# design 1

**config.mk**
```make
export PLATFORM = sky130hd
export DESIGN_NAME = intc_route_sequencer
export DESIGN_NICKNAME = d
export VERILOG_FILES = /design/src/rtl/intc_route_sequencer.sv
export SDC_FILE = /design/constraint.sdc
export NUM_CORES = 2
export LEC_CHECK = 0
export CORE_ASPECT_RATIO = 1.75
export CORE_MARGIN = 5
export CORE_UTILIZATION = 30
export CTS_CLUSTER_SIZE = 40
export DETAILED_ROUTE_END_ITERATION = 16
export GPL_TIMING_DRIVEN = 0
export PLACE_DENSITY = 0.55
export SLEW_MARGIN = 15
export SYNTH_ARGS = -nofsm -noshare
export SYNTH_HDL_FRONTEND = slang
export SYNTH_SLANG_ARGS = --single-unit
```
**constraint.sdc**
```tcl
create_clock -name clk -period 5.5 [get_ports clk]
set_input_delay 1.65 -clock clk [delete_from_list [all_inputs] [get_ports clk]]
set_output_delay 1.65 -clock clk [all_outputs]
set_load 0.02 [all_outputs]
```
**src/rtl/intc_route_sequencer.sv**
```systemverilog
// Route sequencer for the buffer interconnect.
// Accepts route commands (slot <-> module for N beats) into a small FIFO and
// issues them in order to per-slot write-route FSMs and per-module read-route
// FSMs. Each FSM holds its select for the beat count plus a pipeline drain,
// then parks the select on the interconnect's zero-padded input.
//
// state  | meaning
// IDLE   | select parked on the zero input, resource may accept an issue
// ACTIVE | route live, beats counting down, active mask high
// DRAIN  | select held for interconnect pipeline, mask low, done in last cycle
module intc_route_sequencer #(
    parameter int SLOT_NUM   = 20,
    parameter int MODULE_NUM = 20,
    parameter int CMD_DEPTH  = 8,
    parameter int LEN_W      = 16,
    parameter int DRAIN_LAT  = 2,
    parameter int SW         = $clog2(SLOT_NUM),
    parameter int MW         = $clog2(MODULE_NUM)
) (
    input  logic                                clk,
    input  logic                                rst,
    input  logic                                cmd_valid,
    output logic                                cmd_ready,
    input  logic                                cmd_dir,
    input  logic [SW-1:0]                       cmd_slot,
    input  logic [MW-1:0]                       cmd_module,
    input  logic [LEN_W-1:0]                    cmd_len,
    output logic                                cmd_err,
    output logic [SLOT_NUM-1:0][MW-1:0]         module_select,
    output logic [MODULE_NUM-1:0][SW-1:0]       slot_select,
    output logic [SLOT_NUM-1:0]                 slot_wr_active,
    output logic [MODULE_NUM-1:0]               module_rd_active,
    output logic [SLOT_NUM-1:0]                 slot_done,
    output logic [MODULE_NUM-1:0]               module_done,
    output logic                                busy
);

    localparam int PW    = $clog2(CMD_DEPTH);
    localparam int CNT_W = PW + 1;

    localparam logic [SW:0]        SLOT_LIM   = (SW + 1)'(SLOT_NUM);
    localparam logic [MW:0]        MODULE_LIM = (MW + 1)'(MODULE_NUM);
    localparam logic [MW-1:0]      MSEL_IDLE  = MW'(MODULE_NUM);
    localparam logic [SW-1:0]      SSEL_IDLE  = SW'(SLOT_NUM);
    localparam logic [LEN_W-1:0]   DRAIN_LOAD = LEN_W'(DRAIN_LAT);
    localparam logic [LEN_W-1:0]   ONE        = LEN_W'(1);

    typedef enum logic [1:0] {
        ST_IDLE   = 2'd0,
        ST_ACTIVE = 2'd1,
        ST_DRAIN  = 2'd2
    } route_state_t;

    // ------------------------------------------------------------------
    // Command FIFO
    // ------------------------------------------------------------------
    logic             fifo_dir    [CMD_DEPTH];
    logic [SW-1:0]    fifo_slot   [CMD_DEPTH];
    logic [MW-1:0]    fifo_module [CMD_DEPTH];
    logic [LEN_W-1:0] fifo_len    [CMD_DEPTH];

    logic [PW-1:0]    wr_ptr;
    logic [PW-1:0]    rd_ptr;
    logic [CNT_W-1:0] count;

    logic             accept;
    logic             cmd_ok;
    logic             push;
    logic             issue;

    logic             head_dir;
    logic [SW-1:0]    head_slot;
    logic [MW-1:0]    head_module;
    logic [LEN_W-1:0] head_len;
    logic             head_target_idle;

    logic [SLOT_NUM-1:0]   wr_idle;
    logic [MODULE_NUM-1:0] rd_idle;
    logic [SLOT_NUM-1:0]   issue_wr;
    logic [MODULE_NUM-1:0] issue_rd;

    assign cmd_ready = (count != CNT_W'(CMD_DEPTH));
    assign accept    = cmd_valid && cmd_ready;
    assign cmd_ok    = ({1'b0, cmd_slot} < SLOT_LIM) &&
                       ({1'b0, cmd_module} < MODULE_LIM) &&
                       (cmd_len != '0);
    assign push      = accept && cmd_ok;

    assign head_dir    = fifo_dir[rd_ptr];
    assign head_slot   = fifo_slot[rd_ptr];
    assign head_module = fifo_module[rd_ptr];
    assign head_len    = fifo_len[rd_ptr];

    // Head-of-line: only the head may issue, and only into an idle resource.
    assign head_target_idle = head_dir ? wr_idle[head_slot] : rd_idle[head_module];
    assign issue            = (count != '0) && head_target_idle;

    // FIFO payload storage; no reset needed since pointers gate visibility.
    always_ff @(posedge clk) begin
        if (push) begin
            fifo_dir[wr_ptr]    <= cmd_dir;
            fifo_slot[wr_ptr]   <= cmd_slot;
            fifo_module[wr_ptr] <= cmd_module;
            fifo_len[wr_ptr]    <= cmd_len;
        end
    end

    // FIFO pointers, occupancy and the registered reject pulse.
    always_ff @(posedge clk) begin
        if (rst) begin
            wr_ptr  <= '0;
            rd_ptr  <= '0;
            count   <= '0;
            cmd_err <= 1'b0;
        end else begin
            cmd_err <= accept && !cmd_ok;
            if (push) begin
                wr_ptr <= wr_ptr + PW'(1);
            end
            if (issue) begin
                rd_ptr <= rd_ptr + PW'(1);
            end
            case ({push, issue})
                2'b10:   count <= count + CNT_W'(1);
                2'b01:   count <= count - CNT_W'(1);
                default: count <= count;
            endcase
        end
    end

    assign busy = (count != '0) || !(&wr_idle) || !(&rd_idle);

    // ------------------------------------------------------------------
    // Per-slot write-route FSMs (module -> slot)
    // ------------------------------------------------------------------
    for (genvar i = 0; i < SLOT_NUM; i++) begin : g_slot
        route_state_t     state;
        route_state_t     state_nxt;
        logic [LEN_W-1:0] cnt;
        logic [LEN_W-1:0] cnt_nxt;
        logic [MW-1:0]    sel_q;
        logic [MW-1:0]    sel_nxt;
        logic             done_c;

        assign issue_wr[i] = issue && head_dir && (head_slot == SW'(i));

        // State, counter and select registers.
        always_ff @(posedge clk) begin
            if (rst) begin
                state <= ST_IDLE;
                cnt   <= '0;
                sel_q <= MSEL_IDLE;
            end else begin
                state <= state_nxt;
                cnt   <= cnt_nxt;
                sel_q <= sel_nxt;
            end
        end

        // Next state: load beats on issue, then drain count, then park.
        always_comb begin
            state_nxt = state;
            cnt_nxt   = cnt;
            sel_nxt   = sel_q;
            done_c    = 1'b0;
            case (state)
                ST_IDLE: begin
                    if (issue_wr[i]) begin
                        state_nxt = ST_ACTIVE;
                        cnt_nxt   = head_len;
                        sel_nxt   = head_module;
                    end
                end
                ST_ACTIVE: begin
                    if (cnt == ONE) begin
                        state_nxt = ST_DRAIN;
                        cnt_nxt   = DRAIN_LOAD;
                    end else begin
                        cnt_nxt = cnt - ONE;
                    end
                end
                ST_DRAIN: begin
                    if (cnt == ONE) begin
                        done_c    = 1'b1;
                        state_nxt = ST_IDLE;
                        sel_nxt   = MSEL_IDLE;
                    end else begin
                        cnt_nxt = cnt - ONE;
                    end
                end
                default: begin
                    state_nxt = ST_IDLE;
                    sel_nxt   = MSEL_IDLE;
                end
            endcase
        end

        assign module_select[i]  = sel_q;
        assign slot_wr_active[i] = (state == ST_ACTIVE);
        assign slot_done[i]      = done_c;
        assign wr_idle[i]        = (state == ST_IDLE);
    end

    // ------------------------------------------------------------------
    // Per-module read-route FSMs (slot -> module)
    // ------------------------------------------------------------------
    for (genvar j = 0; j < MODULE_NUM; j++) begin : g_module
        route_state_t     state;
        route_state_t     state_nxt;
        logic [LEN_W-1:0] cnt;
        logic [LEN_W-1:0] cnt_nxt;
        logic [SW-1:0]    sel_q;
        logic [SW-1:0]    sel_nxt;
        logic             done_c;

        assign issue_rd[j] = issue && !head_dir && (head_module == MW'(j));

        // State, counter and select registers.
        always_ff @(posedge clk) begin
            if (rst) begin
                state <= ST_IDLE;
                cnt   <= '0;
                sel_q <= SSEL_IDLE;
            end else begin
                state <= state_nxt;
                cnt   <= cnt_nxt;
                sel_q <= sel_nxt;
            end
        end

        // Next state: load beats on issue, then drain count, then park.
        always_comb begin
            state_nxt = state;
            cnt_nxt   = cnt;
            sel_nxt   = sel_q;
            done_c    = 1'b0;
            case (state)
                ST_IDLE: begin
                    if (issue_rd[j]) begin
                        state_nxt = ST_ACTIVE;
                        cnt_nxt   = head_len;
                        sel_nxt   = head_slot;
                    end
                end
                ST_ACTIVE: begin
                    if (cnt == ONE) begin
                        state_nxt = ST_DRAIN;
                        cnt_nxt   = DRAIN_LOAD;
                    end else begin
                        cnt_nxt = cnt - ONE;
                    end
                end
                ST_DRAIN: begin
                    if (cnt == ONE) begin
                        done_c    = 1'b1;
                        state_nxt = ST_IDLE;
                        sel_nxt   = SSEL_IDLE;
                    end else begin
                        cnt_nxt = cnt - ONE;
                    end
                end
                default: begin
                    state_nxt = ST_IDLE;
                    sel_nxt   = SSEL_IDLE;
                end
            endcase
        end

        assign slot_select[j]      = sel_q;
        assign module_rd_active[j] = (state == ST_ACTIVE);
        assign module_done[j]      = done_c;
        assign rd_idle[j]          = (state == ST_IDLE);
    end

endmodule
```
# design 2

`src/rtl/mmio_uart_tx_pkg.sv`:
```
// Shared definitions for the memory-mapped UART transmitter: register
// offsets, STATUS bit positions and the shifter state encoding.
package mmio_uart_tx_pkg;

  // Word offsets inside the 16-byte register window (addr[3:0], low bits zero)
  localparam logic [3:0] UART_TXDATA = 4'h0;
  localparam logic [3:0] UART_STATUS = 4'h4;
  localparam logic [3:0] UART_DIV    = 4'h8;

  // STATUS register bit positions
  localparam int STATUS_FULL_BIT  = 0;
  localparam int STATUS_BUSY_BIT  = 1;
  localparam int STATUS_EMPTY_BIT = 2;
  localparam int STATUS_OVF_BIT   = 3;

  // Serial shifter states: one frame walks START -> DATA -> STOP
  typedef enum logic [1:0] {
    IDLE  = 2'd0,
    START = 2'd1,
    DATA  = 2'd2,
    STOP  = 2'd3
  } uart_tx_state_e;

endpackage

```
`src/rtl/mmio_uart_tx_fifo.sv`:
```
// Small synchronous circular FIFO. Pointers carry one extra wrap bit so
// full and empty are told apart without a separate occupancy counter.
// Read data is combinational from the head entry so the consumer can take
// the byte in the same cycle it pops. A push while full is accepted only
// when a pop frees the head slot in the same cycle.
module sync_fifo #(
  parameter int WIDTH = 8,
  parameter int DEPTH = 4
) (
  input  logic             clk,
  input  logic             rst,
  input  logic             push,
  input  logic             pop,
  input  logic [WIDTH-1:0] din,
  output logic [WIDTH-1:0] dout,
  output logic             full,
  output logic             empty
);

  localparam int         AW      = $clog2(DEPTH);
  localparam logic [AW:0] PTR_ONE = {{AW{1'b0}}, 1'b1};

  logic [WIDTH-1:0] r_mem [DEPTH];
  logic [AW:0]      r_wr_ptr;
  logic [AW:0]      r_rd_ptr;
  logic             w_do_push;
  logic             w_do_pop;

  assign empty     = (r_wr_ptr == r_rd_ptr);
  assign full      = (r_wr_ptr[AW] != r_rd_ptr[AW]) &&
                     (r_wr_ptr[AW-1:0] == r_rd_ptr[AW-1:0]);
  assign w_do_pop  = pop && !empty;
  assign w_do_push = push && (!full || w_do_pop);
  assign dout      = r_mem[r_rd_ptr[AW-1:0]];

  // Storage write; contents need no reset because the pointers define validity
  always_ff @(posedge clk) begin
    if (!rst && w_do_push) begin
      r_mem[r_wr_ptr[AW-1:0]] <= din;
    end
  end

  // Pointer update, wrapping naturally modulo 2*DEPTH
  always_ff @(posedge clk) begin
    if (rst) begin
      r_wr_ptr <= '0;
      r_rd_ptr <= '0;
    end else begin
      if (w_do_push) r_wr_ptr <= r_wr_ptr + PTR_ONE;
      if (w_do_pop)  r_rd_ptr <= r_rd_ptr + PTR_ONE;
    end
  end

endmodule

```
`src/rtl/mmio_uart_tx.sv`:
```
// Memory-mapped 8N1 UART transmitter. Stores to TXDATA queue bytes in a
// small FIFO; a shifter drains it one frame at a time, holding each bit
// for the divisor latched when the frame's byte was popped.
module mmio_uart_tx
  import mmio_uart_tx_pkg::*;
#(
  parameter logic [31:0] BASE_ADDR  = 32'h1000_0000,
  parameter int          FIFO_DEPTH = 4,
  parameter logic [15:0] DIV_INIT   = 16'd868
) (
  input  logic        clk,
  input  logic        rst,
  input  logic [31:0] addr,
  input  logic        we,
  input  logic [31:0] wd,
  output logic [31:0] rd,
  output logic        sel,
  output logic        tx,
  output logic        busy
);

  // Bus decode
  logic        w_sel;
  logic        w_wr;
  logic [3:0]  w_offset;
  logic        w_push;
  logic        w_unused;

  // FIFO interface
  logic        w_pop;
  logic [7:0]  w_fifo_dout;
  logic        w_full;
  logic        w_empty;

  // Control registers
  logic [15:0] r_div;
  logic        r_ovf;

  // Shifter state
  uart_tx_state_e r_state;
  uart_tx_state_e w_state_next;
  logic [15:0] r_cnt;
  logic [15:0] w_cnt_next;
  logic [2:0]  r_idx;
  logic [2:0]  w_idx_next;
  logic [2:0]  w_idx_inc;
  logic [7:0]  r_shift;
  logic [7:0]  w_shift_next;
  logic [15:0] r_bit_div;
  logic [15:0] w_bit_div_next;
  logic        r_tx;
  logic        w_tx_next;
  logic        w_bit_end;
  logic        w_busy;

  assign w_sel    = (addr[31:4] == BASE_ADDR[31:4]);
  assign w_wr     = w_sel && we;
  assign w_offset = {addr[3:2], 2'b00};
  assign w_push   = w_wr && (w_offset == UART_TXDATA);
  assign w_unused = ^{addr[1:0], wd[31:16]};

  assign w_bit_end = (r_cnt == 16'd0);
  assign w_idx_inc = r_idx + 3'd1;
  assign w_busy    = (r_state != IDLE) || !w_empty;

  assign sel  = w_sel;
  assign tx   = r_tx;
  assign busy = w_busy;

  sync_fifo #(
    .WIDTH (8),
    .DEPTH (FIFO_DEPTH)
  ) u_fifo (
    .clk   (clk),
    .rst   (rst),
    .push  (w_push),
    .pop   (w_pop),
    .din   (wd[7:0]),
    .dout  (w_fifo_dout),
    .full  (w_full),
    .empty (w_empty)
  );

  // Divisor and sticky overflow flag, written through the register window
  always_ff @(posedge clk) begin
    if (rst) begin
      r_div <= DIV_INIT;
      r_ovf <= 1'b0;
    end else begin
      if (w_wr && (w_offset == UART_DIV)) begin
        r_div <= (wd[15:0] == 16'd0) ? 16'd1 : wd[15:0];
      end
      if (w_push && w_full && !w_pop) begin
        r_ovf <= 1'b1;
      end else if (w_wr && (w_offset == UART_STATUS) && wd[STATUS_OVF_BIT]) begin
        r_ovf <= 1'b0;
      end
    end
  end

  // Combinational load data; zero outside the window and for write-only slots
  always_comb begin
    rd = 32'd0;
    if (w_sel) begin
      case (w_offset)
        UART_STATUS: begin
          rd[STATUS_FULL_BIT]  = w_full;
          rd[STATUS_BUSY_BIT]  = w_busy;
          rd[STATUS_EMPTY_BIT] = w_empty;
          rd[STATUS_OVF_BIT]   = r_ovf;
        end
        UART_DIV: rd = {16'd0, r_div};
        default:  rd = 32'd0;
      endcase
    end
  end

  // Shifter next state: pops a byte when free, then times each bit with a down-counter
  always_comb begin
    w_state_next   = r_state;
    w_cnt_next     = r_cnt;
    w_idx_next     = r_idx;
    w_shift_next   = r_shift;
    w_bit_div_next = r_bit_div;
    w_tx_next      = r_tx;
    w_pop          = 1'b0;
    case (r_state)
      IDLE: begin
        w_tx_next = 1'b1;
        if (!w_empty) begin
          w_pop          = 1'b1;
          w_shift_next   = w_fifo_dout;
          w_bit_div_next = r_div;
          w_cnt_next     = r_div - 16'd1;
          w_tx_next      = 1'b0;
          w_state_next   = START;
        end
      end
      START: begin
        if (w_bit_end) begin
          w_state_next = DATA;
          w_idx_next   = 3'd0;
          w_tx_next    = r_shift[0];
          w_cnt_next   = r_bit_div - 16'd1;
        end else begin
          w_cnt_next = r_cnt - 16'd1;
        end
      end
      DATA: begin
        if (w_bit_end) begin
          w_cnt_next = r_bit_div - 16'd1;
          if (r_idx == 3'd7) begin
            w_state_next = STOP;
            w_tx_next    = 1'b1;
          end else begin
            w_idx_next = w_idx_inc;
            w_tx_next  = r_shift[w_idx_inc];
          end
        end else begin
          w_cnt_next = r_cnt - 16'd1;
        end
      end
      STOP: begin
        if (w_bit_end) begin
          if (!w_empty) begin
            // Back-to-back frame: straight into the next start bit
            w_pop          = 1'b1;
            w_shift_next   = w_fifo_dout;
            w_bit_div_next = r_div;
            w_cnt_next     = r_div - 16'd1;
            w_tx_next      = 1'b0;
            w_state_next   = START;
          end else begin
            w_tx_next    = 1'b1;
            w_state_next = IDLE;
          end
        end else begin
          w_cnt_next = r_cnt - 16'd1;
        end
      end
      default: begin
        w_tx_next    = 1'b1;
        w_state_next = IDLE;
      end
    endcase
  end

  // Shifter registers; reset aborts any frame in flight
  always_ff @(posedge clk) begin
    if (rst) begin
      r_state   <= IDLE;
      r_cnt     <= 16'd0;
      r_idx     <= 3'd0;
      r_shift   <= 8'd0;
      r_bit_div <= DIV_INIT;
      r_tx      <= 1'b1;
    end else begin
      r_state   <= w_state_next;
      r_cnt     <= w_cnt_next;
      r_idx     <= w_idx_next;
      r_shift   <= w_shift_next;
      r_bit_div <= w_bit_div_next;
      r_tx      <= w_tx_next;
    end
  end

endmodule

```
`config.mk`:
```
export PLATFORM = sky130hd
export DESIGN_NAME = mmio_uart_tx
export DESIGN_NICKNAME = d
export VERILOG_FILES = /design/src/rtl/mmio_uart_tx_pkg.sv /design/src/rtl/mmio_uart_tx_fifo.sv /design/src/rtl/mmio_uart_tx.sv
export SDC_FILE = /design/constraint.sdc
export NUM_CORES = 1
export LEC_CHECK = 0
export ABC_CLOCK_PERIOD_IN_PS = 4300
export CORE_ASPECT_RATIO = 0.9
export CORE_MARGIN = 3
export CORE_UTILIZATION = 57
export DETAILED_ROUTE_END_ITERATION = 7
export HOLD_SLACK_MARGIN = 0.03
export PLACE_DENSITY = 0.88
export SYNTH_ARGS = -nofsm -noshare
export SYNTH_HDL_FRONTEND = slang
export SYNTH_SLANG_ARGS = --single-unit
```
`constraint.sdc`:
```
create_clock -name clk -period 4.3 [get_ports clk]
set_input_delay 1.075 -clock clk [delete_from_list [all_inputs] [get_ports clk]]
set_output_delay 1.075 -clock clk [all_outputs]
set_load 0.01 [all_outputs]
```
# design 3

--- src/rtl/op_sequencer_pkg.sv ---
// op_sequencer_pkg
//   Definitions shared by the command sequencer and the matrix controller.
//   Both blocks take opcodes and chunk-field positions from this package,
//   so they decode a command word the same way.
//   Contents: opcode constants, the sequencer state enum and the bit
//   ranges of the chunk fields.
package op_sequencer_pkg;

  // Opcodes carried in bits [3:0] of a command or operation word.
  localparam logic [3:0] OP_IDLE   = 4'd0;
  localparam logic [3:0] OP_MATMUL = 4'd1;
  localparam logic [3:0] OP_WRITE  = 4'd2;

  // Bit ranges of the chunk fields.
  localparam int FLD_OPCODE_LSB = 0;
  localparam int FLD_OPCODE_MSB = 3;
  localparam int FLD_OP_A_LSB   = 4;
  localparam int FLD_OP_A_MSB   = 7;
  localparam int FLD_OP_B_LSB   = 8;
  localparam int FLD_OP_B_MSB   = 11;
  localparam int FLD_OP_C_LSB   = 12;
  localparam int FLD_OP_C_MSB   = 15;

  typedef enum logic [2:0] {
    ST_IDLE,
    ST_MATMUL,
    ST_DRAIN,
    ST_WRITE,
    ST_GAP
  } state_t;

endpackage

--- src/rtl/op_sequencer.sv ---
// op_sequencer
//   Command-issue stage in front of the matrix controller. The block takes
//   host commands one at a time and turns each one into a correctly timed
//   operation/in_data sequence:
//   - A multiply holds its opcode for MM_CYCLES cycles, then idles for
//     DRAIN_CYCLES cycles.
//   - A write presents one word per accepted host data word,
//     WRITE_WORDS words in total.
//   - Opcode 0 and illegal opcodes are consumed in a single cycle.
//   - A zero operation cycle always separates two issued commands.
// Ports:
//   clk, reset      clock; synchronous active-high reset (overrides enable)
//   enable          global enable; when low, state freezes and handshakes drop
//   cmd_valid/cmd   host command stream; cmd_ready is the accept strobe
//   data_valid/data host write-word stream; data_ready is the accept strobe
//   operation       registered operation word to the controller
//   in_data         registered write data to the controller
//   busy            high whenever the sequencer is not idle
//   done            one-cycle pulse when a command completes
//   err             one-cycle pulse when an illegal opcode is consumed
module op_sequencer
  import op_sequencer_pkg::*;
#(
  parameter int unsigned MM_CYCLES    = 320,
  parameter int unsigned DRAIN_CYCLES = 24,
  parameter int unsigned WRITE_WORDS  = 80,
  parameter int unsigned CNT_W        = 10
) (
  input  logic        clk,
  input  logic        reset,
  input  logic        enable,
  input  logic        cmd_valid,
  input  logic [31:0] cmd,
  output logic        cmd_ready,
  input  logic        data_valid,
  input  logic [31:0] data,
  output logic        data_ready,
  output logic [31:0] operation,
  output logic [31:0] in_data,
  output logic        busy,
  output logic        done,
  output logic        err
);

  localparam logic [CNT_W-1:0] MM_LAST    = CNT_W'(MM_CYCLES);
  localparam logic [CNT_W-1:0] DRAIN_LAST = CNT_W'(DRAIN_CYCLES);
  localparam logic [CNT_W-1:0] WR_LAST    = CNT_W'(WRITE_WORDS - 1);
  localparam logic [CNT_W-1:0] CNT_ONE    = CNT_W'(1);

  state_t           state;
  logic [CNT_W-1:0] cnt;
  logic [31:0]      cmd_q;
  logic             done_q;
  logic             err_q;
  logic [3:0]       cmd_opcode;

  assign cmd_opcode = cmd[FLD_OPCODE_MSB:FLD_OPCODE_LSB];

  assign cmd_ready  = enable && (state == ST_IDLE);
  assign data_ready = enable && (state == ST_WRITE);
  assign busy       = (state != ST_IDLE);
  // The pulses are held while frozen and shown once enable returns.
  assign done       = done_q && enable;
  assign err        = err_q && enable;

  always_ff @(posedge clk) begin
    if (reset) begin
      state     <= ST_IDLE;
      cnt       <= '0;
      cmd_q     <= '0;
      operation <= '0;
      in_data   <= '0;
      done_q    <= 1'b0;
      err_q     <= 1'b0;
    end else if (enable) begin
      done_q <= 1'b0;
      err_q  <= 1'b0;
      unique case (state)
        ST_IDLE: begin
          operation <= '0;
          if (cmd_valid) begin
            cmd_q <= cmd;
            case (cmd_opcode)
              OP_MATMUL: begin
                // The first multiply cycle is the cycle after accept, so it counts as 1.
                operation <= cmd;
                cnt       <= CNT_ONE;
                state     <= ST_MATMUL;
              end
              OP_WRITE: begin
                cnt   <= '0;
                state <= ST_WRITE;
              end
              OP_IDLE: done_q <= 1'b1;
              default: err_q  <= 1'b1;
            endcase
          end
        end
        ST_MATMUL: begin
          if (cnt == MM_LAST) begin
            operation <= '0;
            cnt       <= CNT_ONE;
            state     <= ST_DRAIN;
          end else begin
            cnt <= cnt + CNT_ONE;
          end
        end
        ST_DRAIN: begin
          if (cnt == DRAIN_LAST) begin
            cnt    <= '0;
            done_q <= 1'b1;
            state  <= ST_IDLE;
          end else begin
            cnt <= cnt + CNT_ONE;
          end
        end
        ST_WRITE: begin
          // The write opcode is shown only with a freshly accepted word.
          if (data_valid) begin
            operation <= cmd_q;
            in_data   <= data;
            if (cnt == WR_LAST) begin
              cnt   <= '0;
              state <= ST_GAP;
            end else begin
              cnt <= cnt + CNT_ONE;
            end
          end else begin
            operation <= '0;
          end
        end
        ST_GAP: begin
          // The last write word is on the outputs in this cycle. The next
          // cycle drives operation 0 and pulses done, then idles.
          operation <= '0;
          done_q    <= 1'b1;
          state     <= ST_IDLE;
        end
        default: begin
          operation <= '0;
          cnt       <= '0;
          state     <= ST_IDLE;
        end
      endcase
    end
  end

endmodule
--- config.mk ---
export PLATFORM = sky130hd
export DESIGN_NAME = op_sequencer
export DESIGN_NICKNAME = d
export VERILOG_FILES = /design/src/rtl/op_sequencer_pkg.sv /design/src/rtl/op_sequencer.sv
export SDC_FILE = /design/constraint.sdc
export NUM_CORES = 1
export LEC_CHECK = 0
export CORE_ASPECT_RATIO = 1.1
export CORE_MARGIN = 2
export CORE_UTILIZATION = 45
export DETAILED_ROUTE_END_ITERATION = 10
export GPL_TIMING_DRIVEN = 0
export PLACE_DENSITY_LB_ADDON = 0.15
export SLEW_MARGIN = 30
export SYNTH_ARGS = -nofsm -noshare
export SYNTH_HDL_FRONTEND = slang
export SYNTH_SLANG_ARGS = --single-unit
export TNS_END_PERCENT = 50
--- constraint.sdc ---
create_clock -name clk -period 2.6 [get_ports clk]
set_input_delay 0.78 -clock clk [delete_from_list [all_inputs] [get_ports clk]]
set_output_delay 0.78 -clock clk [all_outputs]
set_load 0.01 [all_outputs]
# design 4

### src/rtl/hex_word_printer_if.sv
// Requester and UART-byte signals of the hex word printer.
// The printer takes the slave side.
interface hex_word_printer_if;
  logic        req0_valid;
  logic [31:0] req0_data;
  logic        req0_ready;
  logic        req1_valid;
  logic [31:0] req1_data;
  logic        req1_ready;
  logic        tx_valid;
  logic [7:0]  tx_data;
  logic        tx_ready;
  logic        busy;
  logic        grant;

  modport master (
    output req0_valid, req0_data, req1_valid, req1_data, tx_ready,
    input  req0_ready, req1_ready, tx_valid, tx_data, busy, grant
  );

  modport slave (
    input  req0_valid, req0_data, req1_valid, req1_data, tx_ready,
    output req0_ready, req1_ready, tx_valid, tx_data, busy, grant
  );
endinterface

### src/rtl/hex_word_printer.sv
// Round-robin arbiter plus sequencer that prints 32-bit words as uppercase hex ASCII,
// MSB nibble first, optionally followed by CR LF.
module hex_word_printer #(
  parameter int DIGITS  = 8,
  parameter bit NEWLINE = 1'b1
) (
  input  logic          clk,
  input  logic          rst_n,
  hex_word_printer_if.slave bus
);
  typedef enum logic [1:0] {IDLE, DIGIT, CR, LF} state_t;

  localparam logic [2:0] CNT_INIT = 3'(DIGITS - 1);

  state_t      state_q, state_d;
  logic [31:0] word_q, word_d;
  logic [2:0]  cnt_q, cnt_d;
  logic        ptr_q, ptr_d;
  logic        grant_q, grant_d;
  logic        tx_valid_q, tx_valid_d;
  logic [7:0]  tx_data_q, tx_data_d;
  logic        busy_q, busy_d;

  logic        idle;
  logic        sel;
  logic        accept;
  logic        tx_acc;
  logic [2:0]  cnt_m1;
  logic [31:0] sel_data;
  logic [3:0]  nib [8];

  function automatic logic [7:0] to_ascii(input logic [3:0] n);
    return (n < 4'd10) ? (8'h30 + {4'h0, n}) : (8'h37 + {4'h0, n});
  endfunction

  for (genvar gi = 0; gi < 8; gi++) begin : g_nib
    assign nib[gi] = word_q[4*gi +: 4];
  end

  // ptr only matters on a tie; a lone valid requester always wins.
  assign idle            = (state_q == IDLE);
  assign sel             = bus.req1_valid & (~bus.req0_valid | ptr_q);
  assign bus.req0_ready  = idle & bus.req0_valid & ~sel;
  assign bus.req1_ready  = idle & bus.req1_valid & sel;
  assign accept          = bus.req0_ready | bus.req1_ready;
  assign sel_data        = sel ? bus.req1_data : bus.req0_data;
  assign tx_acc          = tx_valid_q & bus.tx_ready;
  assign cnt_m1          = cnt_q - 3'd1;

  always_comb begin
    state_d    = state_q;
    word_d     = word_q;
    cnt_d      = cnt_q;
    ptr_d      = ptr_q;
    grant_d    = grant_q;
    tx_valid_d = tx_valid_q;
    tx_data_d  = tx_data_q;
    case (state_q)
      IDLE: begin
        if (accept) begin
          word_d     = sel_data;
          grant_d    = sel;
          ptr_d      = ~sel;
          cnt_d      = CNT_INIT;
          state_d    = DIGIT;
          tx_valid_d = 1'b1;
          tx_data_d  = to_ascii(sel_data[4*(DIGITS-1) +: 4]);
        end
      end
      DIGIT: begin
        if (tx_acc) begin
          if (cnt_q != 3'd0) begin
            cnt_d     = cnt_m1;
            tx_data_d = to_ascii(nib[cnt_m1]);
          end else if (NEWLINE) begin
            state_d   = CR;
            tx_data_d = 8'h0D;
          end else begin
            state_d    = IDLE;
            tx_valid_d = 1'b0;
          end
        end
      end
      CR: begin
        if (tx_acc) begin
          state_d   = LF;
          tx_data_d = 8'h0A;
        end
      end
      LF: begin
        if (tx_acc) begin
          state_d    = IDLE;
          tx_valid_d = 1'b0;
        end
      end
      default: begin
        state_d    = IDLE;
        tx_valid_d = 1'b0;
      end
    endcase
    busy_d = (state_d != IDLE);
  end

  always_ff @(posedge clk or negedge rst_n) begin
    if (!rst_n) begin
      state_q    <= IDLE;
      word_q     <= 32'h0;
      cnt_q      <= 3'd0;
      ptr_q      <= 1'b0;
      grant_q    <= 1'b0;
      tx_valid_q <= 1'b0;
      tx_data_q  <= 8'h00;
      busy_q     <= 1'b0;
    end else begin
      state_q    <= state_d;
      word_q     <= word_d;
      cnt_q      <= cnt_d;
      ptr_q      <= ptr_d;
      grant_q    <= grant_d;
      tx_valid_q <= tx_valid_d;
      tx_data_q  <= tx_data_d;
      busy_q     <= busy_d;
    end
  end

  assign bus.tx_valid = tx_valid_q;
  assign bus.tx_data  = tx_data_q;
  assign bus.busy     = busy_q;
  assign bus.grant    = grant_q;
endmodule

### src/flat_wrapper.sv
// flat-port wrapper written by rule: the top's interface ports become plain ports
module hex_word_printer_flat 
#(
  parameter int DIGITS  = 8,
  parameter bit NEWLINE = 1'b1
)
  (clk, rst_n, bus_req0_valid, bus_req0_data, bus_req1_valid, bus_req1_data, bus_tx_ready, bus_req0_ready, bus_req1_ready, bus_tx_valid, bus_tx_data, bus_busy, bus_grant);
  hex_word_printer_if bus_i ();
  input  logic clk;
  input  logic rst_n;
  input wire logic [$bits(bus_i.req0_valid)-1:0] bus_req0_valid;
  input wire logic [$bits(bus_i.req0_data)-1:0] bus_req0_data;
  input wire logic [$bits(bus_i.req1_valid)-1:0] bus_req1_valid;
  input wire logic [$bits(bus_i.req1_data)-1:0] bus_req1_data;
  input wire logic [$bits(bus_i.tx_ready)-1:0] bus_tx_ready;
  output wire logic [$bits(bus_i.req0_ready)-1:0] bus_req0_ready;
  output wire logic [$bits(bus_i.req1_ready)-1:0] bus_req1_ready;
  output wire logic [$bits(bus_i.tx_valid)-1:0] bus_tx_valid;
  output wire logic [$bits(bus_i.tx_data)-1:0] bus_tx_data;
  output wire logic [$bits(bus_i.busy)-1:0] bus_busy;
  output wire logic [$bits(bus_i.grant)-1:0] bus_grant;
  assign bus_i.req0_valid = bus_req0_valid;
  assign bus_i.req0_data = bus_req0_data;
  assign bus_i.req1_valid = bus_req1_valid;
  assign bus_i.req1_data = bus_req1_data;
  assign bus_i.tx_ready = bus_tx_ready;
  assign bus_req0_ready = bus_i.req0_ready;
  assign bus_req1_ready = bus_i.req1_ready;
  assign bus_tx_valid = bus_i.tx_valid;
  assign bus_tx_data = bus_i.tx_data;
  assign bus_busy = bus_i.busy;
  assign bus_grant = bus_i.grant;
  hex_word_printer #(.DIGITS(DIGITS), .NEWLINE(NEWLINE)) u_core (.clk(clk), .rst_n(rst_n), .bus(bus_i));
endmodule
### config.mk
export PLATFORM = sky130hd
export DESIGN_NAME = hex_word_printer_flat
export DESIGN_NICKNAME = d
export VERILOG_FILES = /design/src/rtl/hex_word_printer_if.sv /design/src/rtl/hex_word_printer.sv /design/src/flat_wrapper.sv
export SDC_FILE = /design/constraint.sdc
export NUM_CORES = 1
export LEC_CHECK = 0
export CAP_MARGIN = 20
export CORE_AREA = 3 3 78 80
export DETAILED_ROUTE_END_ITERATION = 12
export DIE_AREA = 0 0 81 83
export HOLD_SLACK_MARGIN = 0.03
export PLACE_DENSITY = 0.94
export SLEW_MARGIN = 30
export SYNTH_ARGS = -nofsm -noshare
export SYNTH_HDL_FRONTEND = slang
export SYNTH_SLANG_ARGS = --single-unit
### constraint.sdc
create_clock -name clk -period 6.3 [get_ports clk]
set_input_delay 0.945 -clock clk [delete_from_list [all_inputs] [get_ports clk]]
set_output_delay 0.945 -clock clk [all_outputs]
set_load 0.05 [all_outputs]

==> screenshots <==
Metal layers overlaid.
shot_01.png
Drawn at 3 px/um.
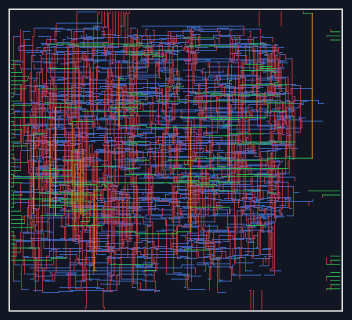
shot_02.png
Drawn at 3 px/um.
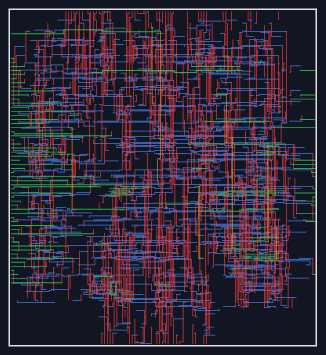
shot_03.png
Drawn at 1 px/um.
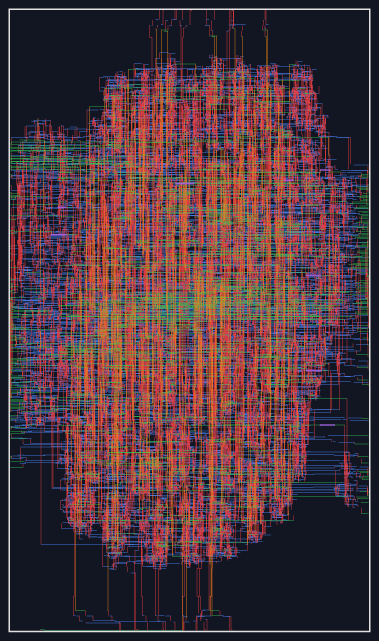
shot_04.png
Drawn at 4 px/um.
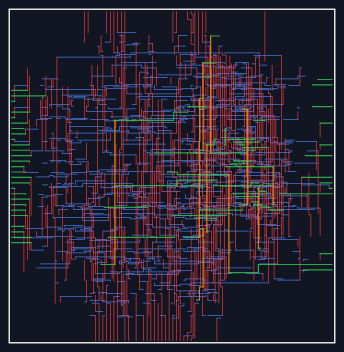
shot_02.png -> design 3
shot_04.png -> design 4
shot_03.png -> design 1
shot_01.png -> design 2
The one with the smallest die is shot_04.png.

Figure 1. Gate-type map (design 2).
Drawn at 3 px/um.
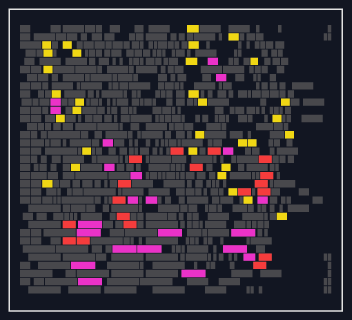
- magenta: mux cells (cells 22)
- yellow: non-inverting ao/oa cells (cells 31)
- red: fa/ha/maj cells (cells 18)
dominant logic cell type in the layout: dfxtp_1
logic share of the area: 0.458

Figure 2. The clock network (design 2).
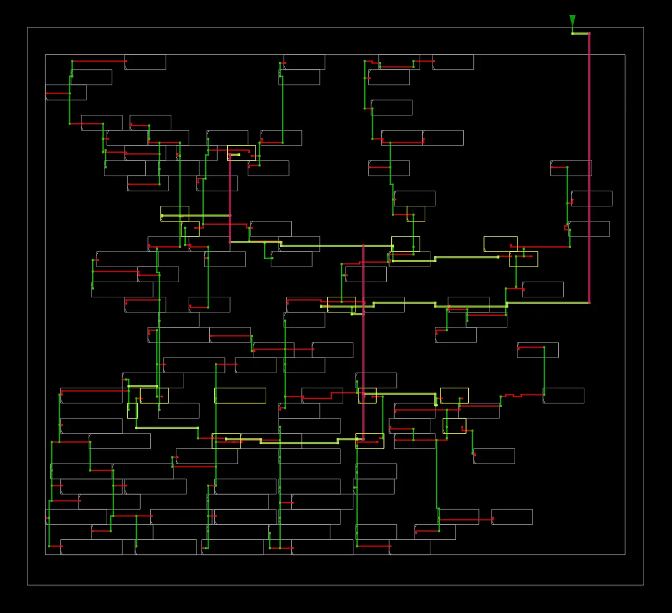
number of sinks driven by the clock tree: 103
layout sequential cell count: 103
clock skew after layout: 0.0200 ns
number of CTS-inserted buffers: 9

==> impl_metrics.toml, design 2 <==
# implementation run metrics
[run_status]
status = "completed"

[power]
power.largest_group = "registers"

[logic_synthesis]
yosys.area.top_type = "dfxtp_1"
yosysChipArea_mm2 = 0.00561
count_of_library_flops_with_an_enable_pin = 32
numSynthFlops = 103
xor_area_frac = 0.0547
post_synth_most_frequent_cells = "dfxtp_1, nand2_1, a21oi_1, nor2_1, edfxtp_1"
synthAdderAreaFrac = 0.0402
postSynthCellCount = 595

[critical_path]
critical_path.reg2reg.startpoint = "r_cnt[0]$_SDFF_PP0_"
crit_slowest_cell = "clkdlybuf4s50_1"
timing.critical_path.buf_inv = 2

[clock_network]
clock_latency_ns = 0.39

[cells_and_area]
multi_input_comb_area_mm2 = 0.00301
clock_buffer_count = 10
finish.cell_count_without_fillers = 782
final_core_util = 0.703

[final_timing]
final-setup-viol-count = 0
finalCriticalPeriod_ns = 4.27
final.period_utilization = 0.994
timing_worst_slew_pin_value_ns = 0.982

[worst_hold_path]
worst_hold_path.endpoint = "r_shift[4]$_SDFFE_PP0P_"
min-delay-path-class = "register to register"

[global_route]
grt_remaining_overflow = 0
grt_antenna_before_repair = 0

[floorplanning]
io_pins = 102
n_tap_cell = 122
floorplan.die.height_um = 100

[detailed_routing]
wl_met2_um = 7250
Figure 3. The clock network (design 1).
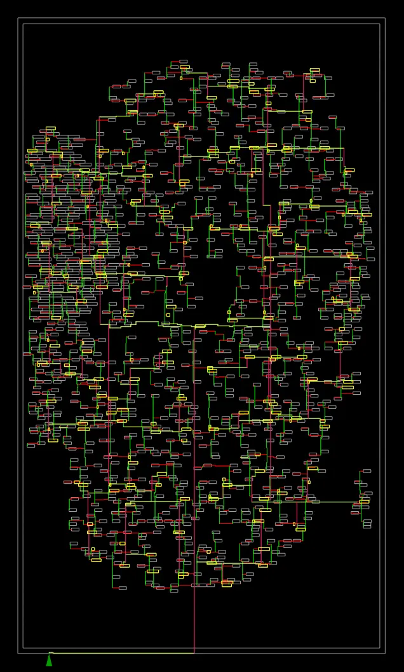
Clock Power: 0.00903 W
number of CTS-inserted buffers: 121
Clk Latency, worst-skew pair: 0.81 ns
# clk buffers: 172
number of sinks driven by the clock tree: 1150

==> impl_metrics.toml, design 1 <==
# implementation run metrics
[run_status]
status = "finished, violations left"
violations = "setup timing"

[floorplanning]
floorplan_die_area_mm2 = 0.223
coreArea_mm2 = 0.212

[logic_synthesis]
synth_cell_type_count = 102
synth.top_cell.area_share = 0.292
postSynthCellCount = 7724
post_synth_and_or_nand_nor_area_fraction = 0.210
synthTopLogicFamily = "AND-OR/OR-AND gates"

[final_timing]
rsz0062_at_grt = "no"
final.setup.worst_slack_ns = -0.0250
final-setup-viol-count = 1

[power]
power_report.internal_total_w = 0.0250
p_total_w = 0.0479
power.largest_group = "combinational logic"

[global_route]
gr-max-usage-layer = "met2"

[critical_path]
critical_path_cell_count = 12
critical_path_arrival_ns = 6.15
cpLargestDelayFamily = "AND-OR/OR-AND gates"

[clock_network]
htree_num_levels = 3

[placed_design]
dpl.hpwl_um = 232000

[cells_and_area]
layout_top_cell_excl_fill_tap = "nor2_1"

[detailed_routing]
wl_met1_um = 113000
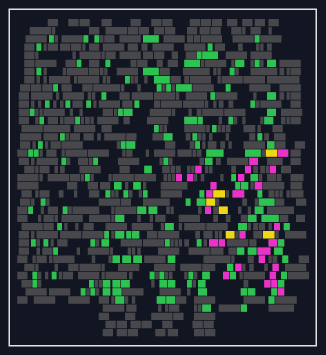
Figure 4: design 3, gate-type map.
Drawn at 3 px/um.
- yellow: non-inverting ao/oa cells (cells 6)
- green: aoi and oai cells (cells 144; where all over the die)
- magenta: and/or cells (cells 27)

==> impl_metrics.toml, design 3 <==
# implementation run metrics
[detailed_routing]
wl_per_cell_um = 16.0
drt_first_pass_iters = 4
drt-total-wl_um = 13700
vias_per_cell = 5.50
post_route_drc = 0

[floorplanning]
floorplan.die.height_um = 112
n_tap_cell = 143

[run_status]
status = "completed"

[cells_and_area]
antenna-diode-count = 0
nonClockBufferCount = 183

[logic_synthesis]
synth-cells-yosys = 563
syn_area_per_cell_um2 = 8.42
synthTopLogicFamily = "simple AND/OR/NAND/NOR gates"
synth.top_cell.area_share = 0.469

[critical_path]
cpLargestDelayFamily = "buffers and inverters"
timing.critical_path.slowest_cell_delay_ns = 0.49
worst-path-max-fanout = 10

[clock_network]
cts-hold-fix-buffers = 0
max-clock-path-buffers = 2

[worst_hold_path]
min-delay-path-class = "register to register"

[global_route]
groute.usage.overall = 0.245
grt_antenna_before_repair = 0

[power]
total_power_density_per_cell_area_mw_per_mm2 = 542

[final_timing]
timing.setup.tns_ns = 0
timing_worst_slew_pin_value_ns = 0.641
Figure 5. Sequential cells grouped by signal name (design 4).
Drawn at 3 px/um.
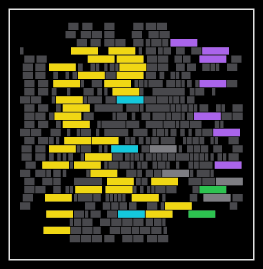
- cyan: u_core.cnt_q (sequential cells 3)
- purple: u_core.bus.tx_data (sequential cells 7)
- green: u_core.state_q (sequential cells 2)
- yellow: u_core.word_q (sequential cells 32)

Figure 6. The clock network (design 4).
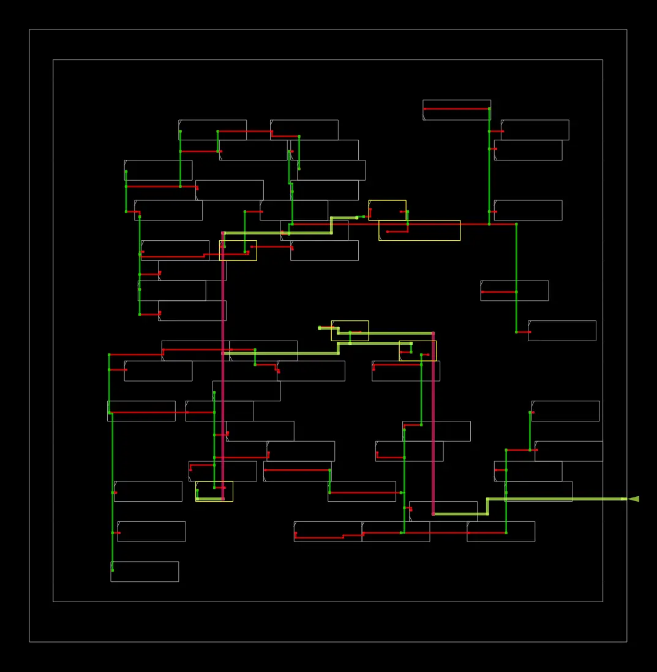
number of CTS-inserted buffers: 5
number of sinks driven by the clock tree: 48

==> impl_metrics.toml, design 4 <==
# implementation run metrics
[final_timing]
rsz0062_at_grt = "no"

[critical_path]
crit_type = "input port to primary output"
critical_path_cell_count = 7
worst-path-max-fanout = 21
cpLargestDelayFamily = "buffers and inverters"
timing.critical_path.mode_cell = "clkdlybuf4s50_1"

[logic_synthesis]
numSynthFlops = 48

[run_status]
status = "completed"

[power]
power.switching_fraction = 0.455
combinationalPower_w = 0.00115
switching_power_w = 0.000871

[detailed_routing]
detailedRoute.firstIterationViolations = 183

[cells_and_area]
final.signal_inverter_count = 9

[global_route]
grt_pass1_wl_um = 11700

[floorplanning]
coreArea_mm2 = 0.00547

# design 5

### config.mk
export PLATFORM = sky130hd
export DESIGN_NAME = stim_reset_stall_gen
export DESIGN_NICKNAME = d
export VERILOG_FILES = /design/src/rtl/stim_reset_stall_gen.sv
export SDC_FILE = /design/constraint.sdc
export NUM_CORES = 1
export LEC_CHECK = 0
export CAP_MARGIN = 20
export CELL_PAD_IN_SITES_DETAIL_PLACEMENT = 2
export CELL_PAD_IN_SITES_GLOBAL_PLACEMENT = 2
export CORE_MARGIN = 2
export CORE_UTILIZATION = 30
export DETAILED_ROUTE_END_ITERATION = 10
export PLACE_DENSITY_LB_ADDON = 0.12
export REMOVE_ABC_BUFFERS = 1
export SYNTH_ARGS = -nofsm -noshare
export SYNTH_HDL_FRONTEND = slang
export SYNTH_SLANG_ARGS = --single-unit
### constraint.sdc
create_clock -name Clock -period 4.4 [get_ports Clock]
set_clock_uncertainty 0.1 [all_clocks]
set_input_delay 0.66 -clock Clock [delete_from_list [all_inputs] [get_ports Clock]]
set_output_delay 0.66 -clock Clock [all_outputs]
set_load 0.02 [all_outputs]
### src/rtl/stim_reset_stall_gen.sv
// Start-triggered DUT reset sequencer driving NUM_CH independent stall channels.
// Define STIM_RESET_STALL_GEN_STATS_EN to add the RunCycles/StallCycles counter ports.
module stim_reset_stall_gen #(
  parameter int unsigned PRE_RESET_CYCLES = 100,
  parameter int unsigned RESET_CYCLES     = 30,
  parameter int unsigned NUM_CH           = 1,
  parameter int unsigned PERIOD_W         = 8,
  parameter logic [15:0] LFSR_SEED        = 16'hACE1
) (
  input  logic                         Clock,
  input  logic                         Reset,
  input  logic                         Start,
  input  logic                         Stop,
  input  logic [2*NUM_CH-1:0]          Mode,
  input  logic [PERIOD_W*NUM_CH-1:0]   Period,
  input  logic [8*NUM_CH-1:0]          Threshold,
  output logic                         DutReset,
  output logic [NUM_CH-1:0]            Stall,
  output logic                         Running
`ifdef STIM_RESET_STALL_GEN_STATS_EN
  ,
  output logic [31:0]                  RunCycles,
  output logic [31:0]                  StallCycles
`endif
);

  localparam int unsigned CntMax = (PRE_RESET_CYCLES > RESET_CYCLES) ? PRE_RESET_CYCLES
                                                                    : RESET_CYCLES;
  localparam int unsigned CntW   = (CntMax > 1) ? $clog2(CntMax) : 1;
  localparam logic [CntW-1:0] PreLoad   = CntW'(PRE_RESET_CYCLES - 1);
  localparam logic [CntW-1:0] ResetLoad = CntW'(RESET_CYCLES - 1);
  // Galois taps for x^16 + x^14 + x^13 + x^11 + 1, right-shifting form.
  localparam logic [15:0] LfsrTaps = 16'hB400;

  typedef enum logic [1:0] {StIdle, StPre, StHold, StRun} stateE;

  function automatic logic [15:0] seedRotl(input int unsigned n);
    logic [31:0] dbl;
    dbl = {LFSR_SEED, LFSR_SEED} << (n % 16);
    return dbl[31:16];
  endfunction

  function automatic logic [15:0] lfsrStep(input logic [15:0] v);
    return v[0] ? ((v >> 1) ^ LfsrTaps) : (v >> 1);
  endfunction

  stateE stateQ, stateD;
  logic [CntW-1:0] cntQ, cntD;
  logic dutResetQ, dutResetD;
  logic runningQ, runningD;
  logic enterRun;

  logic [NUM_CH-1:0]               stallQ, stallD;
  logic [NUM_CH-1:0][1:0]          modeQ, modeD;
  logic [NUM_CH-1:0][PERIOD_W-1:0] periodQ, periodD;
  logic [NUM_CH-1:0][7:0]          thrQ, thrD;
  logic [NUM_CH-1:0][PERIOD_W-1:0] togQ, togD;
  logic [NUM_CH-1:0][15:0]         lfsrQ, lfsrD;

  logic [NUM_CH-1:0][1:0]          effMode;
  logic [NUM_CH-1:0][PERIOD_W-1:0] effPeriod;
  logic [NUM_CH-1:0][PERIOD_W-1:0] reloadVal;
  logic [NUM_CH-1:0][7:0]          effThr;
  logic [NUM_CH-1:0][7:0]          lfsrTap;

  // State register and all sequential state.
  always_ff @(posedge Clock or posedge Reset) begin
    if (Reset) begin
      stateQ    <= StIdle;
      cntQ      <= '0;
      dutResetQ <= 1'b0;
      runningQ  <= 1'b0;
      stallQ    <= '0;
      modeQ     <= '0;
      periodQ   <= '0;
      thrQ      <= '0;
      togQ      <= '0;
      for (int i = 0; i < NUM_CH; i++) begin
        lfsrQ[i] <= seedRotl(i);
      end
    end else begin
      stateQ    <= stateD;
      cntQ      <= cntD;
      dutResetQ <= dutResetD;
      runningQ  <= runningD;
      stallQ    <= stallD;
      modeQ     <= modeD;
      periodQ   <= periodD;
      thrQ      <= thrD;
      togQ      <= togD;
      lfsrQ     <= lfsrD;
    end
  end

  // Next-state logic; Stop overrides everything, including a same-cycle Start.
  always_comb begin
    stateD = stateQ;
    cntD   = cntQ;
    if (Stop) begin
      stateD = StIdle;
      cntD   = '0;
    end else begin
      unique case (stateQ)
        StIdle: begin
          if (Start) begin
            stateD = StPre;
            cntD   = PreLoad;
          end
        end
        StPre: begin
          if (cntQ == '0) begin
            stateD = StHold;
            cntD   = ResetLoad;
          end else begin
            cntD = cntQ - CntW'(1);
          end
        end
        StHold: begin
          if (cntQ == '0) begin
            stateD = StRun;
          end else begin
            cntD = cntQ - CntW'(1);
          end
        end
        StRun: begin
          stateD = StRun;
        end
        default: begin
          stateD = StIdle;
        end
      endcase
    end
  end

  // Output logic: the registered outputs follow the next state.
  always_comb begin
    dutResetD = (stateD == StHold);
    runningD  = (stateD == StRun);
    enterRun  = (stateQ == StHold) && (stateD == StRun);
  end

  // Per-channel stall generation; config is taken straight from the inputs on the entry edge.
  always_comb begin
    modeD     = modeQ;
    periodD   = periodQ;
    thrD      = thrQ;
    togD      = togQ;
    lfsrD     = lfsrQ;
    stallD    = '0;
    effMode   = '0;
    effPeriod = '0;
    reloadVal = '0;
    effThr    = '0;
    lfsrTap   = '0;
    for (int i = 0; i < NUM_CH; i++) begin
      effMode[i]   = enterRun ? Mode[2*i +: 2] : modeQ[i];
      effPeriod[i] = enterRun ? Period[PERIOD_W*i +: PERIOD_W] : periodQ[i];
      effThr[i]    = enterRun ? Threshold[8*i +: 8] : thrQ[i];
      reloadVal[i] = (effPeriod[i] == '0) ? '0 : effPeriod[i] - PERIOD_W'(1);
      modeD[i]     = effMode[i];
      periodD[i]   = effPeriod[i];
      thrD[i]      = effThr[i];
      if (stateQ == StRun) begin
        lfsrD[i] = lfsrStep(lfsrQ[i]);
      end
      // The first RUN cycle shows the LFSR value held at entry; later cycles the advanced one.
      lfsrTap[i] = enterRun ? lfsrQ[i][7:0] : lfsrD[i][7:0];
      if (runningD) begin
        unique case (effMode[i])
          2'b00: stallD[i] = 1'b0;
          2'b01: begin
            if (enterRun) begin
              stallD[i] = 1'b0;
              togD[i]   = reloadVal[i];
            end else if (togQ[i] == '0) begin
              stallD[i] = ~stallQ[i];
              togD[i]   = reloadVal[i];
            end else begin
              stallD[i] = stallQ[i];
              togD[i]   = togQ[i] - PERIOD_W'(1);
            end
          end
          2'b10: stallD[i] = (lfsrTap[i] < effThr[i]);
          2'b11: stallD[i] = 1'b1;
          default: stallD[i] = 1'b0;
        endcase
      end
    end
  end

  assign DutReset = dutResetQ;
  assign Stall    = stallQ;
  assign Running  = runningQ;

`ifdef STIM_RESET_STALL_GEN_STATS_EN
  logic [31:0] runCntQ, stallCntQ;

  always_ff @(posedge Clock or posedge Reset) begin
    if (Reset) begin
      runCntQ   <= '0;
      stallCntQ <= '0;
    end else if ((stateQ == StIdle) && (stateD == StPre)) begin
      runCntQ   <= '0;
      stallCntQ <= '0;
    end else if (stateQ == StRun) begin
      if (runCntQ != '1) begin
        runCntQ <= runCntQ + 32'd1;
      end
      if (stallQ[0] && (stallCntQ != '1)) begin
        stallCntQ <= stallCntQ + 32'd1;
      end
    end
  end

  assign RunCycles   = runCntQ;
  assign StallCycles = stallCntQ;
`endif

endmodule

# design 6

File: config.mk
export PLATFORM = sky130hd
export DESIGN_NAME = alu_mul_seq_flat
export DESIGN_NICKNAME = d
export VERILOG_FILES = /design/src/rtl/alu_pkg.sv /design/src/rtl/alu_mul_seq_if.sv /design/src/rtl/alu_mul_seq.sv /design/src/flat_wrapper.sv
export SDC_FILE = /design/constraint.sdc
export NUM_CORES = 1
export LEC_CHECK = 0
export CAP_MARGIN = 10
export CORE_MARGIN = 5
export CORE_UTILIZATION = 30
export DETAILED_ROUTE_END_ITERATION = 8
export PLACE_DENSITY = 0.56
export SYNTH_ARGS = -nofsm -noshare
export SYNTH_HDL_FRONTEND = slang
export SYNTH_SLANG_ARGS = --single-unit
File: constraint.sdc
create_clock -name clk -period 4.4 [get_ports clk]
set_clock_uncertainty 0.15 [all_clocks]
set_input_delay 1.32 -clock clk [delete_from_list [all_inputs] [get_ports clk]]
set_output_delay 1.32 -clock clk [all_outputs]
set_load 0.05 [all_outputs]
File: src/rtl/alu_pkg.sv
// Shared ALU definitions: opcode constants and the multiply sequencer state encoding.
package alu_pkg;

   localparam logic [2:0] ALU_ADD = 3'b000;
   localparam logic [2:0] ALU_SUB = 3'b001;
   localparam logic [2:0] ALU_AND = 3'b010;
   localparam logic [2:0] ALU_OR  = 3'b011;
   localparam logic [2:0] ALU_XOR = 3'b100;
   localparam logic [2:0] ALU_NOT = 3'b101;
   localparam logic [2:0] ALU_SHL = 3'b110;
   localparam logic [2:0] ALU_SHR = 3'b111;

   typedef enum logic [1:0] {
      StIdle  = 2'd0,
      StAdd   = 2'd1,
      StShift = 2'd2,
      StDone  = 2'd3
   } mul_state_e;

endpackage

File: src/rtl/alu_mul_seq_if.sv
// Operand/product handshake bundle between the CPU execute stage and alu_mul_seq.
interface alu_mul_seq_if;

   logic        in_valid;
   logic        in_ready;
   logic [7:0]  mcand;
   logic [7:0]  mplier;
   logic        out_valid;
   logic        out_ready;
   logic [15:0] product;

   modport master (
      output in_valid, mcand, mplier, out_ready,
      input  in_ready, out_valid, product
   );

   modport slave (
      input  in_valid, mcand, mplier, out_ready,
      output in_ready, out_valid, product
   );

endinterface

File: src/rtl/alu_mul_seq.sv
// Shift-add 8x8->16 unsigned multiply sequencer driving an external ALU.
// Optional ALU_MUL_SKIP_EN skips the ADD step for multiplier bits that are 0.
module alu_mul_seq
   import alu_pkg::*;
(
   input  logic         clk,
   input  logic         rst_n,
   alu_mul_seq_if.slave bus,
   output logic [7:0]   alu_a,
   output logic [7:0]   alu_b,
   output logic [2:0]   alu_op,
   input  logic [7:0]   alu_s,
   input  logic         alu_c
);

`ifdef ALU_MUL_SKIP_EN
   localparam bit SkipEn = 1'b1;
`else
   localparam bit SkipEn = 1'b0;
`endif

   mul_state_e state;
   logic [7:0] m;
   logic [7:0] hi;
   logic [7:0] lo;
   logic [3:0] cnt;
   logic       cy;
   logic       in_ready;
   logic       out_valid;
   logic [7:0] shift_hi;

   // The ALU shifts a 0 into bit 7; the saved add carry replaces it.
   assign shift_hi = {cy, alu_s[6:0]};

   assign bus.in_ready  = in_ready;
   assign bus.out_valid = out_valid;
   assign bus.product   = {hi, lo};

   // ALU drive registers are loaded with the values the next state needs.
   always_ff @(posedge clk or negedge rst_n) begin
      if (!rst_n) begin
         state     <= StIdle;
         m         <= 8'h00;
         hi        <= 8'h00;
         lo        <= 8'h00;
         cnt       <= 4'd0;
         cy        <= 1'b0;
         in_ready  <= 1'b1;
         out_valid <= 1'b0;
         alu_a     <= 8'h00;
         alu_b     <= 8'h00;
         alu_op    <= ALU_ADD;
      end else begin
         unique case (state)
            StIdle: begin
               if (bus.in_valid) begin
                  m        <= bus.mcand;
                  hi       <= 8'h00;
                  lo       <= bus.mplier;
                  cnt      <= 4'd0;
                  cy       <= 1'b0;
                  in_ready <= 1'b0;
                  alu_a    <= 8'h00;
                  if (SkipEn && !bus.mplier[0]) begin
                     state  <= StShift;
                     alu_op <= ALU_SHR;
                     alu_b  <= 8'h00;
                  end else begin
                     state  <= StAdd;
                     alu_op <= ALU_ADD;
                     alu_b  <= bus.mplier[0] ? bus.mcand : 8'h00;
                  end
               end
            end
            StAdd: begin
               hi     <= alu_s;
               cy     <= alu_c;
               state  <= StShift;
               alu_a  <= alu_s;
               alu_b  <= 8'h00;
               alu_op <= ALU_SHR;
            end
            StShift: begin
               hi  <= shift_hi;
               lo  <= {hi[0], lo[7:1]};
               cy  <= 1'b0;
               cnt <= cnt + 4'd1;
               if (cnt == 4'd7) begin
                  state     <= StDone;
                  out_valid <= 1'b1;
                  alu_a     <= 8'h00;
                  alu_b     <= 8'h00;
                  alu_op    <= ALU_ADD;
               end else if (SkipEn && !lo[1]) begin
                  state  <= StShift;
                  alu_a  <= shift_hi;
                  alu_b  <= 8'h00;
                  alu_op <= ALU_SHR;
               end else begin
                  state  <= StAdd;
                  alu_a  <= shift_hi;
                  alu_b  <= lo[1] ? m : 8'h00;
                  alu_op <= ALU_ADD;
               end
            end
            StDone: begin
               if (bus.out_ready) begin
                  state     <= StIdle;
                  out_valid <= 1'b0;
                  in_ready  <= 1'b1;
               end
            end
            default: state <= StIdle;
         endcase
      end
   end

endmodule
File: src/flat_wrapper.sv
// flat-port wrapper written by rule: the top's interface ports become plain ports
module alu_mul_seq_flat import alu_pkg::*;
  (clk, rst_n, alu_a, alu_b, alu_op, alu_s, alu_c, bus_in_valid, bus_mcand, bus_mplier, bus_out_ready, bus_in_ready, bus_out_valid, bus_product);
  alu_mul_seq_if bus_i ();
  input  logic clk;
  input  logic rst_n;
  output logic [7:0] alu_a;
  output logic [7:0] alu_b;
  output logic [2:0] alu_op;
  input  logic [7:0] alu_s;
  input  logic alu_c;
  input wire logic [$bits(bus_i.in_valid)-1:0] bus_in_valid;
  input wire logic [$bits(bus_i.mcand)-1:0] bus_mcand;
  input wire logic [$bits(bus_i.mplier)-1:0] bus_mplier;
  input wire logic [$bits(bus_i.out_ready)-1:0] bus_out_ready;
  output wire logic [$bits(bus_i.in_ready)-1:0] bus_in_ready;
  output wire logic [$bits(bus_i.out_valid)-1:0] bus_out_valid;
  output wire logic [$bits(bus_i.product)-1:0] bus_product;
  assign bus_i.in_valid = bus_in_valid;
  assign bus_i.mcand = bus_mcand;
  assign bus_i.mplier = bus_mplier;
  assign bus_i.out_ready = bus_out_ready;
  assign bus_in_ready = bus_i.in_ready;
  assign bus_out_valid = bus_i.out_valid;
  assign bus_product = bus_i.product;
  alu_mul_seq u_core (.clk(clk), .rst_n(rst_n), .bus(bus_i), .alu_a(alu_a), .alu_b(alu_b), .alu_op(alu_op), .alu_s(alu_s), .alu_c(alu_c));
endmodule
Figure 7. Metal layers overlaid (design 5).
Drawn at 3 px/um.
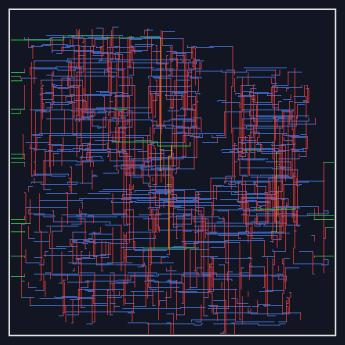
- orange: M4 (wire length 106 um)
- blue: M1 (wire length 4330 um)
- red: M2 (wire length 4200 um)
- green: M3 (wire length 205 um)
routed wire length: 8850 um
average wire per cell in the routed design: 17.4 um

==> impl_metrics.toml, design 5 <==
# implementation run metrics
[critical_path]
rrSetupSlack_ns = 0.58
r2r.worst_path.cells = 13
timing.critical_path.buf_inv = 2
timing.critical_path.from = "Start"

[final_timing]
final-setup-viol-count = 0
report.final.hold_viol_count = 0
timing_worst_slew_pin_value_ns = 0.704
timing.setup.tns_ns = 0

[cells_and_area]
finish.instance_area_mm2 = 0.00376
multi_input_comb_area_mm2 = 0.00176
layout_top_cell_excl_fill_tap = "dfrtp_1"
nonClockBufferCount = 30
final_layout_size_suffix_gt1_frac = 0.155

[power]
seq_power_share = 0.362
leakage_nw = 1.81
switching_power_w = 0.000771

[logic_synthesis]
synth-async-reset-ratio = 1.00
synth-cells-yosys = 342
post_synth_instance_area_mm2 = 0.00326
postSynthCellCount = 342
synth_cell_type_count = 57

[global_route]
gr-max-usage-layer = "met2"
grtUsageMet3 = 0.0271

[floorplanning]
coreArea_mm2 = 0.0107
n_tap_cell = 140

[run_status]
status = "completed"

[worst_hold_path]
min-delay-path-class = "register to register"
Figure 8. Sequential cells grouped by signal name (design 6).
Drawn at 3 px/um.
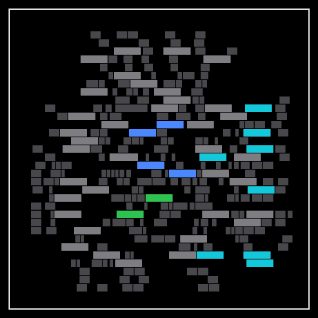
- green: u_core.state (sequential cells 2)
- cyan: u_core.hi (sequential cells 8)
- blue: u_core.cnt (sequential cells 4; where centre)

==> impl_metrics.toml, design 6 <==
# implementation run metrics
[run_status]
status = "completed"

[floorplanning]
io_pins = 66

[cells_and_area]
final_layout_size_suffix_gt1_frac = 0.101
nNetsFinal = 312
clock_buffer_count = 5

[logic_synthesis]
post_synth_most_frequent_cells = "dfrtp_1, nand2_1, o21ai_0"

[final_timing]
slew-limit-headroom = 0.546

[power]
power.switching_fraction = 0.478
power.largest_group = "combinational logic"

[clock_network]
cts.repair_timing.setup_buffer_count = 0
numClockSinks = 50

[critical_path]
critical_path.reg2reg.startpoint = "u_core.state[0]$_DFFE_PN0P_"
cp_data_required_time_ns = 2.93
worst-path-max-fanout = 11

[job]
max_cap_violations = 0

[placed_design]
dpl.hpwl_um = 4150
post_dp_cell_area_mm2 = 0.00310

==> gallery <==
Gate-type map.
image #1
Drawn at 3 px/um.
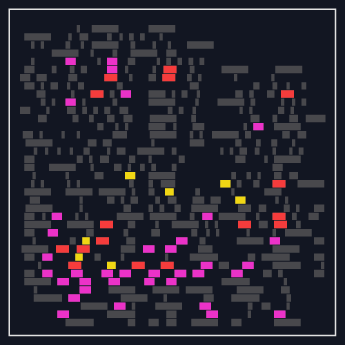
image #2
Drawn at 4 px/um.
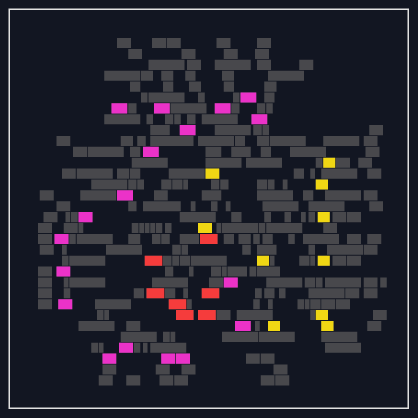
- most cells: image #1
- largest die: image #1
image #1: design 5
image #2: design 6


# design 7

Figure 9. Gate-type map (design 7).
Drawn at 6 px/um.
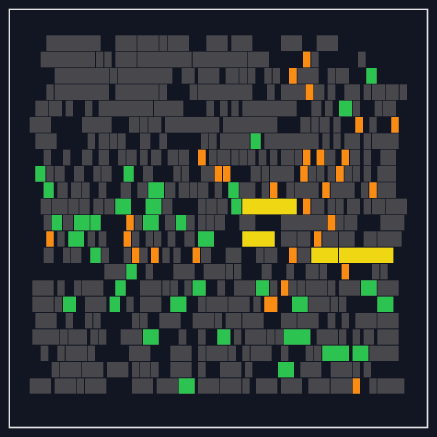

`config.mk`:
```
export PLATFORM = sky130hd
export DESIGN_NAME = shift_arbiter_flat
export DESIGN_NICKNAME = d
export VERILOG_FILES = /design/src/rtl/shift_arbiter_pkg.sv /design/src/rtl/shift_arbiter_if.sv /design/src/rtl/shift_arbiter_shift.sv /design/src/rtl/shift_arbiter.sv /design/src/flat_wrapper.sv
export SDC_FILE = /design/constraint.sdc
export NUM_CORES = 1
export LEC_CHECK = 0
export ABC_AREA = 1
export CORE_MARGIN = 3
export CORE_UTILIZATION = 44
export DETAILED_ROUTE_END_ITERATION = 8
export GPL_TIMING_DRIVEN = 0
export PLACE_DENSITY = 0.8
export SLEW_MARGIN = 20
export SYNTH_ARGS = -nofsm -noshare
export SYNTH_HDL_FRONTEND = slang
export SYNTH_SLANG_ARGS = --single-unit
```
`constraint.sdc`:
```
create_clock -name clk -period 4.5 [get_ports clk]
set_clock_uncertainty 0.1 [all_clocks]
set_input_delay 0.9 -clock clk [delete_from_list [all_inputs] [get_ports clk]]
set_output_delay 0.9 -clock clk [all_outputs]
set_load 0.005 [all_outputs]
```
`src/rtl/shift_arbiter_pkg.sv`:
```
// Shared definitions for the shift arbiter and its shifter datapath.
package shift_arbiter_pkg;

   // Direction encoding carried on req_dir.
   localparam logic DIR_LEFT  = 1'b0;
   localparam logic DIR_RIGHT = 1'b1;

   // Ceiling log2, used to size shift-amount and requester-id fields.
   function automatic int clog2(input int n);
      int r;
      r = 0;
      while ((1 << r) < n) r++;
      return r;
   endfunction

endpackage

```
`src/rtl/shift_arbiter_if.sv`:
```
// Request and result bus between the client pipelines and the shift arbiter.
interface shift_arbiter_if #(
   parameter int width = 8,
   parameter int nreq  = 4
);
   localparam int SW  = shift_arbiter_pkg::clog2(width);
   localparam int IDW = shift_arbiter_pkg::clog2(nreq);

   logic [nreq-1:0]       req_valid;
   logic [nreq-1:0]       req_ready;
   logic [nreq*width-1:0] req_bits;
   logic [nreq*SW-1:0]    req_shift;
   logic [nreq-1:0]       req_dir;
   logic                  out_valid;
   logic                  out_ready;
   logic [width-1:0]      out_bits;
   logic [IDW-1:0]        out_id;

   modport master (
      output req_valid, req_bits, req_shift, req_dir, out_ready,
      input  req_ready, out_valid, out_bits, out_id
   );

   modport slave (
      input  req_valid, req_bits, req_shift, req_dir, out_ready,
      output req_ready, out_valid, out_bits, out_id
   );
endinterface

```
`src/rtl/shift_arbiter_shift.sv`:
```
// Combinational bidirectional logical shifter with zero result for
// out-of-range shift amounts (only reachable for non-power-of-2 widths).
module bidir_shift_gen
   import shift_arbiter_pkg::*;
#(
   parameter int width = 8,
   localparam int SW = clog2(width)
) (
   input  logic [width-1:0] iBits,
   input  logic [SW-1:0]    shift,
   input  logic             dir,
   output logic [width-1:0] oBits
);

   // Zero-filled shift; amounts at or beyond the width clear the result.
   always_comb begin
      oBits = '0;
      if ({1'b0, shift} >= (SW+1)'(width)) begin
         oBits = '0;
      end else if (dir == DIR_LEFT) begin
         oBits = iBits << shift;
      end else begin
         oBits = iBits >> shift;
      end
   end

endmodule

```
`src/rtl/shift_arbiter.sv`:
```
// Round-robin arbiter sharing one shifter among nreq requesters, with a
// single registered result stage returning the result and requester id.
module shift_arbiter
   import shift_arbiter_pkg::*;
#(
   parameter int width = 8,
   parameter int nreq  = 4
) (
   input  logic            clk,
   input  logic            rst_n,
   shift_arbiter_if.slave  bus
);

   localparam int SW  = clog2(width);
   localparam int IDW = clog2(nreq);

   logic             out_valid_q, out_valid_d;
   logic [width-1:0] out_bits_q, out_bits_d;
   logic [IDW-1:0]   out_id_q, out_id_d;
   logic [IDW-1:0]   rr_ptr_q, rr_ptr_d;

   logic             gnt_vld;
   logic [IDW-1:0]   gnt_id;
   logic             can_load;
   logic             fire;
   logic [width-1:0] sel_bits;
   logic [SW-1:0]    sel_shift;
   logic             sel_dir;
   logic [width-1:0] shifted;

   // Round-robin scan of req_valid starting at rr_ptr, wrapping modulo nreq.
   always_comb begin
      logic [IDW:0] idx;
      gnt_vld = 1'b0;
      gnt_id  = '0;
      idx     = '0;
      for (int k = 0; k < nreq; k++) begin
         idx = {1'b0, rr_ptr_q} + (IDW+1)'(k);
         if (idx >= (IDW+1)'(nreq)) idx = idx - (IDW+1)'(nreq);
         for (int i = 0; i < nreq; i++) begin
            if (!gnt_vld && (idx == (IDW+1)'(i)) && bus.req_valid[i]) begin
               gnt_vld = 1'b1;
               gnt_id  = IDW'(i);
            end
         end
      end
   end

   // Route the granted requester's operands into the shared shifter.
   always_comb begin
      sel_bits  = '0;
      sel_shift = '0;
      sel_dir   = DIR_LEFT;
      for (int i = 0; i < nreq; i++) begin
         if (gnt_id == IDW'(i)) begin
            sel_bits  = bus.req_bits[i*width +: width];
            sel_shift = bus.req_shift[i*SW +: SW];
            sel_dir   = bus.req_dir[i];
         end
      end
   end

   bidir_shift_gen #(.width(width)) u_shift (
      .iBits (sel_bits),
      .shift (sel_shift),
      .dir   (sel_dir),
      .oBits (shifted)
   );

   // Accept only into a free (or draining) output stage; nothing during reset.
   always_comb begin
      can_load      = !out_valid_q || bus.out_ready;
      fire          = gnt_vld && can_load && rst_n;
      bus.req_ready = '0;
      for (int i = 0; i < nreq; i++) begin
         if (gnt_vld && (gnt_id == IDW'(i))) bus.req_ready[i] = can_load && rst_n;
      end
   end

   // Next state: load on transfer, drain on accept, otherwise hold.
   always_comb begin
      out_valid_d = fire || (out_valid_q && !bus.out_ready);
      out_bits_d  = out_bits_q;
      out_id_d    = out_id_q;
      rr_ptr_d    = rr_ptr_q;
      if (fire) begin
         out_bits_d = shifted;
         out_id_d   = gnt_id;
         rr_ptr_d   = (gnt_id == IDW'(nreq - 1)) ? '0 : gnt_id + 1'b1;
      end
   end

   // Output register and round-robin pointer.
   always_ff @(posedge clk or negedge rst_n) begin
      if (!rst_n) begin
         out_valid_q <= 1'b0;
         out_bits_q  <= '0;
         out_id_q    <= '0;
         rr_ptr_q    <= '0;
      end else begin
         out_valid_q <= out_valid_d;
         out_bits_q  <= out_bits_d;
         out_id_q    <= out_id_d;
         rr_ptr_q    <= rr_ptr_d;
      end
   end

   assign bus.out_valid = out_valid_q;
   assign bus.out_bits  = out_bits_q;
   assign bus.out_id    = out_id_q;

endmodule
```
`src/flat_wrapper.sv`:
```
// flat-port wrapper written by rule: the top's interface ports become plain ports
module shift_arbiter_flat import shift_arbiter_pkg::*;
#(
   parameter int width = 8,
   parameter int nreq  = 4
)
  (clk, rst_n, bus_req_valid, bus_req_bits, bus_req_shift, bus_req_dir, bus_out_ready, bus_req_ready, bus_out_valid, bus_out_bits, bus_out_id);
  shift_arbiter_if #(.width(width), .nreq(nreq)) bus_i ();
  input  logic clk;
  input  logic rst_n;
  input wire logic [$bits(bus_i.req_valid)-1:0] bus_req_valid;
  input wire logic [$bits(bus_i.req_bits)-1:0] bus_req_bits;
  input wire logic [$bits(bus_i.req_shift)-1:0] bus_req_shift;
  input wire logic [$bits(bus_i.req_dir)-1:0] bus_req_dir;
  input wire logic [$bits(bus_i.out_ready)-1:0] bus_out_ready;
  output wire logic [$bits(bus_i.req_ready)-1:0] bus_req_ready;
  output wire logic [$bits(bus_i.out_valid)-1:0] bus_out_valid;
  output wire logic [$bits(bus_i.out_bits)-1:0] bus_out_bits;
  output wire logic [$bits(bus_i.out_id)-1:0] bus_out_id;
  assign bus_i.req_valid = bus_req_valid;
  assign bus_i.req_bits = bus_req_bits;
  assign bus_i.req_shift = bus_req_shift;
  assign bus_i.req_dir = bus_req_dir;
  assign bus_i.out_ready = bus_out_ready;
  assign bus_req_ready = bus_i.req_ready;
  assign bus_out_valid = bus_i.out_valid;
  assign bus_out_bits = bus_i.out_bits;
  assign bus_out_id = bus_i.out_id;
  shift_arbiter #(.width(width), .nreq(nreq)) u_core (.clk(clk), .rst_n(rst_n), .bus(bus_i));
endmodule
```
# design 8

==> src/rtl/pip_overlay_mixer.sv <==
// rtl/pip_overlay_mixer.sv - PIP window compositor: stream realignment, border, alpha fade, lost-stream fill
module pip_overlay_mixer #(
  parameter int          PIP_X_S     = 440,
  parameter int          PIP_Y_S     = 330,
  parameter int          DST_W       = 200,
  parameter int          DST_H       = 150,
  parameter int          PIP_LAT     = 2,
  parameter int          BORDER_W    = 2,
  parameter logic [23:0] BORDER_RGB  = 24'hFFFFFF,
  parameter logic [23:0] LOST_RGB    = 24'hFF00FF,
  parameter int          ALPHA_MAX   = 16,
  parameter int          LOST_FRAMES = 2
) (
  input  logic       clk,
  input  logic       rst_n,
  input  logic [9:0] vga_x,
  input  logic [9:0] vga_y,
  input  logic       video_on,
  input  logic       vga_hs,
  input  logic       vga_vs,
  input  logic [7:0] bg_r,
  input  logic [7:0] bg_g,
  input  logic [7:0] bg_b,
  input  logic       pip_de,
  input  logic [7:0] pip_r,
  input  logic [7:0] pip_g,
  input  logic [7:0] pip_b,
  input  logic       fade_en,
  input  logic       border_en,
  output logic [7:0] out_r,
  output logic [7:0] out_g,
  output logic [7:0] out_b,
  output logic       out_de,
  output logic       out_hs,
  output logic       out_vs,
  output logic [4:0] alpha,
  output logic       pip_lost
);

  // Tap layout: {x, y, video_on, hs, vs, r, g, b}; syncs idle high
  localparam int              TW       = 47;
  localparam logic [TW-1:0]   TAP_RST  = {20'd0, 1'b0, 1'b1, 1'b1, 24'd0};
  localparam logic [10:0]     WX0      = 11'(PIP_X_S);
  localparam logic [10:0]     WX1      = 11'(PIP_X_S + DST_W);
  localparam logic [10:0]     WY0      = 11'(PIP_Y_S);
  localparam logic [10:0]     WY1      = 11'(PIP_Y_S + DST_H);
  localparam logic [10:0]     BX0      = 11'(PIP_X_S - BORDER_W);
  localparam logic [10:0]     BX1      = 11'(PIP_X_S + DST_W + BORDER_W);
  localparam logic [10:0]     BY0      = 11'(PIP_Y_S - BORDER_W);
  localparam logic [10:0]     BY1      = 11'(PIP_Y_S + DST_H + BORDER_W);
  localparam logic [4:0]      AMAX     = 5'(ALPHA_MAX);
  localparam int              MW       = (LOST_FRAMES < 2) ? 1 : $clog2(LOST_FRAMES + 1);
  localparam logic [MW-1:0]   MISS_MAX = MW'(LOST_FRAMES);

  typedef enum logic [1:0] {HIDDEN, RISING, SHOWN, FALLING} fade_state_t;

  logic [TW-1:0] tap [PIP_LAT];
  logic [9:0]    a_x, a_y;
  logic          a_von, a_hs, a_vs;
  logic [7:0]    a_r, a_g, a_b;
  logic [10:0]   ax, ay;
  logic          a_win, a_grow, a_brd, hit;

  logic          b_win, b_brd, b_von, b_hs, b_vs, b_pde;
  logic [23:0]   b_bg;
  logic [11:0]   b_pp_r, b_pp_g, b_pp_b, b_bp_r, b_bp_g, b_bp_b;
  logic [4:0]    inv_alpha;

  logic          vs_prev, frame_ev, seen;
  logic [MW-1:0] miss_cnt;

  fade_state_t   state_q, state_d;
  logic [4:0]    alpha_d, alpha_up, alpha_dn;

  assign {a_x, a_y, a_von, a_hs, a_vs, a_r, a_g, a_b} = tap[PIP_LAT-1];

  assign ax        = {1'b0, a_x};
  assign ay        = {1'b0, a_y};
  assign a_win     = (ax >= WX0) && (ax < WX1) && (ay >= WY0) && (ay < WY1);
  assign a_grow    = (ax >= BX0) && (ax < BX1) && (ay >= BY0) && (ay < BY1);
  assign a_brd     = a_grow && !a_win;
  assign hit       = a_win && pip_de;
  assign inv_alpha = 5'd16 - alpha;
  assign frame_ev  = vs_prev && !a_vs;
  assign alpha_up  = (alpha >= AMAX) ? AMAX : alpha + 5'd1;
  assign alpha_dn  = (alpha == 5'd0) ? 5'd0 : alpha - 5'd1;

  // Stage A: delay raster and background so they line up with the late pip stream
  always_ff @(posedge clk or negedge rst_n) begin
    if (!rst_n) begin
      for (int i = 0; i < PIP_LAT; i++) tap[i] <= TAP_RST;
    end else begin
      tap[0] <= {vga_x, vga_y, video_on, vga_hs, vga_vs, bg_r, bg_g, bg_b};
      for (int i = 1; i < PIP_LAT; i++) tap[i] <= tap[i-1];
    end
  end

  // Stage B: register window/border classification and the blend products
  always_ff @(posedge clk or negedge rst_n) begin
    if (!rst_n) begin
      b_win  <= 1'b0;
      b_brd  <= 1'b0;
      b_von  <= 1'b0;
      b_hs   <= 1'b1;
      b_vs   <= 1'b1;
      b_pde  <= 1'b0;
      b_bg   <= 24'd0;
      b_pp_r <= 12'd0;
      b_pp_g <= 12'd0;
      b_pp_b <= 12'd0;
      b_bp_r <= 12'd0;
      b_bp_g <= 12'd0;
      b_bp_b <= 12'd0;
    end else begin
      b_win  <= a_win;
      b_brd  <= a_brd;
      b_von  <= a_von;
      b_hs   <= a_hs;
      b_vs   <= a_vs;
      b_pde  <= pip_de;
      b_bg   <= {a_r, a_g, a_b};
      b_pp_r <= {4'd0, pip_r} * {7'd0, alpha};
      b_pp_g <= {4'd0, pip_g} * {7'd0, alpha};
      b_pp_b <= {4'd0, pip_b} * {7'd0, alpha};
      b_bp_r <= {4'd0, a_r} * {7'd0, inv_alpha};
      b_bp_g <= {4'd0, a_g} * {7'd0, inv_alpha};
      b_bp_b <= {4'd0, a_b} * {7'd0, inv_alpha};
    end
  end

  // Stage C: prioritised output select; the sum of products never exceeds 255<<4
  always_ff @(posedge clk or negedge rst_n) begin
    if (!rst_n) begin
      {out_r, out_g, out_b} <= 24'd0;
      out_de <= 1'b0;
      out_hs <= 1'b1;
      out_vs <= 1'b1;
    end else begin
      out_de <= b_von;
      out_hs <= b_hs;
      out_vs <= b_vs;
      if (!b_von) begin
        {out_r, out_g, out_b} <= 24'd0;
      end else if (b_win && pip_lost) begin
        {out_r, out_g, out_b} <= LOST_RGB;
      end else if (b_win && b_pde) begin
        out_r <= 8'((13'(b_pp_r) + 13'(b_bp_r)) >> 4);
        out_g <= 8'((13'(b_pp_g) + 13'(b_bp_g)) >> 4);
        out_b <= 8'((13'(b_pp_b) + 13'(b_bp_b)) >> 4);
      end else if (b_win) begin
        {out_r, out_g, out_b} <= b_bg;
      end else if (b_brd && border_en && (alpha != 5'd0)) begin
        {out_r, out_g, out_b} <= BORDER_RGB;
      end else begin
        {out_r, out_g, out_b} <= b_bg;
      end
    end
  end

  // Watchdog: a frame with no window pixel counts as a miss; a hit on the event cycle belongs to the ending frame
  always_ff @(posedge clk or negedge rst_n) begin
    if (!rst_n) begin
      vs_prev  <= 1'b1;
      seen     <= 1'b0;
      miss_cnt <= '0;
      pip_lost <= 1'b0;
    end else begin
      vs_prev <= a_vs;
      if (frame_ev) begin
        seen <= 1'b0;
        if (seen || hit) begin
          miss_cnt <= '0;
          pip_lost <= 1'b0;
        end else begin
          if (miss_cnt != MISS_MAX) miss_cnt <= miss_cnt + 1'b1;
          if (miss_cnt >= MISS_MAX - 1'b1) pip_lost <= 1'b1;
        end
      end else if (hit) begin
        seen <= 1'b1;
      end
    end
  end

  // Fade state register
  always_ff @(posedge clk or negedge rst_n) begin
    if (!rst_n) begin
      state_q <= HIDDEN;
      alpha   <= 5'd0;
    end else begin
      state_q <= state_d;
      alpha   <= alpha_d;
    end
  end

  // Fade next state: one alpha step per frame toward the requested visibility
  always_comb begin
    state_d = state_q;
    alpha_d = alpha;
    if (frame_ev) begin
      case (state_q)
        HIDDEN: begin
          if (fade_en) begin
            alpha_d = alpha_up;
            state_d = (alpha_up == AMAX) ? SHOWN : RISING;
          end
        end
        RISING, FALLING: begin
          if (fade_en) begin
            alpha_d = alpha_up;
            state_d = (alpha_up == AMAX) ? SHOWN : RISING;
          end else begin
            alpha_d = alpha_dn;
            state_d = (alpha_dn == 5'd0) ? HIDDEN : FALLING;
          end
        end
        SHOWN: begin
          if (!fade_en) begin
            alpha_d = alpha_dn;
            state_d = (alpha_dn == 5'd0) ? HIDDEN : FALLING;
          end
        end
        default: begin
          state_d = HIDDEN;
          alpha_d = 5'd0;
        end
      endcase
    end
  end

endmodule

==> config.mk <==
export PLATFORM = sky130hd
export DESIGN_NAME = pip_overlay_mixer
export DESIGN_NICKNAME = d
export VERILOG_FILES = /design/src/rtl/pip_overlay_mixer.sv
export SDC_FILE = /design/constraint.sdc
export NUM_CORES = 1
export LEC_CHECK = 0
export CORE_ASPECT_RATIO = 1.4
export CORE_UTILIZATION = 40
export DETAILED_ROUTE_END_ITERATION = 8
export PLACE_DENSITY = 0.59
export SETUP_SLACK_MARGIN = 0.05
export SLEW_MARGIN = 0
export SYNTH_ARGS = -nofsm -noshare
export SYNTH_HDL_FRONTEND = slang
export SYNTH_SLANG_ARGS = --single-unit
==> constraint.sdc <==
create_clock -name clk -period 5.65 [get_ports clk]
set_input_delay 1.13 -clock clk [delete_from_list [all_inputs] [get_ports clk]]
set_output_delay 1.13 -clock clk [all_outputs]
set_load 0.03 [all_outputs]
# design 9

File: src/rtl/psu_seq_pkg.sv
// Shared types and constants for the PSU power-on sequencer.
package psu_seq_pkg;

    typedef enum logic [2:0] {
        ST_IDLE     = 3'd0,
        ST_ON_WAIT  = 3'd1,
        ST_SETTLE   = 3'd2,
        ST_ON       = 3'd3,
        ST_OFF_WAIT = 3'd4,
        ST_FAULT    = 3'd5
    } state_e;

    localparam logic [1:0] FC_NONE        = 2'b00;
    localparam logic [1:0] FC_TIMEOUT     = 2'b01;
    localparam logic [1:0] FC_SETTLE_DROP = 2'b10;
    localparam logic [1:0] FC_ON_DROP     = 2'b11;

    // 1s and 50ms at the 2MHz reference
    localparam int unsigned T_LONG_DEF  = 2000000;
    localparam int unsigned T_SHORT_DEF = 100000;
    localparam int unsigned TW_DEF      = 21;

endpackage

File: src/rtl/psu_window_timer.sv
// Two-window state timer: restarts from zero on every state entry and
// saturates at the last cycle of the selected window.
module psu_window_timer #(
    parameter int unsigned T_LONG  = 2000000,
    parameter int unsigned T_SHORT = 100000,
    parameter int unsigned TW      = 21
) (
    input  logic clk_i,
    input  logic rst_ni,
    input  logic restart_i,
    input  logic sel_short_i,
    output logic expired_o
);

    logic [TW-1:0] cnt_q;
    logic [TW-1:0] cnt_d;
    logic [TW-1:0] limit;

    assign limit     = sel_short_i ? TW'(T_SHORT - 1) : TW'(T_LONG - 1);
    assign expired_o = (cnt_q == limit);

    // Next count: clear on restart, otherwise count up and hold at the limit
    always_comb begin
        cnt_d = cnt_q;
        if (restart_i) begin
            cnt_d = '0;
        end else if (cnt_q < limit) begin
            cnt_d = cnt_q + 1'b1;
        end
    end

    // Counter register
    always_ff @(posedge clk_i or negedge rst_ni) begin
        if (!rst_ni) begin
            cnt_q <= '0;
        end else begin
            cnt_q <= cnt_d;
        end
    end

endmodule

File: src/rtl/psu_on_sequencer.sv
// Main PSU power-on sequencer: drives PSU_ON, waits for PWR_OK, qualifies
// it over a settle window and latches a sticky fault code on failure.
module psu_on_sequencer
    import psu_seq_pkg::*;
#(
    parameter int unsigned T_LONG  = T_LONG_DEF,
    parameter int unsigned T_SHORT = T_SHORT_DEF,
    parameter int unsigned TW      = TW_DEF
) (
    input  logic       iClk,
    input  logic       iRst_n,
    input  logic       iGoOn,
    input  logic       iPwrOk,
    input  logic       iClrFault,
    output logic       oPsuOn,
    output logic       oPsuPwrgd,
    output logic       oFault,
    output logic [1:0] oFaultCode,
    output logic [2:0] oState
);

    state_e     state_q, state_d;
    logic [1:0] code_q, code_d;
    logic       psu_on_q, psu_on_d;
    logic       pwrgd_q, pwrgd_d;
    logic       fault_q, fault_d;
    logic       sync1_q, sync2_q;
    logic       pwr_ok_s;
    logic       restart;
    logic       sel_short;
    logic       expired;

    assign pwr_ok_s = sync2_q;

    // Two-flop synchroniser for the asynchronous PWR_OK input
    always_ff @(posedge iClk or negedge iRst_n) begin
        if (!iRst_n) begin
            sync1_q <= 1'b0;
            sync2_q <= 1'b0;
        end else begin
            sync1_q <= iPwrOk;
            sync2_q <= sync1_q;
        end
    end

    assign restart   = (state_d != state_q);
    assign sel_short = (state_q == ST_SETTLE) || (state_q == ST_OFF_WAIT);

    psu_window_timer #(
        .T_LONG  (T_LONG),
        .T_SHORT (T_SHORT),
        .TW      (TW)
    ) u_timer (
        .clk_i       (iClk),
        .rst_ni      (iRst_n),
        .restart_i   (restart),
        .sel_short_i (sel_short),
        .expired_o   (expired)
    );

    // Next-state and next-output logic; outputs are derived from the next
    // state so the registered outputs change on the transition edge
    always_comb begin
        state_d = state_q;
        code_d  = code_q;
        case (state_q)
            ST_IDLE: begin
                if (iGoOn && !fault_q) state_d = ST_ON_WAIT;
            end
            ST_ON_WAIT: begin
                if (!iGoOn) begin
                    state_d = ST_OFF_WAIT;
                end else if (pwr_ok_s) begin
                    state_d = ST_SETTLE;
                end else if (expired) begin
                    state_d = ST_FAULT;
                    code_d  = FC_TIMEOUT;
                end
            end
            ST_SETTLE: begin
                if (!iGoOn) begin
                    state_d = ST_OFF_WAIT;
                end else if (!pwr_ok_s) begin
                    state_d = ST_FAULT;
                    code_d  = FC_SETTLE_DROP;
                end else if (expired) begin
                    state_d = ST_ON;
                end
            end
            ST_ON: begin
                if (!iGoOn) begin
                    state_d = ST_OFF_WAIT;
                end else if (!pwr_ok_s) begin
                    state_d = ST_FAULT;
                    code_d  = FC_ON_DROP;
                end
            end
            ST_OFF_WAIT: begin
                if (expired) state_d = ST_IDLE;
            end
            ST_FAULT: begin
                if (iClrFault && !iGoOn) begin
                    state_d = ST_IDLE;
                    code_d  = FC_NONE;
                end
            end
            default: begin
                state_d = ST_IDLE;
                code_d  = FC_NONE;
            end
        endcase

        psu_on_d = (state_d == ST_ON_WAIT) || (state_d == ST_SETTLE) || (state_d == ST_ON);
        pwrgd_d  = (state_d == ST_ON);
        fault_d  = (state_d == ST_FAULT);
    end

    // State and output registers; reset drops PSU_ON asynchronously
    always_ff @(posedge iClk or negedge iRst_n) begin
        if (!iRst_n) begin
            state_q  <= ST_IDLE;
            code_q   <= FC_NONE;
            psu_on_q <= 1'b0;
            pwrgd_q  <= 1'b0;
            fault_q  <= 1'b0;
        end else begin
            state_q  <= state_d;
            code_q   <= code_d;
            psu_on_q <= psu_on_d;
            pwrgd_q  <= pwrgd_d;
            fault_q  <= fault_d;
        end
    end

    assign oPsuOn     = psu_on_q;
    assign oPsuPwrgd  = pwrgd_q;
    assign oFault     = fault_q;
    assign oFaultCode = code_q;
    assign oState     = state_q;

endmodule

File: config.mk
export PLATFORM = sky130hd
export DESIGN_NAME = psu_on_sequencer
export DESIGN_NICKNAME = d
export VERILOG_FILES = /design/src/rtl/psu_seq_pkg.sv /design/src/rtl/psu_window_timer.sv /design/src/rtl/psu_on_sequencer.sv
export SDC_FILE = /design/constraint.sdc
export NUM_CORES = 1
export LEC_CHECK = 0
export CORE_MARGIN = 5
export CORE_UTILIZATION = 55
export DETAILED_ROUTE_END_ITERATION = 16
export PLACE_DENSITY = 0.82
export SYNTH_ARGS = -nofsm -noshare
export SYNTH_HDL_FRONTEND = slang
export SYNTH_HIERARCHICAL = 1
export SYNTH_SLANG_ARGS = --single-unit
File: constraint.sdc
create_clock -name iClk -period 4.6 [get_ports iClk]
set_clock_uncertainty 0.05 [all_clocks]
set_input_delay 0.92 -clock iClk [delete_from_list [all_inputs] [get_ports iClk]]
set_output_delay 0.92 -clock iClk [all_outputs]
set_load 0.02 [all_outputs]
Figure 10. Sequential cells grouped by signal name (design 7).
Drawn at 4 px/um.
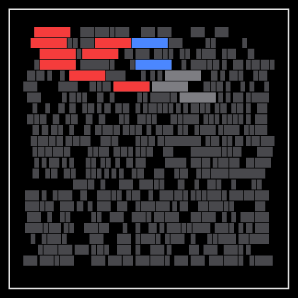
- red: u_core.bus.out_bits (sequential cells 8; where north-west)
- blue: u_core.bus.out_id (sequential cells 2)
register share of the cell area: 0.120
area of all sequential standard cells: 325 um2
post-layout util: 0.718

About Figure 9:
- orange: inv cells (cells 30)
- green: aoi and oai cells (cells 36)
- yellow: fa/ha/maj cells (cells 4)

==> impl_metrics.toml, design 7 <==
# implementation run metrics
[floorplanning]
floorplanUtilization = 0.470
rows = 22

[global_route]
largest_net_degree_at_the_start_of_global_routing = 15
grtUsageMet1 = 0.285

[detailed_routing]
wl_met2_um = 2920

[logic_synthesis]
synth-cells-yosys = 315

[run_status]
status = "completed"

[placed_design]
gp_congestion = 0.921
detailedPlace.worstSlack_ns = -0.604

[worst_hold_path]
worst_hold_startpoint = "u_core.bus.out_bits[1]$_DFFE_PN0P_"
worst_hold_path.endpoint = "u_core.bus.out_bits[1]$_DFFE_PN0P_"

[clock_network]
cts_clk_pin_slew_worst_paths_ns = 0.05
max-clock-path-buffers = 2

[job]
max_cap_violations = 0

[cells_and_area]
syn_to_final_growth_pct = 52.8
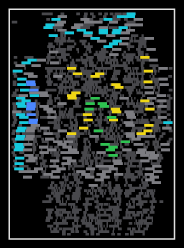
Figure 11: design 8, sequential cells grouped by signal name.
Drawn at 1 px/um.
- green: b_bp_b (sequential cells 12; where centre)
- yellow: b_bg (sequential cells 24)
- blue: a_x (sequential cells 9; where west)
- cyan: tap (sequential cells 45)
- not coloured: 140

==> impl_metrics.toml, design 8 <==
# implementation run metrics
[cells_and_area]
layout_clock_area_frac = 0.0493
comb.multi_input.count = 961
nonClockBufferCount = 117
logic_share_of_the_area = 0.475

[clock_network]
cts-buffers-inserted = 26
cts.repair_timing.setup_buffer_count = 0

[critical_path]
crit_slowest_cell = "ha_1"
rrSetupSlack_ns = 0.59

[detailed_routing]
wl_met3_um = 1070
top_layer = "met4"
vias_per_cell = 5.03
detailedRoute.firstIterationViolations = 380

[run_status]
status = "completed"

[logic_synthesis]
yosys.area.top_type = "dfrtp_1"
syn_area_per_cell_um2 = 10.5
synth_compound_gate_area_share = 0.0911

[final_timing]
max_freq_mhz = 198
finalCriticalPeriod_ns = 5.06
report.final.hold_viol_count = 0

[floorplanning]
floorplan_die_area_mm2 = 0.0374
floorplan.die.height_um = 228
Figure 12. Port wiring (design 9).
Drawn at 6 px/um.
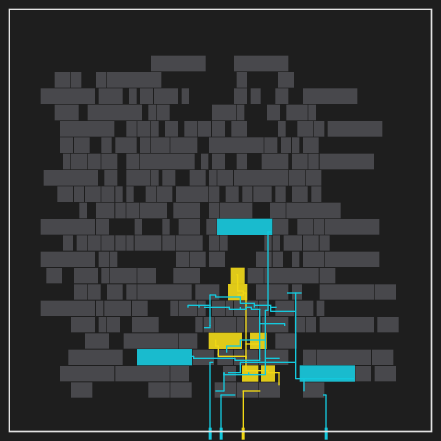
- yellow: iGoOn (bits 1; direction input; end cells 6; buffers 1; wire 46.5 um)
- cyan: oState (bits 3; direction output; end cells 3; buffers 3; wire 179 um)

==> impl_metrics.toml, design 9 <==
# implementation run metrics
[detailed_routing]
route.vias.total = 1641
wl_met3_um = 198

[cells_and_area]
seqAreaFraction = 0.353
clock_buffer_count = 6

[critical_path]
cpLargestDelayFamily = "simple AND/OR/NAND/NOR gates"
cp_data_required_time_ns = 4.77
critical_path_cell_count = 14
cp-end-kind = "register"

[global_route]
largest_net_degree_at_the_start_of_global_routing = 32
groute.usage.overall = 0.179

[placed_design]
detailedPlace.worstSlack_ns = 0.797

[logic_synthesis]
syn_nets = 223
post_synth_instance_area_mm2 = 0.00199
dominantRegCellSynth = "dfrtp_1"

[final_timing]
final-max-slew-violation-count = 0
rsz0062_at_grt = "no"

[run_status]
status = "completed"

[worst_hold_path]
worst_hold_startpoint = "sync1_q$_DFF_PN0_"

# design 10

Figure 13. Gate-type map (design 10).
Drawn at 6 px/um.
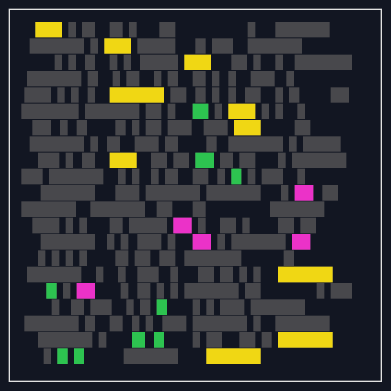

<file path="src/rtl/reset_pkg.sv">
`default_nettype none
// +--------------------------------------------------------------------+
// | reset_pkg : shared types and helpers for the reset sequencer       |
// | Revision  : 1.0                                                    |
// +--------------------------------------------------------------------+
package reset_pkg;

    typedef enum logic [1:0] {
        ST_ASSERT  = 2'd0,
        ST_RELEASE = 2'd1,
        ST_RUN     = 2'd2
    } rstseq_state_t;

    function automatic int max_int(input int a, input int b);
        return (a > b) ? a : b;
    endfunction

endpackage
`default_nettype wire

</file>
<file path="src/rtl/button_filter.sv">
`default_nettype none
// +--------------------------------------------------------------------+
// | button_filter : button synchroniser, debounce filter, press edge   |
// | Revision      : 1.0                                                |
// +--------------------------------------------------------------------+
module button_filter #(
    parameter int DEBOUNCE_CYCLES = 1000,
    parameter bit BTN_ACTIVE_HIGH = 1'b1
) (
    input  logic clk_in,
    input  logic reset_in,
    input  logic button_in,
    output logic filtered_out,
    output logic press_out,
    output logic press_next_out
);

    localparam int              c_dw      = $clog2(DEBOUNCE_CYCLES + 1);
    localparam logic [c_dw-1:0] c_db_last = c_dw'(DEBOUNCE_CYCLES - 1);

    logic            w_btn_fixed;
    logic            w_toggle;
    logic [1:0]      sync_q, sync_d;
    logic            filt_q, filt_d;
    logic [c_dw-1:0] cnt_q, cnt_d;
    logic            evt_q, evt_d;

    // 1 = pressed after this point, so the all-zero reset state reads as released
    assign w_btn_fixed = BTN_ACTIVE_HIGH ? button_in : ~button_in;

    always_comb begin
        sync_d   = {sync_q[0], w_btn_fixed};
        filt_d   = filt_q;
        cnt_d    = '0;
        w_toggle = 1'b0;
        if (sync_q[1] != filt_q) begin
            if (cnt_q == c_db_last) begin
                w_toggle = 1'b1;
                filt_d   = ~filt_q;
            end else begin
                cnt_d = cnt_q + 1'b1;
            end
        end
        evt_d = w_toggle & ~filt_q;
    end

    always_ff @(posedge clk_in or posedge reset_in) begin
        if (reset_in) begin
            sync_q <= '0;
            filt_q <= 1'b0;
            cnt_q  <= '0;
            evt_q  <= 1'b0;
        end else begin
            sync_q <= sync_d;
            filt_q <= filt_d;
            cnt_q  <= cnt_d;
            evt_q  <= evt_d;
        end
    end

    assign filtered_out   = filt_q;
    assign press_out      = evt_q;
    assign press_next_out = evt_d;

endmodule
`default_nettype wire

</file>
<file path="src/rtl/reset_sequencer.sv">
`default_nettype none
// +--------------------------------------------------------------------+
// | reset_sequencer : lock/button gated, staggered reset release       |
// | Revision        : 1.0                                              |
// +--------------------------------------------------------------------+
module reset_sequencer
    import reset_pkg::*;
#(
    parameter int NUM_OUTPUTS     = 2,
    parameter int HOLD_CYCLES     = 16,
    parameter int STAGGER_CYCLES  = 4,
    parameter int DEBOUNCE_CYCLES = 1000,
    parameter bit BTN_ACTIVE_HIGH = 1'b1
) (
    input  logic                   clk_in,
    input  logic                   reset_in,
    input  logic                   locked_in,
    input  logic                   button_in,
    output logic [NUM_OUTPUTS-1:0] resets_out,
    output logic                   ready_out,
    output logic                   button_event_out
);

    localparam int              c_cw        = $clog2(max_int(HOLD_CYCLES, STAGGER_CYCLES) + 1);
    localparam int              c_iw        = $clog2(NUM_OUTPUTS + 1);
    localparam logic [c_cw-1:0] c_hold_last = c_cw'(HOLD_CYCLES - 1);
    localparam logic [c_cw-1:0] c_stag_last = c_cw'(STAGGER_CYCLES - 1);
    localparam logic [c_iw-1:0] c_last_idx  = c_iw'(NUM_OUTPUTS - 1);

    logic                   w_filtered;
    logic                   w_press_next;
    logic                   w_locked_s;
    logic                   w_hold;
    logic [1:0]             lock_sync_q, lock_sync_d;
    rstseq_state_t          state_q, state_d;
    logic [c_cw-1:0]        cnt_q, cnt_d;
    logic [c_iw-1:0]        idx_q, idx_d;
    logic [NUM_OUTPUTS-1:0] resets_q, resets_d;
    logic                   ready_q, ready_d;

    button_filter #(
        .DEBOUNCE_CYCLES (DEBOUNCE_CYCLES),
        .BTN_ACTIVE_HIGH (BTN_ACTIVE_HIGH)
    ) u_button_filter (
        .clk_in         (clk_in),
        .reset_in       (reset_in),
        .button_in      (button_in),
        .filtered_out   (w_filtered),
        .press_out      (button_event_out),
        .press_next_out (w_press_next)
    );

    assign lock_sync_d = {lock_sync_q[0], locked_in};
    assign w_locked_s  = lock_sync_q[1];
    assign w_hold      = w_locked_s & ~w_filtered;

    always_comb begin
        state_d  = state_q;
        cnt_d    = cnt_q;
        idx_d    = idx_q;
        resets_d = resets_q;
        ready_d  = ready_q;
        // A fresh press is seen on the edge it is filtered, so the abort lines up with the event pulse
        if (!w_locked_s || w_press_next) begin
            state_d  = ST_ASSERT;
            resets_d = '1;
            ready_d  = 1'b0;
            cnt_d    = '0;
            idx_d    = '0;
        end else begin
            case (state_q)
                ST_ASSERT: begin
                    resets_d = '1;
                    ready_d  = 1'b0;
                    if (!w_hold) begin
                        cnt_d = '0;
                    end else if (cnt_q == c_hold_last) begin
                        resets_d[0] = 1'b0;
                        cnt_d       = '0;
                        idx_d       = c_iw'(1);
                        if (NUM_OUTPUTS == 1) begin
                            state_d = ST_RUN;
                            ready_d = 1'b1;
                        end else begin
                            state_d = ST_RELEASE;
                        end
                    end else begin
                        cnt_d = cnt_q + 1'b1;
                    end
                end
                ST_RELEASE: begin
                    if (cnt_q == c_stag_last) begin
                        cnt_d = '0;
                        for (int k = 0; k < NUM_OUTPUTS; k++) begin
                            if (idx_q == c_iw'(k)) resets_d[k] = 1'b0;
                        end
                        idx_d = idx_q + 1'b1;
                        if (idx_q == c_last_idx) begin
                            state_d = ST_RUN;
                            ready_d = 1'b1;
                        end
                    end else begin
                        cnt_d = cnt_q + 1'b1;
                    end
                end
                ST_RUN: begin
                    resets_d = '0;
                    ready_d  = 1'b1;
                    cnt_d    = '0;
                end
                default: begin
                    state_d  = ST_ASSERT;
                    resets_d = '1;
                    ready_d  = 1'b0;
                    cnt_d    = '0;
                    idx_d    = '0;
                end
            endcase
        end
    end

    always_ff @(posedge clk_in or posedge reset_in) begin
        if (reset_in) begin
            lock_sync_q <= '0;
            state_q     <= ST_ASSERT;
            cnt_q       <= '0;
            idx_q       <= '0;
            resets_q    <= '1;
            ready_q     <= 1'b0;
        end else begin
            lock_sync_q <= lock_sync_d;
            state_q     <= state_d;
            cnt_q       <= cnt_d;
            idx_q       <= idx_d;
            resets_q    <= resets_d;
            ready_q     <= ready_d;
        end
    end

    assign resets_out = resets_q;
    assign ready_out  = ready_q;

endmodule
`default_nettype wire

</file>
<file path="config.mk">
export PLATFORM = sky130hd
export DESIGN_NAME = reset_sequencer
export DESIGN_NICKNAME = d
export VERILOG_FILES = /design/src/rtl/reset_pkg.sv /design/src/rtl/button_filter.sv /design/src/rtl/reset_sequencer.sv
export SDC_FILE = /design/constraint.sdc
export NUM_CORES = 1
export LEC_CHECK = 0
export ABC_AREA = 1
export CELL_PAD_IN_SITES_DETAIL_PLACEMENT = 1
export CELL_PAD_IN_SITES_GLOBAL_PLACEMENT = 1
export CORE_UTILIZATION = 40
export DETAILED_ROUTE_END_ITERATION = 6
export GPL_ROUTABILITY_DRIVEN = 0
export GPL_TIMING_DRIVEN = 0
export PLACE_DENSITY = 0.78
export SKIP_LAST_GASP = 1
export SLEW_MARGIN = 0
export SYNTH_ARGS = -nofsm -noshare
export SYNTH_HDL_FRONTEND = slang
export SYNTH_SLANG_ARGS = --single-unit
</file>
<file path="constraint.sdc">
create_clock -name clk_in -period 1.5 [get_ports clk_in]
set_input_delay 0.15 -clock clk_in [delete_from_list [all_inputs] [get_ports clk_in]]
set_output_delay 0.15 -clock clk_in [all_outputs]
set_load 0.02 [all_outputs]
</file>
# design 11

`src/rtl/kamus_pkg.sv`:
```
`default_nettype none
// ============================================================================
// Module      : kamus_pkg
// Description : Shared constants and types for the kamus front end.
// Revision    : 1.0 - initial release
// ============================================================================
package kamus_pkg;

    // addi x0,x0,0
    localparam logic [31:0] KAMUS_NOP = 32'h0000_0013;

    typedef struct packed {
        logic [31:0] instr;
        logic [31:0] pc;
        logic [31:0] next_pc;
    } fetch_entry_t;

endpackage
`default_nettype wire

```
`src/rtl/kamus_fetch_queue_if.sv`:
```
`default_nettype none
// ============================================================================
// Module      : kamus_fetch_queue_if
// Description : IF-side push and ID-side pop channels of the fetch queue.
// Revision    : 1.0 - initial release
// ============================================================================
interface kamus_fetch_queue_if #(
    parameter int DEPTH = 4
);
    logic                       if_valid_i;
    logic [31:0]                if_instr_i;
    logic [31:0]                if_pc_i;
    logic [31:0]                if_next_pc_i;
    logic                       if_ready_o;

    logic                       id_valid_o;
    logic [31:0]                id_instr_o;
    logic [31:0]                id_pc_o;
    logic [31:0]                id_next_pc_o;
    logic                       id_ready_i;

    logic [$clog2(DEPTH):0]     count_o;

    // Environment side: IF producer and ID consumer
    modport master (
        output if_valid_i, if_instr_i, if_pc_i, if_next_pc_i, id_ready_i,
        input  if_ready_o, id_valid_o, id_instr_o, id_pc_o, id_next_pc_o, count_o
    );

    // Queue side
    modport slave (
        input  if_valid_i, if_instr_i, if_pc_i, if_next_pc_i, id_ready_i,
        output if_ready_o, id_valid_o, id_instr_o, id_pc_o, id_next_pc_o, count_o
    );
endinterface
`default_nettype wire

```
`src/rtl/kamus_fetch_queue.sv`:
```
`default_nettype none
// ============================================================================
// Module      : kamus_fetch_queue
// Description : DEPTH-entry IF->ID decoupling FIFO with NOP on empty and flush.
// Revision    : 1.0 - initial release
// ============================================================================
module kamus_fetch_queue
    import kamus_pkg::*;
#(
    parameter int          DEPTH     = 4,
    parameter logic [31:0] NOP_INSTR = KAMUS_NOP
) (
    input  wire logic           clk_i,
    input  wire logic           rst_ni,
    input  wire logic           flush_i,
    kamus_fetch_queue_if.slave  q
);
    localparam int PTR_W = $clog2(DEPTH);
    localparam int CNT_W = PTR_W + 1;

    generate
        if (DEPTH < 2 || (DEPTH & (DEPTH - 1)) != 0) begin : g_depth_check
            $error("kamus_fetch_queue: DEPTH must be a power of two and >= 2");
        end
    endgenerate

    fetch_entry_t [DEPTH-1:0]   storage;
    fetch_entry_t               in_entry;
    fetch_entry_t               head;
    logic [PTR_W-1:0]           rd_ptr;
    logic [PTR_W-1:0]           wr_ptr;
    logic [CNT_W-1:0]           count;
    logic                       full;
    logic                       empty;
    logic                       push;
    logic                       pop;

    assign full  = (count == CNT_W'(DEPTH));
    assign empty = (count == '0);
    assign push  = q.if_valid_i & ~full;
    assign pop   = ~empty & q.id_ready_i;

    assign in_entry = '{instr: q.if_instr_i, pc: q.if_pc_i, next_pc: q.if_next_pc_i};

    // Payload array is deliberately left unreset; only occupancy state is.
    always_ff @(posedge clk_i) begin
        if (push && !flush_i) begin
            storage[wr_ptr] <= in_entry;
        end
    end

    always_ff @(posedge clk_i or negedge rst_ni) begin
        if (!rst_ni) begin
            rd_ptr <= '0;
            wr_ptr <= '0;
            count  <= '0;
        end else if (flush_i) begin
            rd_ptr <= '0;
            wr_ptr <= '0;
            count  <= '0;
        end else begin
            if (push) wr_ptr <= wr_ptr + 1'b1;
            if (pop)  rd_ptr <= rd_ptr + 1'b1;
            case ({push, pop})
                2'b10:   count <= count + 1'b1;
                2'b01:   count <= count - 1'b1;
                default: count <= count;
            endcase
        end
    end

    assign head = storage[rd_ptr];

    assign q.if_ready_o   = ~full;
    assign q.id_valid_o   = ~empty;
    assign q.count_o      = count;
    assign q.id_instr_o   = empty ? NOP_INSTR : head.instr;
    assign q.id_pc_o      = empty ? 32'h0     : head.pc;
    assign q.id_next_pc_o = empty ? 32'h0     : head.next_pc;

endmodule
`default_nettype wire
```
`src/flat_wrapper.sv`:
```
// flat-port wrapper written by rule: the top's interface ports become plain ports
module kamus_fetch_queue_flat import kamus_pkg::*;
#(
    parameter int          DEPTH     = 4,
    parameter logic [31:0] NOP_INSTR = KAMUS_NOP
)
  (clk_i, rst_ni, flush_i, q_if_valid_i, q_if_instr_i, q_if_pc_i, q_if_next_pc_i, q_id_ready_i, q_if_ready_o, q_id_valid_o, q_id_instr_o, q_id_pc_o, q_id_next_pc_o, q_count_o);
  kamus_fetch_queue_if #(.DEPTH(DEPTH)) q_i ();
  input  wire logic clk_i;
  input  wire logic rst_ni;
  input  wire logic flush_i;
  input wire logic [$bits(q_i.if_valid_i)-1:0] q_if_valid_i;
  input wire logic [$bits(q_i.if_instr_i)-1:0] q_if_instr_i;
  input wire logic [$bits(q_i.if_pc_i)-1:0] q_if_pc_i;
  input wire logic [$bits(q_i.if_next_pc_i)-1:0] q_if_next_pc_i;
  input wire logic [$bits(q_i.id_ready_i)-1:0] q_id_ready_i;
  output wire logic [$bits(q_i.if_ready_o)-1:0] q_if_ready_o;
  output wire logic [$bits(q_i.id_valid_o)-1:0] q_id_valid_o;
  output wire logic [$bits(q_i.id_instr_o)-1:0] q_id_instr_o;
  output wire logic [$bits(q_i.id_pc_o)-1:0] q_id_pc_o;
  output wire logic [$bits(q_i.id_next_pc_o)-1:0] q_id_next_pc_o;
  output wire logic [$bits(q_i.count_o)-1:0] q_count_o;
  assign q_i.if_valid_i = q_if_valid_i;
  assign q_i.if_instr_i = q_if_instr_i;
  assign q_i.if_pc_i = q_if_pc_i;
  assign q_i.if_next_pc_i = q_if_next_pc_i;
  assign q_i.id_ready_i = q_id_ready_i;
  assign q_if_ready_o = q_i.if_ready_o;
  assign q_id_valid_o = q_i.id_valid_o;
  assign q_id_instr_o = q_i.id_instr_o;
  assign q_id_pc_o = q_i.id_pc_o;
  assign q_id_next_pc_o = q_i.id_next_pc_o;
  assign q_count_o = q_i.count_o;
  kamus_fetch_queue #(.DEPTH(DEPTH), .NOP_INSTR(NOP_INSTR)) u_core (.clk_i(clk_i), .rst_ni(rst_ni), .flush_i(flush_i), .q(q_i));
endmodule
```
`config.mk`:
```
export PLATFORM = sky130hd
export DESIGN_NAME = kamus_fetch_queue_flat
export DESIGN_NICKNAME = d
export VERILOG_FILES = /design/src/rtl/kamus_pkg.sv /design/src/rtl/kamus_fetch_queue_if.sv /design/src/rtl/kamus_fetch_queue.sv /design/src/flat_wrapper.sv
export SDC_FILE = /design/constraint.sdc
export NUM_CORES = 1
export LEC_CHECK = 0
export ABC_AREA = 0
export CAP_MARGIN = 40
export CORE_UTILIZATION = 49
export CTS_CLUSTER_SIZE = 8
export DETAILED_ROUTE_END_ITERATION = 6
export MAX_ROUTING_LAYER = met4
export PLACE_DENSITY = 0.75
export SLEW_MARGIN = 20
export SYNTH_ARGS = -nofsm -noshare
export SYNTH_HDL_FRONTEND = slang
export SYNTH_SLANG_ARGS = --single-unit
```
`constraint.sdc`:
```
create_clock -name clk_i -period 3.6 [get_ports clk_i]
set_input_delay 0.36 -clock clk_i [delete_from_list [all_inputs] [get_ports clk_i]]
set_output_delay 0.36 -clock clk_i [all_outputs]
set_load 0.005 [all_outputs]
```
# design 12

### src/rtl/ring_buffer_ctrl_if.sv
// Producer/consumer handshakes, ring-buffer drive lines and occupancy status
// seen by ring_buffer_ctrl.
interface ring_buffer_ctrl_if #(
    parameter int N_REQ  = 4,
    parameter int DATA_W = 8
);
    logic [N_REQ-1:0]             req_valid;
    logic [N_REQ-1:0][DATA_W-1:0] req_data;
    logic [N_REQ-1:0]             req_ready;

    logic              out_valid;
    logic              out_ready;
    logic [DATA_W-1:0] out_data;

    logic              rb_enable;
    logic              rb_push;
    logic              rb_pop;
    logic [DATA_W-1:0] rb_datain;
    logic [DATA_W-1:0] rb_dataout;

    logic [3:0] count;
    logic       full;
    logic       empty;

    modport master (
        input  req_valid, req_data, out_ready, rb_dataout,
        output req_ready, out_valid, out_data,
        output rb_enable, rb_push, rb_pop, rb_datain,
        output count, full, empty
    );

    modport slave (
        output req_valid, req_data, out_ready, rb_dataout,
        input  req_ready, out_valid, out_data,
        input  rb_enable, rb_push, rb_pop, rb_datain,
        input  count, full, empty
    );
endinterface

### src/rtl/ring_buffer_ctrl.sv
// Round-robin write arbiter, push/pop scheduler and output register in front
// of a flagless ring buffer whose pop data arrives one cycle after the pop.

// Per-producer lane: flags a request at or above the round-robin pointer.
module ring_buffer_lane #(
    parameter int LANE  = 0,
    parameter int PTR_W = 2
) (
    input  logic             valid,
    input  logic [PTR_W-1:0] ptr,
    output logic             hi
);
    assign hi = valid && (PTR_W'(LANE) >= ptr);
endmodule

module ring_buffer_ctrl #(
    parameter int N_REQ  = 4,
    parameter int DEPTH  = 10,
    parameter int DATA_W = 8
) (
    input  logic           clock,
    input  logic           reset,
    ring_buffer_ctrl_if.master bus
);
    localparam int PTR_W  = (N_REQ > 1) ? $clog2(N_REQ) : 1;
    localparam int STAGES = 1;

    typedef enum logic {OP_POP = 1'b0, OP_PUSH = 1'b1} op_e;

    op_e               last_op, last_op_nxt;
    logic [3:0]        count_q;
    logic              full_q, empty_q;
    logic [PTR_W-1:0]  rr_ptr, gnt_idx;
    logic [N_REQ-1:0]  hi_mask, sel_mask;
    logic              push_cand, pop_elig, do_push, do_pop;
    logic [STAGES:0]   vld_pipe;
    logic              out_valid_q;
    logic [DATA_W-1:0] out_data_q;

    for (genvar i = 0; i < N_REQ; i++) begin : g_lane
        ring_buffer_lane #(.LANE(i), .PTR_W(PTR_W)) u_lane (
            .valid (bus.req_valid[i]),
            .ptr   (rr_ptr),
            .hi    (hi_mask[i])
        );
    end

    // Requests at/above the pointer win; otherwise wrap to the lowest index.
    always_comb begin
        sel_mask = (|hi_mask) ? hi_mask : bus.req_valid;
        gnt_idx  = '0;
        for (int i = N_REQ - 1; i >= 0; i--) begin
            if (sel_mask[i]) gnt_idx = PTR_W'(i);
        end
    end

    assign push_cand = !reset && (|bus.req_valid) && !full_q;
    assign pop_elig  = !reset && !empty_q && !vld_pipe[STAGES]
                     && (!out_valid_q || bus.out_ready);

    // Scheduler state: the last issued op decides who wins under contention.
    always_ff @(posedge clock or posedge reset) begin
        if (reset) last_op <= OP_POP;
        else       last_op <= last_op_nxt;
    end

    always_comb begin
        do_push     = push_cand && (!pop_elig || last_op == OP_POP);
        do_pop      = pop_elig && !do_push;
        last_op_nxt = last_op;
        if (do_push)     last_op_nxt = OP_PUSH;
        else if (do_pop) last_op_nxt = OP_POP;
    end

    always_comb begin
        bus.req_ready = '0;
        if (do_push) bus.req_ready[gnt_idx] = 1'b1;
        bus.rb_push   = do_push;
        bus.rb_pop    = do_pop;
        bus.rb_enable = do_push || do_pop;
        bus.rb_datain = do_push ? bus.req_data[gnt_idx] : '0;
    end

    // Occupancy drops at pop issue, not when the byte reaches the consumer.
    always_ff @(posedge clock or posedge reset) begin
        if (reset) begin
            count_q <= '0;
            full_q  <= 1'b0;
            empty_q <= 1'b1;
            rr_ptr  <= '0;
        end else if (do_push) begin
            count_q <= count_q + 4'd1;
            full_q  <= (count_q == 4'(DEPTH - 1));
            empty_q <= 1'b0;
            rr_ptr  <= (gnt_idx == PTR_W'(N_REQ - 1)) ? '0 : gnt_idx + 1'b1;
        end else if (do_pop) begin
            count_q <= count_q - 4'd1;
            full_q  <= 1'b0;
            empty_q <= (count_q == 4'd1);
        end
    end

    assign vld_pipe[0] = do_pop;

    always_ff @(posedge clock or posedge reset) begin
        if (reset) vld_pipe[STAGES:1] <= '0;
        else       vld_pipe[STAGES:1] <= vld_pipe[STAGES-1:0];
    end

    // A capture may coincide with a handshake; the new byte simply replaces it.
    always_ff @(posedge clock or posedge reset) begin
        if (reset) begin
            out_valid_q <= 1'b0;
            out_data_q  <= '0;
        end else if (vld_pipe[STAGES]) begin
            out_valid_q <= 1'b1;
            out_data_q  <= bus.rb_dataout;
        end else if (out_valid_q && bus.out_ready) begin
            out_valid_q <= 1'b0;
        end
    end

    assign bus.count     = count_q;
    assign bus.full      = full_q;
    assign bus.empty     = empty_q;
    assign bus.out_valid = out_valid_q;
    assign bus.out_data  = out_data_q;
endmodule

### src/flat_wrapper.sv
// flat-port wrapper written by rule: the top's interface ports become plain ports
module ring_buffer_ctrl_flat 
#(
    parameter int N_REQ  = 4,
    parameter int DEPTH  = 10,
    parameter int DATA_W = 8
)
  (clock, reset, bus_req_valid, bus_req_data, bus_out_ready, bus_rb_dataout, bus_req_ready, bus_out_valid, bus_out_data, bus_rb_enable, bus_rb_push, bus_rb_pop, bus_rb_datain, bus_count, bus_full, bus_empty);
  ring_buffer_ctrl_if #(.N_REQ(N_REQ), .DATA_W(DATA_W)) bus_i ();
  input  logic clock;
  input  logic reset;
  input wire logic [$bits(bus_i.req_valid)-1:0] bus_req_valid;
  input wire logic [$bits(bus_i.req_data)-1:0] bus_req_data;
  input wire logic [$bits(bus_i.out_ready)-1:0] bus_out_ready;
  input wire logic [$bits(bus_i.rb_dataout)-1:0] bus_rb_dataout;
  output wire logic [$bits(bus_i.req_ready)-1:0] bus_req_ready;
  output wire logic [$bits(bus_i.out_valid)-1:0] bus_out_valid;
  output wire logic [$bits(bus_i.out_data)-1:0] bus_out_data;
  output wire logic [$bits(bus_i.rb_enable)-1:0] bus_rb_enable;
  output wire logic [$bits(bus_i.rb_push)-1:0] bus_rb_push;
  output wire logic [$bits(bus_i.rb_pop)-1:0] bus_rb_pop;
  output wire logic [$bits(bus_i.rb_datain)-1:0] bus_rb_datain;
  output wire logic [$bits(bus_i.count)-1:0] bus_count;
  output wire logic [$bits(bus_i.full)-1:0] bus_full;
  output wire logic [$bits(bus_i.empty)-1:0] bus_empty;
  assign bus_i.req_valid = bus_req_valid;
  assign bus_i.req_data = bus_req_data;
  assign bus_i.out_ready = bus_out_ready;
  assign bus_i.rb_dataout = bus_rb_dataout;
  assign bus_req_ready = bus_i.req_ready;
  assign bus_out_valid = bus_i.out_valid;
  assign bus_out_data = bus_i.out_data;
  assign bus_rb_enable = bus_i.rb_enable;
  assign bus_rb_push = bus_i.rb_push;
  assign bus_rb_pop = bus_i.rb_pop;
  assign bus_rb_datain = bus_i.rb_datain;
  assign bus_count = bus_i.count;
  assign bus_full = bus_i.full;
  assign bus_empty = bus_i.empty;
  ring_buffer_ctrl #(.N_REQ(N_REQ), .DEPTH(DEPTH), .DATA_W(DATA_W)) u_core (.clock(clock), .reset(reset), .bus(bus_i));
endmodule
### config.mk
export PLATFORM = sky130hd
export DESIGN_NAME = ring_buffer_ctrl_flat
export DESIGN_NICKNAME = d
export VERILOG_FILES = /design/src/rtl/ring_buffer_ctrl_if.sv /design/src/rtl/ring_buffer_ctrl.sv /design/src/flat_wrapper.sv
export SDC_FILE = /design/constraint.sdc
export NUM_CORES = 1
export LEC_CHECK = 0
export CORE_MARGIN = 4
export CORE_UTILIZATION = 41
export CTS_CLUSTER_DIAMETER = 50
export DETAILED_ROUTE_END_ITERATION = 10
export GPL_TIMING_DRIVEN = 0
export MAX_ROUTING_LAYER = met4
export PLACE_DENSITY = 0.95
export SYNTH_ARGS = -nofsm -noshare
export SYNTH_HDL_FRONTEND = slang
export SYNTH_HIERARCHICAL = 1
export SYNTH_SLANG_ARGS = --single-unit
### constraint.sdc
create_clock -name clock -period 5 [get_ports clock]
set_input_delay 0.75 -clock clock [delete_from_list [all_inputs] [get_ports clock]]
set_output_delay 0.75 -clock clock [all_outputs]
set_load 0.05 [all_outputs]
# design 13

### config.mk
export PLATFORM = sky130hd
export DESIGN_NAME = clock_chain
export DESIGN_NICKNAME = d
export VERILOG_FILES = /design/src/rtl/clock_pkg.sv /design/src/rtl/clock_stage.sv /design/src/rtl/clock_chain.sv
export SDC_FILE = /design/constraint.sdc
export NUM_CORES = 1
export LEC_CHECK = 0
export CAP_MARGIN = 20
export CORE_AREA = 5 5 100 102
export DETAILED_ROUTE_END_ITERATION = 7
export DIE_AREA = 0 0 105 107
export MAX_ROUTING_LAYER = met4
export PLACE_DENSITY = 0.7
export SLEW_MARGIN = 20
export SYNTH_ARGS = -nofsm -noshare
export SYNTH_HDL_FRONTEND = slang
export SYNTH_HIERARCHICAL = 1
export SYNTH_SLANG_ARGS = --single-unit
### constraint.sdc
create_clock -name clk -period 4 [get_ports clk]
set_input_delay 0.6 -clock clk [delete_from_list [all_inputs] [get_ports clk]]
set_output_delay 0.6 -clock clk [all_outputs]
set_load 0.01 [all_outputs]
### src/rtl/clock_pkg.sv
// Shared constants for the cascaded modulo clock counter.
// Default geometry plus the encoding of the count direction input.
package clock_pkg;

  localparam int DEF_W = 7;
  localparam int DEF_N = 3;

  localparam logic DIR_UP   = 1'b1;
  localparam logic DIR_DOWN = 1'b0;

endpackage

### src/rtl/clock_stage.sv
// One loadable up/down modulo counter stage with combinational wrap carry.
// Count and tick update on the edge after a step; no backpressure, carry is same-cycle.
module clock_stage
  import clock_pkg::*;
#(
  parameter int W = DEF_W
) (
  input  logic         clk,
  input  logic         reset,
  input  logic         step,
  input  logic         dir,
  input  logic [W-1:0] max,
  input  logic         loaden,
  input  logic [W-1:0] load,
  output logic [W-1:0] count,
  output logic         carry,
  output logic         tick
);

  localparam logic [W-1:0] ONE = W'(1);

  logic [W-1:0] count_q, count_d;
  logic         tick_q, tick_d;

  always_comb begin
    count_d = count_q;
    carry   = 1'b0;
    if (loaden) begin
      count_d = (load > max) ? max : load;
    end else if (step) begin
      if (dir == DIR_UP) begin
        // >= rather than == so a count stranded above a lowered max still wraps
        if (count_q >= max) begin
          count_d = '0;
          carry   = 1'b1;
        end else begin
          count_d = count_q + ONE;
        end
      end else begin
        if (count_q == '0) begin
          count_d = max;
          carry   = 1'b1;
        end else if (count_q > max) begin
          count_d = max;
        end else begin
          count_d = count_q - ONE;
        end
      end
    end
    tick_d = carry;
  end

  always_ff @(posedge clk) begin
    if (reset) begin
      count_q <= '0;
      tick_q  <= 1'b0;
    end else begin
      count_q <= count_d;
      tick_q  <= tick_d;
    end
  end

  assign count = count_q;
  assign tick  = tick_q;

endmodule

### src/rtl/clock_chain.sv
// Cascade of N modulo counter stages with same-edge carry ripple and a rollover pulse.
// Whole chain updates on one edge, tick/rollover one cycle later; no backpressure.
module clock_chain
  import clock_pkg::*;
#(
  parameter int W = DEF_W,
  parameter int N = DEF_N
) (
  input  logic           clk,
  input  logic           reset,
  input  logic           enable,
  input  logic           dir,
  input  logic [N*W-1:0] res_compare,
  input  logic [N-1:0]   loaden,
  input  logic [N*W-1:0] load,
  output logic [N*W-1:0] count,
  output logic [N-1:0]   tick,
  output logic           rollover
);

  logic [N-1:0] carry_vec;
  logic         rollover_q, rollover_d;

  for (genvar i = 0; i < N; i++) begin : g_stage
    logic st;
    logic cy;

    if (i == 0) begin : g_first
      assign st = enable & ~loaden[0];
    end else begin : g_next
      // per-stage nets keep the ripple from looping through one shared vector
      assign st = g_stage[i-1].cy & ~loaden[i];
    end

    clock_stage #(.W(W)) u_stage (
      .clk    (clk),
      .reset  (reset),
      .step   (st),
      .dir    (dir),
      .max    (res_compare[i*W +: W]),
      .loaden (loaden[i]),
      .load   (load[i*W +: W]),
      .count  (count[i*W +: W]),
      .carry  (cy),
      .tick   (tick[i])
    );

    assign carry_vec[i] = cy;
  end

  always_comb begin
    rollover_d = &carry_vec;
  end

  always_ff @(posedge clk) begin
    if (reset) begin
      rollover_q <= 1'b0;
    end else begin
      rollover_q <= rollover_d;
    end
  end

  assign rollover = rollover_q;

endmodule

Figure 14. Metal layers overlaid (design 10).
Drawn at 6 px/um.
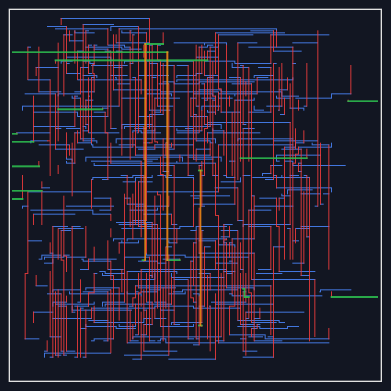
- red: M2 (wire length 2130 um)
- blue: M1 (wire length 1700 um)
- orange: M4 (wire length 96.6 um)
- green: M3 (wire length 105 um)

About Figure 13:
- magenta: xor and xnor cells (cells 5)
- yellow: fa/ha/maj cells (cells 10)
- green: aoi and oai cells (cells 9)

==> impl_metrics.toml, design 10 <==
# implementation run metrics
[clock_network]
cts-hold-fix-buffers = 0
max-clock-path-buffers = 2
cts_clk_pin_slew_worst_paths_ns = 0.16
clock_latency_ns = 0.35
numClockSinks = 28

[final_timing]
final-setup-viol-count = 6
timing.setup.tns_ns = -0.516
final.setup.worst_slack_ns = -0.143

[job]
max_cap_violations = 0

[run_status]
violations = "setup timing"
status = "finished, violations left"

[floorplanning]
fp.dieW_um = 61.8

[cells_and_area]
finish.cell_count_without_fillers = 243
biggestRegsByFlops = "u_button_filter.cnt_q: 10 flops, cnt_q: 5 flops"
bufAreaShareNonClock = 0.101
final_core_util = 0.561
nNetsFinal = 212
seqAreaFraction = 0.370
multi_input_comb_area_um2 = 815
area_of_all_sequential_standard_cells_um2 = 704

[power]
combinationalPower_w = 0.000893

[critical_path]
critical_path_cell_count = 9

[logic_synthesis]
ys_seq_frac = 0.492
numSynthFlops = 28
synthMostInstantiatedCell = "nand2_1"

[global_route]
grt_pass1_vias = 1227

[detailed_routing]
wl_met3_um = 104
post_route_drc = 0
top_layer = "met4"
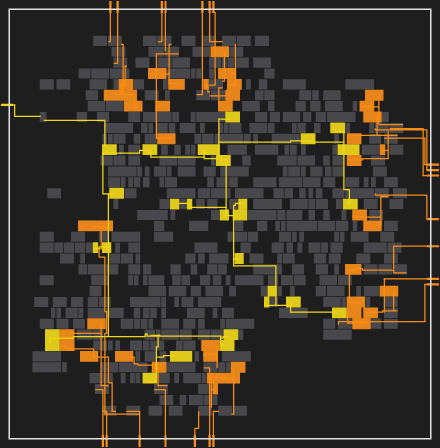
Figure 15: design 13, port wiring.
Drawn at 4 px/um.
- yellow: reset (bits 1; direction input; end cells 28; buffers 2; wire 353 um)
- orange: load (bits 21; direction input; end cells 42; buffers 21; wire 721 um)

==> impl_metrics.toml, design 13 <==
# implementation run metrics
[logic_synthesis]
synth_compound_gate_area_share = 0.281
xor_area_frac = 0.0756
yosysChipArea_mm2 = 0.00348

[power]
seq_cell_power_w = 0.000325
power.switching_fraction = 0.407

[cells_and_area]
area_of_all_sequential_standard_cells_um2 = 500
layout.filler_cells = 873
design.seq.count = 25

[global_route]
grt_antenna_before_repair = 0
gr-max-usage-layer = "met2"

[worst_hold_path]
min-delay-path-class = "register to register"

[floorplanning]
n_tap_cell = 111
coreArea_mm2 = 0.00902

[final_timing]
max_freq_mhz = 278

[detailed_routing]
wl_met1_um = 4610

[job]
stage_log_warnings = 32

[placed_design]
place_inst = 586

[run_status]
status = "completed"
Figure 16. Metal layers overlaid (design 11).
Drawn at 2 px/um.
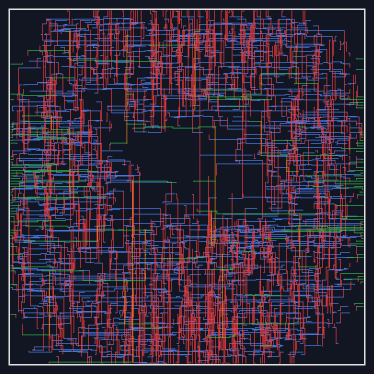
- red: M2 (wire length 14600 um)
- green: M3 (wire length 1770 um)
- orange: M4 (wire length 514 um)
- blue: M1 (wire length 11700 um)

==> impl_metrics.toml, design 11 <==
# implementation run metrics
[global_route]
groute.usage.overall = 0.196
grt_remaining_overflow = 0

[critical_path]
rrSetupSlack_ns = 1.18
timing.critical_path.slowest_cell_delay_ns = 0.70
cpLargestDelayFamily = "buffers and inverters"
cp_cell_sequence = "buf_4 -> mux4_2 -> and2_1 -> clkdlybuf4s50_1"

[clock_network]
clock_tree_from_tritoncts = "built"

[run_status]
status = "completed"

[logic_synthesis]
post_synth_most_frequent_cells = "edfxtp_1, and2_1, mux4_2"
ys_seq_frac = 0.780
dominantRegCellSynth = "edfxtp_1"

[power]
p_total_w = 0.0113
seq_power_share = 0.465

[detailed_routing]
drt_first_pass_iters = 5

[final_timing]
timing.setup.tns_ns = 0

[worst_hold_path]
min-delay-path-class = "input port to async pin"
Figure 17. The clock network (design 12).
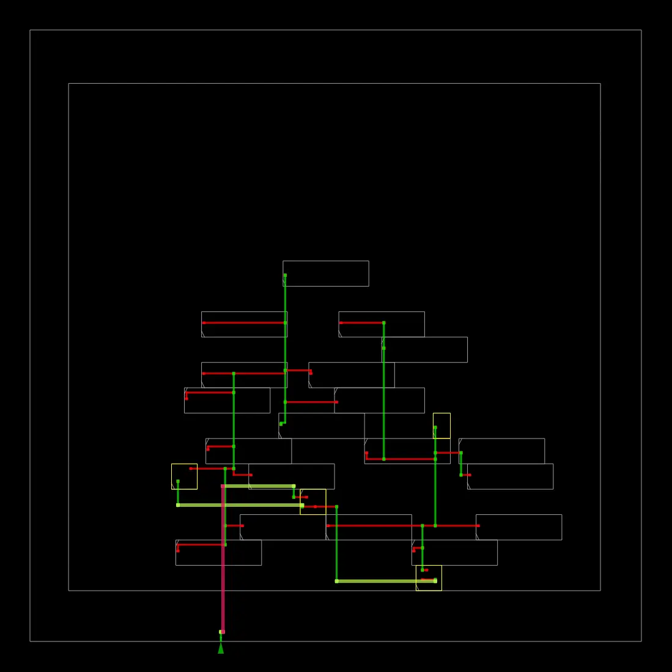
# clk buffers: 3
number of CTS-inserted buffers: 3
number of sinks driven by the clock tree: 19
Clk Latency, worst-skew pair: 0.30 ns

==> impl_metrics.toml, design 12 <==
# implementation run metrics
[run_status]
status = "completed"

[floorplanning]
floorplanUtilization = 0.438
floorplan.die.height_um = 65.6

[critical_path]
crit_type = "input port to primary output"
r2r.worst_path.cells = 6
cp-end-kind = "primary output"
worst_setup_path_start_kind = "input port"

[final_timing]
finalCriticalPeriod_ns = 4.28
rsz0062_at_grt = "no"
timing_worst_slew_pin_value_ns = 0.698
final.period_utilization = 0.856

[power]
power.largest_group = "combinational logic"
total_power_density_per_cell_area_mw_per_mm2 = 623

[logic_synthesis]
synth-async-reset-ratio = 1.00
synthMostInstantiatedCell = "dfrtp_1"
ys_seq_frac = 0.351
count_of_library_flops_with_an_enable_pin = 0
synthTopLogicFamily = "multiplexers"

[cells_and_area]
bufAreaShareNonClock = 0.365
layout_top_cell_excl_fill_tap = "clkdlybuf4s50_1"
nonClockBufferCount = 81
layout_clock_area_frac = 0.0125

[placed_design]
place_inst = 248

[detailed_routing]
drt_first_pass_iters = 4

[global_route]
grt.met2_usage = 0.344
largest_net_degree_at_the_start_of_global_routing = 20


==> gallery <==
Port wiring.
picture 1
Drawn at 6 px/um.
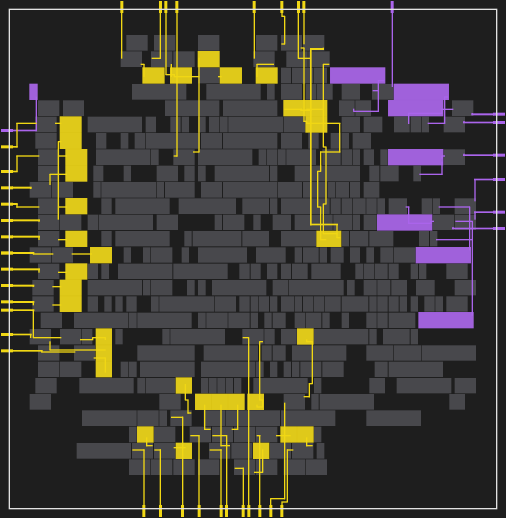
picture 2
Drawn at 2 px/um.
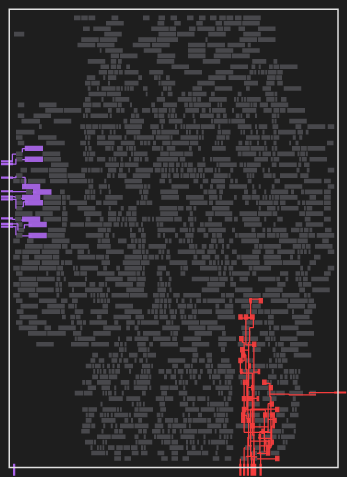
picture 3
Drawn at 3 px/um.
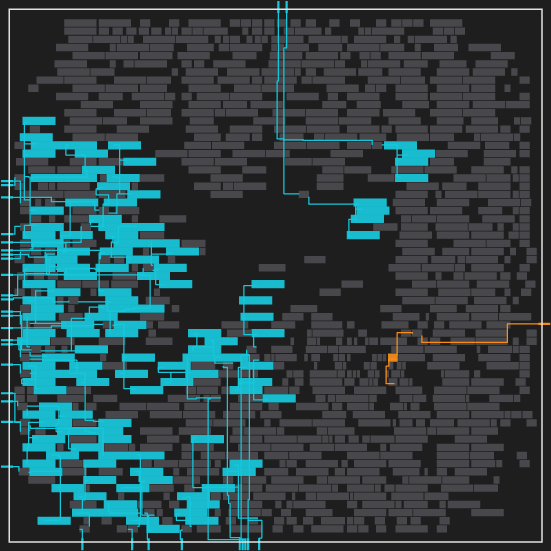
picture 4
Drawn at 4 px/um.
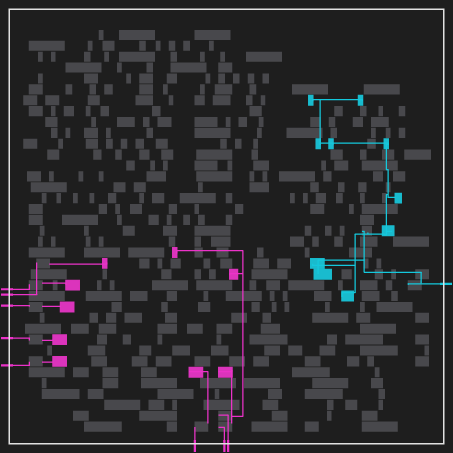
picture 5
Drawn at 4 px/um.
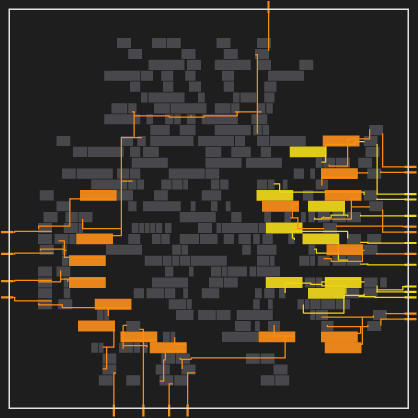
picture 6
Drawn at 8 px/um.
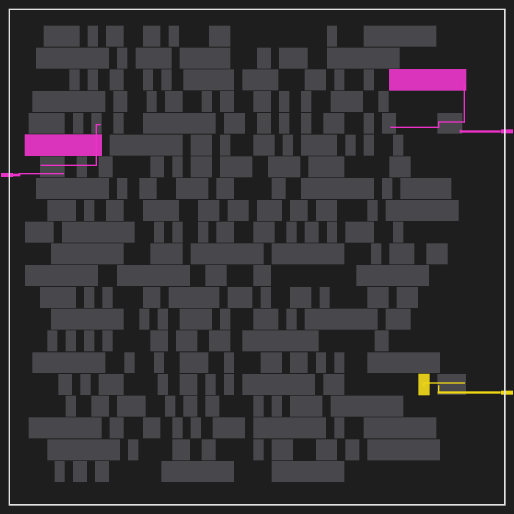
Of these, smallest die: picture 6
Of these, fewest cells: picture 6
picture 4: design 5
picture 1: design 4
picture 3: design 11
picture 6: design 10
picture 5: design 6
picture 2: design 8

Key to picture 2:
- red: pip_g (bits 8; direction input; end cells 40; buffers 8; wire 613 um)
- purple: vga_x (bits 10; direction input; end cells 9; buffers 9; wire 81.7 um)


==> gallery <==
The clock network.
panel A
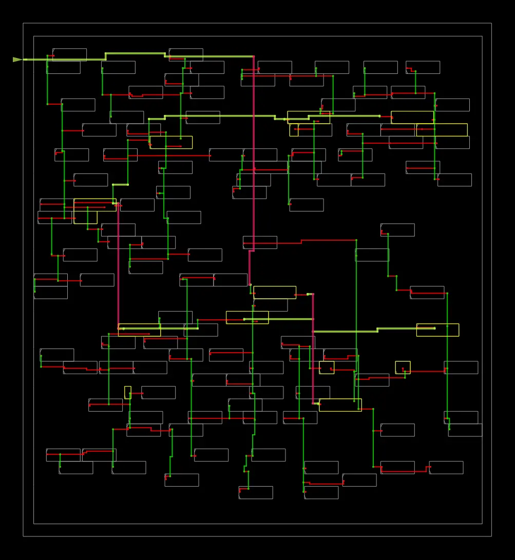
panel B
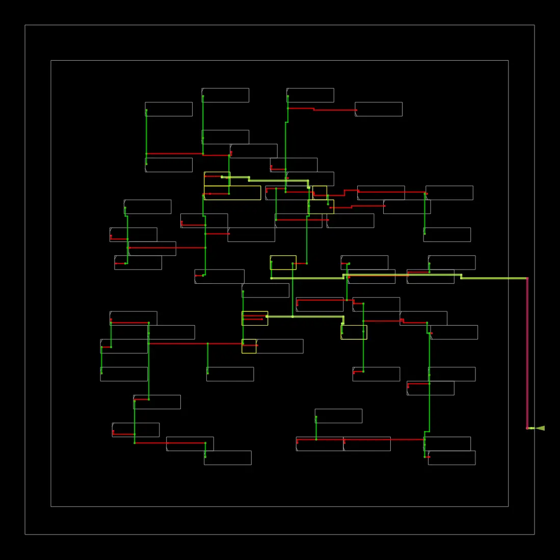
panel C
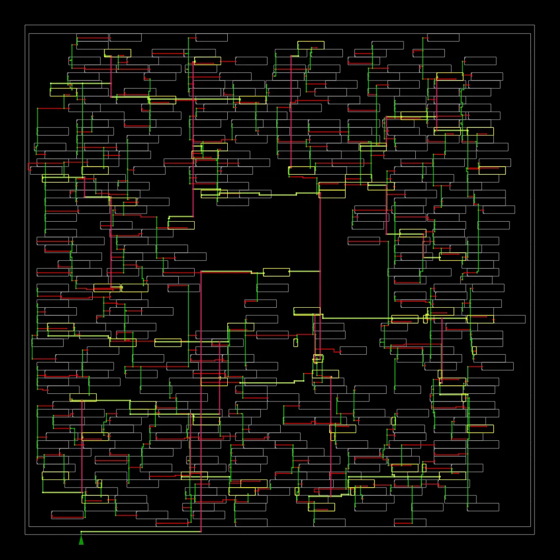
panel D
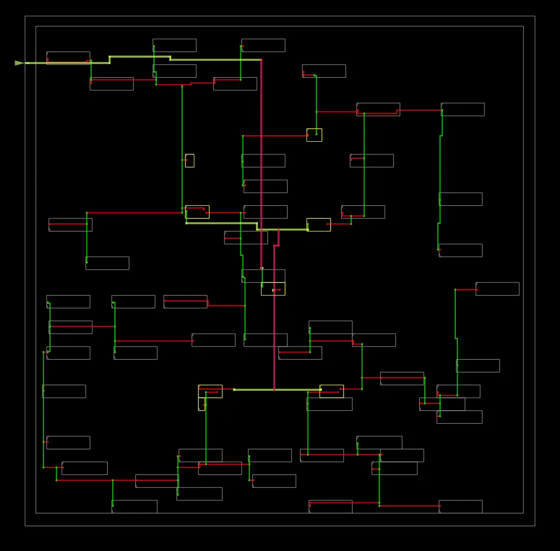
panel E
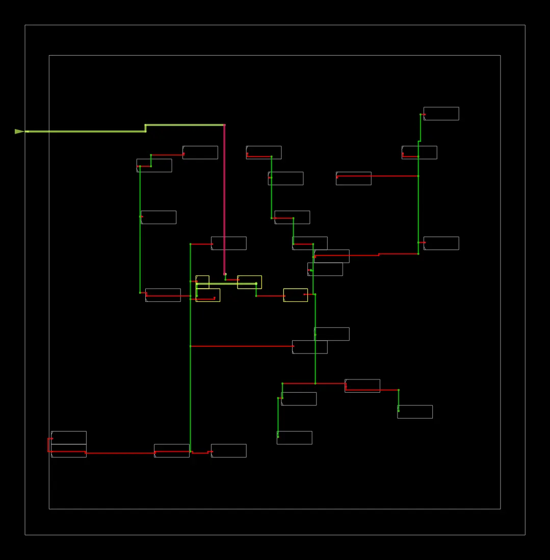
panel F
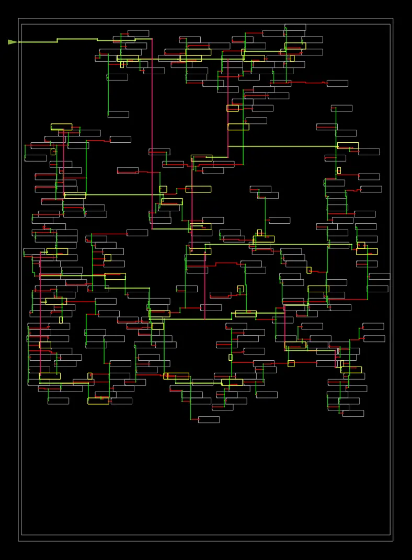
- panel C = design 11
- panel D = design 5
- panel B = design 6
- panel F = design 8
- panel E = design 13
- panel A = design 3
The one with the fewest sequential cells is panel E.
The one with the most clock buffers is panel C.

Power is estimated from default activity; no workload was simulated.
